==================== instr_fetch_unit
## config.mk

```make
export PLATFORM = sky130hd
export DESIGN_NAME = instr_fetch_unit
export DESIGN_NICKNAME = d
export VERILOG_FILES = /design/src/rtl/instr_fetch_unit_pkg.sv /design/src/rtl/instr_fetch_unit_pc_counter.sv /design/src/rtl/instr_fetch_unit.sv
export SDC_FILE = /design/constraint.sdc
export NUM_CORES = 1
export LEC_CHECK = 0
export ABC_AREA = 1
export CAP_MARGIN = 25
export CORE_AREA = 3 3 57 98
export CTS_CLUSTER_DIAMETER = 200
export CTS_CLUSTER_SIZE = 25
export DETAILED_ROUTE_END_ITERATION = 6
export DIE_AREA = 0 0 60 101
export HOLD_SLACK_MARGIN = 0.15
export PLACE_DENSITY = 0.78
export SYNTH_ARGS = -nofsm -noshare
export SYNTH_HDL_FRONTEND = slang
export SYNTH_SLANG_ARGS = --single-unit
```

## constraint.sdc

```tcl
create_clock -name clk -period 1.6 [get_ports clk]
set_clock_uncertainty 0.1 [all_clocks]
set_input_delay 0.16 -clock clk [delete_from_list [all_inputs] [get_ports clk]]
set_output_delay 0.16 -clock clk [all_outputs]
set_load 0.1 [all_outputs]
```

## src/rtl/instr_fetch_unit_pkg.sv

```systemverilog
// Shared fetch-stage definitions: FSM state type and default geometry/timing.
package instr_fetch_unit_pkg;

  typedef enum logic {
    IDLE = 1'b0,
    WAIT = 1'b1
  } fetch_state_t;

  localparam int unsigned DEF_ADDR_W   = 8;
  localparam int unsigned DEF_INSTR_W  = 16;
  localparam int unsigned DEF_OPC_W    = 4;
  localparam int unsigned DEF_RESET_PC = 0;
  localparam int unsigned DEF_TIMEOUT  = 15;
  localparam int unsigned CNT_W        = 8;

endpackage

```

## src/rtl/instr_fetch_unit_pc_counter.sv

```systemverilog
// Program counter: load has priority over increment, both gated by en.
module pc_counter #(
  parameter int unsigned ADDR_W   = 8,
  parameter int unsigned RESET_PC = 0
) (
  input  logic              clk,
  input  logic              rst,
  input  logic              en,
  input  logic              load,
  input  logic              inc,
  input  logic [ADDR_W-1:0] target,
  output logic [ADDR_W-1:0] pc
);

  always_ff @(posedge clk) begin
    if (rst) begin
      pc <= ADDR_W'(RESET_PC);
    end else if (en && load) begin
      pc <= target;
    end else if (en && inc) begin
      pc <= pc + 1'b1;
    end
  end

endmodule

```

## src/rtl/instr_fetch_unit.sv

```systemverilog
// Fetch stage: PC/IR ownership and req/ready instruction fetch with timeout fault.
module instr_fetch_unit
  import instr_fetch_unit_pkg::*;
#(
  parameter int unsigned ADDR_W   = DEF_ADDR_W,
  parameter int unsigned INSTR_W  = DEF_INSTR_W,
  parameter int unsigned OPC_W    = DEF_OPC_W,
  parameter int unsigned RESET_PC = DEF_RESET_PC,
  parameter int unsigned TIMEOUT  = DEF_TIMEOUT
) (
  input  logic                     clk,
  input  logic                     rst,
  input  logic                     en,
  input  logic                     loadIR,
  input  logic                     loadPC,
  input  logic                     incPC,
  input  logic [ADDR_W-1:0]        pc_target,
  output logic                     imem_req,
  output logic [ADDR_W-1:0]        imem_addr,
  input  logic                     imem_ready,
  input  logic [INSTR_W-1:0]       imem_rdata,
  output logic [ADDR_W-1:0]        pc,
  output logic [INSTR_W-1:0]       ir,
  output logic [OPC_W-1:0]         opcode,
  output logic [INSTR_W-OPC_W-1:0] operand,
  output logic                     ir_valid,
  output logic                     busy,
  output logic                     fault
);

  fetch_state_t     state;
  logic [CNT_W-1:0] cnt;

  pc_counter #(
    .ADDR_W   (ADDR_W),
    .RESET_PC (RESET_PC)
  ) u_pc (
    .clk    (clk),
    .rst    (rst),
    .en     (en),
    .load   (loadPC),
    .inc    (incPC),
    .target (pc_target),
    .pc     (pc)
  );

  // imem_addr samples the pre-update pc, so same-edge incPC/loadPC never leak into the request.
  always_ff @(posedge clk) begin
    if (rst) begin
      state     <= IDLE;
      cnt       <= '0;
      imem_req  <= 1'b0;
      imem_addr <= '0;
      ir        <= '0;
      ir_valid  <= 1'b0;
      busy      <= 1'b0;
      fault     <= 1'b0;
    end else begin
      case (state)
        IDLE: begin
          if (en && loadIR) begin
            imem_addr <= pc;
            imem_req  <= 1'b1;
            busy      <= 1'b1;
            ir_valid  <= 1'b0;
            fault     <= 1'b0;
            cnt       <= '0;
            state     <= WAIT;
          end
        end
        WAIT: begin
          if (imem_ready) begin
            ir       <= imem_rdata;
            ir_valid <= 1'b1;
            imem_req <= 1'b0;
            busy     <= 1'b0;
            state    <= IDLE;
          end else if (cnt == CNT_W'(TIMEOUT - 1)) begin
            imem_req <= 1'b0;
            busy     <= 1'b0;
            fault    <= 1'b1;
            state    <= IDLE;
          end else begin
            cnt <= cnt + 1'b1;
          end
        end
        default: state <= IDLE;
      endcase
    end
  end

  assign opcode  = ir[INSTR_W-1 -: OPC_W];
  assign operand = ir[INSTR_W-OPC_W-1:0];

endmodule

```

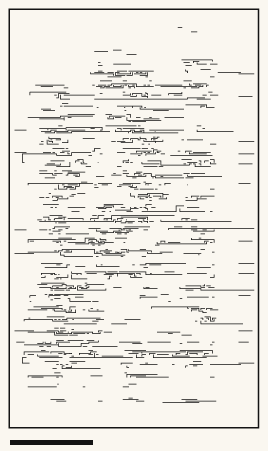
Fig. 1. Signal wires on met1 (instr_fetch_unit).
The bar under the picture is 20 um long.
main direction: horizontal
wire length on this layer: 1,970 um
nets with wire on the layer: 341
share of all routed wire: 34%
longest straight run: 22.5 um

==> metrics.cfg <==
[placed_design]
dpl_cell_area_sq_um = 3443
placed_cell_count = 414
dpl_hpwl_um = 4574

[power]
power.share.combinational = 0.330
pg_seq_mw = 1.24

[run_status]
outcome = completed

[clocking]
tritoncts_clock_tree = yes
postCtsSetupBuffers = 0
clk_root_buffer_cell = sky130_fd_sc_hd__clkbuf_8

[critical_path]
worst-path-buf-inv = 2

[yosys]
synthMostInstantiatedCell = sky130_fd_sc_hd__nor2_1
yosys_area_sq_um = 2073

[die]
chipWidth_um = 60
dieHeight_um = 101

[global_route]
global_route.peak_usage_layer = met2

[routing]
routed_wire_length_per_instance_um = 13.58

[flow_run]
stage_log_warnings = 27

[layout]
combAreaFraction = 0.2555


==================== process_scheduler
File: config.mk
export PLATFORM = sky130hd
export DESIGN_NAME = process_scheduler
export DESIGN_NICKNAME = d
export VERILOG_FILES = /design/src/rtl/process_scheduler_pkg.sv /design/src/rtl/process_scheduler_rr_pid_picker.sv /design/src/rtl/process_scheduler.sv
export SDC_FILE = /design/constraint.sdc
export NUM_CORES = 1
export LEC_CHECK = 0
export CORE_ASPECT_RATIO = 0.9
export CORE_MARGIN = 2
export CORE_UTILIZATION = 48
export DETAILED_ROUTE_END_ITERATION = 6
export GPL_TIMING_DRIVEN = 0
export PLACE_DENSITY = 0.78
export SETUP_SLACK_MARGIN = 0.4
export SYNTH_ARGS = -nofsm -noshare
export SYNTH_HDL_FRONTEND = slang
export SYNTH_SLANG_ARGS = --single-unit
File: constraint.sdc
create_clock -name i_clk -period 4.95 [get_ports i_clk]
set_input_delay 1.485 -clock i_clk [delete_from_list [all_inputs] [get_ports i_clk]]
set_output_delay 1.485 -clock i_clk [all_outputs]
set_load 0.02 [all_outputs]
File: src/rtl/process_scheduler_pkg.sv
// process_scheduler_pkg: shared state encoding, default sizes and process table entry
package process_scheduler_pkg;
  localparam int PS_NUM_PROC = 8;
  localparam int PS_PID_W = 5;
  localparam int PS_PC_W = 32;
  typedef enum logic [2:0] {
    ST_IDLE   = 3'd0,
    ST_RUN    = 3'd1,
    ST_SAVE   = 3'd2,
    ST_SELECT = 3'd3,
    ST_LOAD   = 3'd4
  } state_t;
  typedef struct packed {
    logic                valid;
    logic [PS_PC_W-1:0]  pc;
  } proc_entry_t;
endpackage

File: src/rtl/process_scheduler_rr_pid_picker.sv
// rr_pid_picker: rotating-priority search starting after i_last and checking i_last itself last
module rr_pid_picker
  import process_scheduler_pkg::*;
#(
  parameter int NUM_PROC = PS_NUM_PROC,
  parameter int PID_W = PS_PID_W
) (
  input  logic [NUM_PROC-1:0] i_valid,
  input  logic [PID_W-1:0]    i_last,
  output logic                o_found,
  output logic [PID_W-1:0]    o_pid
);
  // walk distances far-to-near so the nearest valid slot after i_last wins
  always_comb begin
    o_found = 1'b0;
    o_pid = '0;
    for (int k = NUM_PROC; k >= 1; k--) begin
      if (i_valid[(int'(i_last) + k) % NUM_PROC]) begin
        o_found = 1'b1;
        o_pid = PID_W'((int'(i_last) + k) % NUM_PROC);
      end
    end
  end
endmodule

File: src/rtl/process_scheduler.sv
// process_scheduler: round-robin time-sliced scheduler saving/reloading the CPU PC per process
module process_scheduler
  import process_scheduler_pkg::*;
#(
  parameter int NUM_PROC = PS_NUM_PROC,
  parameter int PID_W = PS_PID_W,
  parameter int PC_W = PS_PC_W,
  parameter int QUANTUM = 64
) (
  input  logic             i_clk,
  input  logic             i_rst_n,
  input  logic             i_create_en,
  input  logic [PID_W-1:0] i_create_pid,
  input  logic [PC_W-1:0]  i_create_pc,
  input  logic             i_yield,
  input  logic             i_exit,
  input  logic [PC_W-1:0]  i_current_pc,
  output logic             o_stall,
  output logic             o_pc_load,
  output logic [PC_W-1:0]  o_pc_load_value,
  output logic [PID_W-1:0] o_pid_cpu,
  output logic             o_running
);
  localparam int CNT_W = $clog2(QUANTUM) + 1;
  state_t            r_state, w_next;
  proc_entry_t       r_tbl [NUM_PROC];
  logic [CNT_W-1:0]  r_cnt;
  logic              r_exit_pend;
  logic [NUM_PROC-1:0] w_valid;
  logic              w_found, w_create_ok, w_event;
  logic [PID_W-1:0]  w_pick_pid;
  logic [PC_W-1:0]   w_pick_pc;
  assign w_create_ok = i_create_en && (32'(i_create_pid) < NUM_PROC);
  assign w_event = i_exit | i_yield | (r_cnt == CNT_W'(QUANTUM - 1));
  rr_pid_picker #(.NUM_PROC(NUM_PROC), .PID_W(PID_W)) u_picker (
    .i_valid (w_valid),
    .i_last  (o_pid_cpu),
    .o_found (w_found),
    .o_pid   (w_pick_pid)
  );
  // flatten valid bits and fetch the saved PC of the picked process
  always_comb begin
    w_valid = '0;
    w_pick_pc = '0;
    for (int i = 0; i < NUM_PROC; i++) begin
      w_valid[i] = r_tbl[i].valid;
      if (w_pick_pid == PID_W'(i)) w_pick_pc = r_tbl[i].pc;
    end
  end
  // next-state selection for the context-switch sequence
  always_comb begin
    w_next = r_state;
    unique case (r_state)
      ST_IDLE:   w_next = (|w_valid || w_create_ok) ? ST_SELECT : ST_IDLE;
      ST_RUN:    w_next = w_event ? ST_SAVE : ST_RUN;
      ST_SAVE:   w_next = ST_SELECT;
      ST_SELECT: w_next = w_found ? ST_LOAD : ST_IDLE;
      ST_LOAD:   w_next = ST_RUN;
      default:   w_next = ST_IDLE;
    endcase
  end
  // state, quantum counter and registered CPU-facing outputs derived from the next state
  always_ff @(posedge i_clk) begin
    if (!i_rst_n) begin
      r_state <= ST_IDLE;
      r_cnt <= '0;
      r_exit_pend <= 1'b0;
      o_stall <= 1'b1;
      o_pc_load <= 1'b0;
      o_pc_load_value <= '0;
      o_pid_cpu <= '0;
      o_running <= 1'b0;
    end else begin
      r_state <= w_next;
      r_cnt <= (r_state == ST_LOAD) ? '0 : (r_state == ST_RUN) ? r_cnt + CNT_W'(1) : r_cnt;
      r_exit_pend <= (r_state == ST_RUN) ? i_exit : (r_state == ST_SAVE) ? 1'b0 : r_exit_pend;
      o_stall <= (w_next != ST_RUN);
      o_running <= (w_next == ST_RUN);
      o_pc_load <= (w_next == ST_LOAD);
      if (w_next == ST_LOAD) begin
        o_pid_cpu <= w_pick_pid;
        o_pc_load_value <= w_pick_pc;
      end
    end
  end
  // process table: save/exit of the current slot, with create taking precedence
  always_ff @(posedge i_clk) begin
    for (int i = 0; i < NUM_PROC; i++) begin
      if (!i_rst_n) begin
        r_tbl[i] <= '0;
      end else begin
        if (r_state == ST_SAVE && o_pid_cpu == PID_W'(i)) begin
          if (r_exit_pend) r_tbl[i].valid <= 1'b0;
          else r_tbl[i].pc <= i_current_pc;
        end
        if (w_create_ok && i_create_pid == PID_W'(i)) r_tbl[i] <= '{valid: 1'b1, pc: i_create_pc};
      end
    end
  end
endmodule

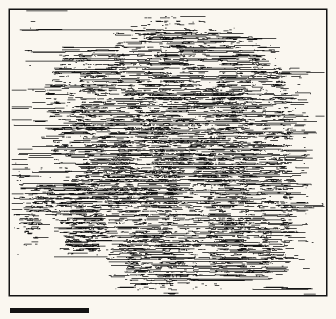
Fig. 2. Signal wires on met1 (process_scheduler).
The bar under the picture is 50 um long.
nets with wire on the layer: 1,452
main direction: horizontal
share of all routed wire: 37%

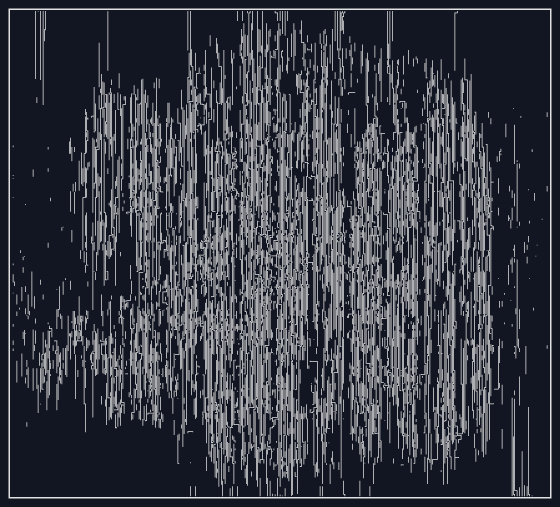
Fig. 3. The metal 2 layer (process_scheduler).
longest straight run: 67.7 um
share of all routed wire: 43%

==> metrics.cfg <==
[run_status]
outcome = completed

[critical_path]
reg2reg_slack_ps = 520
worst_setup_path_startpoint = o_pid_cpu[0]
cp-end-kind = flip-flop
crit_top_cell = sky130_fd_sc_hd__buf_2
cp_top_family = buffers and inverters
timing.setup.critical_path_class = reg -> reg

[yosys]
synthMostInstantiatedCell = sky130_fd_sc_hd__edfxtp_1
simple_gate_share = 0.06597
synth_flops = 313
yosys_warnings = 0

[layout]
num_antenna_cells = 0
biggestCellCategory = registers
mostFrequentLayoutCell = sky130_fd_sc_hd__edfxtp_1
reg_top3 = r_tbl (264), o_pc_load_value (32), r_cnt (7)

[power]
switching_share = 0.3614
power.net_switching_mw = 3.049
clockNetworkPower_mw = 2.54
power.share.sequential = 0.366

[sta]
clock.fmax_mhz = 225.5
hold_slack_ps = 450.8

[global_route]
gr-usage-met1 = 0.4221
first_global_vias = 13010

[placed_design]
place.port_buffers = 46

[clocking]
clk_root_buffer_cell = sky130_fd_sc_hd__clkbuf_16

[routing]
routedLengthMet1_um = 21020


==================== matmul_avs_slave
Fig. 4: matmul_avs_slave, signal wires on met1
The bar under the picture is 100 um long.
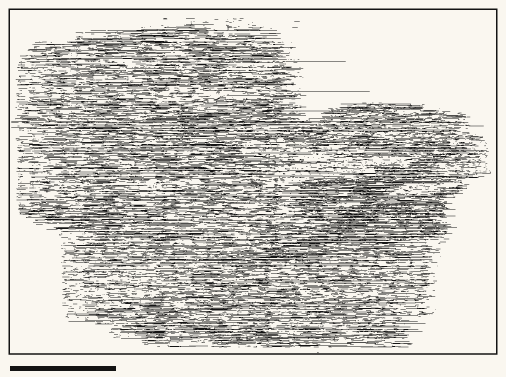
Fig. 5: matmul_avs_slave, the metal 2 layer
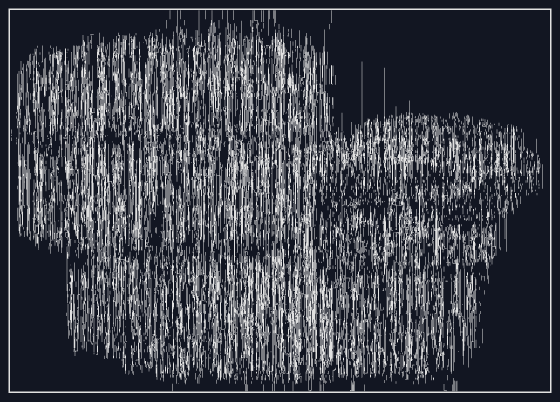
--- src/rtl/matmul_pkg.sv ---
// Shared constants, widths and engine state encoding for the 4x4 Q8.8 matrix
// multiplier behind an Avalon-MM slave port.
package matmul_pkg;

  localparam int DATA_W = 16;
  localparam int ACC_W  = 35;
  localparam int RES_W  = 32;

  localparam logic [5:0] CTRL   = 6'h00;
  localparam logic [5:0] STATUS = 6'h01;
  localparam logic [5:0] A_BASE = 6'h10;
  localparam logic [5:0] B_BASE = 6'h20;
  localparam logic [5:0] C_BASE = 6'h30;

  localparam int CTRL_START    = 0;
  localparam int CTRL_CLR_DONE = 1;
  localparam int CTRL_IRQ_EN   = 2;

  typedef enum logic {
    IDLE = 1'b0,
    RUN  = 1'b1
  } state_t;

endpackage

--- src/rtl/matmul_mac_sat.sv ---
// One multiply-accumulate step plus clamp of the running sum to the signed
// 32-bit result range; purely combinational around the registered accumulator.
module matmul_mac_sat
  import matmul_pkg::*;
(
  input  logic signed [DATA_W-1:0] a,
  input  logic signed [DATA_W-1:0] b,
  input  logic signed [ACC_W-1:0]  acc,
  output logic signed [ACC_W-1:0]  sum,
  output logic signed [RES_W-1:0]  sat
);

  logic signed [2*DATA_W-1:0] prod;

  always_comb begin
    prod = a * b;
    sum  = acc + {{(ACC_W-2*DATA_W){prod[2*DATA_W-1]}}, prod};
    // The sum fits when every bit above the result sign bit copies it.
    if (sum[ACC_W-1:RES_W-1] == {(ACC_W-RES_W+1){sum[RES_W-1]}})
      sat = sum[RES_W-1:0];
    else if (sum[ACC_W-1])
      sat = {1'b1, {(RES_W-1){1'b0}}};
    else
      sat = {1'b0, {(RES_W-1){1'b1}}};
  end

endmodule

--- src/rtl/matmul_avs_slave.sv ---
// Avalon-MM slave holding A, B and C matrices, control/status registers and
// the IDLE/RUN engine that computes C = A*B one MAC per cycle.
module matmul_avs_slave
  import matmul_pkg::*;
#(
  parameter int N = 4
) (
  input  logic        clk,
  input  logic        reset,
  input  logic [5:0]  avs_address,
  input  logic        avs_read,
  input  logic        avs_write,
  input  logic [31:0] avs_writedata,
  output logic [31:0] avs_readdata,
  output logic        avs_readdatavalid,
  output logic        irq
);

  state_t                    state;
  logic                      busy;
  logic                      done;
  logic                      irq_en;
  logic [1:0]                i, j, k;
  logic signed [ACC_W-1:0]   acc;
  logic signed [ACC_W-1:0]   acc_next;
  logic signed [RES_W-1:0]   c_sat;
  logic signed [DATA_W-1:0]  a_mem [N*N];
  logic signed [DATA_W-1:0]  b_mem [N*N];
  logic signed [RES_W-1:0]   c_mem [N*N];
  logic [31:0]               rdata;
  logic [3:0]                idx;
  logic                      wr_ctrl;
  logic                      unused_wdata;

  assign busy         = (state == RUN);
  assign idx          = avs_address[3:0];
  assign wr_ctrl      = avs_write && (avs_address == CTRL);
  assign unused_wdata = ^avs_writedata[31:16];

  matmul_mac_sat u_mac (
    .a   (a_mem[{i, k}]),
    .b   (b_mem[{k, j}]),
    .acc (acc),
    .sum (acc_next),
    .sat (c_sat)
  );

  always_comb begin
    rdata = '0;
    case (avs_address[5:4])
      A_BASE[5:4]: rdata = {{(32-DATA_W){a_mem[idx][DATA_W-1]}}, a_mem[idx]};
      B_BASE[5:4]: rdata = {{(32-DATA_W){b_mem[idx][DATA_W-1]}}, b_mem[idx]};
      C_BASE[5:4]: rdata = c_mem[idx];
      default: begin
        if (avs_address == CTRL)        rdata[CTRL_IRQ_EN] = irq_en;
        else if (avs_address == STATUS) rdata[1:0] = {done, busy};
      end
    endcase
  end

  always_ff @(posedge clk) begin
    if (reset) begin
      state             <= IDLE;
      done              <= 1'b0;
      irq_en            <= 1'b0;
      irq               <= 1'b0;
      avs_readdata      <= '0;
      avs_readdatavalid <= 1'b0;
      {i, j, k}         <= '0;
      acc               <= '0;
      // NOTE: the matrices must read back as zero after reset, so every entry
      // is cleared here; this keeps them in flops rather than block RAM.
      for (int n = 0; n < N*N; n++) begin
        a_mem[n] <= '0;
        b_mem[n] <= '0;
        c_mem[n] <= '0;
      end
    end else begin
      // NOTE: all state here uses non-blocking assignments so every read in
      // this block sees the pre-edge value regardless of statement order.
      avs_readdatavalid <= avs_read;
      avs_readdata      <= rdata;
      irq               <= done & irq_en;

      if (wr_ctrl) irq_en <= avs_writedata[CTRL_IRQ_EN];
      if (wr_ctrl && avs_writedata[CTRL_CLR_DONE]) done <= 1'b0;

      if (avs_write && !busy) begin
        if (avs_address[5:4] == A_BASE[5:4]) a_mem[idx] <= avs_writedata[DATA_W-1:0];
        if (avs_address[5:4] == B_BASE[5:4]) b_mem[idx] <= avs_writedata[DATA_W-1:0];
      end

      case (state)
        IDLE: begin
          if (wr_ctrl && avs_writedata[CTRL_START]) begin
            state     <= RUN;
            done      <= 1'b0;
            {i, j, k} <= '0;
            acc       <= '0;
          end
        end
        RUN: begin
          if (k == 2'd3) begin
            c_mem[{i, j}] <= c_sat;
            acc           <= '0;
          end else begin
            acc <= acc_next;
          end
          {i, j, k} <= {i, j, k} + 6'd1;
          // Completion is ordered after clr_done so a finishing run always flags done.
          if ({i, j, k} == 6'h3F) begin
            state <= IDLE;
            done  <= 1'b1;
          end
        end
        default: state <= IDLE;
      endcase
    end
  end

endmodule

--- config.mk ---
export PLATFORM = sky130hd
export DESIGN_NAME = matmul_avs_slave
export DESIGN_NICKNAME = d
export VERILOG_FILES = /design/src/rtl/matmul_pkg.sv /design/src/rtl/matmul_mac_sat.sv /design/src/rtl/matmul_avs_slave.sv
export SDC_FILE = /design/constraint.sdc
export NUM_CORES = 2
export LEC_CHECK = 0
export CAP_MARGIN = 20
export CORE_ASPECT_RATIO = 0.7
export CORE_MARGIN = 5
export CORE_UTILIZATION = 45
export DETAILED_ROUTE_END_ITERATION = 10
export PLACE_DENSITY = 0.65
export SYNTH_ARGS = -nofsm -noshare
export SYNTH_HDL_FRONTEND = slang
export SYNTH_SLANG_ARGS = --single-unit
--- constraint.sdc ---
create_clock -name clk -period 12.36 [get_ports clk]
set_input_delay 2.472 -clock clk [delete_from_list [all_inputs] [get_ports clk]]
set_output_delay 2.472 -clock clk [all_outputs]
set_load 0.02 [all_outputs]
==> metrics.cfg <==
[run_status]
outcome = completed

[layout]
logic_area_sq_um = 28890
register_fraction_of_the_total_cell_area = 0.4558
final_net_count = 5223

[critical_path]
critical_path.reg2reg.endpoint = c_mem[1][20]
timing.setup.critical_path_class = reg -> reg
reg2reg_slack_ps = 620
path_max_fanout = 15
critical_path.max_stage_delay_ps = 630

[clocking]
tritoncts_clock_tree = yes
postCtsSetupBuffers = 0
cts_resized = 0

[yosys]
netlist_top_cells_area = sky130_fd_sc_hd__edfxtp_1 (48%), sky130_fd_sc_hd__mux4_2 (16%), sky130_fd_sc_hd__fa_1 (8.2%)
synthCells = 4794
synth.cells.most_frequent = sky130_fd_sc_hd__edfxtp_1 (1,024), sky130_fd_sc_hd__nor2_1 (734), sky130_fd_sc_hd__and2_1 (526), sky130_fd_sc_hd__mux4_2 (461), sky130_fd_sc_hd__inv_1 (343)
xor_share = 0.009850
dominantRegCellSynth = sky130_fd_sc_hd__edfxtp_1

[sta]
setup_total_negative_slack_ps = 0

[die]
chipWidth_um = 460.4
floorplan.rows = 115

[routing]
routedLengthMet1_um = 78140
routed_wire_length_per_instance_um = 27.24
route.met3.wl_um = 23290

[global_route]
initial_antenna_violation_count = 10
grt_overflow = 0

[flow_run]
stage_log_warnings = 46

[min_path]
worstHoldStart = acc[33]

Notes on Fig. 4 above:
share of all routed wire: 42%
wire length on this layer: 78.1 mm
met1 usage in global routing: 0.3813
total number of vias: 40,550
Detailed Route WL: 184,400 um

Notes on Fig. 5 above:
nets with wire on the layer: 4,360
share of all routed wire: 43%
Global Route met2 Usage: 0.3534


==================== pwm_phase_gen
Fig. 6: pwm_phase_gen, metal 3
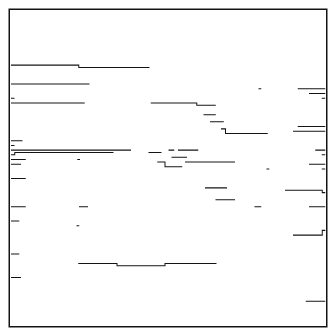
Fig. 7: pwm_phase_gen, the metal 2 layer
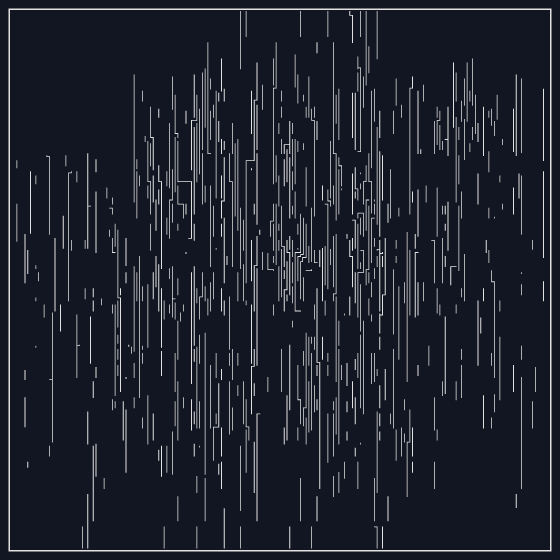
[config.mk]
export PLATFORM = sky130hd
export DESIGN_NAME = pwm_phase_gen
export DESIGN_NICKNAME = d
export VERILOG_FILES = /design/src/rtl/pwm_phase_gen_pkg.sv /design/src/rtl/pwm_period_counter.sv /design/src/rtl/pwm_phase_gen.sv
export SDC_FILE = /design/constraint.sdc
export NUM_CORES = 1
export LEC_CHECK = 0
export CAP_MARGIN = 20
export CORE_MARGIN = 2
export CORE_UTILIZATION = 46
export CTS_CLUSTER_DIAMETER = 80
export DETAILED_ROUTE_END_ITERATION = 10
export GPL_ROUTABILITY_DRIVEN = 1
export MAX_ROUTING_LAYER = met4
export PLACE_DENSITY = 0.7
export SYNTH_ARGS = -nofsm -noshare
export SYNTH_HDL_FRONTEND = slang
export SYNTH_SLANG_ARGS = --single-unit
[constraint.sdc]
create_clock -name clk -period 3.65 [get_ports clk]
set_input_delay 0.73 -clock clk [delete_from_list [all_inputs] [get_ports clk]]
set_output_delay 0.73 -clock clk [all_outputs]
set_load 0.05 [all_outputs]
[src/rtl/pwm_phase_gen_pkg.sv]
// Shared definitions for the PWM channel family: FSM encoding, default counter width
// and a small state helper reused by sibling channels.
package pwm_phase_gen_pkg;

    localparam int PWM_SIZE_DEFAULT = 13;

    typedef enum logic [1:0] {
        ST_IDLE = 2'b00,
        ST_ARM  = 2'b01,
        ST_RUN  = 2'b10
    } pwm_state_e;

    // The period counter only advances while the channel is armed or running.
    function automatic logic is_counting(input pwm_state_e st);
        return (st == ST_ARM) || (st == ST_RUN);
    endfunction

endpackage

[src/rtl/pwm_period_counter.sv]
// Free-running period counter with restart (sync) and end-of-period tick.
// Kept separate so several PWM channels can share one instance.
module pwm_period_counter
    import pwm_phase_gen_pkg::*;
#(
    parameter int SIZE = PWM_SIZE_DEFAULT
) (
    input  logic            clk,
    input  logic            rst_n,
    input  logic            run,
    input  logic            sync_in,
    output logic [SIZE-1:0] cnt,
    output logic            boundary,
    output logic            period_tick
);

    localparam logic [SIZE-1:0] CNT_MAX = {SIZE{1'b1}};
    localparam logic [SIZE-1:0] CNT_ONE = {{(SIZE-1){1'b0}}, 1'b1};

    logic [SIZE-1:0] cnt_r;
    logic [SIZE-1:0] cnt_next_s;
    logic            tick_r;

    // Next count: held at zero when not running, restarted by sync, else wraps naturally.
    always_comb begin
        cnt_next_s = cnt_r;
        if (!run) begin
            cnt_next_s = '0;
        end else if (sync_in) begin
            cnt_next_s = '0;
        end else begin
            cnt_next_s = cnt_r + CNT_ONE;
        end
    end

    // A sync landing on the last count still yields one restart, since both map to zero.
    assign boundary = run && ((cnt_r == CNT_MAX) || sync_in);

    // Counter and tick registers; the tick is pre-decoded so it is high exactly while cnt is at max.
    always_ff @(posedge clk or negedge rst_n) begin
        if (!rst_n) begin
            cnt_r  <= '0;
            tick_r <= 1'b0;
        end else begin
            cnt_r  <= cnt_next_s;
            tick_r <= (cnt_next_s == CNT_MAX);
        end
    end

    assign cnt         = cnt_r;
    assign period_tick = tick_r;

endmodule

[src/rtl/pwm_phase_gen.sv]
// Phase-shifted PWM channel: shadow/active offset and duty registers, modular compare
// against the shared period counter, and a registered gate-drive output.
module pwm_phase_gen
    import pwm_phase_gen_pkg::*;
#(
    parameter int SIZE = PWM_SIZE_DEFAULT
) (
    input  logic            clk,
    input  logic            rst_n,
    input  logic            en,
    input  logic            sync_in,
    input  logic [SIZE-1:0] offset,
    input  logic [SIZE-1:0] duty,
    output logic            pwm_out,
    output logic [SIZE-1:0] cnt,
    output logic            period_tick,
    output logic            running
);

    pwm_state_e      state_r;
    pwm_state_e      state_next_s;
    logic            run_s;
    logic            boundary_s;
    logic [SIZE-1:0] cnt_s;
    logic [SIZE-1:0] off_sh_r;
    logic [SIZE-1:0] duty_sh_r;
    logic [SIZE-1:0] off_act_r;
    logic [SIZE-1:0] duty_act_r;
    logic [SIZE-1:0] phase_s;
    logic            hit_s;
    logic            pwm_r;
    logic            running_r;

    // Dropping en stops the counter on the same edge the FSM returns to IDLE.
    assign run_s = en && is_counting(state_r);

    pwm_period_counter #(
        .SIZE        (SIZE)
    ) u_counter (
        .clk         (clk),
        .rst_n       (rst_n),
        .run         (run_s),
        .sync_in     (sync_in),
        .cnt         (cnt_s),
        .boundary    (boundary_s),
        .period_tick (period_tick)
    );

    // Next-state logic; en low wins over everything, including a coincident sync.
    always_comb begin
        state_next_s = state_r;
        case (state_r)
            ST_IDLE: begin
                if (en) begin
                    state_next_s = ST_ARM;
                end else begin
                    state_next_s = ST_IDLE;
                end
            end
            ST_ARM: begin
                if (!en) begin
                    state_next_s = ST_IDLE;
                end else if (boundary_s) begin
                    state_next_s = ST_RUN;
                end else begin
                    state_next_s = ST_ARM;
                end
            end
            ST_RUN: begin
                if (!en) begin
                    state_next_s = ST_IDLE;
                end else begin
                    state_next_s = ST_RUN;
                end
            end
            default: begin
                state_next_s = ST_IDLE;
            end
        endcase
    end

    // Unsigned modular distance from the rising edge; wraps pulses across the period end.
    assign phase_s = cnt_s - off_act_r;
    assign hit_s   = (phase_s < duty_act_r);

    // State, gate drive and running flag; gate is forced low on the edge that enters IDLE.
    always_ff @(posedge clk or negedge rst_n) begin
        if (!rst_n) begin
            state_r   <= ST_IDLE;
            pwm_r     <= 1'b0;
            running_r <= 1'b0;
        end else begin
            state_r   <= state_next_s;
            pwm_r     <= en && (state_r == ST_RUN) && hit_s;
            running_r <= (state_next_s == ST_RUN);
        end
    end

    // Shadow registers track the inputs; active copies change only at a period boundary.
    always_ff @(posedge clk or negedge rst_n) begin
        if (!rst_n) begin
            off_sh_r   <= '0;
            duty_sh_r  <= '0;
            off_act_r  <= '0;
            duty_act_r <= '0;
        end else begin
            off_sh_r  <= offset;
            duty_sh_r <= duty;
            if (boundary_s) begin
                off_act_r  <= off_sh_r;
                duty_act_r <= duty_sh_r;
            end
        end
    end

    assign pwm_out = pwm_r;
    assign cnt     = cnt_s;
    assign running = running_r;

endmodule

==> metrics.cfg <==
[run_status]
outcome = completed

[sta]
min_clock_period_post_route_ps = 3313
rsz0062_at_grt = no
timing_worst_slew_pin_value_ps = 720.0

[layout]
final_net_count = 445
final_layout_size_suffix_gt1_frac = 0.06410

[clocking]
worst_setup_hold_path_clk_slew_ps = 80
cts_buffer_depth = 2
tritoncts_num_sinks = 70

[routing]
routedLengthMet1_um = 3017
routed_wire_length_per_instance_um = 13.64
drt_iter0_markers = 108

[critical_path]
worstPathArrival_ps = 3580
timing.setup.critical_path_class = reg -> reg
critical_path.reg2reg.endpoint = pwm_out

[placed_design]
dpl_hpwl_um = 4845

[global_route]
globalRouteTotalUtil = 0.1832
gr-usage-met1 = 0.2269

[yosys]
synthesis.area_sq_um = 3483
edf_count = 0
ys_sh_aoi = 0.1254

[power]
power_mw = 2.230

## Picture notes: Fig. 6
wire length on this layer: 376 um
main direction: horizontal
Detailed Route WL: 6668 um
total number of vias: 2,532

## Picture notes: Fig. 7
wire length on this layer: 3,140 um
main direction: vertical
longest straight run: 25.2 um
Global Route met2 Usage: 0.2747


==================== spi_master_nibble_flat
$ cat src/rtl/spi_master_nibble_if.sv
// spi_master_nibble_if
//   Bundles the host handshake and the SPI pins of spi_master_nibble.
//   Host side : start, tx_data (request and nibble to send)
//               busy, done, rx_data (status and last received nibble)
//   SPI side  : sclk_out, mosi_out, ss_n_out (driven by the master)
//               miso_in (driven by the peripheral, asynchronous to clk)
//   Modports  : master -- the SPI master block
//               slave  -- everything around it (host logic plus SPI peripheral)
interface spi_master_nibble_if #(
    parameter int DATA_WIDTH = 4
);
    logic                  start;
    logic [DATA_WIDTH-1:0] tx_data;
    logic                  miso_in;
    logic                  sclk_out;
    logic                  mosi_out;
    logic                  ss_n_out;
    logic                  busy;
    logic                  done;
    logic [DATA_WIDTH-1:0] rx_data;

    modport master (
        input  start, tx_data, miso_in,
        output sclk_out, mosi_out, ss_n_out, busy, done, rx_data
    );

    modport slave (
        output start, tx_data, miso_in,
        input  sclk_out, mosi_out, ss_n_out, busy, done, rx_data
    );
endinterface

$ cat src/rtl/spi_master_nibble.sv
// spi_master_nibble
//   Mode-0 (CPOL=0, CPHA=0), MSB-first SPI master moving one nibble each way
//   per SS frame. Frame layout in clk cycles, H = CLK_DIV, start accepted at 0:
//     SETUP 1..H, XFER 1+H..9H (four SCLK pulses), HOLD 1+9H..10H,
//     GAP 1+10H..11H (done and rx_data update on its first cycle).
//   Ports:
//     clk   - system clock
//     reset - synchronous, active-high
//     bus   - spi_master_nibble_if.master (handshake + SPI pins)
module spi_master_nibble #(
    parameter int CLK_DIV    = 4,
    parameter int DATA_WIDTH = 4
) (
    input  logic                clk,
    input  logic                reset,
    spi_master_nibble_if.master bus
);
    localparam int              CW       = $clog2(CLK_DIV);
    localparam logic [CW-1:0]   CNT_LAST = CW'(CLK_DIV - 1);
    localparam logic [1:0]      BIT_LAST = 2'(DATA_WIDTH - 1);

    typedef enum logic [2:0] {IDLE, SETUP, XFER, HOLD, GAP} state_t;

    state_t                state;
    state_t                state_nxt;
    logic [CW-1:0]         cnt;        // clk cycles within the current half-period
    logic [1:0]            bit_cnt;    // SCLK pulse index inside XFER
    logic                  sclk_q;     // SCLK level during XFER
    logic [DATA_WIDTH-1:0] tx_shift;
    logic [DATA_WIDTH-1:0] rx_shift;
    logic [DATA_WIDTH-1:0] rx_q;
    logic [1:0]            miso_sync;
    logic                  cnt_last;

    assign cnt_last = (cnt == CNT_LAST);

    // State register.
    always_ff @(posedge clk) begin
        // NOTE: clocked state uses non-blocking assignments so every flop
        // samples pre-edge values regardless of process ordering.
        if (reset) state <= IDLE;
        else       state <= state_nxt;
    end

    // Next-state logic.
    always_comb begin
        // NOTE: default assignment first, so no path leaves state_nxt
        // unassigned and no latch is inferred.
        state_nxt = state;
        case (state)
            IDLE:    if (bus.start) state_nxt = SETUP;
            SETUP:   if (cnt_last) state_nxt = XFER;
            // Leave XFER only at the end of the low half of the last pulse.
            XFER:    if (cnt_last && !sclk_q && bit_cnt == BIT_LAST) state_nxt = HOLD;
            HOLD:    if (cnt_last) state_nxt = GAP;
            GAP:     if (cnt_last) state_nxt = IDLE;
            default: state_nxt = IDLE;
        endcase
    end

    // Datapath: counters, shift registers, MISO synchronizer.
    always_ff @(posedge clk) begin
        if (reset) begin
            cnt       <= '0;
            bit_cnt   <= '0;
            sclk_q    <= 1'b0;
            tx_shift  <= '0;
            rx_shift  <= '0;
            rx_q      <= '0;
            miso_sync <= '0;
        end else begin
            miso_sync <= {miso_sync[0], bus.miso_in};

            if (state == IDLE || cnt_last) cnt <= '0;
            else                           cnt <= cnt + 1'b1;

            case (state)
                IDLE: begin
                    sclk_q  <= 1'b0;
                    bit_cnt <= '0;
                    if (bus.start) begin
                        tx_shift <= bus.tx_data;
                        rx_shift <= '0;
                    end
                end
                SETUP: if (cnt_last) sclk_q <= 1'b1;
                XFER: begin
                    // First cycle of a high half: capture MISO.
                    if (sclk_q && cnt == '0)
                        rx_shift <= {rx_shift[DATA_WIDTH-2:0], miso_sync[1]};
                    // First cycle of a low half: advance MOSI, except after the last pulse.
                    if (!sclk_q && cnt == '0 && bit_cnt != BIT_LAST)
                        tx_shift <= {tx_shift[DATA_WIDTH-2:0], 1'b0};
                    if (cnt_last) begin
                        if (sclk_q) begin
                            sclk_q <= 1'b0;
                        end else if (bit_cnt != BIT_LAST) begin
                            sclk_q  <= 1'b1;
                            bit_cnt <= bit_cnt + 1'b1;
                        end
                    end
                end
                // Publish so rx_data changes on the same cycle done pulses.
                HOLD: if (cnt_last) rx_q <= rx_shift;
                default: ;
            endcase
        end
    end

    // Output logic.
    always_comb begin
        bus.ss_n_out = 1'b1;
        bus.sclk_out = 1'b0;
        bus.busy     = 1'b1;
        bus.done     = 1'b0;
        case (state)
            IDLE:        bus.busy = 1'b0;
            SETUP, HOLD: bus.ss_n_out = 1'b0;
            XFER: begin
                bus.ss_n_out = 1'b0;
                bus.sclk_out = sclk_q;
            end
            GAP:         bus.done = (cnt == '0);
            default: ;
        endcase
        bus.mosi_out = tx_shift[DATA_WIDTH-1];
        bus.rx_data  = rx_q;
    end
endmodule

$ cat src/flat_wrapper.sv
// flat-port wrapper written by rule: the top's interface ports become plain ports
module spi_master_nibble_flat 
#(
    parameter int CLK_DIV    = 4,
    parameter int DATA_WIDTH = 4
)
  (clk, reset, bus_start, bus_tx_data, bus_miso_in, bus_sclk_out, bus_mosi_out, bus_ss_n_out, bus_busy, bus_done, bus_rx_data);
  spi_master_nibble_if #(.DATA_WIDTH(DATA_WIDTH)) bus_i ();
  input  logic clk;
  input  logic reset;
  input wire logic [$bits(bus_i.start)-1:0] bus_start;
  input wire logic [$bits(bus_i.tx_data)-1:0] bus_tx_data;
  input wire logic [$bits(bus_i.miso_in)-1:0] bus_miso_in;
  output wire logic [$bits(bus_i.sclk_out)-1:0] bus_sclk_out;
  output wire logic [$bits(bus_i.mosi_out)-1:0] bus_mosi_out;
  output wire logic [$bits(bus_i.ss_n_out)-1:0] bus_ss_n_out;
  output wire logic [$bits(bus_i.busy)-1:0] bus_busy;
  output wire logic [$bits(bus_i.done)-1:0] bus_done;
  output wire logic [$bits(bus_i.rx_data)-1:0] bus_rx_data;
  assign bus_i.start = bus_start;
  assign bus_i.tx_data = bus_tx_data;
  assign bus_i.miso_in = bus_miso_in;
  assign bus_sclk_out = bus_i.sclk_out;
  assign bus_mosi_out = bus_i.mosi_out;
  assign bus_ss_n_out = bus_i.ss_n_out;
  assign bus_busy = bus_i.busy;
  assign bus_done = bus_i.done;
  assign bus_rx_data = bus_i.rx_data;
  spi_master_nibble #(.CLK_DIV(CLK_DIV), .DATA_WIDTH(DATA_WIDTH)) u_core (.clk(clk), .reset(reset), .bus(bus_i));
endmodule
$ cat config.mk
export PLATFORM = sky130hd
export DESIGN_NAME = spi_master_nibble_flat
export DESIGN_NICKNAME = d
export VERILOG_FILES = /design/src/rtl/spi_master_nibble_if.sv /design/src/rtl/spi_master_nibble.sv /design/src/flat_wrapper.sv
export SDC_FILE = /design/constraint.sdc
export NUM_CORES = 1
export LEC_CHECK = 0
export CORE_MARGIN = 3
export CORE_UTILIZATION = 54
export CTS_BUF_LIST = sky130_fd_sc_hd__clkbuf_4
export DETAILED_ROUTE_END_ITERATION = 6
export PLACE_DENSITY = 0.9
export RECOVER_POWER = 50
export SKIP_LAST_GASP = 1
export SYNTH_ARGS = -nofsm -noshare
export SYNTH_HDL_FRONTEND = slang
export SYNTH_SLANG_ARGS = --single-unit
$ cat constraint.sdc
create_clock -name clk -period 1.95 [get_ports clk]
set_input_delay 0.195 -clock clk [delete_from_list [all_inputs] [get_ports clk]]
set_output_delay 0.195 -clock clk [all_outputs]
set_load 0.1 [all_outputs]
==> metrics.cfg <==
[run_status]
outcome = completed

[power]
leakagePower_nw = 0.4974

[placed_design]
dpl_cell_area_sq_um = 1230

[routing]
drt_pass1_iterations = 4

[sta]
timing_hold_violations_final = 0
setup_total_negative_slack_ps = 0

[critical_path]
cp-start-kind = flip-flop
regToRegStartpoint = u_core.cnt[0]

[layout]
layout.filler_cells = 129
final_util = 0.7240
num-nonclk-buffers = 18
combAreaFraction = 0.4198
buffer_area_frac = 0.1475

[clocking]
insertion_delay_ps = 310

[min_path]
worstHoldPathType = in -> reg

[global_route]
grt_first_pass_wirelength_um = 3415

[yosys]
ys_sh_aoi = 0.1319
netlist_logic_family_top = simple AND/OR/NAND/NOR gates

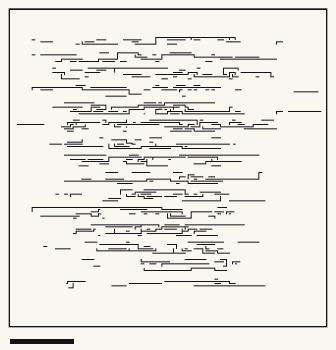
Fig. 8. Signal wires on met1 (spi_master_nibble_flat).
The bar under the picture is 10 um long.
main direction: horizontal
wire length on this layer: 920 um
share of all routed wire: 44%
nets with wire on the layer: 127

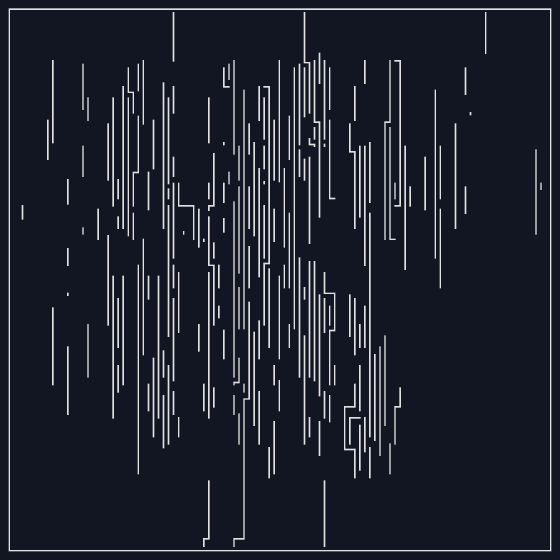
Fig. 9. The metal 2 layer (spi_master_nibble_flat).
longest straight run: 23.8 um
main direction: vertical
share of all routed wire: 50%

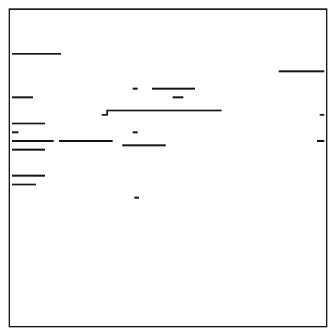
Fig. 10. Metal 3 (spi_master_nibble_flat).
share of all routed wire: 4.1%
nets with wire on the layer: 16
longest straight run: 17.7 um
wire length on this layer: 85.4 um
main direction: horizontal
Detailed Route WL: 2075 um
met3 Usage GRT: 0.01835
total number of vias: 850


==================== prog_sequencer
Fig. 11: prog_sequencer, signal wires on met1
The bar under the picture is 20 um long.
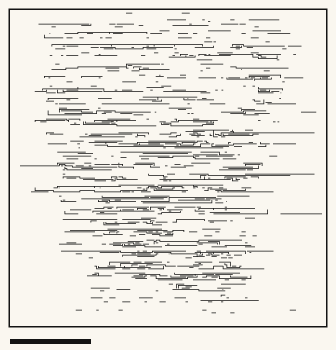
==> src/rtl/prog_sequencer.sv <==
// Program-level sequencer ahead of the PC/fetch stage: loads a program's start address,
// holds fetch for a fixed number of cycles, then runs until Halt or a cycle-count timeout.
module prog_sequencer #(
  parameter int unsigned PC_W        = 11,
  parameter int unsigned CNT_W       = 16,
  parameter int unsigned BASE0       = 0,
  parameter int unsigned BASE1       = 256,
  parameter int unsigned BASE2       = 512,
  parameter int unsigned HOLD_CYCLES = 2,
  parameter int unsigned MAX_CYCLES  = 4096
) (
  input  logic             Clk,
  input  logic             Reset,
  input  logic             Req,
  input  logic [1:0]       ProgSel,
  input  logic             Halt,
  input  logic [PC_W-1:0]  ProgCtr,
  output logic             Start,
  output logic             PcLoad,
  output logic [PC_W-1:0]  PcLoadVal,
  output logic             Busy,
  output logic             Done,
  output logic             TimeoutErr,
  output logic             SelErr,
  output logic [1:0]       ProgId,
  output logic [CNT_W-1:0] CycleCount,
  output logic [PC_W-1:0]  HaltPc
);

  localparam int unsigned HOLD_W = 4;

  typedef enum logic [2:0] {
    S_IDLE  = 3'd0,
    S_LOAD  = 3'd1,
    S_HOLD  = 3'd2,
    S_RUN   = 3'd3,
    S_DONE  = 3'd4,
    S_FAULT = 3'd5
  } state_e;

  state_e             state_q, state_d;
  logic [HOLD_W-1:0]  hold_cnt_q, hold_cnt_d;
  logic [1:0]         prog_id_q, prog_id_d;
  logic [PC_W-1:0]    pc_load_val_q, pc_load_val_d;
  logic [CNT_W-1:0]   cycle_cnt_q, cycle_cnt_d;
  logic [PC_W-1:0]    halt_pc_q, halt_pc_d;
  logic               sel_err_q, sel_err_d;
  logic               sel_lock_q, sel_lock_d;
  logic               accept;
  logic [PC_W-1:0]    base_addr;

  assign accept = (state_q == S_IDLE) && Req && (ProgSel != 2'd3);

  always_comb begin
    base_addr = PC_W'(BASE0);
    case (ProgSel)
      2'd1:    base_addr = PC_W'(BASE1);
      2'd2:    base_addr = PC_W'(BASE2);
      default: base_addr = PC_W'(BASE0);
    endcase
  end

  // State and datapath registers
  always_ff @(posedge Clk) begin
    if (Reset) begin
      state_q       <= S_IDLE;
      hold_cnt_q    <= '0;
      prog_id_q     <= '0;
      pc_load_val_q <= '0;
      cycle_cnt_q   <= '0;
      halt_pc_q     <= '0;
      sel_err_q     <= 1'b0;
      sel_lock_q    <= 1'b0;
    end else begin
      state_q       <= state_d;
      hold_cnt_q    <= hold_cnt_d;
      prog_id_q     <= prog_id_d;
      pc_load_val_q <= pc_load_val_d;
      cycle_cnt_q   <= cycle_cnt_d;
      halt_pc_q     <= halt_pc_d;
      sel_err_q     <= sel_err_d;
      sel_lock_q    <= sel_lock_d;
    end
  end

  // Next-state logic; Halt wins over timeout in the same RUN cycle
  always_comb begin
    state_d = state_q;
    case (state_q)
      S_IDLE:  if (accept) state_d = S_LOAD;
      S_LOAD:  state_d = S_HOLD;
      S_HOLD:  if (hold_cnt_q == '0) state_d = S_RUN;
      S_RUN: begin
        if (Halt)                                            state_d = S_DONE;
        else if (cycle_cnt_q == CNT_W'(MAX_CYCLES - 1))      state_d = S_FAULT;
      end
      S_DONE, S_FAULT: if (!Req) state_d = S_IDLE;
      default: state_d = S_IDLE;
    endcase
  end

  // Datapath next values; SelErr re-arms only after Req is seen low
  always_comb begin
    hold_cnt_d    = hold_cnt_q;
    prog_id_d     = prog_id_q;
    pc_load_val_d = pc_load_val_q;
    cycle_cnt_d   = cycle_cnt_q;
    halt_pc_d     = halt_pc_q;
    sel_err_d     = (state_q == S_IDLE) && Req && (ProgSel == 2'd3) && !sel_lock_q;
    sel_lock_d    = sel_lock_q;

    if (!Req)           sel_lock_d = 1'b0;
    else if (sel_err_d) sel_lock_d = 1'b1;

    if (accept) begin
      prog_id_d     = ProgSel;
      pc_load_val_d = base_addr;
    end

    case (state_q)
      S_LOAD: begin
        cycle_cnt_d = '0;
        hold_cnt_d  = HOLD_W'(HOLD_CYCLES - 1);
      end
      S_HOLD: if (hold_cnt_q != '0) hold_cnt_d = hold_cnt_q - HOLD_W'(1);
      S_RUN: begin
        cycle_cnt_d = cycle_cnt_q + CNT_W'(1);
        if (Halt) halt_pc_d = ProgCtr;
      end
      default: ;
    endcase
  end

  // Outputs decoded from registered state only
  always_comb begin
    Start      = (state_q != S_RUN);
    PcLoad     = (state_q == S_LOAD);
    Busy       = (state_q == S_LOAD) || (state_q == S_HOLD) || (state_q == S_RUN);
    Done       = (state_q == S_DONE) || (state_q == S_FAULT);
    TimeoutErr = (state_q == S_FAULT);
  end

  assign PcLoadVal  = pc_load_val_q;
  assign SelErr     = sel_err_q;
  assign ProgId     = prog_id_q;
  assign CycleCount = cycle_cnt_q;
  assign HaltPc     = halt_pc_q;

endmodule

==> config.mk <==
export PLATFORM = sky130hd
export DESIGN_NAME = prog_sequencer
export DESIGN_NICKNAME = d
export VERILOG_FILES = /design/src/rtl/prog_sequencer.sv
export SDC_FILE = /design/constraint.sdc
export NUM_CORES = 1
export LEC_CHECK = 0
export ABC_CLOCK_PERIOD_IN_PS = 2400
export CELL_PAD_IN_SITES_DETAIL_PLACEMENT = 1
export CELL_PAD_IN_SITES_GLOBAL_PLACEMENT = 1
export CORE_UTILIZATION = 32
export DETAILED_ROUTE_END_ITERATION = 6
export PLACE_DENSITY = 0.81
export SETUP_SLACK_MARGIN = 0.5
export SYNTH_ARGS = -nofsm -noshare
export SYNTH_HDL_FRONTEND = slang
export SYNTH_SLANG_ARGS = --single-unit
==> constraint.sdc <==
create_clock -name Clk -period 2.4 [get_ports Clk]
set_input_delay 0.24 -clock Clk [delete_from_list [all_inputs] [get_ports Clk]]
set_output_delay 0.24 -clock Clk [all_outputs]
set_load 0.005 [all_outputs]
==> metrics.cfg <==
[critical_path]
cp-end-kind = flip-flop
reg2reg_slack_ps = 520
path_max_fanout = 15
cp_top_family = simple AND/OR/NAND/NOR gates
critical_path.max_stage_delay_ps = 520
critical_path_cell_sequence = and4b_2 -> or3b_4 -> or4_1 -> a21oi_1

[clocking]
cts_buffer_depth = 2

[layout]
layout_overhead_on_the_synthesized_area_pct = 40.76
logic_gates = 174
final.clkbuf_count = 6
layout_top_cells_excl_fill_tap = sky130_fd_sc_hd__clkdlybuf4s50_1 (53), sky130_fd_sc_hd__nand2_1 (37), sky130_fd_sc_hd__dfxtp_1 (35), sky130_fd_sc_hd__a21oi_1 (28), sky130_fd_sc_hd__nor2_1 (16)
final_net_count = 305
num-nonclk-buffers = 60
seq_cell_count = 40

[global_route]
initial_antenna_violation_count = 0

[sta]
hold_slack_ps = 445.3
rsz0062_at_grt = yes

[placed_design]
dpl_cell_area_sq_um = 2425

[min_path]
worstHoldPathType = reg -> reg

[power]
leakagePower_nw = 0.8894
power.share.combinational = 0.258
power.share.sequential = 0.426
ir_drop_mv = 0.3300

[die]
dieHeight_um = 78.12

[yosys]
yosysTopAreaCellShare = 0.4318
synthCells = 230
netlist_top_cells_area = sky130_fd_sc_hd__dfxtp_1 (43%), sky130_fd_sc_hd__nand2_1 (7.7%), sky130_fd_sc_hd__a21oi_1 (7.6%)

[run_status]
outcome = completed

About Fig. 11:
longest straight run: 37.3 um
share of all routed wire: 46%


==================== seg_disp_sched
Fig. 12: seg_disp_sched, signal wires on met1
The bar under the picture is 20 um long.
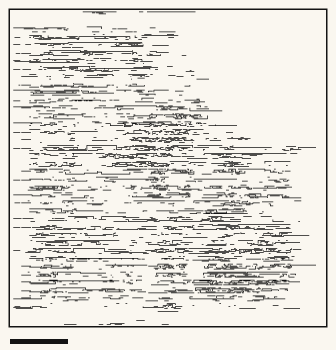
<file path="src/rtl/seg_disp_sched.sv">
// Display ownership scheduler for a shared 4-digit 7-segment mux: round-robin
// between requesters 0/1 with a minimum dwell, plus a preempting blinking alert source.
module seg_disp_sched #(
    parameter int CLK_HZ        = 12_000_000,
    parameter int DWELL_MS      = 2000,
    parameter int BLINK_HALF_MS = 250
) (
    input  logic        clk,
    input  logic        rst,
    input  logic [2:0]  req,
    input  logic [31:0] pat0,
    input  logic [31:0] pat1,
    input  logic [31:0] pat2,
    output logic [2:0]  gnt,
    output logic        gnt_chg,
    output logic [7:0]  seg_a,
    output logic [7:0]  seg_b,
    output logic [7:0]  seg_c,
    output logic [7:0]  seg_d
);

    localparam int P  = CLK_HZ / 1000;
    localparam int PW = (P > 1) ? $clog2(P) : 1;
    localparam logic [PW-1:0] PRESC_LAST = PW'(P - 1);
    localparam logic [15:0]   DWELL_MAX  = 16'(DWELL_MS);
    localparam logic          BLINK_EN   = (BLINK_HALF_MS != 0);
    localparam logic [15:0]   BLINK_LAST = (BLINK_HALF_MS > 0) ? 16'(BLINK_HALF_MS - 1) : 16'd0;

    // State encoding doubles as the one-hot grant vector.
    typedef enum logic [2:0] {
        S_IDLE = 3'b000,
        S_OWN0 = 3'b001,
        S_OWN1 = 3'b010,
        S_URG  = 3'b100
    } state_e;

    state_e          state_q, state_d;
    logic [PW-1:0]   presc_q, presc_d;
    logic [15:0]     dwell_q, dwell_d;
    logic [15:0]     blink_cnt_q, blink_cnt_d;
    logic            phase_off_q, phase_off_d;
    logic            last_q, last_d;
    logic [2:0]      gnt_q;
    logic            gnt_chg_q;
    logic [31:0]     disp_q, disp_d;
    logic            ms_tick_s;
    logic            dwell_done_s;
    logic            state_chg_s;

    // Round-robin pick between requesters 0/1; last_one=1 means requester 1 was served last.
    function automatic state_e arbitrate(input logic [1:0] r, input logic last_one);
        state_e s;
        case (r)
            2'b01:   s = S_OWN0;
            2'b10:   s = S_OWN1;
            2'b11:   s = last_one ? S_OWN0 : S_OWN1;
            default: s = S_IDLE;
        endcase
        return s;
    endfunction

    assign ms_tick_s    = (presc_q == PRESC_LAST);
    assign dwell_done_s = (dwell_q == DWELL_MAX);
    assign state_chg_s  = (state_d != state_q);

    // Next-state selection: urgent preempts, otherwise dwell-limited round robin.
    always_comb begin
        state_d = state_q;
        if (req[2]) begin
            state_d = S_URG;
        end else begin
            case (state_q)
                S_OWN0: begin
                    if (!req[0]) begin
                        state_d = req[1] ? S_OWN1 : S_IDLE;
                    end else if (req[1] && dwell_done_s) begin
                        state_d = S_OWN1;
                    end else begin
                        state_d = S_OWN0;
                    end
                end
                S_OWN1: begin
                    if (!req[1]) begin
                        state_d = req[0] ? S_OWN0 : S_IDLE;
                    end else if (req[0] && dwell_done_s) begin
                        state_d = S_OWN0;
                    end else begin
                        state_d = S_OWN1;
                    end
                end
                S_IDLE, S_URG: state_d = arbitrate(req[1:0], last_q);
                default:       state_d = S_IDLE;
            endcase
        end
    end

    // Timebase, dwell, pointer and blink bookkeeping; all realign on any ownership change.
    always_comb begin
        presc_d     = presc_q;
        dwell_d     = dwell_q;
        blink_cnt_d = blink_cnt_q;
        phase_off_d = phase_off_q;
        last_d      = last_q;

        if (state_chg_s || ms_tick_s) begin
            presc_d = '0;
        end else begin
            presc_d = presc_q + PW'(1);
        end

        if (state_chg_s && (state_d == S_OWN0 || state_d == S_OWN1)) begin
            dwell_d = 16'd0;
        end else if (ms_tick_s && !dwell_done_s) begin
            dwell_d = dwell_q + 16'd1;
        end else begin
            dwell_d = dwell_q;
        end

        if (state_chg_s && state_d == S_OWN0) begin
            last_d = 1'b0;
        end else if (state_chg_s && state_d == S_OWN1) begin
            last_d = 1'b1;
        end else begin
            last_d = last_q;
        end

        if (state_chg_s && state_d == S_URG) begin
            phase_off_d = 1'b0;
            blink_cnt_d = 16'd0;
        end else if (BLINK_EN && state_q == S_URG && ms_tick_s) begin
            if (blink_cnt_q == BLINK_LAST) begin
                phase_off_d = ~phase_off_q;
                blink_cnt_d = 16'd0;
            end else begin
                blink_cnt_d = blink_cnt_q + 16'd1;
            end
        end else begin
            blink_cnt_d = blink_cnt_q;
        end
    end

    // Segment data follows the next owner so grant and segments switch together.
    always_comb begin
        disp_d = 32'h0000_0000;
        case (state_d)
            S_OWN0:  disp_d = pat0;
            S_OWN1:  disp_d = pat1;
            S_URG:   disp_d = phase_off_d ? 32'h0000_0000 : pat2;
            default: disp_d = 32'h0000_0000;
        endcase
    end

    // State, counters and registered outputs.
    always_ff @(posedge clk or posedge rst) begin
        if (rst) begin
            state_q     <= S_IDLE;
            presc_q     <= '0;
            dwell_q     <= 16'd0;
            blink_cnt_q <= 16'd0;
            phase_off_q <= 1'b0;
            last_q      <= 1'b1;
            gnt_q       <= 3'b000;
            gnt_chg_q   <= 1'b0;
            disp_q      <= 32'h0000_0000;
        end else begin
            state_q     <= state_d;
            presc_q     <= presc_d;
            dwell_q     <= dwell_d;
            blink_cnt_q <= blink_cnt_d;
            phase_off_q <= phase_off_d;
            last_q      <= last_d;
            gnt_q       <= state_d;
            gnt_chg_q   <= state_chg_s;
            disp_q      <= disp_d;
        end
    end

    assign gnt     = gnt_q;
    assign gnt_chg = gnt_chg_q;
    assign seg_a   = disp_q[31:24];
    assign seg_b   = disp_q[23:16];
    assign seg_c   = disp_q[15:8];
    assign seg_d   = disp_q[7:0];

endmodule

</file>
<file path="config.mk">
export PLATFORM = sky130hd
export DESIGN_NAME = seg_disp_sched
export DESIGN_NICKNAME = d
export VERILOG_FILES = /design/src/rtl/seg_disp_sched.sv
export SDC_FILE = /design/constraint.sdc
export NUM_CORES = 1
export LEC_CHECK = 0
export ABC_AREA = 1
export CAP_MARGIN = 10
export CORE_MARGIN = 3
export CORE_UTILIZATION = 49
export CTS_CLUSTER_SIZE = 30
export DETAILED_ROUTE_END_ITERATION = 16
export PLACE_DENSITY = 0.89
export SYNTH_ARGS = -nofsm -noshare
export SYNTH_HDL_FRONTEND = slang
export SYNTH_SLANG_ARGS = --single-unit
export TNS_END_PERCENT = 100
</file>
<file path="constraint.sdc">
create_clock -name clk -period 3.6 [get_ports clk]
set_clock_uncertainty 0.2 [all_clocks]
set_input_delay 0.72 -clock clk [delete_from_list [all_inputs] [get_ports clk]]
set_output_delay 0.72 -clock clk [all_outputs]
set_load 0.005 [all_outputs]
</file>
==> metrics.cfg <==
[run_status]
outcome = completed

[critical_path]
crit_top_cell = sky130_fd_sc_hd__inv_1
worst_setup_path_startpoint = dwell_q[1]

[sta]
final_min_period_over_clock_period = 0.7922
slew_viol_final = 0
setup_total_negative_slack_ps = 0

[power]
p_int_mw = 1.675
leakagePower_nw = 3.134
clockNetworkPower_mw = 0.676
switching_share = 0.2810
ir_drop_mv = 0.1830
pwr.group.combinational_mw = 0.602

[global_route]
global_route_met2_usage = 0.3950
grt_max_degree = 40

[routing]
met2_wirelength_um = 6440
drt-total-wl_um = 12190
drt_pass1_iterations = 5

[layout]
seq_cell_count = 84
final.clkbuf_count = 10

[yosys]
synth.mux.area_fraction = 0

[clocking]
cts_resized = 0

Notes on Fig. 12 above:
wire length on this layer: 4,710 um
nets with wire on the layer: 796
share of all routed wire: 39%
longest straight run: 28.1 um
main direction: horizontal


==================== uart_byte_bridge
Fig. 13: uart_byte_bridge, metal 3
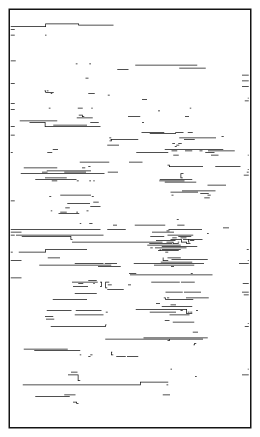
Fig. 14: uart_byte_bridge, signal wires on met1
The bar under the picture is 20 um long.
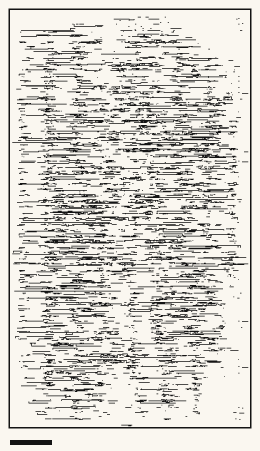
Fig. 15: uart_byte_bridge, signal wires on met4
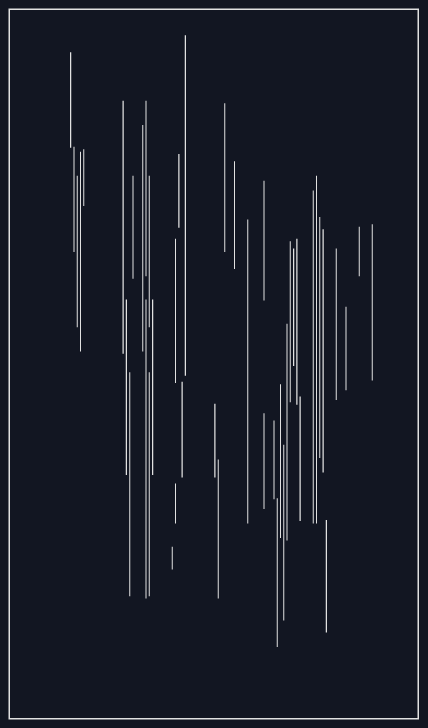
`config.mk`:
```
export PLATFORM = sky130hd
export DESIGN_NAME = uart_byte_bridge
export DESIGN_NICKNAME = d
export VERILOG_FILES = /design/src/rtl/uart_byte_bridge.sv
export SDC_FILE = /design/constraint.sdc
export NUM_CORES = 1
export LEC_CHECK = 0
export ABC_AREA = 1
export ABC_CLOCK_PERIOD_IN_PS = 2900
export CAP_MARGIN = 40
export CORE_ASPECT_RATIO = 1.75
export CORE_UTILIZATION = 59
export CTS_CLUSTER_SIZE = 24
export DETAILED_ROUTE_END_ITERATION = 7
export GPL_TIMING_DRIVEN = 0
export PLACE_DENSITY = 0.8
export SYNTH_ARGS = -nofsm -noshare
export SYNTH_HDL_FRONTEND = slang
export SYNTH_SLANG_ARGS = --single-unit
```
`constraint.sdc`:
```
create_clock -name clk -period 2.9 [get_ports clk]
set_input_delay 0.58 -clock clk [delete_from_list [all_inputs] [get_ports clk]]
set_output_delay 0.58 -clock clk [all_outputs]
set_load 0.01 [all_outputs]
```
`src/rtl/uart_byte_bridge.sv`:
```
// rtl/uart_byte_bridge.sv - MMIO register bridge with TX/RX byte FIFOs for the UART byte controller
// Optional TX->RX loopback path is built only when UART_BRIDGE_LOOPBACK_EN is defined.
module uart_byte_bridge #(
  parameter int TX_DEPTH = 16,
  parameter int RX_DEPTH = 16
) (
  input  logic        clk,
  input  logic        rst,
  input  logic [3:0]  bus_addr,
  input  logic        bus_wr,
  input  logic        bus_rd,
  input  logic [31:0] bus_wdata,
  output logic [31:0] bus_rdata,
  output logic        irq,
  output logic [7:0]  uart_send_data,
  output logic        uart_send,
  input  logic        uart_send_busy,
  input  logic [7:0]  uart_rev_data,
  input  logic        uart_rev_data_valid,
  output logic        uart_rev_data_invalid
);

  localparam int TAW = $clog2(TX_DEPTH);
  localparam int RAW = $clog2(RX_DEPTH);

  typedef enum logic [1:0] {IDLE, WAIT_HI, WAIT_LO} tx_state_e;

  tx_state_e   state_q, state_d;
  logic [TAW:0] tx_wp_q, tx_wp_d, tx_rp_q, tx_rp_d;
  logic [RAW:0] rx_wp_q, rx_wp_d, rx_rp_q, rx_rp_d;
  logic [7:0]  tx_mem_q [TX_DEPTH];
  logic [7:0]  rx_mem_q [RX_DEPTH];
  logic        send_q, send_d;
  logic [7:0]  send_data_q, send_data_d;
  logic        rev_invalid_q, rev_invalid_d;
  logic        rev_valid_q, rev_valid_d;
  logic [31:0] rdata_q, rdata_d;
  logic        irq_q, irq_d;
  logic        rx_ovr_q, rx_ovr_d;
  logic        tx_ovf_q, tx_ovf_d;
  logic [2:0]  ctrl_q, ctrl_d;

  logic        sel_data, sel_stat, sel_ctrl;
  logic        tx_empty, tx_full, rx_empty, rx_full, tx_active;
  logic        tx_wr, tx_pop, tx_push_ok, issue, lb_mode, lb_go;
  logic        rx_pop, rx_push_req, rx_push_ok, rx_drop, uart_edge;
  logic [7:0]  tx_head, rx_head, rx_push_byte, rx_count8, ctrl_wbit2_byte;
  logic [RAW:0] rx_cnt;
  logic [31:0] status_word;
  logic        unused_ok;

  assign unused_ok = ^{bus_addr[1:0], bus_wdata[31:8], bus_wdata[2], ctrl_wbit2_byte};

`ifdef UART_BRIDGE_LOOPBACK_EN
  assign lb_mode         = ctrl_q[2];
  assign ctrl_wbit2_byte = {7'b0, bus_wdata[2]};
`else
  assign lb_mode         = 1'b0;
  assign ctrl_wbit2_byte = 8'h00;
`endif

  always_comb begin
    sel_data  = (bus_addr[3:2] == 2'd0);
    sel_stat  = (bus_addr[3:2] == 2'd1);
    sel_ctrl  = (bus_addr[3:2] == 2'd2);
    tx_empty  = (tx_wp_q == tx_rp_q);
    tx_full   = (tx_wp_q[TAW] != tx_rp_q[TAW]) && (tx_wp_q[TAW-1:0] == tx_rp_q[TAW-1:0]);
    rx_empty  = (rx_wp_q == rx_rp_q);
    rx_full   = (rx_wp_q[RAW] != rx_rp_q[RAW]) && (rx_wp_q[RAW-1:0] == rx_rp_q[RAW-1:0]);
    tx_head   = tx_mem_q[tx_rp_q[TAW-1:0]];
    rx_head   = rx_mem_q[rx_rp_q[RAW-1:0]];
    rx_cnt    = rx_wp_q - rx_rp_q;
    rx_count8 = 8'(rx_cnt);
    tx_active = (state_q != IDLE) || !tx_empty;
    uart_edge = uart_rev_data_valid && !rev_valid_q;

    // Never issue while the controller still reports busy (e.g. a byte left over from before reset)
    issue  = (state_q == IDLE) && !tx_empty && !lb_mode && !uart_send_busy;
    lb_go  = (state_q == IDLE) && !tx_empty && lb_mode && !uart_edge;
    tx_pop = issue || lb_go;

    tx_wr      = bus_wr && sel_data;
    tx_push_ok = tx_wr && (!tx_full || tx_pop);

    rx_pop       = bus_rd && sel_data && !rx_empty;
    rx_push_req  = uart_edge || lb_go;
    rx_push_ok   = rx_push_req && (!rx_full || rx_pop);
    rx_drop      = rx_push_req && rx_full && !rx_pop;
    rx_push_byte = uart_edge ? uart_rev_data : tx_head;

    tx_wp_d = tx_wp_q + {{TAW{1'b0}}, tx_push_ok};
    tx_rp_d = tx_rp_q + {{TAW{1'b0}}, tx_pop};
    rx_wp_d = rx_wp_q + {{RAW{1'b0}}, rx_push_ok};
    rx_rp_d = rx_rp_q + {{RAW{1'b0}}, rx_pop};

    state_d = state_q;
    case (state_q)
      IDLE:    if (issue) state_d = WAIT_HI;
      WAIT_HI: if (uart_send_busy) state_d = WAIT_LO;
      WAIT_LO: if (!uart_send_busy) state_d = IDLE;
      default: state_d = IDLE;
    endcase
    send_d        = issue;
    send_data_d   = issue ? tx_head : send_data_q;
    rev_invalid_d = uart_edge;
    rev_valid_d   = uart_rev_data_valid;

    rx_ovr_d = rx_ovr_q;
    tx_ovf_d = tx_ovf_q;
    if (bus_wr && sel_stat && bus_wdata[4]) rx_ovr_d = 1'b0;
    if (bus_wr && sel_stat && bus_wdata[5]) tx_ovf_d = 1'b0;
    if (rx_drop) rx_ovr_d = 1'b1;
    if (tx_wr && tx_full && !tx_pop) tx_ovf_d = 1'b1;

    ctrl_d = ctrl_q;
    if (bus_wr && sel_ctrl) ctrl_d = {ctrl_wbit2_byte[0], bus_wdata[1:0]};

    status_word = {16'h0, rx_count8, 1'b0, tx_active, tx_ovf_q, rx_ovr_q,
                   rx_full, rx_empty, tx_empty, tx_full};
    rdata_d = rdata_q;
    if (bus_rd) begin
      case (bus_addr[3:2])
        2'd0:    rdata_d = {24'h0, rx_empty ? 8'h00 : rx_head};
        2'd1:    rdata_d = status_word;
        2'd2:    rdata_d = {29'h0, ctrl_q};
        default: rdata_d = 32'h0;
      endcase
    end

    irq_d = (ctrl_q[0] && !rx_empty) || (ctrl_q[1] && tx_empty && (state_q == IDLE)) || rx_ovr_q;
  end

  always_ff @(posedge clk) begin
    if (!rst) begin
      state_q       <= IDLE;
      tx_wp_q       <= '0;
      tx_rp_q       <= '0;
      rx_wp_q       <= '0;
      rx_rp_q       <= '0;
      send_q        <= 1'b0;
      send_data_q   <= 8'h00;
      rev_invalid_q <= 1'b0;
      rev_valid_q   <= 1'b0;
      rdata_q       <= 32'h0;
      irq_q         <= 1'b0;
      rx_ovr_q      <= 1'b0;
      tx_ovf_q      <= 1'b0;
      ctrl_q        <= 3'b000;
    end else begin
      state_q       <= state_d;
      tx_wp_q       <= tx_wp_d;
      tx_rp_q       <= tx_rp_d;
      rx_wp_q       <= rx_wp_d;
      rx_rp_q       <= rx_rp_d;
      send_q        <= send_d;
      send_data_q   <= send_data_d;
      rev_invalid_q <= rev_invalid_d;
      rev_valid_q   <= rev_valid_d;
      rdata_q       <= rdata_d;
      irq_q         <= irq_d;
      rx_ovr_q      <= rx_ovr_d;
      tx_ovf_q      <= tx_ovf_d;
      ctrl_q        <= ctrl_d;
    end
  end

  // Storage is not reset; pointers alone define contents
  always_ff @(posedge clk) begin
    if (tx_push_ok) tx_mem_q[tx_wp_q[TAW-1:0]] <= bus_wdata[7:0];
    if (rx_push_ok) rx_mem_q[rx_wp_q[RAW-1:0]] <= rx_push_byte;
  end

  assign bus_rdata             = rdata_q;
  assign irq                   = irq_q;
  assign uart_send             = send_q;
  assign uart_send_data        = send_data_q;
  assign uart_rev_data_invalid = rev_invalid_q;

endmodule

```
==> metrics.cfg <==
[run_status]
outcome = completed

[sta]
final_min_period_over_clock_period = 0.9623

[clocking]
tritoncts.num_buffers = 26
insertion_delay_ps = 550

[routing]
drc = 0
viasPerCell = 5.557

[layout]
buffer_area_frac = 0.06184
layout.area.seq_sq_um = 8710
n_all_inverters = 120
logic_gates = 748
mostFrequentLayoutCell = sky130_fd_sc_hd__edfxtp_1
final.clkbuf_count = 34
register_fraction_of_the_total_cell_area = 0.5817

[die]
design.core.area_sq_um = 21590
floorplanUtilization = 0.6041

[power]
p_int_mw = 7.099
pg_seq_mw = 4.92
clockPowerShare = 0.382
top_power_group = sequential cells

[min_path]
worstHoldStart = rst

[critical_path]
cp_top_family = simple AND/OR/NAND/NOR gates
end_point_of_the_critical_path = rx_mem_q[10][4]
worstPathArrival_ps = 2970
cp_data_required_time_ps = 3080

[yosys]
xor_share = 0.01065
synth.mux.area_fraction = 0
synthMostInstantiatedCell = sky130_fd_sc_hd__edfxtp_1

Notes on Fig. 13 above:
longest straight run: 55.9 um
share of all routed wire: 5.9%
Detailed Route WL: 31,850 um
total number of vias: 9,146
met3 Usage GRT: 0.03534

Notes on Fig. 14 above:
nets with wire on the layer: 1,280
wire length on this layer: 10,200 um
met1 usage in global routing: 0.2899

Notes on Fig. 15 above:
share of all routed wire: 6.5%
longest straight run: 97.2 um


==================== snake_dir_input
Fig. 16: snake_dir_input, signal wires on met1
The bar under the picture is 50 um long.
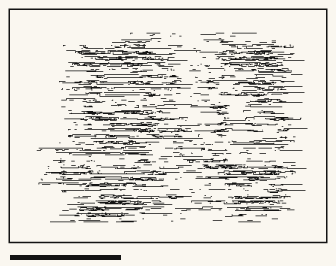
$ cat src/rtl/snake_dir_input.sv
// Button conditioning and direction arbitration for the snake game core.
// Optional macro DIR_QUEUE2_EN replaces the single pending register with a 2-entry FIFO.
module snake_dir_input #(
    parameter int unsigned DEB_CYCLES = 500000,
    parameter int unsigned CNT_W      = 19
) (
    input  logic       SYS_CLK,
    input  logic       RST_N,
    input  logic       UP,
    input  logic       DOWN,
    input  logic       LEFT,
    input  logic       RIGHT,
    input  logic       PAUSE,
    input  logic       STEP,
    output logic [1:0] move_dir,
    output logic       dir_changed,
    output logic       paused
);

    localparam int unsigned NB = 5;
    localparam int unsigned ND = 4;
    localparam logic [CNT_W-1:0] CNT_LAST = CNT_W'(DEB_CYCLES - 1);

    // Button bit order: 0 up, 1 down, 2 left, 3 right, 4 pause
    logic [NB-1:0]    w_raw;
    logic [NB-1:0]    r_sync1;
    logic [NB-1:0]    r_sync2;
    logic [NB-1:0]    r_stable;
    logic [NB-1:0]    r_stable_d;
    logic [NB-1:0]    w_press;
    logic [CNT_W-1:0] r_cnt [NB];

    logic       w_req_valid;
    logic [1:0] w_req_dir;
    logic [3:0] w_others;
    logic       w_step_act;
    logic       w_pause_tgl;
    logic [1:0] w_ref;
    logic       w_accept;
    logic [1:0] w_move_nxt;
    logic       w_chg_nxt;

    logic [1:0] r_move_dir;
    logic       r_dir_changed;
    logic       r_paused;

    function automatic logic [1:0] opposite(input logic [1:0] d);
        return {d[1], ~d[0]};
    endfunction

    assign w_raw = {PAUSE, RIGHT, LEFT, DOWN, UP};

    always_ff @(posedge SYS_CLK or negedge RST_N) begin
        if (!RST_N) begin
            r_sync1 <= '0;
            r_sync2 <= '0;
        end else begin
            r_sync1 <= w_raw;
            r_sync2 <= r_sync1;
        end
    end

    // Stable level flips only after DEB_CYCLES consecutive disagreeing samples
    always_ff @(posedge SYS_CLK or negedge RST_N) begin
        if (!RST_N) begin
            r_stable   <= '0;
            r_stable_d <= '0;
            for (int i = 0; i < NB; i++) begin
                r_cnt[i] <= '0;
            end
        end else begin
            r_stable_d <= r_stable;
            for (int i = 0; i < NB; i++) begin
                if (r_sync2[i] == r_stable[i]) begin
                    r_cnt[i] <= '0;
                end else if (r_cnt[i] == CNT_LAST) begin
                    r_stable[i] <= ~r_stable[i];
                    r_cnt[i]    <= '0;
                end else begin
                    r_cnt[i] <= r_cnt[i] + CNT_W'(1);
                end
            end
        end
    end

    assign w_press     = r_stable & ~r_stable_d;
    assign w_step_act  = STEP & ~r_paused;
    assign w_pause_tgl = w_press[4];

    // A request needs its own press pulse with every other direction released
    always_comb begin
        w_req_valid = 1'b0;
        w_req_dir   = 2'b00;
        w_others    = 4'b0000;
        for (int i = 0; i < ND; i++) begin
            w_others    = r_stable[3:0];
            w_others[i] = 1'b0;
            if (w_press[i] && (w_others == 4'b0000)) begin
                w_req_valid = 1'b1;
                w_req_dir   = 2'(i);
            end
        end
    end

`ifdef DIR_QUEUE2_EN
    logic [1:0] r_q0;
    logic [1:0] r_q1;
    logic [1:0] r_qcnt;
    logic [1:0] w_q0_nxt;
    logic [1:0] w_q1_nxt;
    logic [1:0] w_qcnt_nxt;
    logic [1:0] w_p_q0;
    logic [1:0] w_p_cnt;
    logic       w_pop;

    // Pop first, then judge the request against the post-pop tail
    always_comb begin
        w_pop      = w_step_act && (r_qcnt != 2'd0);
        w_p_cnt    = w_pop ? (r_qcnt - 2'd1) : r_qcnt;
        w_p_q0     = w_pop ? r_q1 : r_q0;
        w_move_nxt = w_pop ? r_q0 : r_move_dir;
        w_chg_nxt  = w_pop && (r_q0 != r_move_dir);
        case (w_p_cnt)
            2'd0:    w_ref = w_move_nxt;
            2'd1:    w_ref = w_p_q0;
            default: w_ref = r_q1;
        endcase
        w_accept = w_req_valid && !r_paused && (w_req_dir != w_ref)
                   && (w_req_dir != opposite(w_ref)) && (w_p_cnt != 2'd2);
        w_q0_nxt   = w_p_q0;
        w_q1_nxt   = r_q1;
        w_qcnt_nxt = w_p_cnt;
        if (w_accept) begin
            if (w_p_cnt == 2'd0) begin
                w_q0_nxt = w_req_dir;
            end else begin
                w_q1_nxt = w_req_dir;
            end
            w_qcnt_nxt = w_p_cnt + 2'd1;
        end
        if (w_pause_tgl) begin
            w_qcnt_nxt = 2'd0;
        end
    end

    always_ff @(posedge SYS_CLK or negedge RST_N) begin
        if (!RST_N) begin
            r_q0   <= 2'b00;
            r_q1   <= 2'b00;
            r_qcnt <= 2'd0;
        end else begin
            r_q0   <= w_q0_nxt;
            r_q1   <= w_q1_nxt;
            r_qcnt <= w_qcnt_nxt;
        end
    end
`else
    logic [1:0] r_pending;
    logic [1:0] w_pending_nxt;

    always_comb begin
        w_ref         = STEP ? r_pending : r_move_dir;
        w_accept      = w_req_valid && !r_paused && (w_req_dir != opposite(w_ref));
        w_pending_nxt = w_accept ? w_req_dir : r_pending;
        w_move_nxt    = w_step_act ? r_pending : r_move_dir;
        w_chg_nxt     = w_step_act && (r_pending != r_move_dir);
    end

    always_ff @(posedge SYS_CLK or negedge RST_N) begin
        if (!RST_N) begin
            r_pending <= 2'b00;
        end else begin
            r_pending <= w_pending_nxt;
        end
    end
`endif

    always_ff @(posedge SYS_CLK or negedge RST_N) begin
        if (!RST_N) begin
            r_move_dir    <= 2'b00;
            r_dir_changed <= 1'b0;
            r_paused      <= 1'b0;
        end else begin
            r_move_dir    <= w_move_nxt;
            r_dir_changed <= w_chg_nxt;
            r_paused      <= r_paused ^ w_pause_tgl;
        end
    end

    assign move_dir    = r_move_dir;
    assign dir_changed = r_dir_changed;
    assign paused      = r_paused;

endmodule

$ cat config.mk
export PLATFORM = sky130hd
export DESIGN_NAME = snake_dir_input
export DESIGN_NICKNAME = d
export VERILOG_FILES = /design/src/rtl/snake_dir_input.sv
export SDC_FILE = /design/constraint.sdc
export NUM_CORES = 1
export LEC_CHECK = 0
export ABC_CLOCK_PERIOD_IN_PS = 3050
export CORE_ASPECT_RATIO = 0.7
export CORE_MARGIN = 8
export CORE_UTILIZATION = 50
export CTS_BUF_LIST = sky130_fd_sc_hd__clkbuf_4 sky130_fd_sc_hd__clkbuf_8
export DETAILED_ROUTE_END_ITERATION = 7
export PLACE_DENSITY_LB_ADDON = 0.2
export SYNTH_ARGS = -nofsm -noshare
export SYNTH_HDL_FRONTEND = slang
export SYNTH_SLANG_ARGS = --single-unit
$ cat constraint.sdc
create_clock -name SYS_CLK -period 3.05 [get_ports SYS_CLK]
set_input_delay 0.61 -clock SYS_CLK [delete_from_list [all_inputs] [get_ports SYS_CLK]]
set_output_delay 0.61 -clock SYS_CLK [all_outputs]
set_load 0.005 [all_outputs]
==> metrics.cfg <==
[layout]
biggestCellCategory = registers
largest_register_ff_count = 95
final_layout_size_suffix_gt1_frac = 0.08793
logic_gates = 401
largest_register_by_flop_count = r_cnt
register_fraction_of_the_total_cell_area = 0.4816

[flow_run]
maxCapViolCount = 0

[sta]
slew_hr = 0.4875
slew_viol_final = 0
hold_slack_ps = 251.0

[routing]
drt_iter0_markers = 206
dr.max_layer_used = met4
drtAntennaViolNets = 0

[power]
pg_seq_mw = 1.65

[clocking]
cts_buffer_depth = 2
tritoncts.num_buffers = 17

[critical_path]
worst_setup_path_startpoint = r_cnt[76]

[run_status]
outcome = completed

[global_route]
global_route_met2_usage = 0.1970

About Fig. 16:
nets with wire on the layer: 546
longest straight run: 29.9 um
main direction: horizontal
share of all routed wire: 53%
met1 usage in global routing: 0.2028
Detailed Route WL: 9675 um
total number of vias: 3,673


==================== eater_ctrl_seq
Fig. 17: eater_ctrl_seq, signal wires on met1
The bar under the picture is 10 um long.
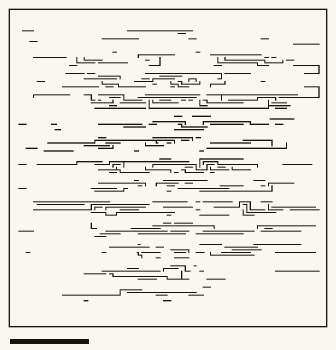
Fig. 18: eater_ctrl_seq, the metal 2 layer
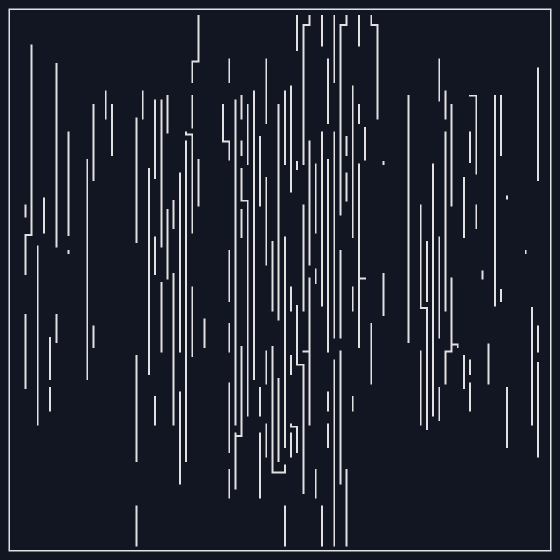
`config.mk`:
```
export PLATFORM = sky130hd
export DESIGN_NAME = eater_ctrl_seq
export DESIGN_NICKNAME = d
export VERILOG_FILES = /design/src/rtl/eater_pkg.sv /design/src/rtl/eater_ucode_rom.sv /design/src/rtl/eater_ctrl_seq.sv
export SDC_FILE = /design/constraint.sdc
export NUM_CORES = 1
export LEC_CHECK = 0
export CORE_UTILIZATION = 43
export DETAILED_ROUTE_END_ITERATION = 8
export GPL_TIMING_DRIVEN = 1
export PLACE_DENSITY = 0.83
export SLEW_MARGIN = 30
export SYNTH_ARGS = -nofsm -noshare
export SYNTH_HDL_FRONTEND = slang
export SYNTH_SLANG_ARGS = --single-unit
```
`constraint.sdc`:
```
create_clock -name clk -period 4.6 [get_ports clk]
set_input_delay 0.69 -clock clk [delete_from_list [all_inputs] [get_ports clk]]
set_output_delay 0.69 -clock clk [all_outputs]
set_load 0.01 [all_outputs]
```
`src/rtl/eater_pkg.sv`:
```
// eater_pkg: shared constants for the breadboard CPU microcode sequencer.
//   - bit positions of the 16 control lines and the matching one-hot masks
//   - opcode encodings (IR upper nibble)
//   - the two fetch control words, common to every instruction
package eater_pkg;

  localparam int unsigned CW_W = 16;

  // Control line bit positions
  localparam int unsigned B_HLT = 15;
  localparam int unsigned B_MI  = 14;
  localparam int unsigned B_RI  = 13;
  localparam int unsigned B_RO  = 12;
  localparam int unsigned B_IO  = 11;
  localparam int unsigned B_II  = 10;
  localparam int unsigned B_AI  = 9;
  localparam int unsigned B_AO  = 8;
  localparam int unsigned B_EO  = 7;
  localparam int unsigned B_SU  = 6;
  localparam int unsigned B_BI  = 5;
  localparam int unsigned B_OI  = 4;
  localparam int unsigned B_CE  = 3;
  localparam int unsigned B_CO  = 2;
  localparam int unsigned B_J   = 1;
  localparam int unsigned B_FI  = 0;

  // One-hot masks derived from the bit positions
  localparam logic [CW_W-1:0] M_HLT = 16'h0001 << B_HLT;
  localparam logic [CW_W-1:0] M_MI  = 16'h0001 << B_MI;
  localparam logic [CW_W-1:0] M_RI  = 16'h0001 << B_RI;
  localparam logic [CW_W-1:0] M_RO  = 16'h0001 << B_RO;
  localparam logic [CW_W-1:0] M_IO  = 16'h0001 << B_IO;
  localparam logic [CW_W-1:0] M_II  = 16'h0001 << B_II;
  localparam logic [CW_W-1:0] M_AI  = 16'h0001 << B_AI;
  localparam logic [CW_W-1:0] M_AO  = 16'h0001 << B_AO;
  localparam logic [CW_W-1:0] M_EO  = 16'h0001 << B_EO;
  localparam logic [CW_W-1:0] M_SU  = 16'h0001 << B_SU;
  localparam logic [CW_W-1:0] M_BI  = 16'h0001 << B_BI;
  localparam logic [CW_W-1:0] M_OI  = 16'h0001 << B_OI;
  localparam logic [CW_W-1:0] M_CE  = 16'h0001 << B_CE;
  localparam logic [CW_W-1:0] M_CO  = 16'h0001 << B_CO;
  localparam logic [CW_W-1:0] M_J   = 16'h0001 << B_J;
  localparam logic [CW_W-1:0] M_FI  = 16'h0001 << B_FI;

  // Opcodes (9..D are unassigned and decode as NOP)
  localparam logic [3:0] OP_NOP = 4'h0;
  localparam logic [3:0] OP_LDA = 4'h1;
  localparam logic [3:0] OP_ADD = 4'h2;
  localparam logic [3:0] OP_SUB = 4'h3;
  localparam logic [3:0] OP_STA = 4'h4;
  localparam logic [3:0] OP_LDI = 4'h5;
  localparam logic [3:0] OP_JMP = 4'h6;
  localparam logic [3:0] OP_JC  = 4'h7;
  localparam logic [3:0] OP_JZ  = 4'h8;
  localparam logic [3:0] OP_OUT = 4'hE;
  localparam logic [3:0] OP_HLT = 4'hF;

  // Fetch control words: T0 = CO|MI, T1 = RO|II|CE
  localparam logic [CW_W-1:0] CW_T0 = 16'h4004;
  localparam logic [CW_W-1:0] CW_T1 = 16'h1408;

endpackage

```
`src/rtl/eater_ucode_rom.sv`:
```
// eater_ucode_rom: combinational microcode decoder.
//   i_opcode [3:0]  current opcode
//   i_step   [2:0]  current microstep
//   i_carry, i_zero ALU flags (only consulted at T2 of JC/JZ)
//   o_ctrl   [15:0] control word for this step
//   o_last          this step is the final one of the instruction
// Steps past an opcode's last step, and illegal steps 5..7, yield ctrl=0
// with o_last=1 so the counter recovers to T0 on the next enabled edge.
module eater_ucode_rom
  import eater_pkg::*;
(
  input  logic [3:0]      i_opcode,
  input  logic [2:0]      i_step,
  input  logic            i_carry,
  input  logic            i_zero,
  output logic [CW_W-1:0] o_ctrl,
  output logic            o_last
);

  // Decode (opcode, step, flags) into the control word and last-step flag
  always_comb begin
    o_ctrl = 16'h0000;
    o_last = 1'b1;
    case (i_step)
      3'd0: begin
        o_ctrl = CW_T0;
        o_last = 1'b0;
      end
      3'd1: begin
        o_ctrl = CW_T1;
        o_last = 1'b0;
      end
      3'd2: begin
        case (i_opcode)
          OP_LDA, OP_ADD, OP_SUB, OP_STA: begin
            o_ctrl = M_IO | M_MI;
            o_last = 1'b0;
          end
          OP_LDI: o_ctrl = M_IO | M_AI;
          OP_JMP: o_ctrl = M_IO | M_J;
          // Untaken conditional jumps still spend T2 as an idle step
          OP_JC: begin
            if (i_carry) o_ctrl = M_IO | M_J;
            else         o_ctrl = 16'h0000;
          end
          OP_JZ: begin
            if (i_zero) o_ctrl = M_IO | M_J;
            else        o_ctrl = 16'h0000;
          end
          OP_OUT:  o_ctrl = M_AO | M_OI;
          OP_HLT:  o_ctrl = M_HLT;
          default: o_ctrl = 16'h0000;
        endcase
      end
      3'd3: begin
        case (i_opcode)
          OP_LDA: o_ctrl = M_RO | M_AI;
          OP_ADD, OP_SUB: begin
            o_ctrl = M_RO | M_BI;
            o_last = 1'b0;
          end
          OP_STA:  o_ctrl = M_AO | M_RI;
          default: o_ctrl = 16'h0000;
        endcase
      end
      3'd4: begin
        case (i_opcode)
          OP_ADD:  o_ctrl = M_EO | M_AI | M_FI;
          OP_SUB:  o_ctrl = M_EO | M_SU | M_AI | M_FI;
          default: o_ctrl = 16'h0000;
        endcase
      end
      default: begin
        o_ctrl = 16'h0000;
        o_last = 1'b1;
      end
    endcase
  end

endmodule

```
`src/rtl/eater_ctrl_seq.sv`:
```
// eater_ctrl_seq: microcode sequencer for the 8-bit breadboard CPU.
//   clk     system clock
//   clr     asynchronous active-high reset
//   run     run enable; 0 freezes the step counter and masks ctrl
//   opcode  instruction-register upper nibble (no internal copy is kept)
//   carry   registered ALU carry flag
//   zero    registered ALU zero flag
//   ctrl    16-bit control word, combinational from registered state
//   step    current microstep
//   halted  set by HLT, cleared only by clr
module eater_ctrl_seq
  import eater_pkg::*;
#(
  parameter int OPW = 4,
  parameter int STW = 3
) (
  input  logic           clk,
  input  logic           clr,
  input  logic           run,
  input  logic [OPW-1:0] opcode,
  input  logic           carry,
  input  logic           zero,
  output logic [15:0]    ctrl,
  output logic [STW-1:0] step,
  output logic           halted
);

  logic [STW-1:0]  r_step;
  logic            r_halted;
  logic [CW_W-1:0] w_rom_ctrl;
  logic            w_last;

  eater_ucode_rom u_rom (
    .i_opcode (opcode),
    .i_step   (r_step),
    .i_carry  (carry),
    .i_zero   (zero),
    .o_ctrl   (w_rom_ctrl),
    .o_last   (w_last)
  );

  // Step counter and halt latch; both frozen when run is low or halted
  always_ff @(posedge clk or posedge clr) begin
    if (clr) begin
      r_step   <= '0;
      r_halted <= 1'b0;
    end else if (run && !r_halted) begin
      if (w_last) r_step <= '0;
      else        r_step <= r_step + STW'(1);
      if ((r_step == STW'(2)) && (opcode == OP_HLT)) r_halted <= 1'b1;
      else                                            r_halted <= r_halted;
    end else begin
      r_step   <= r_step;
      r_halted <= r_halted;
    end
  end

  // Output masking: halt dominates, then the run gate, then the decoder
  always_comb begin
    ctrl = 16'h0000;
    if (r_halted)  ctrl = M_HLT;
    else if (!run) ctrl = 16'h0000;
    else           ctrl = w_rom_ctrl;
  end

  assign step   = r_step;
  assign halted = r_halted;

endmodule

```
==> metrics.cfg <==
[run_status]
outcome = completed

[yosys]
netlist_top_cells_area = sky130_fd_sc_hd__dfrtp_1 (16%), sky130_fd_sc_hd__ha_1 (10%), sky130_fd_sc_hd__a21oi_1 (5.6%)
netlist_logic_family_top = simple AND/OR/NAND/NOR gates
synthAdderAreaFrac = 0.09960
simple_gate_share = 0.3247

[clocking]
cts_buffer_depth = 2
tritoncts_clock_tree = yes
cts_resized = 0
worst_setup_hold_path_clk_slew_ps = 40

[power]
power.net_switching_mw = 0.1750
pwr.group.combinational_mw = 0.275
p_int_mw = 0.2190
top_power_group = combinational logic

[routing]
drc = 0
drt-total-wl_um = 1675

[global_route]
first_global_vias = 579

[layout]
area_share_clock_buf_inv = 0.02486
num-nonclk-buffers = 28

[critical_path]
path_depth = 5
cp-end-kind = output pin
critical_path.max_stage_delay_ps = 630

About Fig. 17:
longest straight run: 15.2 um
nets with wire on the layer: 107
share of all routed wire: 45%

About Fig. 18:
longest straight run: 24.1 um
main direction: vertical


==================== pq_cmd_driver
Fig. 19: pq_cmd_driver, the metal 2 layer
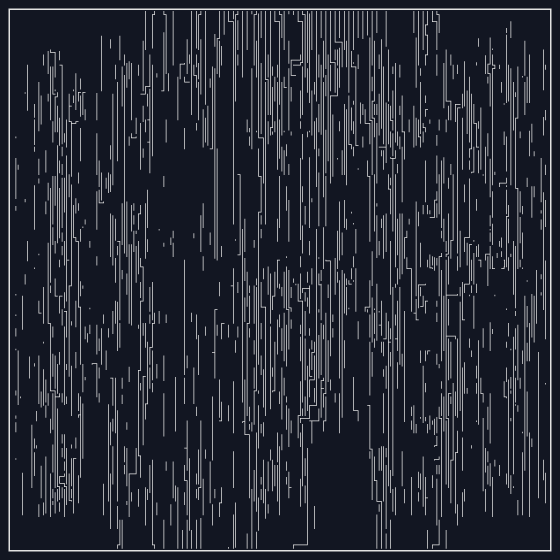
Fig. 20: pq_cmd_driver, routing congestion
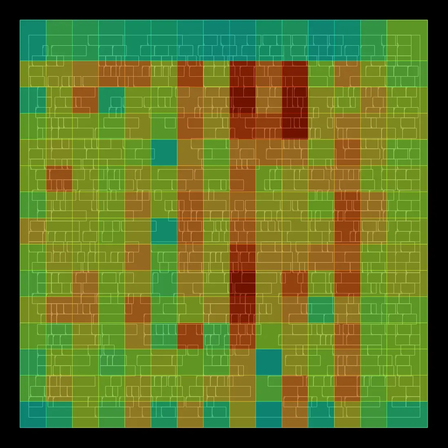
==> src/rtl/pq_cmd_driver.sv <==
// Single-command initiator for the priority-queue push/pop/drop port.
// Define PQ_DRV_STATS_EN to add saturating op/error counters and their clear input.
module pq_cmd_driver #(
  parameter int unsigned DW       = 32,
  parameter int unsigned ID_WIDTH = 5,
  parameter int unsigned TIMEOUT  = 255,
  parameter int unsigned STAT_W   = 16
) (
  input  logic                clk_i,
  input  logic                rst_i,
  input  logic                cmd_valid_i,
  output logic                cmd_ready_o,
  input  logic [1:0]          cmd_op_i,
  input  logic [DW-1:0]       cmd_data_i,
  input  logic [ID_WIDTH-1:0] cmd_id_i,
  output logic                rsp_valid_o,
  input  logic                rsp_ready_i,
  output logic [1:0]          rsp_op_o,
  output logic [DW-1:0]       rsp_data_o,
  output logic [ID_WIDTH-1:0] rsp_id_o,
  output logic                rsp_ovf_o,
  output logic                rsp_err_o,
  output logic                pq_push_o,
  output logic                pq_pop_o,
  output logic                pq_drop_o,
  output logic [ID_WIDTH-1:0] pq_drop_id_o,
  output logic [DW-1:0]       pq_data_o,
  input  logic                pq_push_rdy_i,
  input  logic                pq_pop_rdy_i,
  input  logic                pq_drop_rdy_i,
  input  logic [ID_WIDTH-1:0] pq_push_id_i,
  input  logic [DW-1:0]       pq_data_i,
  input  logic                pq_overflow_i,
`ifdef PQ_DRV_STATS_EN
  input  logic                stat_clr_i,
  output logic [STAT_W-1:0]   stat_push_o,
  output logic [STAT_W-1:0]   stat_pop_o,
  output logic [STAT_W-1:0]   stat_drop_o,
  output logic [STAT_W-1:0]   stat_err_o,
`endif
  input  logic [DW-1:0]       pq_data_ovf_i
);

  localparam logic [1:0] OpPush = 2'b00;
  localparam logic [1:0] OpPop  = 2'b01;
  localparam logic [1:0] OpDrop = 2'b10;
  localparam logic [1:0] OpNop  = 2'b11;
  localparam int unsigned TW = $clog2(TIMEOUT + 1);

  typedef enum logic [1:0] {StIdle, StIssue, StResp} state_e;

  state_e                state_q, state_d;
  logic                  cmd_ready_q, cmd_ready_d;
  logic                  rsp_valid_q, rsp_valid_d;
  logic [1:0]            rsp_op_q, rsp_op_d;
  logic [DW-1:0]         rsp_data_q, rsp_data_d;
  logic [ID_WIDTH-1:0]   rsp_id_q, rsp_id_d;
  logic                  rsp_ovf_q, rsp_ovf_d;
  logic                  rsp_err_q, rsp_err_d;
  logic                  push_q, push_d, pop_q, pop_d, drop_q, drop_d;
  logic [ID_WIDTH-1:0]   drop_id_q, drop_id_d;
  logic [DW-1:0]         pq_data_q, pq_data_d;
  logic [TW-1:0]         timer_q, timer_d;
  logic                  done, inc_push, inc_pop, inc_drop, inc_err;

  assign done = (push_q & pq_push_rdy_i) | (pop_q & pq_pop_rdy_i) | (drop_q & pq_drop_rdy_i);

  always_comb begin
    state_d     = state_q;
    cmd_ready_d = cmd_ready_q;
    rsp_valid_d = rsp_valid_q;
    rsp_op_d    = rsp_op_q;
    rsp_data_d  = rsp_data_q;
    rsp_id_d    = rsp_id_q;
    rsp_ovf_d   = rsp_ovf_q;
    rsp_err_d   = rsp_err_q;
    push_d      = push_q;
    pop_d       = pop_q;
    drop_d      = drop_q;
    drop_id_d   = drop_id_q;
    pq_data_d   = pq_data_q;
    timer_d     = timer_q;
    inc_push    = 1'b0;
    inc_pop     = 1'b0;
    inc_drop    = 1'b0;
    inc_err     = 1'b0;
    unique case (state_q)
      StIdle: begin
        if (cmd_valid_i) begin
          cmd_ready_d = 1'b0;
          rsp_op_d    = cmd_op_i;
          if (cmd_op_i == OpNop) begin
            state_d     = StResp;
            rsp_valid_d = 1'b1;
            rsp_data_d  = '0;
            rsp_id_d    = '0;
            rsp_ovf_d   = 1'b0;
            rsp_err_d   = 1'b0;
          end else begin
            state_d   = StIssue;
            timer_d   = '0;
            push_d    = (cmd_op_i == OpPush);
            pop_d     = (cmd_op_i == OpPop);
            drop_d    = (cmd_op_i == OpDrop);
            pq_data_d = (cmd_op_i == OpPush) ? cmd_data_i : '0;
            drop_id_d = (cmd_op_i == OpDrop) ? cmd_id_i : '0;
          end
        end
      end
      StIssue: begin
        if (done || timer_q == TW'(TIMEOUT - 1)) begin
          state_d     = StResp;
          rsp_valid_d = 1'b1;
          push_d      = 1'b0;
          pop_d       = 1'b0;
          drop_d      = 1'b0;
          pq_data_d   = '0;
          drop_id_d   = '0;
          rsp_err_d   = ~done;
          rsp_ovf_d   = done & push_q & pq_overflow_i;
          rsp_id_d    = (done & push_q) ? pq_push_id_i : '0;
          rsp_data_d  = '0;
          if (done && pop_q) begin
            rsp_data_d = pq_data_i;
          end else if (done && push_q && pq_overflow_i) begin
            rsp_data_d = pq_data_ovf_i;
          end
          inc_push = done & push_q;
          inc_pop  = done & pop_q;
          inc_drop = done & drop_q;
          inc_err  = ~done;
        end else begin
          timer_d = timer_q + 1'b1;
        end
      end
      StResp: begin
        if (rsp_ready_i) begin
          state_d     = StIdle;
          cmd_ready_d = 1'b1;
          rsp_valid_d = 1'b0;
          rsp_op_d    = '0;
          rsp_data_d  = '0;
          rsp_id_d    = '0;
          rsp_ovf_d   = 1'b0;
          rsp_err_d   = 1'b0;
        end
      end
      default: state_d = StIdle;
    endcase
  end

  always_ff @(posedge clk_i or posedge rst_i) begin
    if (rst_i) begin
      state_q     <= StIdle;
      cmd_ready_q <= 1'b1;
      rsp_valid_q <= 1'b0;
      rsp_op_q    <= '0;
      rsp_data_q  <= '0;
      rsp_id_q    <= '0;
      rsp_ovf_q   <= 1'b0;
      rsp_err_q   <= 1'b0;
      push_q      <= 1'b0;
      pop_q       <= 1'b0;
      drop_q      <= 1'b0;
      drop_id_q   <= '0;
      pq_data_q   <= '0;
      timer_q     <= '0;
    end else begin
      state_q     <= state_d;
      cmd_ready_q <= cmd_ready_d;
      rsp_valid_q <= rsp_valid_d;
      rsp_op_q    <= rsp_op_d;
      rsp_data_q  <= rsp_data_d;
      rsp_id_q    <= rsp_id_d;
      rsp_ovf_q   <= rsp_ovf_d;
      rsp_err_q   <= rsp_err_d;
      push_q      <= push_d;
      pop_q       <= pop_d;
      drop_q      <= drop_d;
      drop_id_q   <= drop_id_d;
      pq_data_q   <= pq_data_d;
      timer_q     <= timer_d;
    end
  end

  assign cmd_ready_o  = cmd_ready_q;
  assign rsp_valid_o  = rsp_valid_q;
  assign rsp_op_o     = rsp_op_q;
  assign rsp_data_o   = rsp_data_q;
  assign rsp_id_o     = rsp_id_q;
  assign rsp_ovf_o    = rsp_ovf_q;
  assign rsp_err_o    = rsp_err_q;
  assign pq_push_o    = push_q;
  assign pq_pop_o     = pop_q;
  assign pq_drop_o    = drop_q;
  assign pq_drop_id_o = drop_id_q;
  assign pq_data_o    = pq_data_q;

`ifdef PQ_DRV_STATS_EN
  logic [STAT_W-1:0] st_push_q, st_push_d, st_pop_q, st_pop_d;
  logic [STAT_W-1:0] st_drop_q, st_drop_d, st_err_q, st_err_d;

  // Counters saturate at all-ones; clear takes priority over any increment.
  always_comb begin
    st_push_d = st_push_q + STAT_W'(inc_push && st_push_q != '1);
    st_pop_d  = st_pop_q  + STAT_W'(inc_pop  && st_pop_q  != '1);
    st_drop_d = st_drop_q + STAT_W'(inc_drop && st_drop_q != '1);
    st_err_d  = st_err_q  + STAT_W'(inc_err  && st_err_q  != '1);
    if (stat_clr_i) begin
      st_push_d = '0;
      st_pop_d  = '0;
      st_drop_d = '0;
      st_err_d  = '0;
    end
  end

  always_ff @(posedge clk_i or posedge rst_i) begin
    if (rst_i) begin
      st_push_q <= '0;
      st_pop_q  <= '0;
      st_drop_q <= '0;
      st_err_q  <= '0;
    end else begin
      st_push_q <= st_push_d;
      st_pop_q  <= st_pop_d;
      st_drop_q <= st_drop_d;
      st_err_q  <= st_err_d;
    end
  end

  assign stat_push_o = st_push_q;
  assign stat_pop_o  = st_pop_q;
  assign stat_drop_o = st_drop_q;
  assign stat_err_o  = st_err_q;
`endif

endmodule
==> config.mk <==
export PLATFORM = sky130hd
export DESIGN_NAME = pq_cmd_driver
export DESIGN_NICKNAME = d
export VERILOG_FILES = /design/src/rtl/pq_cmd_driver.sv
export SDC_FILE = /design/constraint.sdc
export NUM_CORES = 1
export LEC_CHECK = 0
export CAP_MARGIN = 20
export CORE_MARGIN = 2
export CORE_UTILIZATION = 43
export CTS_CLUSTER_DIAMETER = 60
export DETAILED_ROUTE_END_ITERATION = 10
export PLACE_DENSITY_LB_ADDON = 0.2
export RECOVER_POWER = 50
export SYNTH_ARGS = -nofsm -noshare
export SYNTH_HDL_FRONTEND = slang
export SYNTH_SLANG_ARGS = --single-unit
export TNS_END_PERCENT = 10
==> constraint.sdc <==
create_clock -name clk_i -period 4.2 [get_ports clk_i]
set_input_delay 1.05 -clock clk_i [delete_from_list [all_inputs] [get_ports clk_i]]
set_output_delay 1.05 -clock clk_i [all_outputs]
set_load 0.05 [all_outputs]
==> metrics.cfg <==
[sta]
timing_worst_slew_pin_value_ps = 1092
clock.fmax_mhz = 332.9
slew_hr = 0.2722
min_clock_period_post_route_ps = 3003

[run_status]
outcome = completed

[yosys]
synthesis.area_per_instance_sq_um = 9.260
synthDistinctLibCells = 40
synthCells = 496

[power]
p_int_mw = 2.740
switching_share = 0.5163

[layout]
combAreaFraction = 0.3051

[flow_run]
maxCapViolCount = 0

[die]
design.core.area_sq_um = 10370

[global_route]
grt_max_degree = 64

[critical_path]
worst-path-buf-inv = 1

[routing]
drt_iter0_markers = 256

[placed_design]
globalplace.congestion = 0.8154

About Fig. 19:
main direction: vertical
longest straight run: 40.3 um
share of all routed wire: 48%
nets with wire on the layer: 669
wire length on this layer: 6,680 um
Global Route met2 Usage: 0.3969
total number of vias: 4,650
Detailed Route WL: 14,010 um

About Fig. 20:
final cell utilization of the core: 0.6706
met1 usage in global routing: 0.2983


==================== object_field
[config.mk]
export PLATFORM = sky130hd
export DESIGN_NAME = object_field
export DESIGN_NICKNAME = d
export VERILOG_FILES = /design/src/rtl/object_field_pkg.sv /design/src/rtl/object_field_slot.sv /design/src/rtl/object_field.sv
export SDC_FILE = /design/constraint.sdc
export NUM_CORES = 1
export LEC_CHECK = 0
export ABC_AREA = 0
export CAP_MARGIN = 0
export CORE_UTILIZATION = 40
export CTS_CLUSTER_SIZE = 8
export DETAILED_ROUTE_END_ITERATION = 12
export GPL_TIMING_DRIVEN = 0
export PLACE_DENSITY = 0.65
export SLEW_MARGIN = 20
export SYNTH_ARGS = -nofsm -noshare
export SYNTH_HDL_FRONTEND = slang
export SYNTH_HIERARCHICAL = 1
export SYNTH_SLANG_ARGS = --single-unit
[constraint.sdc]
create_clock -name clk -period 7.2 [get_ports clk]
set_clock_uncertainty 0.1 [all_clocks]
set_input_delay 0.72 -clock clk [delete_from_list [all_inputs] [get_ports clk]]
set_output_delay 0.72 -clock clk [all_outputs]
set_load 0.05 [all_outputs]
[src/rtl/object_field_pkg.sv]
// Shared types and default geometry for the falling-object playfield.
package object_field_pkg;

    localparam int COORD_W = 11;
    localparam int SCORE_W = 16;

    // Default screen and game geometry
    localparam int DEF_N_OBJ        = 4;
    localparam int DEF_H_RES        = 640;
    localparam int DEF_V_RES        = 480;
    localparam int DEF_OBJ_SIZE     = 16;
    localparam int DEF_PLAYER_Y     = 440;
    localparam int DEF_PLAYER_W     = 64;
    localparam int DEF_STEP         = 2;
    localparam int DEF_SPAWN_PERIOD = 60;

    typedef logic [COORD_W-1:0] coord_t;
    typedef logic [COORD_W:0]   coord_wide_t;  // one guard bit so sums never wrap
    typedef logic [COORD_W+1:0] coord_sum_t;   // two guard bits for y + STEP + OBJ_SIZE

    typedef enum logic [1:0] {
        ST_IDLE  = 2'd0,
        ST_SCAN  = 2'd1,
        ST_SPAWN = 2'd2
    } state_e;

    // Fold a 10-bit random value into the legal spawn column range [0, limit).
    function automatic coord_t fold_spawn_x(input logic [9:0] raw, input int limit);
        coord_t raw_v;
        coord_t limit_v;
        raw_v   = {1'b0, raw};
        limit_v = coord_t'(limit);
        if (raw_v >= limit_v) begin
            return raw_v - limit_v;
        end else begin
            return raw_v;
        end
    endfunction

endpackage

[src/rtl/object_field_slot.sv]
// Per-slot fall step plus catch/miss evaluation; shared by all slots in turn.
module object_slot_update
    import object_field_pkg::*;
#(
    parameter int V_RES    = DEF_V_RES,
    parameter int OBJ_SIZE = DEF_OBJ_SIZE,
    parameter int PLAYER_Y = DEF_PLAYER_Y,
    parameter int PLAYER_W = DEF_PLAYER_W,
    parameter int STEP     = DEF_STEP
) (
    input  logic   slot_valid,
    input  coord_t slot_x,
    input  coord_t slot_y,
    input  coord_t player_x,
    output coord_t y_next,
    output logic   catch_hit,
    output logic   miss_hit
);

    coord_wide_t y_step_s;
    coord_sum_t  bottom_s;
    coord_wide_t obj_right_s;
    coord_wide_t pad_right_s;
    logic        reach_paddle_s;
    logic        overlap_s;
    logic        reach_floor_s;

    // Step the object down and classify it against paddle and floor; catch wins over miss.
    always_comb begin
        y_step_s       = {1'b0, slot_y} + coord_wide_t'(STEP);
        bottom_s       = {1'b0, y_step_s} + coord_sum_t'(OBJ_SIZE);
        obj_right_s    = {1'b0, slot_x} + coord_wide_t'(OBJ_SIZE);
        pad_right_s    = {1'b0, player_x} + coord_wide_t'(PLAYER_W);
        reach_paddle_s = (bottom_s >= coord_sum_t'(PLAYER_Y));
        overlap_s      = (obj_right_s > {1'b0, player_x}) && ({1'b0, slot_x} < pad_right_s);
        reach_floor_s  = (bottom_s >= coord_sum_t'(V_RES));
        y_next         = y_step_s[COORD_W-1:0];
        catch_hit      = slot_valid && reach_paddle_s && overlap_s;
        miss_hit       = slot_valid && !catch_hit && reach_floor_s;
    end

endmodule

[src/rtl/object_field.sv]
// Falling-object playfield: once per frame, step every live slot, score
// catches and misses, and periodically spawn a new object.
module object_field
    import object_field_pkg::*;
#(
    parameter int N_OBJ        = DEF_N_OBJ,
    parameter int H_RES        = DEF_H_RES,
    parameter int V_RES        = DEF_V_RES,
    parameter int OBJ_SIZE     = DEF_OBJ_SIZE,
    parameter int PLAYER_Y     = DEF_PLAYER_Y,
    parameter int PLAYER_W     = DEF_PLAYER_W,
    parameter int STEP         = DEF_STEP,
    parameter int SPAWN_PERIOD = DEF_SPAWN_PERIOD
) (
    input  logic                     clk,
    input  logic                     rst,
    input  logic                     frame_tick,
    input  logic [COORD_W-1:0]       random_number,
    input  logic [COORD_W-1:0]       player_x,
    output logic [N_OBJ-1:0]         obj_valid,
    output logic [COORD_W*N_OBJ-1:0] obj_x,
    output logic [COORD_W*N_OBJ-1:0] obj_y,
    output logic                     catch_pulse,
    output logic                     miss_pulse,
    output logic [SCORE_W-1:0]       score,
    output logic                     busy
);

    localparam int IDX_W       = (N_OBJ > 1) ? $clog2(N_OBJ) : 1;
    localparam int CNT_W       = ($clog2(SPAWN_PERIOD) > 0) ? $clog2(SPAWN_PERIOD) : 1;
    localparam int SPAWN_RANGE = H_RES - OBJ_SIZE;
    localparam logic [IDX_W-1:0] LAST_IDX = IDX_W'(N_OBJ - 1);
    localparam logic [CNT_W-1:0] CNT_LAST = CNT_W'(SPAWN_PERIOD - 1);

    state_e             state_r;
    state_e             state_next_s;
    logic [IDX_W-1:0]   idx_r;
    logic               pending_r;
    logic [CNT_W-1:0]   frame_cnt_r;
    logic [N_OBJ-1:0]   obj_valid_r;
    coord_t             obj_x_r [N_OBJ];
    coord_t             obj_y_r [N_OBJ];
    logic               catch_r;
    logic               miss_r;
    logic [SCORE_W-1:0] score_r;
    logic               busy_r;

    logic               cur_valid_s;
    coord_t             cur_x_s;
    coord_t             cur_y_s;
    coord_t             upd_y_s;
    logic               upd_catch_s;
    logic               upd_miss_s;
    logic               free_found_s;
    logic [IDX_W-1:0]   free_idx_s;
    coord_t             spawn_x_s;
    logic               unused_rand_s;

    // Only the low ten random bits pick the spawn column.
    assign unused_rand_s = random_number[COORD_W-1];

    // Present the slot currently being scanned to the shared update logic.
    always_comb begin
        cur_valid_s = obj_valid_r[idx_r];
        cur_x_s     = obj_x_r[idx_r];
        cur_y_s     = obj_y_r[idx_r];
    end

    object_slot_update #(
        .V_RES    (V_RES),
        .OBJ_SIZE (OBJ_SIZE),
        .PLAYER_Y (PLAYER_Y),
        .PLAYER_W (PLAYER_W),
        .STEP     (STEP)
    ) u_slot_update (
        .slot_valid (cur_valid_s),
        .slot_x     (cur_x_s),
        .slot_y     (cur_y_s),
        .player_x   (player_x),
        .y_next     (upd_y_s),
        .catch_hit  (upd_catch_s),
        .miss_hit   (upd_miss_s)
    );

    // Find the lowest-index free slot; scanning downward lets the lowest one win.
    always_comb begin
        free_found_s = 1'b0;
        free_idx_s   = '0;
        for (int i = N_OBJ - 1; i >= 0; i--) begin
            if (!obj_valid_r[i]) begin
                free_found_s = 1'b1;
                free_idx_s   = IDX_W'(i);
            end else begin
                free_idx_s   = free_idx_s;
            end
        end
        spawn_x_s = fold_spawn_x(random_number[9:0], SPAWN_RANGE);
    end

    // Next-state logic: IDLE -> SCAN (one slot per cycle) -> SPAWN -> IDLE.
    always_comb begin
        state_next_s = state_r;
        case (state_r)
            ST_IDLE: begin
                if (frame_tick || pending_r) begin
                    state_next_s = ST_SCAN;
                end else begin
                    state_next_s = ST_IDLE;
                end
            end
            ST_SCAN: begin
                if (idx_r == LAST_IDX) begin
                    state_next_s = ST_SPAWN;
                end else begin
                    state_next_s = ST_SCAN;
                end
            end
            ST_SPAWN: state_next_s = ST_IDLE;
            default:  state_next_s = ST_IDLE;
        endcase
    end

    // FSM, slot storage, pulses, score and spawn counter.
    always_ff @(posedge clk or negedge rst) begin
        if (!rst) begin
            state_r     <= ST_IDLE;
            idx_r       <= '0;
            pending_r   <= 1'b0;
            frame_cnt_r <= '0;
            obj_valid_r <= '0;
            catch_r     <= 1'b0;
            miss_r      <= 1'b0;
            score_r     <= '0;
            busy_r      <= 1'b0;
            for (int i = 0; i < N_OBJ; i++) begin
                obj_x_r[i] <= '0;
                obj_y_r[i] <= '0;
            end
        end else begin
            state_r <= state_next_s;
            busy_r  <= (state_next_s != ST_IDLE);
            catch_r <= 1'b0;
            miss_r  <= 1'b0;
            case (state_r)
                ST_IDLE: begin
                    idx_r     <= '0;
                    pending_r <= 1'b0;
                end
                ST_SCAN: begin
                    if (frame_tick) begin
                        pending_r <= 1'b1;
                    end
                    idx_r <= (idx_r == LAST_IDX) ? '0 : idx_r + IDX_W'(1);
                    if (upd_catch_s) begin
                        obj_valid_r[idx_r] <= 1'b0;
                        catch_r            <= 1'b1;
                        score_r            <= (score_r == 16'hFFFF) ? score_r : score_r + 16'd1;
                    end else if (upd_miss_s) begin
                        obj_valid_r[idx_r] <= 1'b0;
                        miss_r             <= 1'b1;
                    end else if (cur_valid_s) begin
                        obj_y_r[idx_r] <= upd_y_s;
                    end
                end
                ST_SPAWN: begin
                    if (frame_tick) begin
                        pending_r <= 1'b1;
                    end
                    if ((frame_cnt_r == '0) && free_found_s) begin
                        obj_valid_r[free_idx_s] <= 1'b1;
                        obj_x_r[free_idx_s]     <= spawn_x_s;
                        obj_y_r[free_idx_s]     <= '0;
                    end
                    frame_cnt_r <= (frame_cnt_r == CNT_LAST) ? '0 : frame_cnt_r + CNT_W'(1);
                end
                default: begin
                    idx_r <= '0;
                end
            endcase
        end
    end

    assign obj_valid   = obj_valid_r;
    assign catch_pulse = catch_r;
    assign miss_pulse  = miss_r;
    assign score       = score_r;
    assign busy        = busy_r;

    for (genvar g = 0; g < N_OBJ; g++) begin : g_pack
        assign obj_x[g*COORD_W +: COORD_W] = obj_x_r[g];
        assign obj_y[g*COORD_W +: COORD_W] = obj_y_r[g];
    end

endmodule

==> metrics.cfg <==
[run_status]
outcome = completed

[clocking]
cts_resized = 0

[routing]
drt_iter0_markers = 328
total_number_of_vias = 5510

[die]
dieArea_sq_um = 17570
floorplanUtilization = 0.4110

[power]
clockNetworkPower_mw = 0.864
power-per-cell-area_nw_per_um2 = 196.0
power.share.combinational = 0.115

[flow_run]
maxCapViolCount = 0

[global_route]
globalRouteTotalUtil = 0.2196
global_route_met2_usage = 0.3629
global_route.peak_usage_layer = met2
grt_first_pass_wirelength_um = 29930

[sta]
finalWorstSetupSlack_ps = 937.5
finalSetupViolations = 0

[critical_path]
path_depth = 18
cp_top_family = AND-OR/OR-AND gates
reg2reg_slack_ps = 940

[layout]
num-nonclk-buffers = 165
final_net_count = 824
logic_gates = 424
layout.area.seq_sq_um = 3053

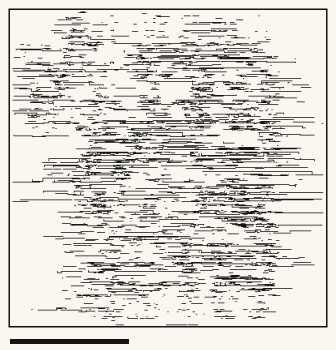
Fig. 21. Signal wires on met1 (object_field).
The bar under the picture is 50 um long.
wire length on this layer: 7,900 um
longest straight run: 46.0 um

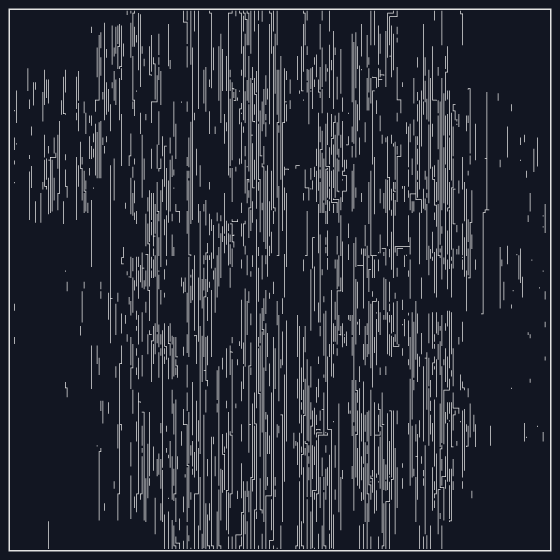
Fig. 22. The metal 2 layer (object_field).
share of all routed wire: 50%
main direction: vertical
longest straight run: 49.8 um
nets with wire on the layer: 733
wire length on this layer: 9,080 um


==================== alu_res_decode
Fig. 23: alu_res_decode, I/O nets highlighted
The bar under the picture is 20 um long.
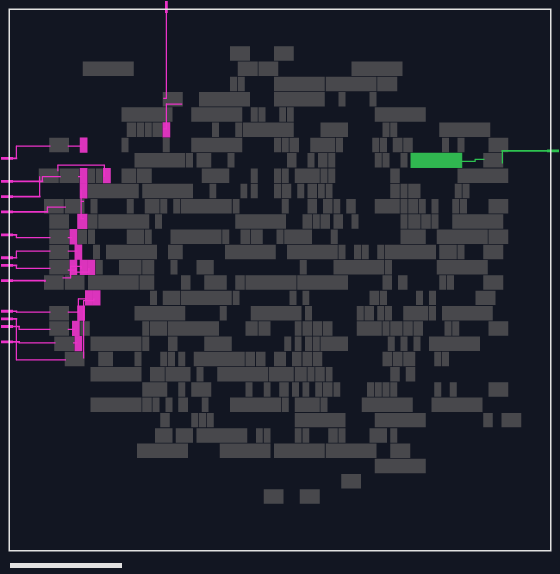
Fig. 24: alu_res_decode, routing congestion
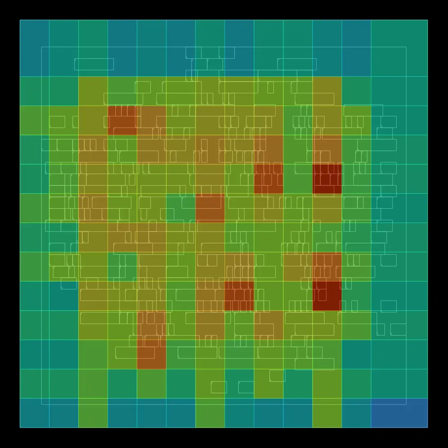
Fig. 25: alu_res_decode, the metal 2 layer
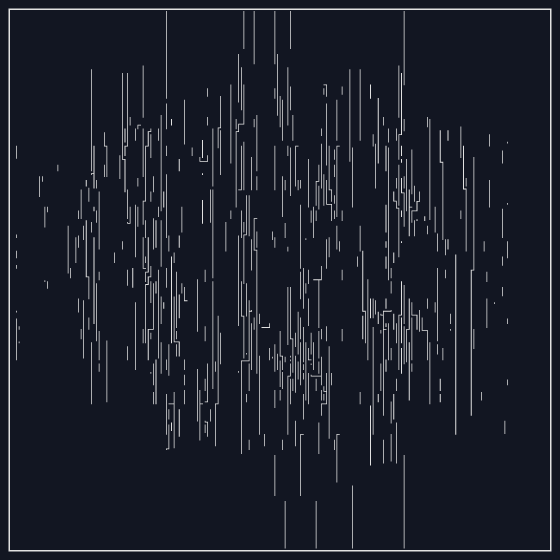
===== config.mk =====
export PLATFORM = sky130hd
export DESIGN_NAME = alu_res_decode
export DESIGN_NICKNAME = d
export VERILOG_FILES = /design/src/rtl/alu_dec_pkg.sv /design/src/rtl/alu_res_decode_seg7_digit.sv /design/src/rtl/alu_res_decode.sv
export SDC_FILE = /design/constraint.sdc
export NUM_CORES = 1
export LEC_CHECK = 0
export ABC_AREA = 1
export CORE_MARGIN = 5
export CORE_UTILIZATION = 35
export DETAILED_ROUTE_END_ITERATION = 6
export HOLD_SLACK_MARGIN = 0.15
export PLACE_DENSITY = 0.61
export SYNTH_ARGS = -nofsm -noshare
export SYNTH_HDL_FRONTEND = slang
export SYNTH_SLANG_ARGS = --single-unit

===== constraint.sdc =====
create_clock -name clk -period 3.2 [get_ports clk]
set_input_delay 0.32 -clock clk [delete_from_list [all_inputs] [get_ports clk]]
set_output_delay 0.32 -clock clk [all_outputs]
set_load 0.01 [all_outputs]

===== src/rtl/alu_dec_pkg.sv =====
// Shared types and constants for the ALU result BCD decoder: FSM state
// encoding, default geometry, and active-high {g,f,e,d,c,b,a} segment patterns.
package alu_dec_pkg;

   typedef enum logic {
      IDLE  = 1'b0,
      SHIFT = 1'b1
   } state_t;

   localparam int DEF_RES_W    = 13;
   localparam int DEF_MAG_W    = 8;
   localparam int DEF_SIGN_BIT = 9;
   localparam int DEF_DIGITS   = 4;

   localparam logic [6:0] SEG_BLANK = 7'b0000000;
   localparam logic [6:0] SEG_MINUS = 7'b1000000;
   localparam logic [6:0] SEG_0     = 7'b0111111;
   localparam logic [6:0] SEG_1     = 7'b0000110;
   localparam logic [6:0] SEG_2     = 7'b1011011;
   localparam logic [6:0] SEG_3     = 7'b1001111;
   localparam logic [6:0] SEG_4     = 7'b1100110;
   localparam logic [6:0] SEG_5     = 7'b1101101;
   localparam logic [6:0] SEG_6     = 7'b1111101;
   localparam logic [6:0] SEG_7     = 7'b0000111;
   localparam logic [6:0] SEG_8     = 7'b1111111;
   localparam logic [6:0] SEG_9     = 7'b1101111;

endpackage


===== src/rtl/alu_res_decode_seg7_digit.sv =====
// seg7_digit: combinational BCD digit to 7-segment pattern.
// Codes 10-15 cannot occur from the converter; they map to blank.
module seg7_digit
   import alu_dec_pkg::*;
(
   input  logic [3:0] digit,
   output logic [6:0] seg
);

   // one pattern per decimal code
   always_comb begin
      seg = SEG_BLANK;
      unique case (digit)
         4'd0:    seg = SEG_0;
         4'd1:    seg = SEG_1;
         4'd2:    seg = SEG_2;
         4'd3:    seg = SEG_3;
         4'd4:    seg = SEG_4;
         4'd5:    seg = SEG_5;
         4'd6:    seg = SEG_6;
         4'd7:    seg = SEG_7;
         4'd8:    seg = SEG_8;
         4'd9:    seg = SEG_9;
         default: seg = SEG_BLANK;
      endcase
   end

endmodule


===== src/rtl/alu_res_decode.sv =====
// alu_res_decode: sequential double-dabble converter from the ALU result word
// to DIGITS packed BCD digits plus a negative flag. One bit per clock, RES_W
// clocks per conversion; outputs only change on the completing edge.
// Optional: define ALU_DEC_SEG7_EN to add registered 7-segment outputs.
module alu_res_decode
   import alu_dec_pkg::*;
#(
   parameter int RES_W    = DEF_RES_W,
   parameter int MAG_W    = DEF_MAG_W,
   parameter int SIGN_BIT = DEF_SIGN_BIT,
   parameter int DIGITS   = DEF_DIGITS
) (
   input  logic                  clk,
   input  logic                  rst_n,
   input  logic                  start,
   input  logic [RES_W-1:0]      res,
   input  logic                  sign_mode,
   output logic                  busy,
   output logic                  done,
   output logic                  neg,
   output logic [DIGITS*4-1:0]   bcd
`ifdef ALU_DEC_SEG7_EN
   ,
   output logic [DIGITS*7-1:0]   seg,
   output logic [6:0]            seg_sign
`endif
);

   localparam int BCD_W = DIGITS * 4;
   localparam int CNT_W = $clog2(RES_W);
   localparam logic [CNT_W-1:0] LAST = CNT_W'(RES_W - 1);

   state_t             state;
   logic [RES_W-1:0]   sreg, sreg_nxt, cap;
   logic [BCD_W-1:0]   scratch, adj, scratch_nxt;
   logic [CNT_W-1:0]   cnt;
   logic               sign_l;

   // value to capture: low magnitude zero-extended in signed mode, whole word otherwise
   always_comb begin
      cap = '0;
      if (sign_mode) cap[MAG_W-1:0] = res[MAG_W-1:0];
      else           cap = res;
   end

   // one double-dabble step: +3 on digits >= 5, then shift {scratch, sreg} left
   always_comb begin
      adj = scratch;
      for (int d = 0; d < DIGITS; d++)
         if (scratch[d*4 +: 4] >= 4'd5) adj[d*4 +: 4] = scratch[d*4 +: 4] + 4'd3;
      scratch_nxt = (adj << 1) | BCD_W'(sreg[RES_W-1]);
      sreg_nxt    = sreg << 1;
   end

`ifdef ALU_DEC_SEG7_EN
   logic [DIGITS*7-1:0] seg_nxt;

   // encode the final digits so seg lands on the same edge as bcd
   for (genvar g = 0; g < DIGITS; g++) begin : g_seg
      seg7_digit u_seg (
         .digit (scratch_nxt[g*4 +: 4]),
         .seg   (seg_nxt[g*7 +: 7])
      );
   end
`endif

   // control FSM; registered status and result outputs
   always_ff @(posedge clk or negedge rst_n) begin
      if (!rst_n) begin
         state    <= IDLE;
         sreg     <= '0;
         scratch  <= '0;
         cnt      <= '0;
         sign_l   <= 1'b0;
         busy     <= 1'b0;
         done     <= 1'b0;
         neg      <= 1'b0;
         bcd      <= '0;
`ifdef ALU_DEC_SEG7_EN
         seg      <= '0;
         seg_sign <= SEG_BLANK;
`endif
      end else begin
         done <= 1'b0;
         unique case (state)
            IDLE: begin
               if (start) begin
                  sreg    <= cap;
                  // a negative zero is reported as positive
                  sign_l  <= sign_mode & res[SIGN_BIT] & (|res[MAG_W-1:0]);
                  scratch <= '0;
                  cnt     <= '0;
                  busy    <= 1'b1;
                  state   <= SHIFT;
               end
            end
            SHIFT: begin
               scratch <= scratch_nxt;
               sreg    <= sreg_nxt;
               cnt     <= cnt + 1'b1;
               if (cnt == LAST) begin
                  bcd   <= scratch_nxt;
                  neg   <= sign_l;
                  done  <= 1'b1;
                  busy  <= 1'b0;
                  cnt   <= '0;
                  state <= IDLE;
`ifdef ALU_DEC_SEG7_EN
                  seg      <= seg_nxt;
                  seg_sign <= sign_l ? SEG_MINUS : SEG_BLANK;
`endif
               end
            end
            default: state <= IDLE;
         endcase
      end
   end

endmodule


==> metrics.cfg <==
[critical_path]
worst-path-buf-inv = 2
path_max_fanout = 26
regToRegStartpoint = state

[yosys]
dominantRegCellSynth = sky130_fd_sc_hd__dfrtp_1
yosys_area_sq_um = 2596
ys_seq_share = 0.5205

[layout]
layout.area.seq_sq_um = 1351
logic_area_sq_um = 1065

[power]
power.share.sequential = 0.435

[sta]
timing_hold_violations_final = 0
final_min_period_over_clock_period = 0.6478

[routing]
met2_wirelength_um = 2319
routed_wire_length_per_instance_um = 11.80

[run_status]
outcome = completed

[flow_run]
maxCapViolCount = 0

[clocking]
insertion_delay_ps = 300
clock_tree.htree_level_count = 2

[min_path]
min_to = bcd[12]

Notes on Fig. 23 above:
legend:
  done:
    color: green
    bits: 1
    direction: output
    edge: right
    end_cells: 1
    buffers: 1
    wire: 14.8 um
  res:
    color: magenta
    bits: 13
    direction: input
    edge: 12 left, 1 top
    end_cells: 16
    buffers: 13
    wire: 180 um
number of top-level pins: 36
tally of buffers added on design ports: 35

Notes on Fig. 24 above:
met1 usage in global routing: 0.1799
met3 Usage GRT: 0.03362
final cell utilization of the core: 0.4278

Notes on Fig. 25 above:
wire length on this layer: 2,320 um
longest straight run: 32.0 um
share of all routed wire: 44%
nets with wire on the layer: 285
main direction: vertical
total number of vias: 2,088
Detailed Route WL: 5227 um
Global Route met2 Usage: 0.1978


==================== bin_fcl_engine
Fig. 26: bin_fcl_engine, signal wires on met1
The bar under the picture is 200 um long.
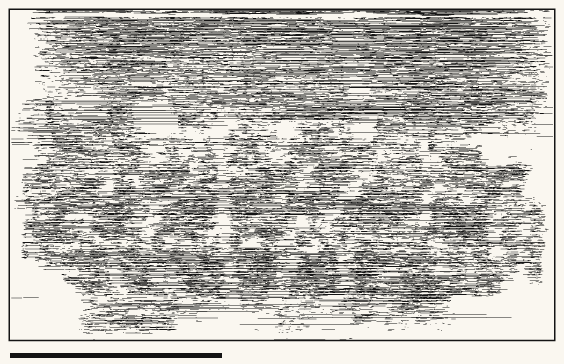
Fig. 27: bin_fcl_engine, the metal 2 layer
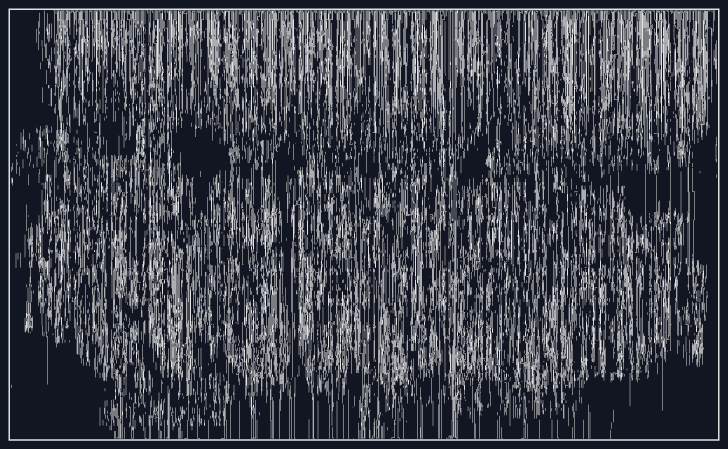
Fig. 28: bin_fcl_engine, metal 3
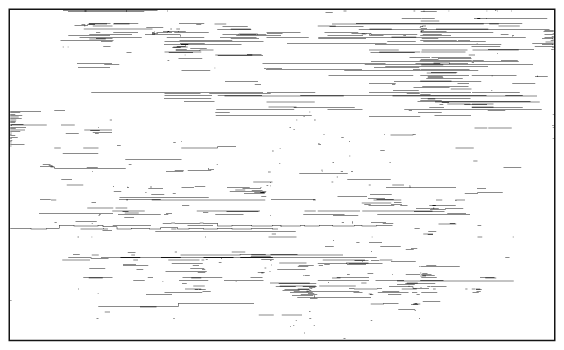
==> config.mk <==
export PLATFORM = sky130hd
export DESIGN_NAME = bin_fcl_engine
export DESIGN_NICKNAME = d
export VERILOG_FILES = /design/src/rtl/bin_fcl_engine.sv
export SDC_FILE = /design/constraint.sdc
export NUM_CORES = 2
export LEC_CHECK = 0
export CAP_MARGIN = 20
export CELL_PAD_IN_SITES_DETAIL_PLACEMENT = 1
export CELL_PAD_IN_SITES_GLOBAL_PLACEMENT = 2
export CORE_ASPECT_RATIO = 0.6
export CORE_MARGIN = 4
export CORE_UTILIZATION = 30
export CTS_BUF_LIST = sky130_fd_sc_hd__clkbuf_8
export CTS_CLUSTER_SIZE = 10
export DETAILED_ROUTE_END_ITERATION = 10
export PLACE_DENSITY = 0.78
export SYNTH_ARGS = -nofsm -noshare
export SYNTH_HDL_FRONTEND = slang
export SYNTH_SLANG_ARGS = --single-unit
==> constraint.sdc <==
create_clock -name clk -period 13.45 [get_ports clk]
set_input_delay 1.345 -clock clk [delete_from_list [all_inputs] [get_ports clk]]
set_output_delay 1.345 -clock clk [all_outputs]
set_load 0.05 [all_outputs]
==> src/rtl/bin_fcl_engine.sv <==
// Binary fully-connected-layer engine: N_PE XNOR-popcount lanes accumulate one
// output neuron each over a variable-length stream of binary input beats, then
// round, shift and saturate the result into a valid/ready output stage.
module bin_fcl_engine #(
  parameter int IN_BITS   = 64,
  parameter int N_PE      = 8,
  parameter int ACC_WIDTH = 16,
  parameter int OUT_WIDTH = 8
) (
  input  logic                          clk,
  input  logic                          rst,
  input  logic                          in_valid,
  output logic                          in_ready,
  input  logic [IN_BITS-1:0]            in_x,
  input  logic [N_PE*IN_BITS-1:0]       in_w,
  input  logic                          in_last,
  input  logic [$clog2(ACC_WIDTH)-1:0]  shift,
  output logic                          out_valid,
  input  logic                          out_ready,
  output logic [N_PE*OUT_WIDTH-1:0]     out_data,
  output logic [15:0]                   beat_cnt
);

  localparam int PW  = $clog2(IN_BITS) + 2;
  localparam int SW  = $clog2(ACC_WIDTH);
  localparam int AW1 = ACC_WIDTH + 1;
  localparam int TW  = ACC_WIDTH - OUT_WIDTH + 2;

  typedef enum logic {S_ACCUM, S_HOLD} state_t;

  state_t state_q, state_d;
  logic   first_q;
  logic   accept;

  logic signed [ACC_WIDTH-1:0] acc_q [N_PE];
  logic signed [ACC_WIDTH-1:0] acc_d [N_PE];
  logic signed [ACC_WIDTH-1:0] ext_w [N_PE];
  logic signed [OUT_WIDTH-1:0] res_d [N_PE];
  logic [N_PE*OUT_WIDTH-1:0]   out_data_q;
  logic [15:0]                 beat_cnt_q, beat_cnt_d;

  // 2*popcount(xnor) - IN_BITS; the unsigned wrap of the subtraction yields the signed value
  function automatic logic signed [PW-1:0] partial_f(input logic [IN_BITS-1:0] x,
                                                     input logic [IN_BITS-1:0] w);
    logic [PW-1:0] pc;
    pc = '0;
    for (int i = 0; i < IN_BITS; i++) pc = pc + {{(PW-1){1'b0}}, ~(x[i] ^ w[i])};
    return $signed((pc << 1) - PW'(IN_BITS));
  endfunction

  function automatic logic signed [ACC_WIDTH-1:0] sext_f(input logic signed [PW-1:0] v);
    return {{(ACC_WIDTH-PW){v[PW-1]}}, v};
  endfunction

  // Clamp a one-bit-wider sum back into the accumulator range
  function automatic logic signed [ACC_WIDTH-1:0] sat_acc_f(input logic signed [ACC_WIDTH:0] v);
    if (v[ACC_WIDTH] != v[ACC_WIDTH-1])
      return v[ACC_WIDTH] ? {1'b1, {(ACC_WIDTH-1){1'b0}}} : {1'b0, {(ACC_WIDTH-1){1'b1}}};
    return v[ACC_WIDTH-1:0];
  endfunction

  // Round-half-up arithmetic shift; the guard bit keeps acc+bias from wrapping at +max
  function automatic logic signed [ACC_WIDTH:0] round_f(input logic signed [ACC_WIDTH-1:0] a,
                                                        input logic [SW-1:0] sh);
    logic signed [ACC_WIDTH:0] bias;
    logic signed [ACC_WIDTH:0] sum;
    bias = (sh != '0) ? (AW1'(1) << (sh - 1'b1)) : '0;
    sum  = {a[ACC_WIDTH-1], a} + bias;
    return sum >>> sh;
  endfunction

  // Clamp the rounded value into the signed output range
  function automatic logic signed [OUT_WIDTH-1:0] sat_out_f(input logic signed [ACC_WIDTH:0] r);
    logic [TW-1:0] top;
    top = r[ACC_WIDTH:OUT_WIDTH-1];
    if ((&top) || !(|top)) return r[OUT_WIDTH-1:0];
    return r[ACC_WIDTH] ? {1'b1, {(OUT_WIDTH-1){1'b0}}} : {1'b0, {(OUT_WIDTH-1){1'b1}}};
  endfunction

  assign accept   = in_valid && in_ready;
  assign out_data = out_data_q;
  assign beat_cnt = beat_cnt_q;

  // State register
  always_ff @(posedge clk) begin
    if (!rst) state_q <= S_ACCUM;
    else      state_q <= state_d;
  end

  // Next state: last accepted beat enters HOLD, consumer handshake returns to ACCUM
  always_comb begin
    state_d = state_q;
    if (state_q == S_ACCUM) begin
      if (accept && in_last) state_d = S_HOLD;
    end else if (out_ready) begin
      state_d = S_ACCUM;
    end
  end

  // Handshake outputs; in_ready is held low while reset is asserted
  always_comb begin
    in_ready  = 1'b0;
    out_valid = 1'b0;
    if (state_q == S_ACCUM) in_ready  = rst;
    else                    out_valid = 1'b1;
  end

  // Per-lane partial, saturating accumulate and output rounding for the current beat
  always_comb begin
    for (int p = 0; p < N_PE; p++) begin
      ext_w[p] = sext_f(partial_f(in_x, in_w[p*IN_BITS +: IN_BITS]));
      if (first_q) acc_d[p] = ext_w[p];
      else         acc_d[p] = sat_acc_f({acc_q[p][ACC_WIDTH-1], acc_q[p]} +
                                        {ext_w[p][ACC_WIDTH-1], ext_w[p]});
      res_d[p] = sat_out_f(round_f(acc_d[p], shift));
    end
    if (first_q)                     beat_cnt_d = 16'd1;
    else if (beat_cnt_q == 16'hFFFF) beat_cnt_d = beat_cnt_q;
    else                             beat_cnt_d = beat_cnt_q + 16'd1;
  end

  // Accumulator, beat counter and output registers; updated only on accepted beats
  always_ff @(posedge clk) begin
    if (!rst) begin
      for (int p = 0; p < N_PE; p++) acc_q[p] <= '0;
      out_data_q <= '0;
      beat_cnt_q <= '0;
      first_q    <= 1'b1;
    end else if (accept) begin
      for (int p = 0; p < N_PE; p++) acc_q[p] <= acc_d[p];
      beat_cnt_q <= beat_cnt_d;
      first_q    <= in_last;
      if (in_last)
        for (int p = 0; p < N_PE; p++) out_data_q[p*OUT_WIDTH +: OUT_WIDTH] <= res_d[p];
    end
  end

endmodule

==> metrics.cfg <==
[yosys]
synthArstFlopShare = 0
xor_share = 0.1436
edf_count = 128
ys_sh_aoi = 0.1974
yosysTopAreaCellShare = 0.1959

[clocking]
cts_resized = 16
tritoncts_num_sinks = 210
tritoncts_clock_tree = yes
worst_setup_hold_path_clk_slew_ps = 70

[min_path]
worstHoldPathType = reg -> reg

[layout]
final_net_count = 8242
register_fraction_of_the_total_cell_area = 0.08441
largest_register_by_flop_count = acc_q

[sta]
finalWorstSetupSlack_ps = 293.4
timing_worst_slew_pin_value_ps = 1198

[critical_path]
end_point_of_the_critical_path = out_data[42]
worstPathArrival_ps = 13720
crit_top_cell = sky130_fd_sc_hd__fa_1
timing.reg2reg.worst_path_depth = 27

[global_route]
grt_first_pass_wirelength_um = 329800
global_route.peak_usage_layer = met2

[routing]
met2_wirelength_um = 102800
dr.max_layer_used = met5

[die]
design.core.area_sq_um = 150800

[run_status]
outcome = completed

[flow_run]
stage_log_warnings = 46

Notes on Fig. 26 above:
main direction: horizontal
nets with wire on the layer: 7,822
share of all routed wire: 48%
longest straight run: 154 um

Notes on Fig. 27 above:
nets with wire on the layer: 7,432
main direction: vertical
wire length on this layer: 103 mm
share of all routed wire: 45%
longest straight run: 122 um
total number of vias: 46,870
Detailed Route WL: 230,300 um
Global Route met2 Usage: 0.4281

Notes on Fig. 28 above:
share of all routed wire: 6.0%
longest straight run: 195 um
met3 Usage GRT: 0.04244


==================== fifo_packet_mover
<file path="config.mk">
export PLATFORM = sky130hd
export DESIGN_NAME = fifo_packet_mover
export DESIGN_NICKNAME = d
export VERILOG_FILES = /design/src/rtl/fifo_mover_pkg.sv /design/src/rtl/pace_counter.sv /design/src/rtl/fifo_packet_mover.sv
export SDC_FILE = /design/constraint.sdc
export NUM_CORES = 1
export LEC_CHECK = 0
export CAP_MARGIN = 20
export CORE_ASPECT_RATIO = 0.75
export CORE_UTILIZATION = 47
export DETAILED_ROUTE_END_ITERATION = 8
export PLACE_DENSITY = 0.94
export SYNTH_ARGS = -nofsm -noshare
export SYNTH_HDL_FRONTEND = slang
export SYNTH_HIERARCHICAL = 1
export SYNTH_SLANG_ARGS = --single-unit
</file>
<file path="constraint.sdc">
create_clock -name clk -period 4 [get_ports clk]
set_clock_uncertainty 0.2 [all_clocks]
set_input_delay 0.6 -clock clk [delete_from_list [all_inputs] [get_ports clk]]
set_output_delay 0.6 -clock clk [all_outputs]
set_load 0.1 [all_outputs]
</file>
<file path="src/rtl/fifo_mover_pkg.sv">
// Shared types and width helpers for the FWFT packet mover.
package fifo_mover_pkg;

    typedef enum logic [2:0] {
        IDLE,
        HDR,
        XFER,
        GAP,
        FIN
    } state_t;

    // Pace counter must hold PACE-1; keep at least one bit when PACE is 0.
    function automatic int pace_cnt_w(input int pace);
        return (pace < 1) ? 1 : $clog2(pace + 1);
    endfunction

endpackage

</file>
<file path="src/rtl/pace_counter.sv">
// Loadable down-counter that stops at zero; times the idle gap between beats.
module pace_counter #(
    parameter int W = 1
) (
    input  logic         clk,
    input  logic         reset,
    input  logic         load,
    input  logic [W-1:0] load_val,
    output logic         zero
);

    logic [W-1:0] cnt;

    always_ff @(posedge clk) begin
        if (reset) begin
            cnt <= '0;
        end else if (load) begin
            cnt <= load_val;
        end else if (cnt != '0) begin
            cnt <= cnt - W'(1);
        end
    end

    assign zero = (cnt == '0);

endmodule

</file>
<file path="src/rtl/fifo_packet_mover.sv">
// Moves length-prefixed packets from a source FWFT data/length FIFO pair to a destination pair.
module fifo_packet_mover
    import fifo_mover_pkg::*;
#(
    parameter int DATA_W       = 8,
    parameter int LEN_W        = 8,
    parameter int PACE         = 0,
    parameter int AUTO_RESTART = 0
) (
    input  logic              clk,
    input  logic              reset,
    input  logic              start,
    input  logic              stop,
    input  logic [LEN_W-1:0]  len_in,
    input  logic              len_empty,
    output logic              len_rd_en,
    input  logic [DATA_W-1:0] src_data,
    input  logic              src_empty,
    output logic              src_rd_en,
    output logic [DATA_W-1:0] dst_data,
    output logic              dst_wr_en,
    input  logic              dst_afull,
    output logic [LEN_W-1:0]  dst_len,
    output logic              dst_len_wr_en,
    input  logic              dst_len_full,
    output logic              busy,
    output logic              done,
    output logic              aborted,
    output logic              zero_len,
    output logic [LEN_W-1:0]  beats_left
);

    localparam int PCW = pace_cnt_w(PACE);
    localparam logic [PCW-1:0] GAP_LOAD = (PACE > 0) ? PCW'(PACE - 1) : '0;

    state_t state, state_nxt;
    logic   hdr_fire;
    logic   beat;
    logic   last_beat;
    logic   abort;
    logic   gap_load;
    logic   gap_zero;

    always_ff @(posedge clk) begin
        if (reset) begin
            state <= IDLE;
        end else begin
            state <= state_nxt;
        end
    end

    // stop masks every pop so unread beats stay in the source FIFO.
    always_comb begin
        state_nxt = state;
        hdr_fire  = 1'b0;
        beat      = 1'b0;
        last_beat = 1'b0;
        abort     = 1'b0;
        gap_load  = 1'b0;
        case (state)
            IDLE: begin
                if (start && !stop) begin
                    state_nxt = HDR;
                end
            end
            HDR: begin
                if (stop) begin
                    abort     = 1'b1;
                    state_nxt = IDLE;
                end else if (!len_empty && !dst_len_full) begin
                    hdr_fire = 1'b1;
                    if (len_in != '0) begin
                        state_nxt = XFER;
                    end else if (AUTO_RESTART == 0) begin
                        state_nxt = IDLE;
                    end
                end
            end
            XFER: begin
                if (stop) begin
                    abort     = 1'b1;
                    state_nxt = IDLE;
                end else if (!src_empty && !dst_afull) begin
                    beat      = 1'b1;
                    last_beat = (beats_left == LEN_W'(1));
                    if (last_beat) begin
                        state_nxt = FIN;
                    end else if (PACE > 0) begin
                        gap_load  = 1'b1;
                        state_nxt = GAP;
                    end
                end
            end
            GAP: begin
                if (stop) begin
                    abort     = 1'b1;
                    state_nxt = IDLE;
                end else if (gap_zero) begin
                    state_nxt = XFER;
                end
            end
            FIN: begin
                state_nxt = (AUTO_RESTART != 0 || start) ? HDR : IDLE;
            end
            default: state_nxt = IDLE;
        endcase
    end

    assign len_rd_en = hdr_fire;
    assign src_rd_en = beat;
    assign busy      = (state != IDLE);

    pace_counter #(
        .W(PCW)
    ) u_pace (
        .clk     (clk),
        .reset   (reset),
        .load    (gap_load),
        .load_val(GAP_LOAD),
        .zero    (gap_zero)
    );

    always_ff @(posedge clk) begin
        if (reset) begin
            dst_data      <= '0;
            dst_wr_en     <= 1'b0;
            dst_len       <= '0;
            dst_len_wr_en <= 1'b0;
            done          <= 1'b0;
            aborted       <= 1'b0;
            zero_len      <= 1'b0;
            beats_left    <= '0;
        end else begin
            dst_wr_en     <= beat;
            dst_len_wr_en <= hdr_fire && (len_in != '0);
            zero_len      <= hdr_fire && (len_in == '0);
            done          <= (state == FIN);
            aborted       <= abort;
            if (beat) begin
                dst_data <= src_data;
            end
            if (hdr_fire && (len_in != '0)) begin
                dst_len <= len_in;
            end
            // beats_left saturates at zero rather than wrapping.
            if (abort) begin
                beats_left <= '0;
            end else if (hdr_fire && (len_in != '0)) begin
                beats_left <= len_in;
            end else if (beat && (beats_left != '0)) begin
                beats_left <= beats_left - LEN_W'(1);
            end
        end
    end

endmodule

</file>
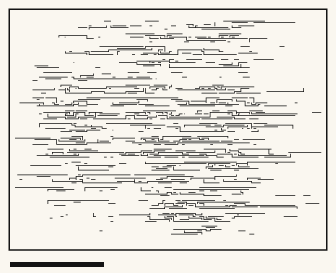
Fig. 29. Signal wires on met1 (fifo_packet_mover).
The bar under the picture is 20 um long.
nets with wire on the layer: 223
share of all routed wire: 45%
longest straight run: 19.3 um
Detailed Route WL: 3971 um
total number of vias: 1,533

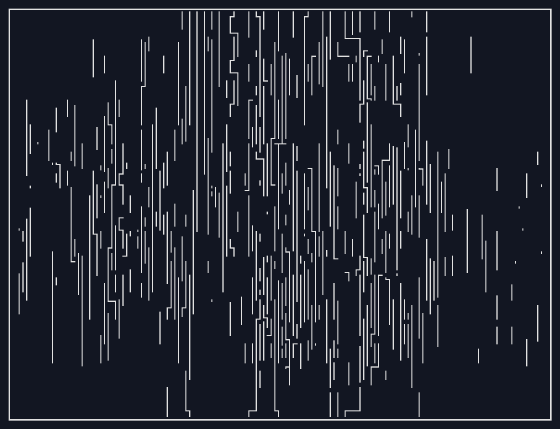
Fig. 30. The metal 2 layer (fifo_packet_mover).
longest straight run: 27.3 um
share of all routed wire: 44%
Global Route met2 Usage: 0.3700

==> metrics.cfg <==
[run_status]
outcome = completed

[yosys]
synthMostInstantiatedCell = sky130_fd_sc_hd__nand2_1
yosysTopAreaCellShare = 0.4426
synthDistinctLibCells = 43
synth.cells.most_frequent = sky130_fd_sc_hd__nand2_1 (37), sky130_fd_sc_hd__dfxtp_1 (33), sky130_fd_sc_hd__a21oi_1 (21), sky130_fd_sc_hd__nor2_1 (12), sky130_fd_sc_hd__nor3_1 (7)
yosys_area_sq_um = 1493

[power]
power_mw = 0.7439
pg_seq_mw = 0.335
clockPowerShare = 0.443

[clocking]
cts_hold_repair.buffers = 0

[critical_path]
regToRegStartpoint = state[0]
path_max_fanout = 16
worstPathArrival_ps = 2290

[min_path]
worstHoldPathType = reg -> reg

[sta]
timing_hold_violations_final = 0

[layout]
layout_overhead_on_the_synthesized_area_pct = 46.35
logic_area_sq_um = 772.0
seq_cell_count = 33

[global_route]
globalRouteTotalUtil = 0.2673

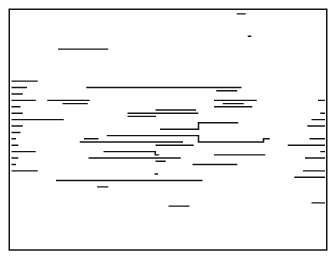
Fig. 31. Metal 3 (fifo_packet_mover).
share of all routed wire: 9.4%
longest straight run: 32.7 um
met3 Usage GRT: 0.08864


==================== tag_sequencer
## src/rtl/tag_sequencer.sv

```systemverilog
// Tag inventory/access sequencer.
// Decodes parsed commands into state, slot and reply requests.
module tag_sequencer (
  input  logic        bitclk,
  input  logic        reset,
  input  logic [8:0]  cmd_in,
  input  logic        packet_complete,
  input  logic        crc_ok,
  input  logic        rn_match,
  input  logic [3:0]  q_in,
  input  logic [15:0] rng_in,
  input  logic        tx_done,
  output logic [2:0]  state,
  output logic [14:0] slot,
  output logic        tx_start,
  output logic [2:0]  tx_sel,
  output logic        tx_busy,
  output logic        rx_reset
);

  localparam logic [2:0] S_READY = 3'd0;
  localparam logic [2:0] S_ARB   = 3'd1;
  localparam logic [2:0] S_REPLY = 3'd2;
  localparam logic [2:0] S_ACK   = 3'd3;
  localparam logic [2:0] S_OPEN  = 3'd4;

  localparam logic [2:0] TX_RN16  = 3'd0;
  localparam logic [2:0] TX_EPC   = 3'd1;
  localparam logic [2:0] TX_HNDL  = 3'd2;
  localparam logic [2:0] TX_RDATA = 3'd3;
  localparam logic [2:0] TX_WACK  = 3'd4;

  logic [2:0]  state_q, state_d;
  logic [14:0] slot_q, slot_d;
  logic        start_q, start_d;
  logic [2:0]  sel_q, sel_d;
  logic        busy_q, busy_d;
  logic        rxr_q, rxr_d;
  logic        pc_q;

  logic        pkt_ev;
  logic        one_hot;
  logic        cmd_ok;
  logic [15:0] mask;
  logic [15:0] ns_full;
  logic [14:0] dec_slot;
  logic        go_tx;
  logic [2:0]  go_sel;

  assign pkt_ev   = packet_complete & ~pc_q;
  assign one_hot  = (cmd_in != 9'd0) &&
                    ((cmd_in & (cmd_in - 9'd1)) == 9'd0);
  assign cmd_ok   = pkt_ev & crc_ok & one_hot & ~busy_q;
  assign mask     = (16'd1 << q_in) - 16'd1;
  assign ns_full  = rng_in & mask;
  assign dec_slot = slot_q - 15'd1;

  // State register: all sequencer state, reset wins over everything
  always_ff @(posedge bitclk) begin
    if (reset) begin
      state_q <= S_READY;
      slot_q  <= 15'd0;
      start_q <= 1'b0;
      sel_q   <= TX_RN16;
      busy_q  <= 1'b0;
      rxr_q   <= 1'b0;
      pc_q    <= 1'b0;
    end else begin
      state_q <= state_d;
      slot_q  <= slot_d;
      start_q <= start_d;
      sel_q   <= sel_d;
      busy_q  <= busy_d;
      rxr_q   <= rxr_d;
      pc_q    <= packet_complete;
    end
  end

  // Next-state decode of an accepted command
  always_comb begin
    state_d = state_q;
    slot_d  = slot_q;
    go_tx   = 1'b0;
    go_sel  = TX_RN16;
    if (cmd_ok) begin
      unique case (1'b1)
        cmd_in[0]: begin
          if (state_q == S_ARB) begin
            slot_d = dec_slot;
            if (dec_slot == 15'd0) begin
              state_d = S_REPLY;
              go_tx   = 1'b1;
            end
          end else if (state_q == S_REPLY) begin
            state_d = S_ARB;
            slot_d  = 15'h7FFF;
          end else if (state_q == S_ACK ||
                       state_q == S_OPEN) begin
            state_d = S_READY;
          end
        end
        cmd_in[1]: begin
          if (rn_match &&
              (state_q == S_REPLY || state_q == S_ACK)) begin
            state_d = S_ACK;
            go_tx   = 1'b1;
            go_sel  = TX_EPC;
          end else if (state_q == S_REPLY) begin
            state_d = S_ARB;
          end
        end
        cmd_in[2], cmd_in[3]: begin
          if (cmd_in[2] || state_q == S_ARB ||
              state_q == S_REPLY) begin
            slot_d = ns_full[14:0];
            if (ns_full == 16'd0) begin
              state_d = S_REPLY;
              go_tx   = 1'b1;
            end else begin
              state_d = S_ARB;
            end
          end else if (state_q == S_ACK ||
                       state_q == S_OPEN) begin
            state_d = S_READY;
          end
        end
        cmd_in[4]: state_d = S_READY;
        cmd_in[5]: begin
          if (state_q == S_REPLY || state_q == S_ACK ||
              state_q == S_OPEN) begin
            state_d = S_ARB;
          end
        end
        cmd_in[6]: begin
          if (rn_match && state_q == S_ACK) begin
            state_d = S_OPEN;
            go_tx   = 1'b1;
            go_sel  = TX_HNDL;
          end else if (rn_match && state_q == S_OPEN) begin
            go_tx   = 1'b1;
          end
        end
        cmd_in[7], cmd_in[8]: begin
          if (rn_match && state_q == S_OPEN) begin
            go_tx  = 1'b1;
            go_sel = cmd_in[7] ? TX_RDATA : TX_WACK;
          end
        end
        default: ;
      endcase
    end
  end

  // Output/handshake next values: reply pulse, held selector, busy, rearm
  always_comb begin
    start_d = go_tx;
    sel_d   = go_tx ? go_sel : sel_q;
    rxr_d   = pkt_ev;
    busy_d  = busy_q;
    if (start_q)
      busy_d = 1'b1;
    else if (busy_q && tx_done)
      busy_d = 1'b0;
  end

  assign state    = state_q;
  assign slot     = slot_q;
  assign tx_start = start_q;
  assign tx_sel   = sel_q;
  assign tx_busy  = busy_q;
  assign rx_reset = rxr_q;

endmodule

```

## config.mk

```make
export PLATFORM = sky130hd
export DESIGN_NAME = tag_sequencer
export DESIGN_NICKNAME = d
export VERILOG_FILES = /design/src/rtl/tag_sequencer.sv
export SDC_FILE = /design/constraint.sdc
export NUM_CORES = 1
export LEC_CHECK = 0
export CORE_MARGIN = 5
export CORE_UTILIZATION = 50
export CTS_CLUSTER_SIZE = 14
export DETAILED_ROUTE_END_ITERATION = 6
export HOLD_SLACK_MARGIN = 0.03
export PLACE_DENSITY = 0.92
export SYNTH_ARGS = -nofsm -noshare
export SYNTH_HDL_FRONTEND = slang
export SYNTH_SLANG_ARGS = --single-unit
```

## constraint.sdc

```tcl
create_clock -name bitclk -period 5 [get_ports bitclk]
set_clock_uncertainty 0.15 [all_clocks]
set_input_delay 0.5 -clock bitclk [delete_from_list [all_inputs] [get_ports bitclk]]
set_output_delay 0.5 -clock bitclk [all_outputs]
set_load 0.01 [all_outputs]
```

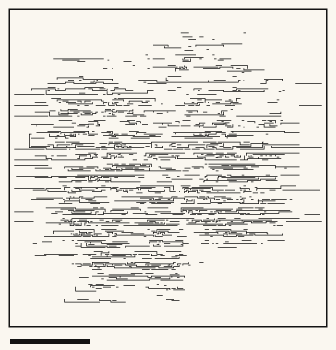
Fig. 32. Signal wires on met1 (tag_sequencer).
The bar under the picture is 20 um long.
share of all routed wire: 42%
wire length on this layer: 2,820 um
longest straight run: 30.4 um

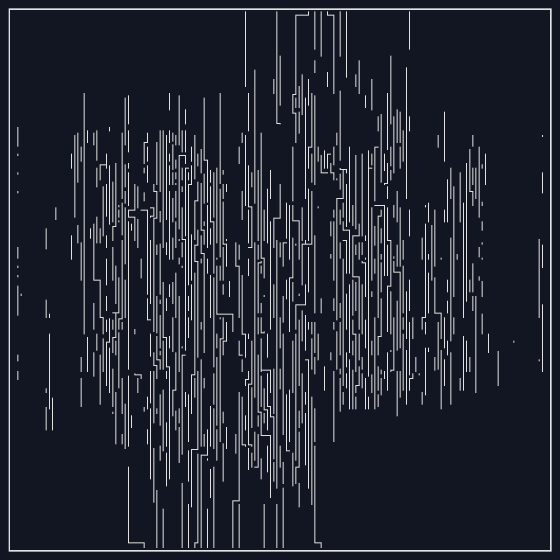
Fig. 33. The metal 2 layer (tag_sequencer).
share of all routed wire: 48%
main direction: vertical
wire length on this layer: 3,220 um

==> metrics.cfg <==
[run_status]
outcome = completed

[routing]
dr.max_layer_used = met4
route.met3.wl_um = 559

[global_route]
grt_max_degree = 27
initial_antenna_violation_count = 0
global_route.peak_usage_layer = met2
grt_first_pass_wirelength_um = 11300

[power]
leakagePower_nw = 0.9828
power_mw = 0.4206
pwr.group.combinational_mw = 0.0976

[placed_design]
place_ws_ps = 1033
placed_cell_count = 401
dpl_hpwl_um = 5002

[layout]
final_util = 0.6217
layout_top_cells_excl_fill_tap = sky130_fd_sc_hd__clkdlybuf4s50_1 (57), sky130_fd_sc_hd__a21oi_1 (29), sky130_fd_sc_hd__nor2_1 (26), sky130_fd_sc_hd__dfxtp_1 (25)
logic_area_sq_um = 1649

[critical_path]
end_point_of_the_critical_path = state[1]
worst-path-buf-inv = 1

[yosys]
synthesis.area_per_instance_sq_um = 7.596
synth-cells-yosys = 310
synth.cells.most_frequent = sky130_fd_sc_hd__a21oi_1 (29), sky130_fd_sc_hd__nor2_1 (26), sky130_fd_sc_hd__dfxtp_1 (25), sky130_fd_sc_hd__nand2_1 (22), sky130_fd_sc_hd__o21ai_0 (22)
synthArstFlopShare = 0
simple_gate_share = 0.2991
synthAdderAreaFrac = 0.01594
yosys_warnings = 0

[min_path]
worstHoldStart = pc_q

[clocking]
insertion_delay_ps = 270
cts_resized = 0


==================== onoc_net_iface
==> src/rtl/packet_pkg.sv <==
// Shared packet format, network-interface FSM states and default sizing for the optical NoC.
package packet_pkg;

  localparam int NI_DEFAULT_DEPTH   = 4;
  localparam int NI_DEFAULT_TIMEOUT = 16;

  typedef struct packed {
    logic [3:0]  src;
    logic [3:0]  dst;
    logic [31:0] payload;
  } packet_t;

  typedef enum logic [1:0] {
    IDLE      = 2'd0,
    REQ       = 2'd1,
    SEND      = 2'd2,
    WAIT_DONE = 2'd3
  } ni_state_t;

endpackage

==> src/rtl/ni_fifo.sv <==
// Packet queue: registered head, count updates on the push/pop edge.
// Latency 1 cycle push-to-head; a push while full or a pop while empty is ignored.
module ni_fifo
  import packet_pkg::*;
#(
  parameter int DEPTH = NI_DEFAULT_DEPTH
) (
  input  logic                       clk,
  input  logic                       rst,
  input  logic                       push,
  input  packet_t                    push_dat,
  input  logic                       pop,
  output logic                       full,
  output logic                       empty,
  output packet_t                    head,
  output logic [$clog2(DEPTH+1)-1:0] count
);

  localparam int AW = $clog2(DEPTH);
  localparam int CW = $clog2(DEPTH+1);

  if (DEPTH < 2 || (DEPTH & (DEPTH - 1)) != 0) begin : g_bad_depth
    $error("ni_fifo DEPTH must be a power of two >= 2");
  end

  packet_t        mem [DEPTH];
  logic [AW-1:0]  wr_ptr;
  logic [AW-1:0]  rd_ptr;
  logic           push_ok;
  logic           pop_ok;

  assign full    = (count == CW'(DEPTH));
  assign empty   = (count == '0);
  assign head    = mem[rd_ptr];
  assign push_ok = push && !full;
  assign pop_ok  = pop && !empty;

  always_ff @(posedge clk) begin
    if (push_ok) mem[wr_ptr] <= push_dat;
  end

  always_ff @(posedge clk or posedge rst) begin
    if (rst) begin
      wr_ptr <= '0;
      rd_ptr <= '0;
      count  <= '0;
    end else begin
      if (push_ok) wr_ptr <= wr_ptr + 1'b1;
      if (pop_ok)  rd_ptr <= rd_ptr + 1'b1;
      case ({push_ok, pop_ok})
        2'b10:   count <= count + 1'b1;
        2'b01:   count <= count - 1'b1;
        default: count <= count;
      endcase
    end
  end

endmodule

==> src/rtl/onoc_net_iface.sv <==
// Network interface: queues IP packets, arbitrates for the waveguide, sends one at a time.
// Latency: request 1 cycle after push; backpressure via ready_out (not-full); optional ONOC_NI_TIMEOUT_EN drops stalled packets.
module onoc_net_iface
  import packet_pkg::*;
#(
  parameter int DEPTH   = NI_DEFAULT_DEPTH,
  parameter int TIMEOUT = NI_DEFAULT_TIMEOUT
) (
  input  logic                       clk,
  input  logic                       rst,
  input  packet_t                    data_in,
  input  logic                       valid_in,
  output logic                       ready_out,
  output logic                       request_to_send,
  input  logic                       permission_granted_send,
  input  logic                       packet_done,
  output packet_t                    data_out,
  output logic                       valid_out,
  output logic [$clog2(DEPTH+1)-1:0] occupancy,
  output logic [31:0]                overflow_count,
  output logic [31:0]                drop_count
);

  if (TIMEOUT < 1) begin : g_bad_timeout
    $error("onoc_net_iface TIMEOUT must be >= 1");
  end

  ni_state_t state;
  ni_state_t next_state;
  logic      fifo_full;
  logic      fifo_empty;
  packet_t   fifo_head;
  logic      fifo_pop;
  logic      fire;

  ni_fifo #(.DEPTH(DEPTH)) u_fifo (
    .clk      (clk),
    .rst      (rst),
    .push     (valid_in),
    .push_dat (data_in),
    .pop      (fifo_pop),
    .full     (fifo_full),
    .empty    (fifo_empty),
    .head     (fifo_head),
    .count    (occupancy)
  );

  assign ready_out       = !fifo_full;
  assign request_to_send = (state != IDLE);
  assign fire            = (state == REQ) && permission_granted_send;

`ifdef ONOC_NI_TIMEOUT_EN
  localparam int TW = $clog2(TIMEOUT+1);
  logic [TW-1:0] timer;
  logic          expire;

  // Delivery wins over expiry when both land on the same cycle.
  assign expire = (state == WAIT_DONE) && !packet_done && (timer == TW'(TIMEOUT-1));

  always_ff @(posedge clk or posedge rst) begin
    if (rst) begin
      timer      <= '0;
      drop_count <= '0;
    end else begin
      if (state == SEND) begin
        timer <= '0;
      end else if (state == WAIT_DONE && !packet_done && !expire) begin
        timer <= timer + 1'b1;
      end
      if (expire && drop_count != '1) drop_count <= drop_count + 1'b1;
    end
  end
`else
  logic expire;
  assign expire     = 1'b0;
  assign drop_count = '0;
`endif

  always_comb begin
    next_state = state;
    fifo_pop   = 1'b0;
    case (state)
      IDLE:      if (!fifo_empty) next_state = REQ;
      REQ:       if (permission_granted_send) next_state = SEND;
      SEND:      next_state = WAIT_DONE;
      WAIT_DONE: begin
        if (packet_done || expire) begin
          fifo_pop   = 1'b1;
          next_state = IDLE;
        end
      end
      default:   next_state = IDLE;
    endcase
  end

  always_ff @(posedge clk or posedge rst) begin
    if (rst) begin
      state          <= IDLE;
      valid_out      <= 1'b0;
      data_out       <= '0;
      overflow_count <= '0;
    end else begin
      state     <= next_state;
      valid_out <= fire;
      if (fire) data_out <= fifo_head;
      // Fullness is sampled before this edge's pop, so a departing packet never frees a slot early.
      if (valid_in && fifo_full && overflow_count != '1) overflow_count <= overflow_count + 1'b1;
    end
  end

endmodule

==> config.mk <==
export PLATFORM = sky130hd
export DESIGN_NAME = onoc_net_iface
export DESIGN_NICKNAME = d
export VERILOG_FILES = /design/src/rtl/packet_pkg.sv /design/src/rtl/ni_fifo.sv /design/src/rtl/onoc_net_iface.sv
export SDC_FILE = /design/constraint.sdc
export NUM_CORES = 1
export LEC_CHECK = 0
export ABC_CLOCK_PERIOD_IN_PS = 2700
export CAP_MARGIN = 20
export CORE_UTILIZATION = 36
export CTS_CLUSTER_SIZE = 25
export DETAILED_ROUTE_END_ITERATION = 8
export SLEW_MARGIN = 20
export SYNTH_ARGS = -nofsm -noshare
export SYNTH_HDL_FRONTEND = slang
export SYNTH_SLANG_ARGS = --single-unit
==> constraint.sdc <==
create_clock -name clk -period 2.7 [get_ports clk]
set_input_delay 0.27 -clock clk [delete_from_list [all_inputs] [get_ports clk]]
set_output_delay 0.27 -clock clk [all_outputs]
set_load 0.02 [all_outputs]
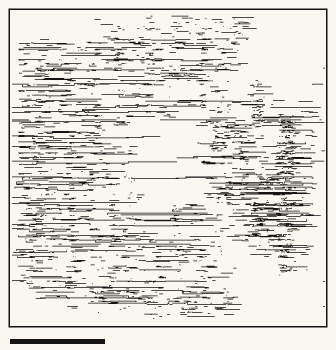
Fig. 34. Signal wires on met1 (onoc_net_iface).
The bar under the picture is 50 um long.
main direction: horizontal
wire length on this layer: 8,470 um

==> metrics.cfg <==
[power]
power.share.sequential = 0.434
switching_share = 0.2959
power.share.combinational = 0.295

[routing]
viasPerCell = 4.915
drc = 17
route.met3.wl_um = 1287

[flow_run]
stage_log_warnings = 33

[yosys]
xor_share = 0.03258
synthMostInstantiatedCell = sky130_fd_sc_hd__edfxtp_1
synthAdderAreaFrac = 0.01629
synth.largest_area_cell = sky130_fd_sc_hd__edfxtp_1
synthDistinctLibCells = 37

[layout]
logic_area_sq_um = 2575
n_all_inverters = 15
layout_top_cells_excl_fill_tap = sky130_fd_sc_hd__edfxtp_1 (160), sky130_fd_sc_hd__clkdlybuf4s50_1 (122), sky130_fd_sc_hd__dfrtp_1 (80), sky130_fd_sc_hd__mux4_2 (40), sky130_fd_sc_hd__mux2_2 (40)
biggestCellCategory = registers
final_net_count = 735
area_share_clock_buf_inv = 0.06843

[die]
floorplanUtilization = 0.3693
pin_count = 155

[global_route]
global_route.peak_usage_layer = met2

[clocking]
cts_resized = 0
cts_buffer_depth = 3

[sta]
timing_hold_violations_final = 0
timing_worst_slew_pin_value_ps = 679.6

[critical_path]
cp_top_family = buffers and inverters

[run_status]
violations = design-rule violations
outcome = finished with violations

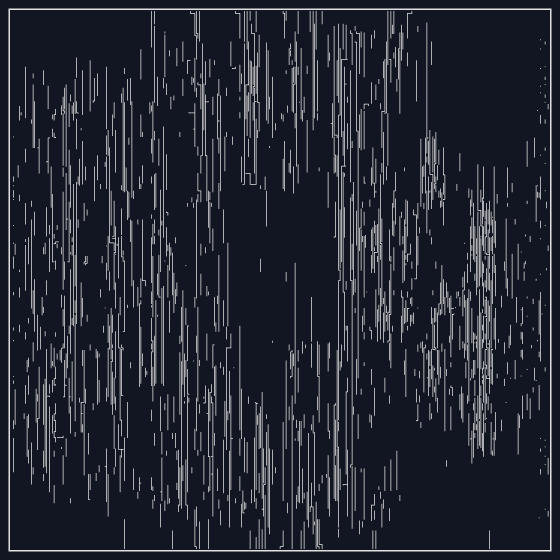
Fig. 35. The metal 2 layer (onoc_net_iface).
main direction: vertical
wire length on this layer: 9,390 um
longest straight run: 75.8 um
nets with wire on the layer: 681


==================== time_entry_ctrl
$ cat src/rtl/time_pkg.sv
// Shared types, constants and field-increment helpers for the time-entry front end.
package time_pkg;

  typedef enum logic [1:0] {
    IDLE,
    HOUR,
    MIN,
    SEC
  } state_t;

  localparam logic [1:0] FIELD_NONE = 2'd0;
  localparam logic [1:0] FIELD_HOUR = 2'd1;
  localparam logic [1:0] FIELD_MIN  = 2'd2;
  localparam logic [1:0] FIELD_SEC  = 2'd3;

  localparam int HOURS_PER_DAY = 24;
  localparam int UNITS_PER_MIN = 60;

  localparam int HOUR_W = 5;
  localparam int MIN_W  = 6;

  // Hour increment with 23 -> 0 wrap.
  function automatic logic [HOUR_W-1:0] inc_hour(input logic [HOUR_W-1:0] h);
    return (h == HOUR_W'(HOURS_PER_DAY - 1)) ? '0 : h + HOUR_W'(1);
  endfunction

  // Minute/second increment with 59 -> 0 wrap.
  function automatic logic [MIN_W-1:0] inc_unit(input logic [MIN_W-1:0] u);
    return (u == MIN_W'(UNITS_PER_MIN - 1)) ? '0 : u + MIN_W'(1);
  endfunction

endpackage

$ cat src/rtl/time_entry_ctrl_key_debounce.sv
// Push-button conditioner: two-flop synchroniser, stability counter,
// accepted level and a one-cycle pulse on each accepted press (1 -> 0).
module key_debounce #(
  parameter int DEBOUNCE_CYCLES = 1_000_000
) (
  input  logic clk,
  input  logic rst_n,
  input  logic key_n,
  output logic level,
  output logic press
);

  localparam int CNT_W = $clog2(DEBOUNCE_CYCLES + 1);
  localparam logic [CNT_W-1:0] CNT_LAST = CNT_W'(DEBOUNCE_CYCLES - 1);

  logic sync1;
  logic sync2;
  logic level_d;
  logic [CNT_W-1:0] cnt;

  // Bring the raw button into the clock domain; idle level is released (1).
  always_ff @(posedge clk or negedge rst_n) begin
    if (!rst_n) begin
      sync1 <= 1'b1;
      sync2 <= 1'b1;
    end else begin
      sync1 <= key_n;
      sync2 <= sync1;
    end
  end

  // Accept a new level only after it has been seen on every cycle of the window.
  always_ff @(posedge clk or negedge rst_n) begin
    if (!rst_n) begin
      cnt   <= '0;
      level <= 1'b1;
    end else if (sync2 == level) begin
      cnt <= '0;
    end else if (cnt == CNT_LAST) begin
      cnt   <= '0;
      level <= sync2;
    end else begin
      cnt <= cnt + CNT_W'(1);
    end
  end

  // Registered edge detect on the accepted level gives the press pulse.
  always_ff @(posedge clk or negedge rst_n) begin
    if (!rst_n) begin
      level_d <= 1'b1;
      press   <= 1'b0;
    end else begin
      level_d <= level;
      press   <= level_d & ~level;
    end
  end

endmodule

$ cat src/rtl/time_entry_ctrl.sv
// Button-driven hh:mm:ss editor: captures the live time on entry, edits a
// shadow copy field by field and commits it with a single-cycle load strobe.
module time_entry_ctrl
  import time_pkg::*;
#(
  parameter int DEBOUNCE_CYCLES = 1_000_000,
  parameter int REPEAT_DELAY    = 25_000_000,
  parameter int REPEAT_PERIOD   = 5_000_000,
  parameter int BLINK_HALF      = 12_500_000,
  parameter int TIMEOUT_CYCLES  = 500_000_000
) (
  input  logic              clk,
  input  logic              rst_n,
  input  logic              key_mode_n,
  input  logic              key_next_n,
  input  logic              key_inc_n,
  input  logic [HOUR_W-1:0] cur_hour,
  input  logic [MIN_W-1:0]  cur_min,
  input  logic [MIN_W-1:0]  cur_sec,
  output logic              edit_active,
  output logic [1:0]        edit_field,
  output logic              blink,
  output logic [HOUR_W-1:0] set_hour,
  output logic [MIN_W-1:0]  set_min,
  output logic [MIN_W-1:0]  set_sec,
  output logic              load
);

  localparam int RPT_MAX = (REPEAT_DELAY > REPEAT_PERIOD) ? REPEAT_DELAY : REPEAT_PERIOD;
  localparam int RPT_W   = $clog2(RPT_MAX + 1);
  localparam int IDLE_W  = $clog2(TIMEOUT_CYCLES + 1);
  localparam int BLINK_W = $clog2(BLINK_HALF + 1);

  localparam logic [RPT_W-1:0]   DELAY_LAST  = RPT_W'(REPEAT_DELAY - 1);
  localparam logic [RPT_W-1:0]   PERIOD_LAST = RPT_W'(REPEAT_PERIOD - 1);
  localparam logic [IDLE_W-1:0]  IDLE_LAST   = IDLE_W'(TIMEOUT_CYCLES - 1);
  localparam logic [BLINK_W-1:0] BLINK_LAST  = BLINK_W'(BLINK_HALF - 1);

  state_t state;

  logic mode_press;
  logic next_press;
  logic inc_press;
  logic inc_level;
  logic mode_level_unused;
  logic next_level_unused;

  logic mode_ev;
  logic next_ev;
  logic inc_ev;
  logic rpt_fire;

  logic               rpt_armed;
  logic               rpt_started;
  logic [RPT_W-1:0]   rpt_cnt;
  logic [IDLE_W-1:0]  idle_cnt;
  logic [BLINK_W-1:0] blink_cnt;

  key_debounce #(.DEBOUNCE_CYCLES(DEBOUNCE_CYCLES)) u_key_mode (
    .clk   (clk),
    .rst_n (rst_n),
    .key_n (key_mode_n),
    .level (mode_level_unused),
    .press (mode_press)
  );

  key_debounce #(.DEBOUNCE_CYCLES(DEBOUNCE_CYCLES)) u_key_next (
    .clk   (clk),
    .rst_n (rst_n),
    .key_n (key_next_n),
    .level (next_level_unused),
    .press (next_press)
  );

  key_debounce #(.DEBOUNCE_CYCLES(DEBOUNCE_CYCLES)) u_key_inc (
    .clk   (clk),
    .rst_n (rst_n),
    .key_n (key_inc_n),
    .level (inc_level),
    .press (inc_press)
  );

  // Coincident presses resolve as mode > next > inc; losers are dropped.
  always_comb begin
    mode_ev  = mode_press;
    next_ev  = next_press & ~mode_press;
    inc_ev   = inc_press & ~mode_press & ~next_press;
    rpt_fire = (state != IDLE) && rpt_armed && !inc_level &&
               (rpt_cnt == (rpt_started ? PERIOD_LAST : DELAY_LAST));
  end

  // Auto-repeat timer: armed by an inc press while editing, cleared on release or field/state change.
  always_ff @(posedge clk or negedge rst_n) begin
    if (!rst_n) begin
      rpt_armed   <= 1'b0;
      rpt_started <= 1'b0;
      rpt_cnt     <= '0;
    end else if (state == IDLE || inc_level || mode_ev || next_ev) begin
      rpt_armed   <= 1'b0;
      rpt_started <= 1'b0;
      rpt_cnt     <= '0;
    end else if (inc_ev) begin
      rpt_armed   <= 1'b1;
      rpt_started <= 1'b0;
      rpt_cnt     <= '0;
    end else if (rpt_armed) begin
      if (rpt_fire) begin
        rpt_started <= 1'b1;
        rpt_cnt     <= '0;
      end else begin
        rpt_cnt <= rpt_cnt + RPT_W'(1);
      end
    end
  end

  // Edit FSM with registered field decode, shadow time, blink, timeout and commit strobe.
  always_ff @(posedge clk or negedge rst_n) begin
    if (!rst_n) begin
      state       <= IDLE;
      edit_active <= 1'b0;
      edit_field  <= FIELD_NONE;
      blink       <= 1'b1;
      set_hour    <= '0;
      set_min     <= '0;
      set_sec     <= '0;
      load        <= 1'b0;
      idle_cnt    <= '0;
      blink_cnt   <= '0;
    end else begin
      load <= 1'b0;
      if (state == IDLE) begin
        blink     <= 1'b1;
        blink_cnt <= '0;
        idle_cnt  <= '0;
        if (mode_ev) begin
          state       <= HOUR;
          edit_active <= 1'b1;
          edit_field  <= FIELD_HOUR;
          set_hour    <= cur_hour;
          set_min     <= cur_min;
          set_sec     <= cur_sec;
        end
      end else if (mode_ev) begin
        state       <= IDLE;
        edit_active <= 1'b0;
        edit_field  <= FIELD_NONE;
        load        <= 1'b1;
        blink       <= 1'b1;
        blink_cnt   <= '0;
        idle_cnt    <= '0;
      end else if (next_ev) begin
        blink     <= 1'b1;
        blink_cnt <= '0;
        idle_cnt  <= '0;
        case (state)
          HOUR: begin
            state      <= MIN;
            edit_field <= FIELD_MIN;
          end
          MIN: begin
            state      <= SEC;
            edit_field <= FIELD_SEC;
          end
          default: begin
            state      <= HOUR;
            edit_field <= FIELD_HOUR;
          end
        endcase
      end else if (inc_ev || rpt_fire) begin
        blink     <= 1'b1;
        blink_cnt <= '0;
        idle_cnt  <= '0;
        case (state)
          HOUR:    set_hour <= inc_hour(set_hour);
          MIN:     set_min  <= inc_unit(set_min);
          default: set_sec  <= inc_unit(set_sec);
        endcase
      end else if (idle_cnt == IDLE_LAST) begin
        state       <= IDLE;
        edit_active <= 1'b0;
        edit_field  <= FIELD_NONE;
        blink       <= 1'b1;
        blink_cnt   <= '0;
        idle_cnt    <= '0;
      end else begin
        idle_cnt <= idle_cnt + IDLE_W'(1);
        if (blink_cnt == BLINK_LAST) begin
          blink     <= ~blink;
          blink_cnt <= '0;
        end else begin
          blink_cnt <= blink_cnt + BLINK_W'(1);
        end
      end
    end
  end

endmodule

$ cat config.mk
export PLATFORM = sky130hd
export DESIGN_NAME = time_entry_ctrl
export DESIGN_NICKNAME = d
export VERILOG_FILES = /design/src/rtl/time_pkg.sv /design/src/rtl/time_entry_ctrl_key_debounce.sv /design/src/rtl/time_entry_ctrl.sv
export SDC_FILE = /design/constraint.sdc
export NUM_CORES = 1
export LEC_CHECK = 0
export ABC_AREA = 1
export ABC_CLOCK_PERIOD_IN_PS = 1580
export CAP_MARGIN = 5
export CELL_PAD_IN_SITES_DETAIL_PLACEMENT = 0
export CELL_PAD_IN_SITES_GLOBAL_PLACEMENT = 1
export CORE_MARGIN = 2
export CORE_UTILIZATION = 42
export DETAILED_ROUTE_END_ITERATION = 16
export PLACE_DENSITY = 0.79
export SYNTH_ARGS = -nofsm -noshare
export SYNTH_HDL_FRONTEND = slang
export SYNTH_HIERARCHICAL = 1
export SYNTH_SLANG_ARGS = --single-unit
$ cat constraint.sdc
create_clock -name clk -period 1.58 [get_ports clk]
set_input_delay 0.158 -clock clk [delete_from_list [all_inputs] [get_ports clk]]
set_output_delay 0.158 -clock clk [all_outputs]
set_load 0.05 [all_outputs]
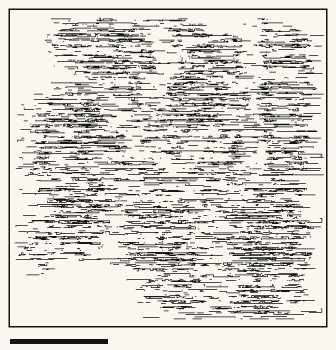
Fig. 36. Signal wires on met1 (time_entry_ctrl).
The bar under the picture is 50 um long.
share of all routed wire: 47%
wire length on this layer: 12,200 um
longest straight run: 35.9 um
main direction: horizontal
nets with wire on the layer: 1,461
total number of vias: 9,226
Detailed Route WL: 25,800 um
met1 usage in global routing: 0.2778

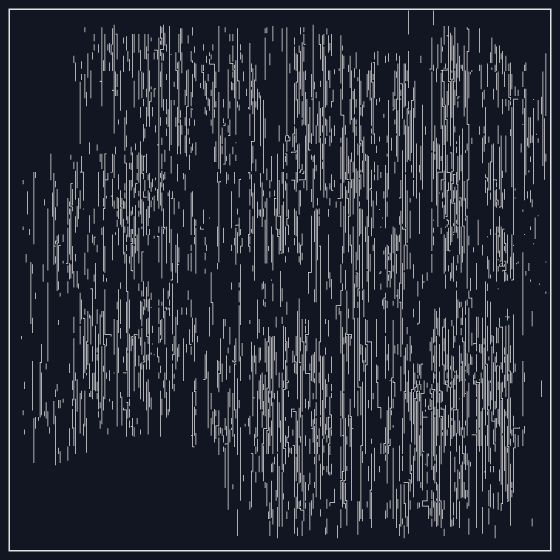
Fig. 37. The metal 2 layer (time_entry_ctrl).
main direction: vertical
nets with wire on the layer: 1,245
wire length on this layer: 12,500 um

==> metrics.cfg <==
[run_status]
outcome = finished with violations
violations = negative setup slack

[min_path]
worstHoldStart = key_inc_n
worstHoldPathType = in -> reg

[layout]
num-nonclk-buffers = 199
num_antenna_cells = 0
biggestCellCategory = multi-input combinational cells
layout_top_cells_excl_fill_tap = sky130_fd_sc_hd__nand2_1 (284), sky130_fd_sc_hd__nor2_1 (212), sky130_fd_sc_hd__dfrtp_1 (162), sky130_fd_sc_hd__buf_4 (155), sky130_fd_sc_hd__inv_1 (119)
layout_overhead_on_the_synthesized_area_pct = 31.10
reg_top3 = idle_cnt (29), rpt_cnt (25), blink_cnt (24)
combAreaFraction = 0.4315

[yosys]
synth.mux.area_fraction = 0
synthArstFlopShare = 1.000
dominantRegCellSynth = sky130_fd_sc_hd__dfrtp_1
synthesis.area_sq_um = 10360

[global_route]
grt_max_degree = 43

[routing]
viasPerCell = 4.915
routed_wire_length_per_instance_um = 13.75

[sta]
finalSetupViolations = 99
finalWorstSetupSlack_ps = -138.7

[die]
chipWidth_um = 161.1

[clocking]
postCtsSetupBuffers = 3
cts_resized = 19

[critical_path]
critical_path.reg2reg.endpoint = rpt_cnt[10]
regToRegStartpoint = state[1]

[power]
p_int_mw = 6.825


==================== sync_fifo_param
`config.mk`:
```
export PLATFORM = sky130hd
export DESIGN_NAME = sync_fifo_param
export DESIGN_NICKNAME = d
export VERILOG_FILES = /design/src/rtl/sync_fifo_param.sv
export SDC_FILE = /design/constraint.sdc
export NUM_CORES = 1
export LEC_CHECK = 0
export ABC_CLOCK_PERIOD_IN_PS = 5200
export CELL_PAD_IN_SITES_DETAIL_PLACEMENT = 0
export CELL_PAD_IN_SITES_GLOBAL_PLACEMENT = 1
export CORE_MARGIN = 4
export CORE_UTILIZATION = 30
export CTS_CLUSTER_DIAMETER = 30
export DETAILED_ROUTE_END_ITERATION = 12
export PLACE_DENSITY = 0.55
export SYNTH_ARGS = -nofsm -noshare
export SYNTH_HDL_FRONTEND = slang
export SYNTH_SLANG_ARGS = --single-unit
export TNS_END_PERCENT = 30
```
`constraint.sdc`:
```
create_clock -name clk -period 5.2 [get_ports clk]
set_input_delay 1.04 -clock clk [delete_from_list [all_inputs] [get_ports clk]]
set_output_delay 1.04 -clock clk [all_outputs]
set_load 0.1 [all_outputs]
```
`src/rtl/sync_fifo_param.sv`:
```
// sync_fifo_param: parametrised single-clock FIFO with level flags, read-valid and sticky error flags
// Optional first-word-fall-through read port: define SYNC_FIFO_FWFT_EN
// Ports:
//   clk, rst          clock (rising edge), synchronous active-high reset
//   wr_en, wr_data    write request and data
//   rd_en             read request (pop/acknowledge in FWFT mode)
//   rd_data, rd_valid read data and its valid flag
//   full, empty       count == DEPTH, count == 0
//   almost_full       count >= AF_LEVEL
//   almost_empty      count <= AE_LEVEL
//   count             occupancy 0..DEPTH
//   overflow          sticky: write attempted while full
//   underflow         sticky: read attempted while empty
//   err_clr           clears overflow/underflow (a new error in the same cycle wins)
module sync_fifo_param #(
    parameter int DATA_W   = 8,
    parameter int DEPTH    = 16,
    parameter int AF_LEVEL = DEPTH - 2,
    parameter int AE_LEVEL = 2,
    localparam int AW      = $clog2(DEPTH)
) (
    input  logic              clk,
    input  logic              rst,
    input  logic              wr_en,
    input  logic [DATA_W-1:0] wr_data,
    input  logic              rd_en,
    output logic [DATA_W-1:0] rd_data,
    output logic              rd_valid,
    output logic              full,
    output logic              empty,
    output logic              almost_full,
    output logic              almost_empty,
    output logic [AW:0]       count,
    output logic              overflow,
    output logic              underflow,
    input  logic              err_clr
);
    logic [DATA_W-1:0] mem [DEPTH];
    logic [AW-1:0]     wr_ptr, rd_ptr;
    logic              wr_acc, rd_acc;

    assign full         = count == (AW+1)'(DEPTH);
    assign empty        = count == '0;
    assign almost_full  = count >= (AW+1)'(AF_LEVEL);
    assign almost_empty = count <= (AW+1)'(AE_LEVEL);
    assign wr_acc       = wr_en & ~full;
    assign rd_acc       = rd_en & ~empty;

    always_ff @(posedge clk)
        if (wr_acc) mem[wr_ptr] <= wr_data;

    always_ff @(posedge clk) begin
        if (rst) begin
            wr_ptr    <= '0;
            rd_ptr    <= '0;
            count     <= '0;
            overflow  <= 1'b0;
            underflow <= 1'b0;
        end else begin
            if (wr_acc) wr_ptr <= wr_ptr + 1'b1;
            if (rd_acc) rd_ptr <= rd_ptr + 1'b1;
            if (wr_acc & ~rd_acc) count <= count + 1'b1;
            else if (rd_acc & ~wr_acc) count <= count - 1'b1;
            overflow  <= (wr_en & full) | (overflow & ~err_clr);
            underflow <= (rd_en & empty) | (underflow & ~err_clr);
        end
    end

`ifdef SYNC_FIFO_FWFT_EN
    // head word is always presented; rd_en only pops it
    assign rd_data  = mem[rd_ptr];
    assign rd_valid = ~empty;
`else
    always_ff @(posedge clk) begin
        if (rst) begin
            rd_data  <= '0;
            rd_valid <= 1'b0;
        end else begin
            rd_valid <= rd_acc;
            if (rd_acc) rd_data <= mem[rd_ptr];
        end
    end
`endif
endmodule

```
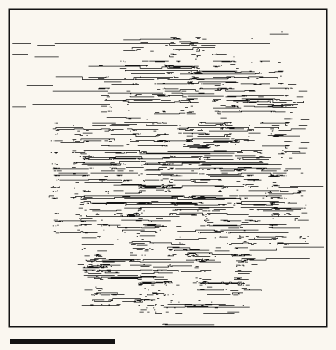
Fig. 38. Signal wires on met1 (sync_fifo_param).
The bar under the picture is 50 um long.
main direction: horizontal
wire length on this layer: 6,360 um
longest straight run: 57.5 um

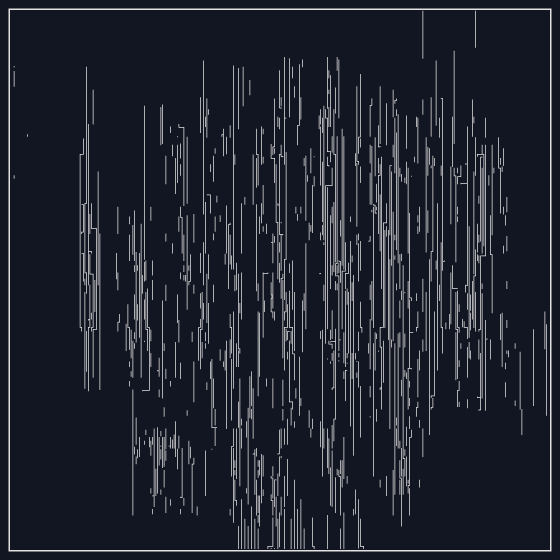
Fig. 39. The metal 2 layer (sync_fifo_param).
nets with wire on the layer: 364
share of all routed wire: 49%

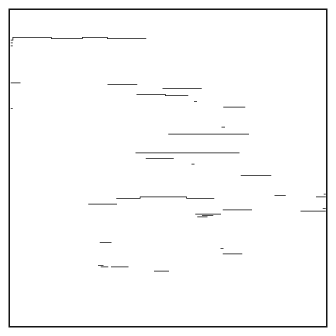
Fig. 40. Metal 3 (sync_fifo_param).
main direction: horizontal
nets with wire on the layer: 22
share of all routed wire: 3.1%
wire length on this layer: 415 um
Detailed Route WL: 13,590 um
total number of vias: 3,291

==> metrics.cfg <==
[layout]
register_fraction_of_the_total_cell_area = 0.5967
final_layout_size_suffix_gt1_frac = 0.08145
logic_area_sq_um = 1647
final.clkbuf_count = 17

[run_status]
outcome = completed

[yosys]
synth-cells-yosys = 400
xor_share = 0.01290
synth.cells.most_frequent = sky130_fd_sc_hd__edfxtp_1 (128), sky130_fd_sc_hd__mux2i_1 (67), sky130_fd_sc_hd__nor2_1 (40), sky130_fd_sc_hd__o22ai_1 (32), sky130_fd_sc_hd__dfxtp_1 (24)
synth.mux.area_fraction = 0.1116

[clocking]
postCtsSetupBuffers = 0
tritoncts.num_buffers = 17
tritoncts_clock_tree = yes
worst_setup_hold_path_clk_slew_ps = 60

[die]
design.core.area_sq_um = 19720

[min_path]
worstHoldPathType = reg -> reg

[sta]
finalSetupViolations = 0
timing_worst_slew_pin_value_ps = 1186
hold_slack_ps = 504.6

[power]
p_int_mw = 2.475

[global_route]
global_route_met2_usage = 0.2036
globalRouteTotalUtil = 0.1269

[placed_design]
dpl_hpwl_um = 9136

[routing]
routedLengthMet1_um = 6358


==================== microwave_ctrl
## src/rtl/microwave_pkg.sv

```systemverilog
// Shared types and limits for the microwave cook-time controller.
package microwave_pkg;

   typedef enum logic [2:0] {
      ST_IDLE  = 3'd0,
      ST_SET   = 3'd1,
      ST_RUN   = 3'd2,
      ST_PAUSE = 3'd3,
      ST_DONE  = 3'd4
   } state_t;

   localparam int MAX_MIN  = 99;
   localparam int MAX_SEC  = 59;
   localparam int SEC_STEP = 10;

endpackage

```

## src/rtl/sec_tick_gen.sv

```systemverilog
// 1 s prescaler: pulses tick on the last count of each period; clr wins over en.
module sec_tick_gen #(
   parameter int TICK_COUNT = 100_000_000
) (
   input  logic clk,
   input  logic rst,
   input  logic en,
   input  logic clr,
   output logic tick
);

   localparam int W = (TICK_COUNT > 1) ? $clog2(TICK_COUNT) : 1;
   localparam logic [W-1:0] LAST = W'(TICK_COUNT - 1);

   logic [W-1:0] cnt;

   assign tick = en && (cnt == LAST);

   always_ff @(posedge clk) begin
      if (!rst) begin
         cnt <= '0;
      end else if (clr) begin
         cnt <= '0;
      end else if (en) begin
         cnt <= (cnt == LAST) ? '0 : cnt + W'(1);
      end
   end

endmodule

```

## src/rtl/microwave_ctrl.sv

```systemverilog
// Cook-time controller: button-driven mm:ss entry, 1 Hz countdown, buzzer on completion.
//
//   state | meaning
//   IDLE  | time 0:00, waiting for an add
//   SET   | time entered, waiting for start
//   RUN   | magnetron on, counting down
//   PAUSE | stopped by stop button or door, prescaler frozen
//   DONE  | buzzer on for BUZZ_SEC seconds
module microwave_ctrl
   import microwave_pkg::*;
#(
   parameter int TICK_COUNT = 100_000_000,
   parameter int BUZZ_SEC   = 3
) (
   input  logic       clk,
   input  logic       rst,
   input  logic       i_btn_start,
   input  logic       i_btn_stop,
   input  logic       i_btn_min,
   input  logic       i_btn_sec,
   input  logic       i_door_open,
   output logic [6:0] o_min,
   output logic [5:0] o_sec,
   output logic [2:0] o_state,
   output logic       o_run,
   output logic       o_buzzer,
   output logic       o_done
);

   localparam int BW = $clog2(BUZZ_SEC + 1);

   state_t          state, state_nx;
   logic [6:0]      min_q, min_nx, add_min, dec_min;
   logic [5:0]      sec_q, sec_nx, add_sec, dec_sec;
   logic [BW-1:0]   buzz_q, buzz_nx;
   logic            done_nx;
   logic            tick, pre_en, pre_clr;
   logic            ev_stop, ev_start, ev_min, ev_sec, ev_add, any_btn;
   logic            carry, time_zero, last_sec;

   // one event per cycle: stop > start > min > sec
   assign ev_stop  = i_btn_stop;
   assign ev_start = i_btn_start & ~i_btn_stop;
   assign ev_min   = i_btn_min & ~i_btn_start & ~i_btn_stop;
   assign ev_sec   = i_btn_sec & ~i_btn_min & ~i_btn_start & ~i_btn_stop;
   assign ev_add   = ev_min | ev_sec;
   assign any_btn  = i_btn_start | i_btn_stop | i_btn_min | i_btn_sec;

   assign time_zero = (min_q == 7'd0) && (sec_q == 6'd0);
   assign last_sec  = (min_q == 7'd0) && (sec_q == 6'd1);
   assign pre_en    = (state == ST_RUN) || (state == ST_DONE);

   sec_tick_gen #(.TICK_COUNT(TICK_COUNT)) u_tick (
      .clk  (clk),
      .rst  (rst),
      .en   (pre_en),
      .clr  (pre_clr),
      .tick (tick)
   );

   always_comb begin
      add_min = min_q;
      add_sec = sec_q;
      carry   = 1'b0;
      if (ev_min) begin
         carry = 1'b1;
      end else if (sec_q >= 6'(MAX_SEC + 1 - SEC_STEP)) begin
         add_sec = sec_q - 6'(MAX_SEC + 1 - SEC_STEP);
         carry   = 1'b1;
      end else begin
         add_sec = sec_q + 6'(SEC_STEP);
      end
      if (carry) begin
         if (min_q == 7'(MAX_MIN)) begin
            add_min = 7'(MAX_MIN);
            add_sec = 6'(MAX_SEC);
         end else begin
            add_min = min_q + 7'd1;
         end
      end
   end

   always_comb begin
      dec_min = min_q;
      dec_sec = sec_q - 6'd1;
      if (sec_q == 6'd0) begin
         dec_min = min_q - 7'd1;
         dec_sec = 6'(MAX_SEC);
      end
   end

   always_comb begin
      state_nx = state;
      min_nx   = min_q;
      sec_nx   = sec_q;
      buzz_nx  = buzz_q;
      done_nx  = 1'b0;
      pre_clr  = 1'b0;
      case (state)
         ST_IDLE: begin
            if (ev_add) begin
               min_nx   = add_min;
               sec_nx   = add_sec;
               state_nx = ST_SET;
            end
         end
         ST_SET, ST_PAUSE: begin
            if (ev_stop) begin
               min_nx   = '0;
               sec_nx   = '0;
               state_nx = ST_IDLE;
            end else if (ev_start) begin
               if (!i_door_open && !time_zero) begin
                  state_nx = ST_RUN;
                  pre_clr  = (state == ST_SET);
               end
            end else if (ev_add) begin
               min_nx = add_min;
               sec_nx = add_sec;
            end
         end
         ST_RUN: begin
            // leaving RUN drops any tick landing in the same cycle
            if (ev_stop || i_door_open) begin
               state_nx = ST_PAUSE;
            end else if (tick) begin
               min_nx = dec_min;
               sec_nx = dec_sec;
               if (last_sec) begin
                  state_nx = ST_DONE;
                  done_nx  = 1'b1;
                  pre_clr  = 1'b1;
                  buzz_nx  = BW'(BUZZ_SEC);
               end
            end
         end
         ST_DONE: begin
            if (any_btn) begin
               state_nx = ST_IDLE;
            end else if (tick) begin
               if (buzz_q <= BW'(1)) begin
                  state_nx = ST_IDLE;
               end else begin
                  buzz_nx = buzz_q - BW'(1);
               end
            end
         end
         default: begin
            state_nx = ST_IDLE;
            min_nx   = '0;
            sec_nx   = '0;
         end
      endcase
   end

   always_ff @(posedge clk) begin
      if (!rst) begin
         state    <= ST_IDLE;
         min_q    <= '0;
         sec_q    <= '0;
         buzz_q   <= '0;
         o_run    <= 1'b0;
         o_buzzer <= 1'b0;
         o_done   <= 1'b0;
      end else begin
         state    <= state_nx;
         min_q    <= min_nx;
         sec_q    <= sec_nx;
         buzz_q   <= buzz_nx;
         o_run    <= (state_nx == ST_RUN);
         o_buzzer <= (state_nx == ST_DONE);
         o_done   <= done_nx;
      end
   end

   assign o_min   = min_q;
   assign o_sec   = sec_q;
   assign o_state = state;

endmodule

```

## config.mk

```make
export PLATFORM = sky130hd
export DESIGN_NAME = microwave_ctrl
export DESIGN_NICKNAME = d
export VERILOG_FILES = /design/src/rtl/microwave_pkg.sv /design/src/rtl/sec_tick_gen.sv /design/src/rtl/microwave_ctrl.sv
export SDC_FILE = /design/constraint.sdc
export NUM_CORES = 1
export LEC_CHECK = 0
export CORE_MARGIN = 2
export CORE_UTILIZATION = 50
export DETAILED_ROUTE_END_ITERATION = 6
export GPL_TIMING_DRIVEN = 0
export MAX_ROUTING_LAYER = met4
export PLACE_DENSITY = 0.78
export SLEW_MARGIN = 5
export SYNTH_ARGS = -nofsm -noshare
export SYNTH_HDL_FRONTEND = slang
export SYNTH_HIERARCHICAL = 1
export SYNTH_SLANG_ARGS = --single-unit
```

## constraint.sdc

```tcl
create_clock -name clk -period 3.5 [get_ports clk]
set_input_delay 0.525 -clock clk [delete_from_list [all_inputs] [get_ports clk]]
set_output_delay 0.525 -clock clk [all_outputs]
set_load 0.05 [all_outputs]
```

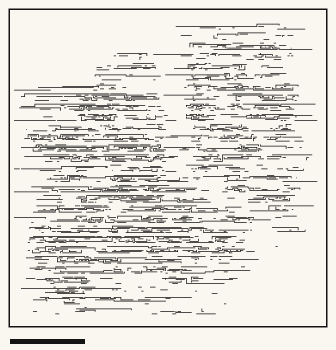
Fig. 41. Signal wires on met1 (microwave_ctrl).
The bar under the picture is 20 um long.
longest straight run: 22.5 um
share of all routed wire: 43%
main direction: horizontal
Detailed Route WL: 8511 um
total number of vias: 3,283
met1 usage in global routing: 0.3121

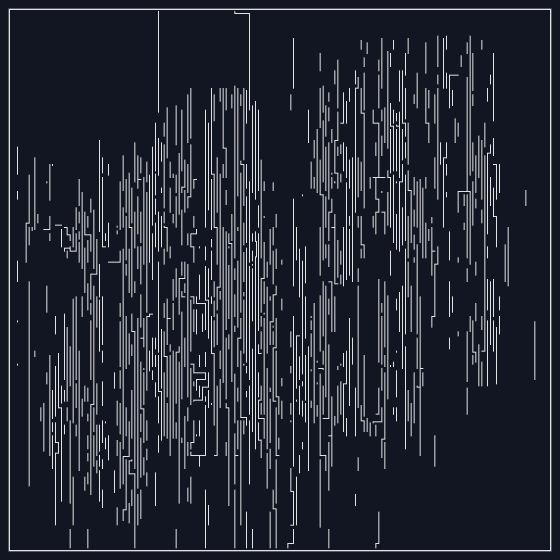
Fig. 42. The metal 2 layer (microwave_ctrl).
main direction: vertical
nets with wire on the layer: 396
wire length on this layer: 4,140 um
longest straight run: 32.0 um
share of all routed wire: 49%
Global Route met2 Usage: 0.3966

==> metrics.cfg <==
[global_route]
grt_first_pass_wirelength_um = 14110
global_route.peak_usage_layer = met2

[critical_path]
timing.setup.critical_path_class = reg -> reg
path_max_fanout = 6
worstPathArrival_ps = 3540
critical_path_cell_sequence = or3b_2 -> nand2_4 -> nand3_2 -> or4_4 -> nor2_4 -> nor3b_4 -> nand2_2 -> nor2_4 -> a31o_2 -> nor2b_1 -> nand2_1 -> nor2_1 -> a31oi_1 -> o21ai_0
end_point_of_the_critical_path = u_tick/cnt[23]

[layout]
layout_overhead_on_the_synthesized_area_pct = 19.50
area_share_clock_buf_inv = 0.03134
logic_gates = 326
layout.filler_cells = 557
final_layout_size_suffix_gt1_frac = 0.1559
seq_cell_count = 48
register_fraction_of_the_total_cell_area = 0.2491

[die]
chipWidth_um = 84.51

[min_path]
min_to = buzz_q[1]

[yosys]
xor_share = 0.06216
synth.mux.area_fraction = 0.006178
synth_flops = 48
synth.largest_area_cell = sky130_fd_sc_hd__dfxtp_1

[placed_design]
dpl_cell_area_sq_um = 3578
place.port_buffers = 24

[run_status]
outcome = completed

[sta]
hold_slack_ps = 485.1
timing_worst_slew_pin_value_ps = 925.1
timing_hold_violations_final = 0

[clocking]
worst_setup_hold_path_clk_slew_ps = 90

[routing]
drt_pass1_iterations = 5


==================== iter_shift_right
Fig. 43: iter_shift_right, signal wires on met1
The bar under the picture is 20 um long.
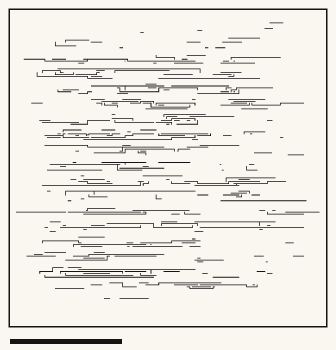
Fig. 44: iter_shift_right, the metal 2 layer
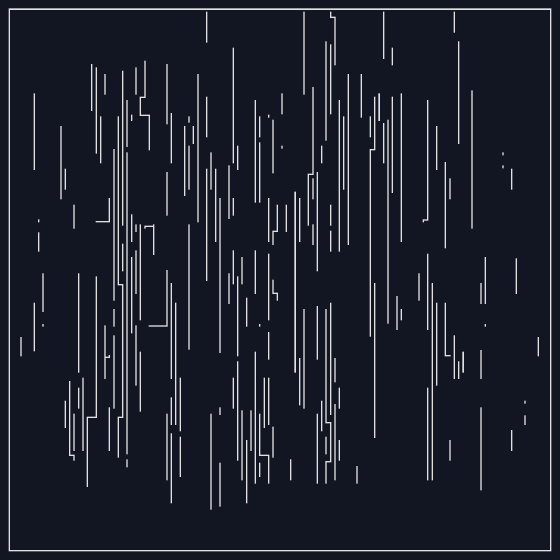
Fig. 45: iter_shift_right, metal 3
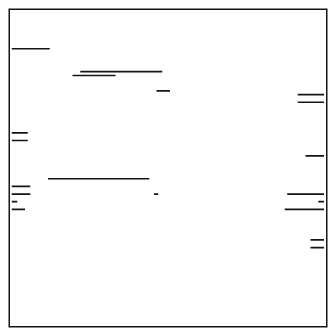
File: config.mk
export PLATFORM = sky130hd
export DESIGN_NAME = iter_shift_right
export DESIGN_NICKNAME = d
export VERILOG_FILES = /design/src/rtl/shift_pkg.sv /design/src/rtl/iter_shift_right_shr_step.sv /design/src/rtl/iter_shift_right.sv
export SDC_FILE = /design/constraint.sdc
export NUM_CORES = 1
export LEC_CHECK = 0
export CELL_PAD_IN_SITES_DETAIL_PLACEMENT = 2
export CELL_PAD_IN_SITES_GLOBAL_PLACEMENT = 2
export CORE_MARGIN = 1
export CORE_UTILIZATION = 30
export CTS_CLUSTER_DIAMETER = 120
export DETAILED_ROUTE_END_ITERATION = 10
export PLACE_DENSITY_LB_ADDON = 0.25
export SLEW_MARGIN = 30
export SYNTH_ARGS = -nofsm -noshare
export SYNTH_HDL_FRONTEND = slang
export SYNTH_SLANG_ARGS = --single-unit
File: constraint.sdc
create_clock -name clk -period 3.05 [get_ports clk]
set_input_delay 0.61 -clock clk [delete_from_list [all_inputs] [get_ports clk]]
set_output_delay 0.61 -clock clk [all_outputs]
set_load 0.005 [all_outputs]
File: src/rtl/shift_pkg.sv
// Shared definitions for the iterative right shifter: state encoding and fill helper.
package shift_pkg;

  localparam logic [1:0] ST_IDLE  = 2'd0;
  localparam logic [1:0] ST_SHIFT = 2'd1;
  localparam logic [1:0] ST_DONE  = 2'd2;

  typedef enum logic [1:0] {
    S_IDLE  = ST_IDLE,
    S_SHIFT = ST_SHIFT,
    S_DONE  = ST_DONE
  } state_e;

  // Sign fill for arithmetic shifts, zero fill for logical shifts.
  function automatic logic fill_bit(input logic arith, input logic msb);
    return arith & msb;
  endfunction

endpackage

File: src/rtl/iter_shift_right_shr_step.sv
// One-position right shift with an explicit fill bit entering at the MSB.
module shr_step #(
  parameter int WIDTH = 4
) (
  input  logic [WIDTH-1:0] din,
  input  logic             fill,
  output logic [WIDTH-1:0] dout
);

  assign dout = {fill, din[WIDTH-1:1]};

endmodule

File: src/rtl/iter_shift_right.sv
// Multi-cycle right shifter: one bit position per clock, valid/ready on both sides.
module iter_shift_right
  import shift_pkg::*;
#(
  parameter int WIDTH = 4,
  parameter int AMT_W = 4
) (
  input  logic             clk,
  input  logic             rst_n,
  input  logic             in_valid,
  output logic             in_ready,
  input  logic [WIDTH-1:0] in_data,
  input  logic [AMT_W-1:0] in_amt,
  input  logic             in_arith,
  output logic             out_valid,
  input  logic             out_ready,
  output logic [WIDTH-1:0] out_data,
  output logic             busy
);

  // Extra bit keeps WIDTH == 2**AMT_W from wrapping to zero.
  localparam logic [AMT_W:0]   WIDTH_X = (AMT_W+1)'(WIDTH);
  localparam logic [AMT_W-1:0] CNT_ONE = AMT_W'(1);
  localparam logic [AMT_W-1:0] CNT_ZERO = '0;

  state_e           state_r, state_s;
  logic [WIDTH-1:0] sreg_r, sreg_s;
  logic [AMT_W-1:0] cnt_r, cnt_s;
  logic             fill_r, fill_s;
  logic [WIDTH-1:0] out_data_r, out_data_s;
  logic             in_ready_r, out_valid_r, busy_r;
  logic [WIDTH-1:0] step_s;
  logic             in_fill_s;
  logic             in_sat_s;

  shr_step #(.WIDTH(WIDTH)) u_step (
    .din  (sreg_r),
    .fill (fill_r),
    .dout (step_s)
  );

  assign in_fill_s = fill_bit(in_arith, in_data[WIDTH-1]);
  assign in_sat_s  = ({1'b0, in_amt} >= WIDTH_X);

  // Next-state, datapath and result selection.
  always_comb begin
    state_s    = state_r;
    sreg_s     = sreg_r;
    cnt_s      = cnt_r;
    fill_s     = fill_r;
    out_data_s = out_data_r;
    case (state_r)
      S_IDLE: begin
        if (in_valid) begin
          fill_s = in_fill_s;
          cnt_s  = in_amt;
          if (in_amt == CNT_ZERO) begin
            sreg_s     = in_data;
            out_data_s = in_data;
            state_s    = S_DONE;
          end else if (in_sat_s) begin
            sreg_s     = {WIDTH{in_fill_s}};
            out_data_s = {WIDTH{in_fill_s}};
            state_s    = S_DONE;
          end else begin
            sreg_s  = in_data;
            state_s = S_SHIFT;
          end
        end else begin
          state_s = S_IDLE;
        end
      end
      S_SHIFT: begin
        sreg_s = step_s;
        cnt_s  = cnt_r - CNT_ONE;
        if (cnt_r == CNT_ONE) begin
          out_data_s = step_s;
          state_s    = S_DONE;
        end else begin
          state_s = S_SHIFT;
        end
      end
      S_DONE: begin
        if (out_ready) begin
          state_s = S_IDLE;
        end else begin
          state_s = S_DONE;
        end
      end
      default: begin
        state_s = S_IDLE;
      end
    endcase
  end

  // State, datapath and registered handshake outputs.
  always_ff @(posedge clk) begin
    if (!rst_n) begin
      state_r     <= S_IDLE;
      sreg_r      <= '0;
      cnt_r       <= '0;
      fill_r      <= 1'b0;
      out_data_r  <= '0;
      in_ready_r  <= 1'b1;
      out_valid_r <= 1'b0;
      busy_r      <= 1'b0;
    end else begin
      state_r     <= state_s;
      sreg_r      <= sreg_s;
      cnt_r       <= cnt_s;
      fill_r      <= fill_s;
      out_data_r  <= out_data_s;
      in_ready_r  <= (state_s == S_IDLE);
      out_valid_r <= (state_s == S_DONE);
      busy_r      <= (state_s != S_IDLE);
    end
  end

  assign in_ready  = in_ready_r;
  assign out_valid = out_valid_r;
  assign out_data  = out_data_r;
  assign busy      = busy_r;

endmodule
==> metrics.cfg <==
[layout]
layout.filler_cells = 316
area_share_clock_buf_inv = 0.02395
logic_gates = 75
biggestCellCategory = multi-input combinational cells

[placed_design]
place_ws_ps = 678.7
dpl_cell_area_sq_um = 1071

[critical_path]
path_depth = 5
cp-start-kind = primary input
cpMaxStageDelayCell = sky130_fd_sc_hd__or4_4

[min_path]
worstHoldStart = out_data[3]
worstHoldPathType = reg -> reg

[global_route]
globalRouteTotalUtil = 0.1774

[sta]
slew_hr = 0.7021
timing_hold_violations_final = 0
finalWorstSetupSlack_ps = 964.3

[routing]
met2_wirelength_um = 1107
drt_pass1_iterations = 4

[yosys]
simple_gate_share = 0.2443
netlist_logic_family_top = AND-OR/OR-AND gates

[clocking]
postCtsSetupBuffers = 0
clock_tree.htree_level_count = 1

[run_status]
outcome = completed

[die]
dieArea_sq_um = 3157

About Fig. 43:
main direction: horizontal
nets with wire on the layer: 116
met1 usage in global routing: 0.2328
total number of vias: 835
Detailed Route WL: 2412 um

About Fig. 44:
wire length on this layer: 1,110 um
longest straight run: 31.3 um
nets with wire on the layer: 129

About Fig. 45:
longest straight run: 17.7 um
wire length on this layer: 91.3 um
share of all routed wire: 3.8%


==================== axis_rr_arbiter
**src/rtl/axis_arb_pkg.sv**
```systemverilog
// -----------------------------------------------------------------------------
// axis_arb_pkg
// Shared constants, types and the rotating-priority search function used by the
// AXI-Stream round-robin arbiter (axis_rr_arbiter) and its picker (axis_rr_pick).
//
// Contents:
//   AXIS_ARB_N_REQ    default number of requesters
//   AXIS_ARB_TDATA_W  default stream data width
//   AXIS_ARB_MAX_REQ  largest requester count the search function supports
//   rr_result_t       {found, idx} result of a round-robin search
//   rr_next()         first requester with req=1 after ptr, wrapping modulo n
// -----------------------------------------------------------------------------
package axis_arb_pkg;

    localparam int AXIS_ARB_N_REQ   = 4;
    localparam int AXIS_ARB_TDATA_W = 32;

    // The search works on a fixed-width request vector so one function serves
    // every instance; arbiters wider than this are not supported.
    localparam int AXIS_ARB_MAX_REQ = 32;
    localparam int AXIS_ARB_IDX_W   = 5;
    localparam int AXIS_ARB_CAND_W  = AXIS_ARB_IDX_W + 1;

    typedef struct packed {
        logic                      found;
        logic [AXIS_ARB_IDX_W-1:0] idx;
    } rr_result_t;

    // Scan ptr+1, ptr+2, ... (mod n) and return the first requester with req=1.
    // ptr must be < n; the candidate is at most 2n-1, so one conditional
    // subtraction replaces a true modulo.
    function automatic rr_result_t rr_next(
        input int                          n,
        input logic [AXIS_ARB_IDX_W-1:0]   ptr,
        input logic [AXIS_ARB_MAX_REQ-1:0] req
    );
        rr_result_t                 res;
        logic [AXIS_ARB_CAND_W-1:0] cand;
        res = '0;
        for (int k = 1; k <= AXIS_ARB_MAX_REQ; k++) begin
            cand = {1'b0, ptr} + AXIS_ARB_CAND_W'(k);
            if (cand >= AXIS_ARB_CAND_W'(n)) begin
                cand = cand - AXIS_ARB_CAND_W'(n);
            end
            if ((k <= n) && !res.found && req[cand[AXIS_ARB_IDX_W-1:0]]) begin
                res.found = 1'b1;
                res.idx   = cand[AXIS_ARB_IDX_W-1:0];
            end
        end
        return res;
    endfunction

endpackage

```
**src/rtl/axis_rr_pick.sv**
```systemverilog
// -----------------------------------------------------------------------------
// axis_rr_pick
// Purely combinational rotating-priority picker. The requester after ptr has
// the highest priority, wrapping from N_REQ-1 back to 0.
//
// Ports:
//   req        in   N_REQ   request vector
//   ptr        in   IDX_W   index of the last winner
//   grant      out  N_REQ   one-hot grant (all zero when nothing requests)
//   grant_idx  out  IDX_W   index of the granted requester
//   any        out  1       at least one requester granted
// -----------------------------------------------------------------------------
module axis_rr_pick
    import axis_arb_pkg::*;
#(
    parameter int N_REQ = AXIS_ARB_N_REQ,
    parameter int IDX_W = $clog2(AXIS_ARB_N_REQ)
) (
    input  logic [N_REQ-1:0] req,
    input  logic [IDX_W-1:0] ptr,
    output logic [N_REQ-1:0] grant,
    output logic [IDX_W-1:0] grant_idx,
    output logic             any
);

    logic [AXIS_ARB_MAX_REQ-1:0] req_ext;
    rr_result_t                  res;

    assign req_ext   = AXIS_ARB_MAX_REQ'(req);
    assign res       = rr_next(N_REQ, AXIS_ARB_IDX_W'(ptr), req_ext);
    assign any       = res.found;
    assign grant_idx = res.idx[IDX_W-1:0];

    genvar gi;
    generate
        for (gi = 0; gi < N_REQ; gi++) begin : g_grant
            assign grant[gi] = res.found && (res.idx == AXIS_ARB_IDX_W'(gi));
        end
    endgenerate

endmodule

```
**src/rtl/axis_rr_arbiter.sv**
```systemverilog
// -----------------------------------------------------------------------------
// axis_rr_arbiter
// Shares one registered AXI-Stream output among N_REQ AXI-Stream requesters
// with fair round-robin arbitration. The output is a single register slice;
// m_tid reports which requester produced the beat.
//
// Optional feature: define AXIS_ARB_BURST_EN to let the last winner keep the
// grant for up to MAX_BURST consecutive beats. Undefined (default): strict
// per-beat round-robin and MAX_BURST has no effect.
//
// Ports:
//   clk       in   1                    clock, posedge
//   rst       in   1                    synchronous active-high reset
//   s_tvalid  in   N_REQ                per-requester valid
//   s_tdata   in   N_REQ*TDATA_WIDTH    requester i in [i*TDATA_WIDTH +: TDATA_WIDTH]
//   s_tready  out  N_REQ                per-requester ready (at most one high)
//   m_tvalid  out  1                    output valid (registered)
//   m_tdata   out  TDATA_WIDTH          output data (registered)
//   m_tid     out  $clog2(N_REQ)        winning requester index (registered)
//   m_tready  in   1                    output ready
//   flush     in   1                    drops the held output beat
// -----------------------------------------------------------------------------
module axis_rr_arbiter
    import axis_arb_pkg::*;
#(
    parameter int N_REQ       = AXIS_ARB_N_REQ,
    parameter int TDATA_WIDTH = AXIS_ARB_TDATA_W,
    parameter int MAX_BURST   = 4
) (
    input  logic                         clk,
    input  logic                         rst,
    input  logic [N_REQ-1:0]             s_tvalid,
    input  logic [N_REQ*TDATA_WIDTH-1:0] s_tdata,
    output logic [N_REQ-1:0]             s_tready,
    output logic                         m_tvalid,
    output logic [TDATA_WIDTH-1:0]       m_tdata,
    output logic [$clog2(N_REQ)-1:0]     m_tid,
    input  logic                         m_tready,
    input  logic                         flush
);

    localparam int              IDX_W   = $clog2(N_REQ);
    localparam logic [IDX_W-1:0] PTR_RST = IDX_W'(N_REQ - 1);

    genvar gi;

    logic                   m_tvalid_reg;
    logic [TDATA_WIDTH-1:0] m_tdata_reg;
    logic [IDX_W-1:0]       m_tid_reg;
    logic [IDX_W-1:0]       ptr_reg;

    logic                   accept;
    logic [N_REQ-1:0]       pick_grant;
    logic [IDX_W-1:0]       pick_idx;
    logic                   pick_any;
    logic [N_REQ-1:0]       win_grant;
    logic [IDX_W-1:0]       win_idx;
    logic                   win_any;

    logic [TDATA_WIDTH-1:0] s_data_arr [N_REQ];

    generate
        for (gi = 0; gi < N_REQ; gi++) begin : g_unpack
            assign s_data_arr[gi] = s_tdata[gi*TDATA_WIDTH +: TDATA_WIDTH];
        end
    endgenerate

    // The slice can take a beat when empty or when its beat leaves this cycle.
    assign accept = (!m_tvalid_reg || m_tready) && !flush;

    axis_rr_pick #(
        .N_REQ (N_REQ),
        .IDX_W (IDX_W)
    ) u_pick (
        .req       (s_tvalid),
        .ptr       (ptr_reg),
        .grant     (pick_grant),
        .grant_idx (pick_idx),
        .any       (pick_any)
    );

`ifdef AXIS_ARB_BURST_EN
    localparam int               CNT_W   = $clog2(MAX_BURST + 1);
    localparam logic [CNT_W-1:0] CNT_MAX = CNT_W'(MAX_BURST);

    logic [CNT_W-1:0] cnt_reg;
    logic [CNT_W-1:0] cnt_next;
    logic [N_REQ-1:0] ptr_onehot;
    logic             hold_ptr;

    generate
        for (gi = 0; gi < N_REQ; gi++) begin : g_ptr_onehot
            assign ptr_onehot[gi] = (ptr_reg == IDX_W'(gi));
        end
    endgenerate

    // cnt=0 means the last winner has no live burst (after reset or an idle
    // accept cycle), so the pointer requester gets no head start then. This
    // also makes MAX_BURST=1 behave exactly like plain round-robin.
    assign hold_ptr  = s_tvalid[ptr_reg] && (cnt_reg != '0) && (cnt_reg < CNT_MAX);
    assign win_grant = hold_ptr ? ptr_onehot : pick_grant;
    assign win_idx   = hold_ptr ? ptr_reg    : pick_idx;
    assign win_any   = hold_ptr || pick_any;

    // Repeat grants saturate at CNT_MAX; any value >= CNT_MAX already blocks
    // the hold, so saturating only keeps the counter from wrapping back to 1.
    always_comb begin
        cnt_next = cnt_reg;
        if (accept) begin
            if (win_any) begin
                if (win_idx == ptr_reg) begin
                    cnt_next = (cnt_reg == CNT_MAX) ? cnt_reg : cnt_reg + CNT_W'(1);
                end else begin
                    cnt_next = CNT_W'(1);
                end
            end else begin
                cnt_next = '0;
            end
        end
    end

    always_ff @(posedge clk) begin
        if (rst) begin
            cnt_reg <= '0;
        end else begin
            cnt_reg <= cnt_next;
        end
    end
`else
    // Without bursting, MAX_BURST has no function.
    logic unused_max_burst;
    assign unused_max_burst = (MAX_BURST > 0);

    assign win_grant = pick_grant;
    assign win_idx   = pick_idx;
    assign win_any   = pick_any;
`endif

    assign s_tready = accept ? win_grant : '0;

    always_ff @(posedge clk) begin
        if (rst) begin
            m_tvalid_reg <= 1'b0;
            m_tdata_reg  <= '0;
            m_tid_reg    <= '0;
            ptr_reg      <= PTR_RST;
        end else if (accept) begin
            if (win_any) begin
                m_tvalid_reg <= 1'b1;
                m_tdata_reg  <= s_data_arr[win_idx];
                m_tid_reg    <= win_idx;
                ptr_reg      <= win_idx;
            end else begin
                m_tvalid_reg <= 1'b0;
            end
        end else if (flush) begin
            m_tvalid_reg <= 1'b0;
        end
    end

    assign m_tvalid = m_tvalid_reg;
    assign m_tdata  = m_tdata_reg;
    assign m_tid    = m_tid_reg;

endmodule

```
**config.mk**
```make
export PLATFORM = sky130hd
export DESIGN_NAME = axis_rr_arbiter
export DESIGN_NICKNAME = d
export VERILOG_FILES = /design/src/rtl/axis_arb_pkg.sv /design/src/rtl/axis_rr_pick.sv /design/src/rtl/axis_rr_arbiter.sv
export SDC_FILE = /design/constraint.sdc
export NUM_CORES = 1
export LEC_CHECK = 0
export CORE_MARGIN = 10
export CORE_UTILIZATION = 35
export DETAILED_ROUTE_END_ITERATION = 8
export GPL_ROUTABILITY_DRIVEN = 0
export HOLD_SLACK_MARGIN = 0.06
export MAX_ROUTING_LAYER = met4
export RECOVER_POWER = 100
export SYNTH_ARGS = -nofsm -noshare
export SYNTH_HDL_FRONTEND = slang
export SYNTH_SLANG_ARGS = --single-unit
```
**constraint.sdc**
```tcl
create_clock -name clk -period 8.49 [get_ports clk]
set_input_delay 1.2735 -clock clk [delete_from_list [all_inputs] [get_ports clk]]
set_output_delay 1.2735 -clock clk [all_outputs]
set_load 0.01 [all_outputs]
```
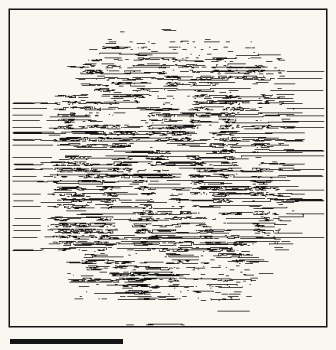
Fig. 46. Signal wires on met1 (axis_rr_arbiter).
The bar under the picture is 50 um long.
longest straight run: 39.6 um
main direction: horizontal
nets with wire on the layer: 837
share of all routed wire: 45%
total number of vias: 6,002
Detailed Route WL: 20,350 um
met1 usage in global routing: 0.2569

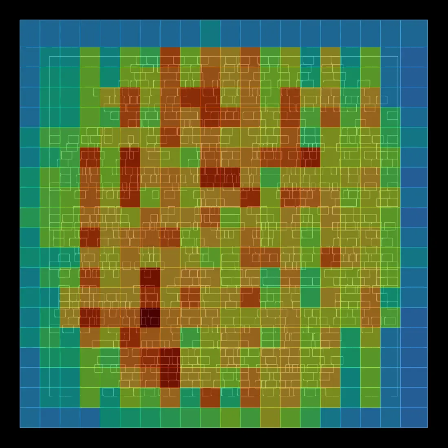
Fig. 47. Routing congestion (axis_rr_arbiter).
GRT Overall Usage: 0.1990
met3 Usage GRT: 0.02231
Global Route met2 Usage: 0.3177
routed length per instance: 21.43 um
final cell utilization of the core: 0.4933

==> metrics.cfg <==
[sta]
slew_viol_final = 70
slew_hr = -0.1813
min_clock_period_post_route_ps = 7002

[run_status]
violations = max-capacitance violations, max-slew violations
outcome = finished with violations

[layout]
layout.area.seq_sq_um = 742.0
area_share_clock_buf_inv = 0.02059
stdcell_area_sq_um = 6927
biggestCellCategory = multi-input combinational cells
final.clkbuf_count = 7
final_net_count = 910

[critical_path]
worst-path-buf-inv = 3
worst_setup_path_startpoint = s_tvalid[0]
timing.setup.critical_path_class = in -> out
cpMaxStageDelayCell = sky130_fd_sc_hd__clkbuf_1

[yosys]
mappedNetlistNets = 802
netlist_top_cells_area = sky130_fd_sc_hd__dfxtp_1 (15%), sky130_fd_sc_hd__mux2_2 (12%), sky130_fd_sc_hd__o211ai_1 (9.3%)
dominantRegCellSynth = sky130_fd_sc_hd__dfxtp_1

[flow_run]
maxCapViolCount = 2

[power]
power_mw = 2.518
power.net_switching_mw = 1.310
switching_share = 0.5201

[routing]
drt_pass1_iterations = 6

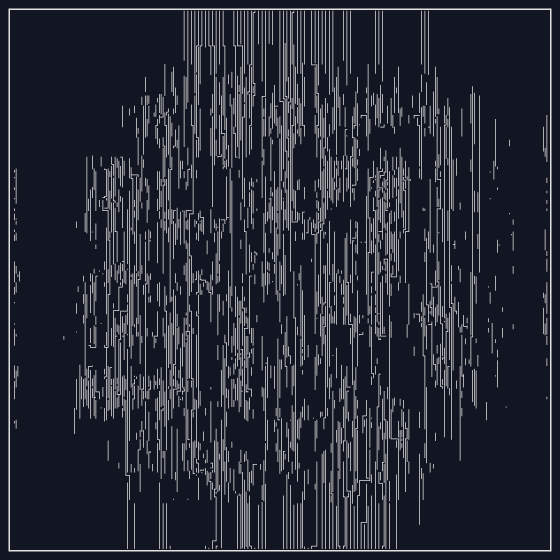
Fig. 48. The metal 2 layer (axis_rr_arbiter).
longest straight run: 65.1 um
share of all routed wire: 48%
main direction: vertical
nets with wire on the layer: 753


==================== neuron_ctrl
==> config.mk <==
export PLATFORM = sky130hd
export DESIGN_NAME = neuron_ctrl
export DESIGN_NICKNAME = d
export VERILOG_FILES = /design/src/rtl/neuron_ctrl.sv
export SDC_FILE = /design/constraint.sdc
export NUM_CORES = 1
export LEC_CHECK = 0
export CAP_MARGIN = 25
export CORE_ASPECT_RATIO = 0.7
export CORE_UTILIZATION = 30
export DETAILED_ROUTE_END_ITERATION = 6
export PLACE_DENSITY = 0.52
export SETUP_SLACK_MARGIN = 0.3
export SYNTH_ARGS = -nofsm -noshare
export SYNTH_HDL_FRONTEND = slang
export SYNTH_SLANG_ARGS = --single-unit
==> constraint.sdc <==
create_clock -name clk -period 6.1 [get_ports clk]
set_input_delay 1.22 -clock clk [delete_from_list [all_inputs] [get_ports clk]]
set_output_delay 1.22 -clock clk [all_outputs]
set_load 0.01 [all_outputs]
==> src/rtl/neuron_ctrl.sv <==
// neuron_ctrl: sequencer for one fully-connected neuron.
// Streams one activation per cycle against weights read from weight_mem.
// Accumulates the products, adds the bias, rescales by frac_bits and saturates.
// The result is presented on a valid/ready output.
// Optional feature: define NEURON_RELU_EN to clamp negative results to zero.
module neuron_ctrl #(
  parameter int NUM_WEIGHT    = 3,
  parameter int ADDRESS_WIDTH = 10,
  parameter int DATA_WIDTH    = 16,
  parameter int FRAC_BITS     = 8
) (
  input  logic                     clk,
  input  logic                     rst,
  input  logic                     in_valid,
  output logic                     in_ready,
  input  logic [DATA_WIDTH-1:0]    in_data,
  input  logic [DATA_WIDTH-1:0]    bias,
  output logic                     r_en,
  output logic [ADDRESS_WIDTH-1:0] r_add,
  input  logic [DATA_WIDTH-1:0]    w_out,
  output logic                     out_valid,
  input  logic                     out_ready,
  output logic [DATA_WIDTH-1:0]    out_data
);

  localparam int CW    = ADDRESS_WIDTH + 1;
  localparam int ACC_W = 2*DATA_WIDTH + ADDRESS_WIDTH;
  localparam int PW    = 2*DATA_WIDTH;

  localparam logic [CW-1:0] LAST = CW'(NUM_WEIGHT - 1);

  // Saturation bounds expressed at accumulator width
  localparam logic signed [ACC_W-1:0] SAT_MAX =
    {{(ACC_W-DATA_WIDTH+1){1'b0}}, {(DATA_WIDTH-1){1'b1}}};
  localparam logic signed [ACC_W-1:0] SAT_MIN =
    {{(ACC_W-DATA_WIDTH+1){1'b1}}, {(DATA_WIDTH-1){1'b0}}};

  typedef enum logic [2:0] {
    S_IDLE,
    S_LOAD,
    S_ACC,
    S_BIAS,
    S_OUT
  } state_t;

  state_t                   state_q, state_d;
  logic [CW-1:0]            cnt_q, cnt_d;
  logic signed [ACC_W-1:0]  acc_q, acc_d;
  logic [DATA_WIDTH-1:0]    out_q, out_d;

  // Datapath helpers
  logic signed [PW-1:0]         prod;
  logic signed [ACC_W-1:0]      prod_ext;
  logic signed [ACC_W-1:0]      bias_ext;
  logic signed [ACC_W-1:0]      sum;
  logic signed [ACC_W-1:0]      scaled;
  logic [DATA_WIDTH-1:0]        sat;
  logic [DATA_WIDTH-1:0]        res;
  logic [CW-1:0]                cnt_inc;

  // Full-width signed product, sign-extended to the accumulator
  assign prod     = $signed(in_data) * $signed(w_out);
  assign prod_ext = {{(ACC_W-PW){prod[PW-1]}}, prod};

  // Bias is aligned to the product's fractional point before the add
  assign bias_ext = {{(ACC_W-DATA_WIDTH){bias[DATA_WIDTH-1]}}, bias} <<< FRAC_BITS;
  assign sum      = acc_q + bias_ext;
  assign scaled   = sum >>> FRAC_BITS;
  assign cnt_inc  = cnt_q + 1'b1;

  // Clamp the rescaled sum into the output range
  always_comb begin
    if (scaled > SAT_MAX)
      sat = {1'b0, {(DATA_WIDTH-1){1'b1}}};
    else if (scaled < SAT_MIN)
      sat = {1'b1, {(DATA_WIDTH-1){1'b0}}};
    else
      sat = scaled[DATA_WIDTH-1:0];
  end

`ifdef NEURON_RELU_EN
  assign res = sat[DATA_WIDTH-1] ? '0 : sat;
`else
  assign res = sat;
`endif

  // State, counter, accumulator and result registers
  always_ff @(posedge clk or posedge rst) begin
    if (rst) begin
      state_q <= S_IDLE;
      cnt_q   <= '0;
      acc_q   <= '0;
      out_q   <= '0;
    end else begin
      state_q <= state_d;
      cnt_q   <= cnt_d;
      acc_q   <= acc_d;
      out_q   <= out_d;
    end
  end

  // Next-state and handshake/read-port outputs
  always_comb begin
    state_d   = state_q;
    cnt_d     = cnt_q;
    acc_d     = acc_q;
    out_d     = out_q;
    r_en      = 1'b0;
    r_add     = '0;
    in_ready  = 1'b0;
    out_valid = 1'b0;
    case (state_q)
      S_IDLE: state_d = S_LOAD;
      S_LOAD: begin
        // Prefetch weight 0 so it is on w_out for the first input
        r_en    = 1'b1;
        r_add   = '0;
        cnt_d   = '0;
        acc_d   = '0;
        state_d = S_ACC;
      end
      S_ACC: begin
        in_ready = 1'b1;
        if (in_valid) begin
          acc_d = acc_q + prod_ext;
          if (cnt_q == LAST) begin
            state_d = S_BIAS;
          end else begin
            // Fetch the weight for the next input; without a handshake
            // the memory holds the current weight on w_out
            r_en  = 1'b1;
            r_add = cnt_inc[ADDRESS_WIDTH-1:0];
            cnt_d = cnt_inc;
          end
        end
      end
      S_BIAS: begin
        out_d   = res;
        state_d = S_OUT;
      end
      S_OUT: begin
        out_valid = 1'b1;
        if (out_ready) state_d = S_LOAD;
      end
      default: state_d = S_IDLE;
    endcase
  end

  assign out_data = out_q;

endmodule

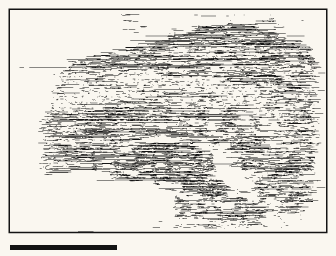
Fig. 49. Signal wires on met1 (neuron_ctrl).
The bar under the picture is 100 um long.
nets with wire on the layer: 2,666
wire length on this layer: 23.7 mm

==> metrics.cfg <==
[yosys]
simple_gate_share = 0.1511
yosys_area_sq_um = 18090
netlist_logic_family_top = adder cells

[sta]
finalSetupViolations = 26
finalWorstSetupSlack_ps = -772.4

[critical_path]
cp_top_family = adder cells
path_max_fanout = 5

[routing]
routedLengthMet1_um = 23680

[run_status]
violations = negative setup slack
outcome = finished with violations

[placed_design]
dpl_cell_area_sq_um = 21680

[layout]
seq_cell_count = 72

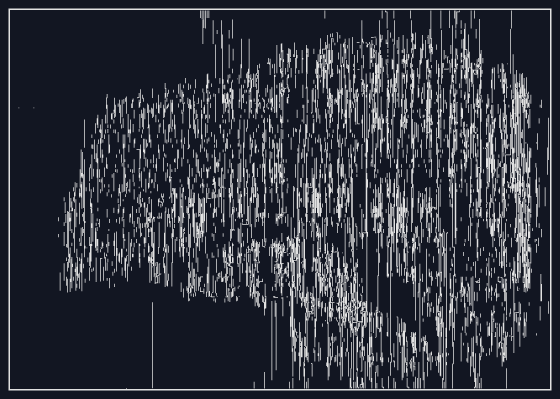
Fig. 50. The metal 2 layer (neuron_ctrl).
nets with wire on the layer: 2,464
longest straight run: 75.8 um
main direction: vertical
Detailed Route WL: 48,480 um
Global Route met2 Usage: 0.2560
total number of vias: 14,680


==================== plb_debug_dump_sequencer
Fig. 51: plb_debug_dump_sequencer, metal 3
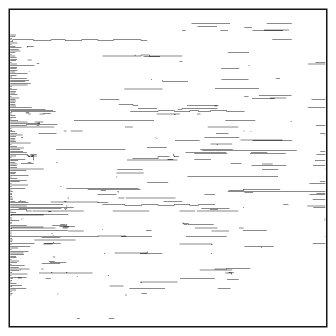
### src/rtl/plb_debug_dump_sequencer.sv
// plb_debug_dump_sequencer
// Walks a latched channel mask, dumping each selected shadow chain into a
// tagged show-ahead capture FIFO that the PLB slave drains. Handles FIFO
// backpressure, per-channel timeout and error-injection control to the chains.
module plb_debug_dump_sequencer #(
   parameter int NUM_CH      = 32,
   parameter int DW          = 32,
   parameter int CTRL_W      = 12,
   parameter int FIFO_DEPTH  = 16,
   parameter int TIMEOUT_CYC = 1024
) (
   input  logic                          gclk,
   input  logic                          rst_n,
   input  logic                          start,
   input  logic [NUM_CH-1:0]             ch_mask,
   input  logic                          err_req,
   input  logic [CTRL_W-1:0]             err_mode_in,
   output logic                          busy,
   output logic                          done,
   output logic                          timeout_err,
   output logic                          sh_rst,
   output logic                          c_en,
   output logic [NUM_CH-1:0]             dump_en,
   output logic                          err_en,
   output logic [CTRL_W-1:0]             err_ctrl,
   input  logic [DW-1:0]                 sh_out,
   input  logic [NUM_CH-1:0]             sh_out_vld,
   input  logic [NUM_CH-1:0]             sh_out_done,
   input  logic                          rd_en,
   output logic                          rd_valid,
   output logic [DW-1:0]                 rd_data,
   output logic [$clog2(NUM_CH)-1:0]     rd_ch,
   output logic                          rd_last,
   output logic [$clog2(FIFO_DEPTH):0]   fifo_cnt
);

   localparam int CHW = $clog2(NUM_CH);
   localparam int AW  = $clog2(FIFO_DEPTH);
   localparam int TW  = $clog2(TIMEOUT_CYC + 1);
   localparam int EW  = DW + CHW + 1;

   localparam logic [2:0] S_IDLE = 3'd0;
   localparam logic [2:0] S_RST  = 3'd1;
   localparam logic [2:0] S_SEL  = 3'd2;
   localparam logic [2:0] S_SCAN = 3'd3;
   localparam logic [2:0] S_FIN  = 3'd4;

   logic [2:0]        state_reg;
   logic [NUM_CH-1:0] mask_reg;
   logic              err_req_reg;
   logic [CTRL_W-1:0] err_mode_reg;
   logic [CHW-1:0]    ch_reg;
   logic [TW-1:0]     tmo_cnt_reg;
   logic              timeout_err_reg;
   logic [AW-1:0]     wr_ptr_reg;
   logic [AW-1:0]     rd_ptr_reg;
   logic [AW:0]       cnt_reg;
   logic [EW-1:0]     mem [FIFO_DEPTH];

   logic              sel_found;
   logic [CHW-1:0]    sel_idx;
   logic              in_scan;
   logic              fifo_full;
   logic              cur_vld;
   logic              cur_done;
   logic              push;
   logic              pop;
   logic              chan_end;
   logic              tmo_hit;
   logic              err_active;
   logic [EW-1:0]     head;

   // Lowest set bit of the remaining mask (scan from the top so the lowest wins)
   always_comb begin
      sel_found = 1'b0;
      sel_idx   = '0;
      for (int i = NUM_CH - 1; i >= 0; i--) begin
         if (mask_reg[i]) begin
            sel_found = 1'b1;
            sel_idx   = CHW'(i);
         end
      end
   end

   assign in_scan   = (state_reg == S_SCAN);
   assign fifo_full = (cnt_reg == (AW+1)'(FIFO_DEPTH));
   assign c_en      = in_scan && !fifo_full;
   assign cur_vld   = sh_out_vld[ch_reg];
   assign cur_done  = sh_out_done[ch_reg];
   assign push      = c_en && cur_vld;
   assign pop       = rd_en && (cnt_reg != '0);
   assign chan_end  = c_en && cur_done;
   // Timeout fires on the TIMEOUT_CYC-th enabled cycle with nothing accepted
   assign tmo_hit   = c_en && !cur_vld && !cur_done && (tmo_cnt_reg == TW'(TIMEOUT_CYC - 1));

   // Sequencer FSM: latch the request, walk the mask, track per-channel timeout
   always_ff @(posedge gclk or negedge rst_n) begin
      if (!rst_n) begin
         state_reg       <= S_IDLE;
         mask_reg        <= '0;
         err_req_reg     <= 1'b0;
         err_mode_reg    <= '0;
         ch_reg          <= '0;
         tmo_cnt_reg     <= '0;
         timeout_err_reg <= 1'b0;
      end else begin
         case (state_reg)
            S_IDLE: begin
               if (start) begin
                  mask_reg        <= ch_mask;
                  err_req_reg     <= err_req;
                  err_mode_reg    <= err_mode_in;
                  timeout_err_reg <= 1'b0;
                  state_reg       <= S_RST;
               end
            end
            S_RST: state_reg <= S_SEL;
            S_SEL: begin
               if (sel_found) begin
                  ch_reg            <= sel_idx;
                  mask_reg[sel_idx] <= 1'b0;
                  tmo_cnt_reg       <= '0;
                  state_reg         <= S_SCAN;
               end else begin
                  state_reg <= S_FIN;
               end
            end
            S_SCAN: begin
               if (chan_end) begin
                  state_reg <= S_SEL;
               end else if (push) begin
                  tmo_cnt_reg <= '0;
               end else if (tmo_hit) begin
                  timeout_err_reg <= 1'b1;
                  state_reg       <= S_SEL;
               end else if (c_en) begin
                  tmo_cnt_reg <= tmo_cnt_reg + 1'b1;
               end
            end
            S_FIN:   state_reg <= S_IDLE;
            default: state_reg <= S_IDLE;
         endcase
      end
   end

   // Capture FIFO pointers and occupancy; contents are simply abandoned on reset
   always_ff @(posedge gclk or negedge rst_n) begin
      if (!rst_n) begin
         wr_ptr_reg <= '0;
         rd_ptr_reg <= '0;
         cnt_reg    <= '0;
      end else begin
         if (push) wr_ptr_reg <= wr_ptr_reg + 1'b1;
         if (pop)  rd_ptr_reg <= rd_ptr_reg + 1'b1;
         case ({push, pop})
            2'b10:   cnt_reg <= cnt_reg + 1'b1;
            2'b01:   cnt_reg <= cnt_reg - 1'b1;
            default: cnt_reg <= cnt_reg;
         endcase
      end
   end

   // FIFO storage write: {word, channel tag, last flag}
   always_ff @(posedge gclk) begin
      if (push) mem[wr_ptr_reg] <= {sh_out, ch_reg, cur_done};
   end

   // One-hot channel select, only while scanning
   for (genvar gi = 0; gi < NUM_CH; gi++) begin : g_dump_en
      assign dump_en[gi] = in_scan && (ch_reg == CHW'(gi));
   end

   assign err_active  = (state_reg == S_RST) || (state_reg == S_SEL) || in_scan;
   assign busy        = (state_reg != S_IDLE);
   assign done        = (state_reg == S_FIN);
   assign sh_rst      = (state_reg == S_RST);
   assign err_en      = err_active && err_req_reg;
   assign err_ctrl    = err_active ? err_mode_reg : '0;
   assign timeout_err = timeout_err_reg;

   // Show-ahead head; fields forced to zero while empty so stale entries never leak out
   assign head     = mem[rd_ptr_reg];
   assign rd_valid = (cnt_reg != '0);
   assign rd_data  = rd_valid ? head[EW-1 -: DW] : '0;
   assign rd_ch    = rd_valid ? head[CHW:1] : '0;
   assign rd_last  = rd_valid && head[0];
   assign fifo_cnt = cnt_reg;

endmodule
### config.mk
export PLATFORM = sky130hd
export DESIGN_NAME = plb_debug_dump_sequencer
export DESIGN_NICKNAME = d
export VERILOG_FILES = /design/src/rtl/plb_debug_dump_sequencer.sv
export SDC_FILE = /design/constraint.sdc
export NUM_CORES = 1
export LEC_CHECK = 0
export CAP_MARGIN = 40
export CORE_MARGIN = 4
export CORE_UTILIZATION = 42
export DETAILED_ROUTE_END_ITERATION = 6
export SYNTH_ARGS = -nofsm -noshare
export SYNTH_HDL_FRONTEND = slang
export SYNTH_SLANG_ARGS = --single-unit
### constraint.sdc
create_clock -name gclk -period 5 [get_ports gclk]
set_input_delay 1 -clock gclk [delete_from_list [all_inputs] [get_ports gclk]]
set_output_delay 1 -clock gclk [all_outputs]
set_load 0.05 [all_outputs]
==> metrics.cfg <==
[run_status]
outcome = completed

[power]
clockPowerShare = 0.249
power_mw = 21.31
power.share.sequential = 0.358
pwr.group.combinational_mw = 8.37

[clocking]
clk_root_buffer_cell = sky130_fd_sc_hd__clkbuf_16
tritoncts_clock_tree = yes

[layout]
register_fraction_of_the_total_cell_area = 0.5907
post_layout_nonfiller_instances = 2649
biggestCellCategory = registers

[global_route]
initial_antenna_violation_count = 3
gr-usage-met1 = 0.2641

[critical_path]
worst-path-buf-inv = 2
cp_data_required_time_ps = 4000
path_depth = 5
timing.reg2reg.worst_path_depth = 8
cp-end-kind = output pin

[flow_run]
maxCapViolCount = 0

[routing]
drc = 0
routed_wire_length_per_instance_um = 25.48

[placed_design]
place.port_buffers = 238
globalplace.congestion = 0.8664
dpl_cell_area_sq_um = 31890
placed_cell_count = 2521

[sta]
setup_total_negative_slack_ps = 0

[yosys]
synthesis.area_sq_um = 27980
synth_flops = 686
synth.cells.most_frequent = sky130_fd_sc_hd__edfxtp_1 (608), sky130_fd_sc_hd__mux4_2 (203), sky130_fd_sc_hd__nand2_1 (84), sky130_fd_sc_hd__nor2_1 (79), sky130_fd_sc_hd__dfrtp_1 (78)

Notes on Fig. 51 above:
wire length on this layer: 4,760 um
share of all routed wire: 7.0%


==================== rle_job_scheduler_flat
Fig. 52: rle_job_scheduler_flat, signal wires on met1
The bar under the picture is 50 um long.
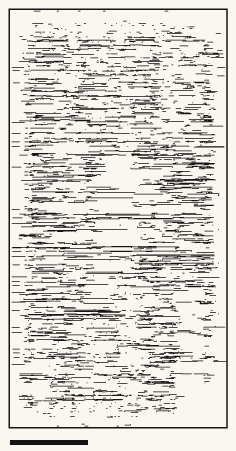
Fig. 53: rle_job_scheduler_flat, the metal 2 layer
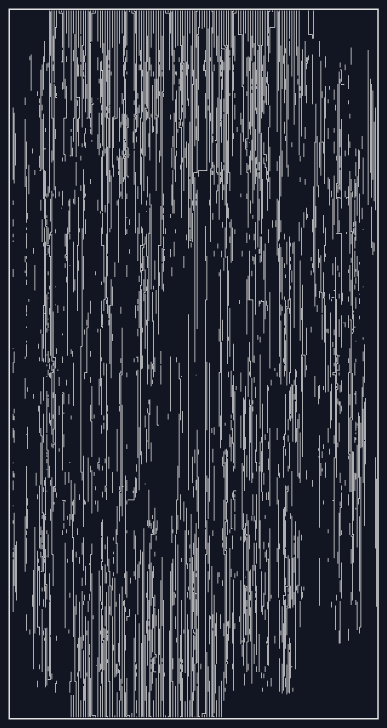
Fig. 54: rle_job_scheduler_flat, metal 3
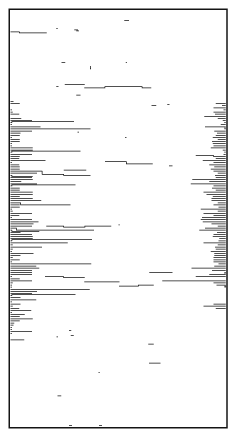
==> src/rtl/rle_job_scheduler_pkg.sv <==
// Shared types and constants for the rle compression-engine front end.
package rle_ctrl_pkg;

  typedef enum logic [2:0] {
    S_IDLE    = 3'd0,
    S_CHECK   = 3'd1,
    S_START   = 3'd2,
    S_WAIT    = 3'd3,
    S_RECOVER = 3'd4,
    S_RESP    = 3'd5
  } sched_state_t;

  localparam logic [1:0] RLE_OK      = 2'b00;
  localparam logic [1:0] RLE_BADSIZE = 2'b01;
  localparam logic [1:0] RLE_TIMEOUT = 2'b10;

  typedef struct packed {
    logic [31:0] msg_addr;
    logic [31:0] msg_size;
    logic [31:0] rle_addr;
  } rle_desc_t;

  // The engine's byte counter cannot handle an empty message either.
  function automatic logic size_ok(input logic [31:0] size, input logic [31:0] max_size);
    return (size != '0) && (size <= max_size);
  endfunction

endpackage

==> src/rtl/rle_job_scheduler_if.sv <==
// Requester-side job descriptor and response channels, flattened per requester.
interface rle_job_scheduler_if #(
  parameter int NREQ = 2
);
  logic [NREQ-1:0]    req_valid;
  logic [NREQ-1:0]    req_ready;
  logic [NREQ*32-1:0] req_msg_addr;
  logic [NREQ*32-1:0] req_msg_size;
  logic [NREQ*32-1:0] req_rle_addr;
  logic [NREQ-1:0]    rsp_valid;
  logic [NREQ-1:0]    rsp_ready;
  logic [31:0]        rsp_size;
  logic [1:0]         rsp_status;

  modport master (
    output req_valid, req_msg_addr, req_msg_size, req_rle_addr, rsp_ready,
    input  req_ready, rsp_valid, rsp_size, rsp_status
  );

  modport slave (
    input  req_valid, req_msg_addr, req_msg_size, req_rle_addr, rsp_ready,
    output req_ready, rsp_valid, rsp_size, rsp_status
  );
endinterface

==> src/rtl/rle_job_scheduler_rr_arbiter.sv <==
// Combinational round-robin arbiter: first request at or above ptr, wrapping.
module rle_rr_arbiter #(
  parameter int NREQ = 2,
  parameter int IDW  = $clog2(NREQ)
) (
  input  logic [NREQ-1:0] req,
  input  logic [IDW-1:0]  ptr,
  output logic [NREQ-1:0] grant,
  output logic [IDW-1:0]  grant_id
);
  localparam int unsigned N = NREQ;

  logic           found;
  logic [IDW-1:0] sel;

  always_comb begin
    grant    = '0;
    grant_id = '0;
    found    = 1'b0;
    sel      = '0;
    for (int unsigned i = 0; i < N; i++) begin
      sel = IDW'((32'(ptr) + i) % N);
      if (!found && req[sel]) begin
        found       = 1'b1;
        grant[sel]  = 1'b1;
        grant_id    = sel;
      end
    end
  end
endmodule

==> src/rtl/rle_job_scheduler.sv <==
// Job front end for the rle engine: arbitrates requesters, runs start/done,
// rejects bad sizes, recovers hung jobs and routes the result back to its owner.
module rle_job_scheduler
  import rle_ctrl_pkg::*;
#(
  parameter int NREQ     = 2,
  parameter int MAX_SIZE = 255,
  parameter int TIMEOUT  = 4096,
  parameter int IDW      = $clog2(NREQ)
) (
  input  logic                clk,
  input  logic                nreset,
  rle_job_scheduler_if.slave  req_if,
  output logic                eng_start,
  output logic [31:0]         eng_message_addr,
  output logic [31:0]         eng_message_size,
  output logic [31:0]         eng_rle_addr,
  input  logic                eng_done,
  input  logic [31:0]         eng_rle_size,
  output logic                eng_reset,
  output logic                busy,
  output logic [IDW-1:0]      grant_id
);
  localparam int             WD_W    = (TIMEOUT > 2) ? $clog2(TIMEOUT) : 1;
  localparam logic [WD_W-1:0] WD_LAST = WD_W'(TIMEOUT - 1);

  sched_state_t    state_q, state_d;
  logic [IDW-1:0]  rr_ptr_q, rr_ptr_d;
  logic [IDW-1:0]  grant_id_q, grant_id_d;
  rle_desc_t       desc_q, desc_d;
  logic [31:0]     rsp_size_q, rsp_size_d;
  logic [1:0]      rsp_status_q, rsp_status_d;
  logic [WD_W-1:0] wdog_q, wdog_d;
  logic            rec_cnt_q, rec_cnt_d;

  logic [NREQ-1:0] arb_grant;
  logic [IDW-1:0]  arb_id;
  rle_desc_t       req_desc;
  logic [NREQ-1:0] rsp_oh;

  rle_rr_arbiter #(
    .NREQ (NREQ),
    .IDW  (IDW)
  ) u_arb (
    .req      (req_if.req_valid),
    .ptr      (rr_ptr_q),
    .grant    (arb_grant),
    .grant_id (arb_id)
  );

  always_comb begin
    req_desc = '0;
    for (int unsigned i = 0; i < NREQ; i++) begin
      if (arb_grant[i]) begin
        req_desc.msg_addr = req_if.req_msg_addr[32*i +: 32];
        req_desc.msg_size = req_if.req_msg_size[32*i +: 32];
        req_desc.rle_addr = req_if.req_rle_addr[32*i +: 32];
      end
    end
  end

  always_comb begin
    state_d      = state_q;
    rr_ptr_d     = rr_ptr_q;
    grant_id_d   = grant_id_q;
    desc_d       = desc_q;
    rsp_size_d   = rsp_size_q;
    rsp_status_d = rsp_status_q;
    wdog_d       = wdog_q;
    rec_cnt_d    = rec_cnt_q;

    case (state_q)
      S_IDLE: begin
        if (|arb_grant) begin
          desc_d     = req_desc;
          grant_id_d = arb_id;
          state_d    = S_CHECK;
        end
      end
      S_CHECK: begin
        if (!size_ok(desc_q.msg_size, 32'(MAX_SIZE))) begin
          rsp_status_d = RLE_BADSIZE;
          rsp_size_d   = '0;
          state_d      = S_RESP;
        end else begin
          state_d = S_START;
        end
      end
      S_START: begin
        wdog_d  = '0;
        state_d = S_WAIT;
      end
      S_WAIT: begin
        // A zero watchdog marks the first WAIT cycle, where done may be stale.
        if ((wdog_q != '0) && eng_done) begin
          rsp_size_d   = eng_rle_size;
          rsp_status_d = RLE_OK;
          state_d      = S_RESP;
        end else if (wdog_q == WD_LAST) begin
          rec_cnt_d = 1'b0;
          state_d   = S_RECOVER;
        end else if (wdog_q != '1) begin
          wdog_d = wdog_q + 1'b1;
        end
      end
      S_RECOVER: begin
        if (rec_cnt_q) begin
          rsp_status_d = RLE_TIMEOUT;
          rsp_size_d   = '0;
          state_d      = S_RESP;
        end else begin
          rec_cnt_d = 1'b1;
        end
      end
      S_RESP: begin
        if (req_if.rsp_ready[grant_id_q]) begin
          rr_ptr_d = (grant_id_q == IDW'(NREQ - 1)) ? '0 : grant_id_q + 1'b1;
          state_d  = S_IDLE;
        end
      end
      default: state_d = S_IDLE;
    endcase
  end

  always_ff @(posedge clk or posedge nreset) begin
    if (nreset) begin
      state_q      <= S_IDLE;
      rr_ptr_q     <= '0;
      grant_id_q   <= '0;
      desc_q       <= '0;
      rsp_size_q   <= '0;
      rsp_status_q <= '0;
      wdog_q       <= '0;
      rec_cnt_q    <= 1'b0;
    end else begin
      state_q      <= state_d;
      rr_ptr_q     <= rr_ptr_d;
      grant_id_q   <= grant_id_d;
      desc_q       <= desc_d;
      rsp_size_q   <= rsp_size_d;
      rsp_status_q <= rsp_status_d;
      wdog_q       <= wdog_d;
      rec_cnt_q    <= rec_cnt_d;
    end
  end

  always_comb begin
    rsp_oh = '0;
    if (state_q == S_RESP) rsp_oh[grant_id_q] = 1'b1;
  end

  assign req_if.req_ready  = (state_q == S_IDLE) ? arb_grant : '0;
  assign req_if.rsp_valid  = rsp_oh;
  assign req_if.rsp_size   = rsp_size_q;
  assign req_if.rsp_status = rsp_status_q;

  assign eng_start        = (state_q == S_START);
  assign eng_reset        = (state_q == S_RECOVER);
  assign busy             = (state_q != S_IDLE);
  assign grant_id         = grant_id_q;
  assign eng_message_addr = desc_q.msg_addr;
  assign eng_message_size = desc_q.msg_size;
  assign eng_rle_addr     = desc_q.rle_addr;
endmodule
==> src/flat_wrapper.sv <==
// flat-port wrapper written by rule: the top's interface ports become plain ports
module rle_job_scheduler_flat import rle_ctrl_pkg::*;
#(
  parameter int NREQ     = 2,
  parameter int MAX_SIZE = 255,
  parameter int TIMEOUT  = 4096,
  parameter int IDW      = $clog2(NREQ)
)
  (clk, nreset, eng_start, eng_message_addr, eng_message_size, eng_rle_addr, eng_done, eng_rle_size, eng_reset, busy, grant_id, req_if_req_valid, req_if_req_msg_addr, req_if_req_msg_size, req_if_req_rle_addr, req_if_rsp_ready, req_if_req_ready, req_if_rsp_valid, req_if_rsp_size, req_if_rsp_status);
  rle_job_scheduler_if #(.NREQ(NREQ)) req_if_i ();
  input  logic clk;
  input  logic nreset;
  output logic eng_start;
  output logic [31:0] eng_message_addr;
  output logic [31:0] eng_message_size;
  output logic [31:0] eng_rle_addr;
  input  logic eng_done;
  input  logic [31:0] eng_rle_size;
  output logic eng_reset;
  output logic busy;
  output logic [IDW-1:0] grant_id;
  input wire logic [$bits(req_if_i.req_valid)-1:0] req_if_req_valid;
  input wire logic [$bits(req_if_i.req_msg_addr)-1:0] req_if_req_msg_addr;
  input wire logic [$bits(req_if_i.req_msg_size)-1:0] req_if_req_msg_size;
  input wire logic [$bits(req_if_i.req_rle_addr)-1:0] req_if_req_rle_addr;
  input wire logic [$bits(req_if_i.rsp_ready)-1:0] req_if_rsp_ready;
  output wire logic [$bits(req_if_i.req_ready)-1:0] req_if_req_ready;
  output wire logic [$bits(req_if_i.rsp_valid)-1:0] req_if_rsp_valid;
  output wire logic [$bits(req_if_i.rsp_size)-1:0] req_if_rsp_size;
  output wire logic [$bits(req_if_i.rsp_status)-1:0] req_if_rsp_status;
  assign req_if_i.req_valid = req_if_req_valid;
  assign req_if_i.req_msg_addr = req_if_req_msg_addr;
  assign req_if_i.req_msg_size = req_if_req_msg_size;
  assign req_if_i.req_rle_addr = req_if_req_rle_addr;
  assign req_if_i.rsp_ready = req_if_rsp_ready;
  assign req_if_req_ready = req_if_i.req_ready;
  assign req_if_rsp_valid = req_if_i.rsp_valid;
  assign req_if_rsp_size = req_if_i.rsp_size;
  assign req_if_rsp_status = req_if_i.rsp_status;
  rle_job_scheduler #(.NREQ(NREQ), .MAX_SIZE(MAX_SIZE), .TIMEOUT(TIMEOUT), .IDW(IDW)) u_core (.clk(clk), .nreset(nreset), .req_if(req_if_i), .eng_start(eng_start), .eng_message_addr(eng_message_addr), .eng_message_size(eng_message_size), .eng_rle_addr(eng_rle_addr), .eng_done(eng_done), .eng_rle_size(eng_rle_size), .eng_reset(eng_reset), .busy(busy), .grant_id(grant_id));
endmodule
==> config.mk <==
export PLATFORM = sky130hd
export DESIGN_NAME = rle_job_scheduler_flat
export DESIGN_NICKNAME = d
export VERILOG_FILES = /design/src/rtl/rle_job_scheduler_pkg.sv /design/src/rtl/rle_job_scheduler_if.sv /design/src/rtl/rle_job_scheduler_rr_arbiter.sv /design/src/rtl/rle_job_scheduler.sv /design/src/flat_wrapper.sv
export SDC_FILE = /design/constraint.sdc
export NUM_CORES = 1
export LEC_CHECK = 0
export ABC_AREA = 1
export CELL_PAD_IN_SITES_DETAIL_PLACEMENT = 1
export CELL_PAD_IN_SITES_GLOBAL_PLACEMENT = 2
export CORE_ASPECT_RATIO = 2
export CORE_MARGIN = 5
export CORE_UTILIZATION = 22
export DETAILED_ROUTE_END_ITERATION = 8
export GPL_TIMING_DRIVEN = 0
export PLACE_DENSITY_LB_ADDON = 0.12
export SLEW_MARGIN = 20
export SYNTH_ARGS = -nofsm -noshare
export SYNTH_HDL_FRONTEND = slang
export SYNTH_HIERARCHICAL = 1
export SYNTH_SLANG_ARGS = --single-unit
==> constraint.sdc <==
create_clock -name clk -period 5.9 [get_ports clk]
set_input_delay 1.18 -clock clk [delete_from_list [all_inputs] [get_ports clk]]
set_output_delay 1.18 -clock clk [all_outputs]
set_load 0.01 [all_outputs]
==> metrics.cfg <==
[yosys]
synth-cells-yosys = 899
synthArstFlopShare = 1.000
synthesis.area_sq_um = 7365
netlist_logic_family_top = simple AND/OR/NAND/NOR gates

[critical_path]
cp_top_family = buffers and inverters
crit_top_cell = sky130_fd_sc_hd__clkdlybuf4s50_1
critical_path.reg2reg.endpoint = u_core/eng_message_addr[3]
path_depth = 8
path_max_fanout = 10

[clocking]
cts_buffer_depth = 2
clk_root_buffer_cell = sky130_fd_sc_hd__clkbuf_16

[layout]
layout.area.seq_sq_um = 3704
final_util = 0.3701
layout_top_cells_excl_fill_tap = sky130_fd_sc_hd__clkdlybuf4s50_1 (368), sky130_fd_sc_hd__nand2_1 (269), sky130_fd_sc_hd__nand3_1 (201), sky130_fd_sc_hd__dfrtp_1 (148), sky130_fd_sc_hd__o21a_1 (87)

[sta]
timing_worst_slew_pin_value_ps = 578.2

[run_status]
outcome = completed

[routing]
met2_wirelength_um = 20270
viasPerCell = 4.484
routed_wire_length_per_instance_um = 20.15

[min_path]
min_to = u_core/req_if.rsp_size[16]
worstHoldPathType = reg -> reg

[power]
pwr.group.combinational_mw = 2.42

[placed_design]
placed_cell_count = 1700

About Fig. 52:
share of all routed wire: 33%
nets with wire on the layer: 1,328
wire length on this layer: 11,600 um
main direction: horizontal
longest straight run: 50.1 um
met1 usage in global routing: 0.1717
total number of vias: 7,779
Detailed Route WL: 34,960 um

About Fig. 53:
wire length on this layer: 20.3 mm
share of all routed wire: 58%
nets with wire on the layer: 1,310
main direction: vertical
Global Route met2 Usage: 0.3615

About Fig. 54:
wire length on this layer: 2,440 um
longest straight run: 51.8 um
share of all routed wire: 7.0%
nets with wire on the layer: 211
main direction: horizontal
met3 Usage GRT: 0.06034


==================== lcd_bus_driver_flat
Fig. 55: lcd_bus_driver_flat, signal wires on met1
The bar under the picture is 20 um long.
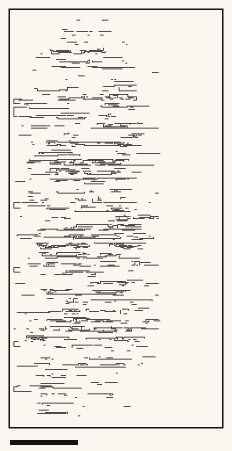
Fig. 56: lcd_bus_driver_flat, the metal 2 layer
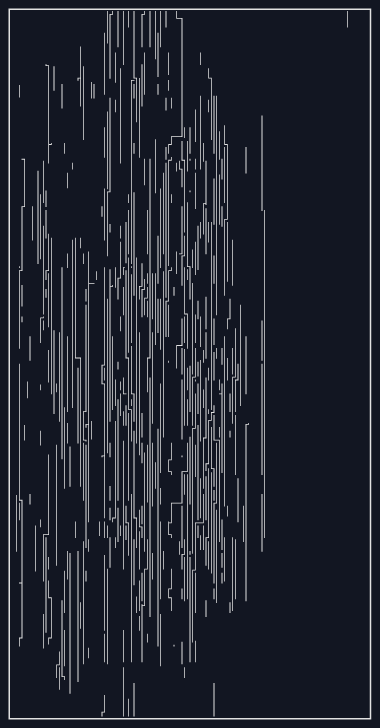
Fig. 57: lcd_bus_driver_flat, metal 3
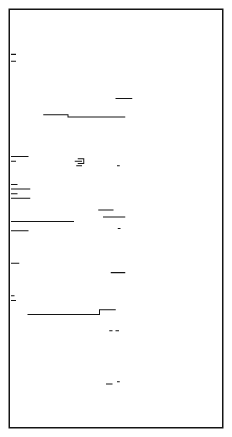
## config.mk

```make
export PLATFORM = sky130hd
export DESIGN_NAME = lcd_bus_driver_flat
export DESIGN_NICKNAME = d
export VERILOG_FILES = /design/src/rtl/lcd_pkg.sv /design/src/rtl/lcd_bus_driver_if.sv /design/src/rtl/lcd_delay_cnt.sv /design/src/rtl/lcd_bus_driver.sv /design/src/flat_wrapper.sv
export SDC_FILE = /design/constraint.sdc
export NUM_CORES = 1
export LEC_CHECK = 0
export CORE_ASPECT_RATIO = 2
export CORE_UTILIZATION = 28
export DETAILED_ROUTE_END_ITERATION = 8
export MAX_ROUTING_LAYER = met4
export SLEW_MARGIN = 20
export SYNTH_ARGS = -nofsm -noshare
export SYNTH_HDL_FRONTEND = slang
export SYNTH_SLANG_ARGS = --single-unit
export TNS_END_PERCENT = 50
```

## constraint.sdc

```tcl
create_clock -name clk -period 2 [get_ports clk]
set_clock_uncertainty 0.15 [all_clocks]
set_input_delay 0.5 -clock clk [delete_from_list [all_inputs] [get_ports clk]]
set_output_delay 0.5 -clock clk [all_outputs]
set_load 0.01 [all_outputs]
```

## src/rtl/lcd_pkg.sv

```systemverilog
// Shared definitions for the HD44780-style LCD bus driver: FSM states, command
// codes and default timing (in clock cycles at 50 MHz).
package lcd_pkg;

    typedef enum logic [2:0] {
        S_IDLE,
        S_LOAD,
        S_SETUP,
        S_E_HIGH,
        S_HOLD,
        S_WAIT,
        S_DONE
    } state_t;

    localparam logic [7:0] CMD_CLEAR    = 8'h01;
    localparam logic [7:0] CMD_HOME     = 8'h02;
    localparam logic [7:0] CMD_HOME_ALT = 8'h03;

    localparam int DEF_T_AS        = 2;
    localparam int DEF_T_EH        = 12;
    localparam int DEF_T_AH        = 2;
    localparam int DEF_T_WAIT      = 2000;
    localparam int DEF_T_WAIT_LONG = 82000;
    localparam int DEF_TW          = 18;

    // Clear and home are the slow instructions on this controller family.
    function automatic logic is_long_cmd(input logic rs, input logic [7:0] data);
        return !rs && (data == CMD_CLEAR || data == CMD_HOME || data == CMD_HOME_ALT);
    endfunction

endpackage

```

## src/rtl/lcd_bus_driver_if.sv

```systemverilog
// Controller <-> LCD driver handshake plus the upstream byte-select mux path.
// The controller side is the master; the bus driver is the slave.
interface lcd_bus_driver_if;

    logic       lcd_enable;
    logic       reg_sel;
    logic [1:0] lcd_cnt;
    logic [7:0] lcd_data;
    logic [1:0] byte_idx;
    logic       busy;
    logic       lcd_finish;

    modport master (
        output lcd_enable, reg_sel, lcd_cnt, lcd_data,
        input  byte_idx, busy, lcd_finish
    );

    modport slave (
        input  lcd_enable, reg_sel, lcd_cnt, lcd_data,
        output byte_idx, busy, lcd_finish
    );

endinterface

```

## src/rtl/lcd_delay_cnt.sv

```systemverilog
// Loadable down-counter used to time each FSM phase; a phase loaded with N-1
// lasts exactly N cycles, ending in the cycle where zero is high.
module lcd_delay_cnt #(
    parameter int TW = 18
) (
    input  logic          clk,
    input  logic          rst,
    input  logic          load,
    input  logic [TW-1:0] load_val,
    output logic          zero
);

    logic [TW-1:0] count;

    // NOTE: sequential state uses non-blocking assignments so every register
    // samples pre-edge values regardless of process evaluation order.
    always_ff @(posedge clk or posedge rst) begin
        if (rst) begin
            count <= '0;
        end else if (load) begin
            count <= load_val;
        end else if (count != '0) begin
            count <= count - TW'(1);
        end
    end

    assign zero = (count == '0);

endmodule

```

## src/rtl/lcd_bus_driver.sv

```systemverilog
// Writes lcd_cnt+1 bytes to an HD44780-style panel per lcd_enable request,
// sequencing setup, E pulse, hold and execution wait for every byte.
module lcd_bus_driver
    import lcd_pkg::*;
#(
    parameter int T_AS        = DEF_T_AS,
    parameter int T_EH        = DEF_T_EH,
    parameter int T_AH        = DEF_T_AH,
    parameter int T_WAIT      = DEF_T_WAIT,
    parameter int T_WAIT_LONG = DEF_T_WAIT_LONG,
    parameter int TW          = DEF_TW
) (
    input  logic                clk,
    input  logic                rst,
    lcd_bus_driver_if.slave     bus,
    output logic                lcd_e,
    output logic                lcd_rs,
    output logic                lcd_rw,
    output logic [7:0]          lcd_db
);

    state_t        state, next_state;
    logic          rs_l;
    logic [1:0]    cnt_l;
    logic          long_l;
    logic [1:0]    byte_idx;
    logic          finish_r;
    logic          cnt_load;
    logic [TW-1:0] cnt_val;
    logic          cnt_zero;

    lcd_delay_cnt #(.TW(TW)) u_delay (
        .clk      (clk),
        .rst      (rst),
        .load     (cnt_load),
        .load_val (cnt_val),
        .zero     (cnt_zero)
    );

    always_ff @(posedge clk or posedge rst) begin
        if (rst) state <= S_IDLE;
        else     state <= next_state;
    end

    // NOTE: every always_comb output gets a default first, so no path can
    // leave a signal unassigned and infer a latch.
    always_comb begin
        next_state = state;
        cnt_load   = 1'b0;
        cnt_val    = '0;
        case (state)
            S_IDLE: if (bus.lcd_enable) next_state = S_LOAD;
            S_LOAD: begin
                next_state = S_SETUP;
                cnt_load   = 1'b1;
                cnt_val    = TW'(T_AS - 1);
            end
            S_SETUP: if (cnt_zero) begin
                next_state = S_E_HIGH;
                cnt_load   = 1'b1;
                cnt_val    = TW'(T_EH - 1);
            end
            S_E_HIGH: if (cnt_zero) begin
                next_state = S_HOLD;
                cnt_load   = 1'b1;
                cnt_val    = TW'(T_AH - 1);
            end
            S_HOLD: if (cnt_zero) begin
                next_state = S_WAIT;
                cnt_load   = 1'b1;
                cnt_val    = long_l ? TW'(T_WAIT_LONG - 1) : TW'(T_WAIT - 1);
            end
            S_WAIT: if (cnt_zero) next_state = (byte_idx == cnt_l) ? S_DONE : S_LOAD;
            S_DONE:  next_state = S_IDLE;
            default: next_state = S_IDLE;
        endcase
    end

    // Panel pins and the finish pulse are registered; finish therefore rises
    // on the edge that leaves DONE, coinciding with busy falling.
    always_ff @(posedge clk or posedge rst) begin
        if (rst) begin
            rs_l     <= 1'b0;
            cnt_l    <= 2'd0;
            long_l   <= 1'b0;
            byte_idx <= 2'd0;
            finish_r <= 1'b0;
            lcd_e    <= 1'b0;
            lcd_rs   <= 1'b0;
            lcd_db   <= 8'h00;
        end else begin
            lcd_e    <= (next_state == S_E_HIGH);
            finish_r <= (state == S_DONE);
            case (state)
                S_IDLE: if (bus.lcd_enable) begin
                    rs_l     <= bus.reg_sel;
                    cnt_l    <= bus.lcd_cnt;
                    byte_idx <= 2'd0;
                end
                S_LOAD: begin
                    lcd_db <= bus.lcd_data;
                    lcd_rs <= rs_l;
                    long_l <= is_long_cmd(rs_l, bus.lcd_data);
                end
                S_WAIT: if (cnt_zero && byte_idx != cnt_l) byte_idx <= byte_idx + 2'd1;
                default: ;
            endcase
        end
    end

    assign bus.byte_idx   = byte_idx;
    assign bus.busy       = (state != S_IDLE);
    assign bus.lcd_finish = finish_r;
    assign lcd_rw         = 1'b0;

endmodule

```

## src/flat_wrapper.sv

```systemverilog
// flat-port wrapper written by rule: the top's interface ports become plain ports
module lcd_bus_driver_flat import lcd_pkg::*;
#(
    parameter int T_AS        = DEF_T_AS,
    parameter int T_EH        = DEF_T_EH,
    parameter int T_AH        = DEF_T_AH,
    parameter int T_WAIT      = DEF_T_WAIT,
    parameter int T_WAIT_LONG = DEF_T_WAIT_LONG,
    parameter int TW          = DEF_TW
)
  (clk, rst, lcd_e, lcd_rs, lcd_rw, lcd_db, bus_lcd_enable, bus_reg_sel, bus_lcd_cnt, bus_lcd_data, bus_byte_idx, bus_busy, bus_lcd_finish);
  lcd_bus_driver_if bus_i ();
  input  logic clk;
  input  logic rst;
  output logic lcd_e;
  output logic lcd_rs;
  output logic lcd_rw;
  output logic [7:0] lcd_db;
  input wire logic [$bits(bus_i.lcd_enable)-1:0] bus_lcd_enable;
  input wire logic [$bits(bus_i.reg_sel)-1:0] bus_reg_sel;
  input wire logic [$bits(bus_i.lcd_cnt)-1:0] bus_lcd_cnt;
  input wire logic [$bits(bus_i.lcd_data)-1:0] bus_lcd_data;
  output wire logic [$bits(bus_i.byte_idx)-1:0] bus_byte_idx;
  output wire logic [$bits(bus_i.busy)-1:0] bus_busy;
  output wire logic [$bits(bus_i.lcd_finish)-1:0] bus_lcd_finish;
  assign bus_i.lcd_enable = bus_lcd_enable;
  assign bus_i.reg_sel = bus_reg_sel;
  assign bus_i.lcd_cnt = bus_lcd_cnt;
  assign bus_i.lcd_data = bus_lcd_data;
  assign bus_byte_idx = bus_i.byte_idx;
  assign bus_busy = bus_i.busy;
  assign bus_lcd_finish = bus_i.lcd_finish;
  lcd_bus_driver #(.T_AS(T_AS), .T_EH(T_EH), .T_AH(T_AH), .T_WAIT(T_WAIT), .T_WAIT_LONG(T_WAIT_LONG), .TW(TW)) u_core (.clk(clk), .rst(rst), .bus(bus_i), .lcd_e(lcd_e), .lcd_rs(lcd_rs), .lcd_rw(lcd_rw), .lcd_db(lcd_db));
endmodule
```

==> metrics.cfg <==
[run_status]
outcome = finished with violations
violations = negative setup slack

[clocking]
tritoncts_clock_tree = yes
tritoncts_num_sinks = 38
cts_hold_repair.buffers = 0

[sta]
finalSetupViolations = 18
timing_hold_violations_final = 0
finalWorstSetupSlack_ps = -168.3

[yosys]
ys_seq_share = 0.4706
yosysTopAreaCellShare = 0.4706
mappedNetlistNets = 212
synth-cells-yosys = 197

[flow_run]
maxCapViolCount = 0

[global_route]
grt_first_pass_wirelength_um = 9121
global_route_met2_usage = 0.3092
grt_max_degree = 32

[layout]
num_antenna_cells = 0
reg_top3 = u_core.u_delay.count (18), u_core.lcd_db (8), u_core.state (3)
mostFrequentLayoutCell = sky130_fd_sc_hd__buf_4
logic_area_sq_um = 1126
buffer_area_frac = 0.2187

[critical_path]
cpMaxStageDelayCell = sky130_fd_sc_hd__or4_4
worst_setup_path_startpoint = u_core.u_delay.count[1]

[min_path]
worstHoldPathType = in -> async

[die]
dieHeight_um = 122.1
design.core.area_sq_um = 6940

[routing]
routed_wire_length_per_instance_um = 15.14
drt_pass1_iterations = 4
met2_wirelength_um = 3351

## Picture notes: Fig. 55
wire length on this layer: 1,860 um
nets with wire on the layer: 264
share of all routed wire: 34%
main direction: horizontal
longest straight run: 20.2 um

## Picture notes: Fig. 56
nets with wire on the layer: 259
longest straight run: 56.4 um

## Picture notes: Fig. 57
share of all routed wire: 2.4%
main direction: horizontal



==> gallery <==
Metal 3.
(a)
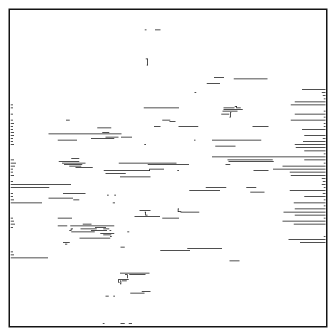
(b)
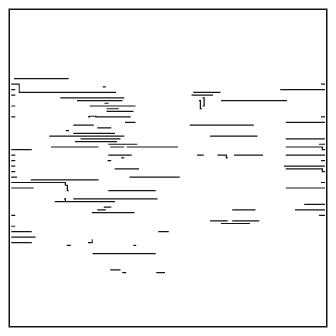
(c)
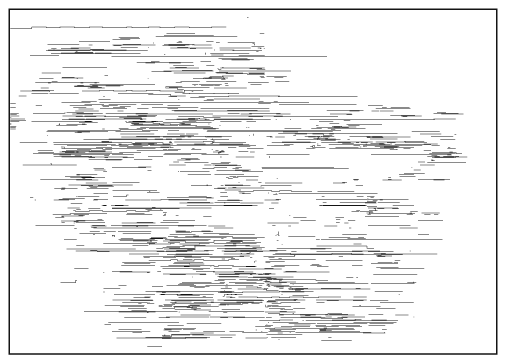
(d)
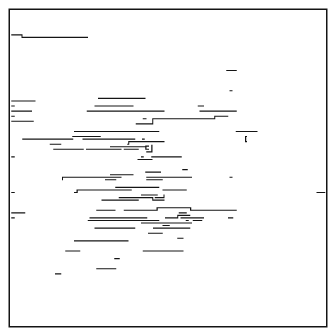
(e)
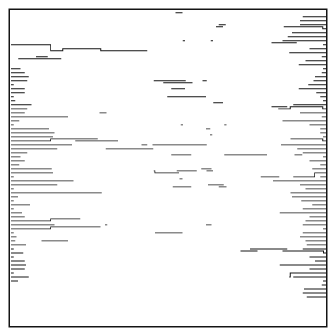
(f)
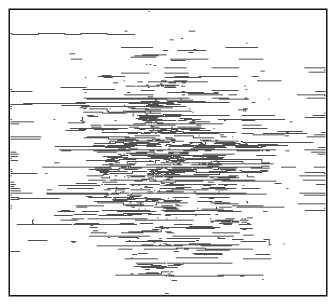
- axis_rr_arbiter = (a)
- matmul_avs_slave = (c)
- pq_cmd_driver = (e)
- microwave_ctrl = (d)
- tag_sequencer = (b)
- process_scheduler = (f)

Key to (a):
longest straight run: 50.1 um
share of all routed wire: 5.7%
main direction: horizontal
nets with wire on the layer: 132


==> screenshots <==
Signal wires on met1.
shot_01.png
The bar under the picture is 20 um long.
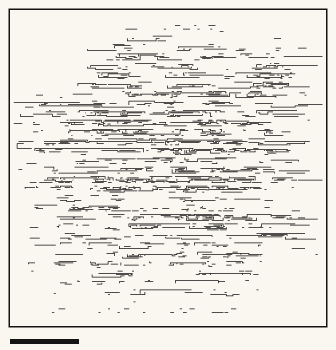
shot_02.png
The bar under the picture is 100 um long.
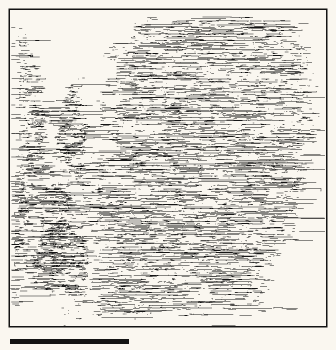
shot_03.png
The bar under the picture is 20 um long.
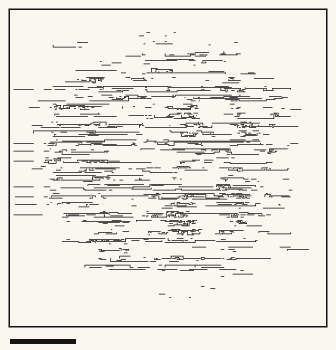
shot_04.png
The bar under the picture is 20 um long.
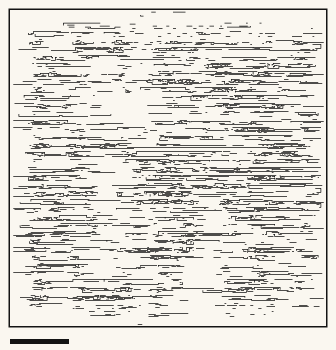
- pq_cmd_driver = shot_04.png
- alu_res_decode = shot_03.png
- pwm_phase_gen = shot_01.png
- plb_debug_dump_sequencer = shot_02.png
- largest die: shot_02.png

Key to shot_01.png:
share of all routed wire: 45%
main direction: horizontal
wire length on this layer: 3,020 um

Power is estimated from default activity; no workload was simulated.
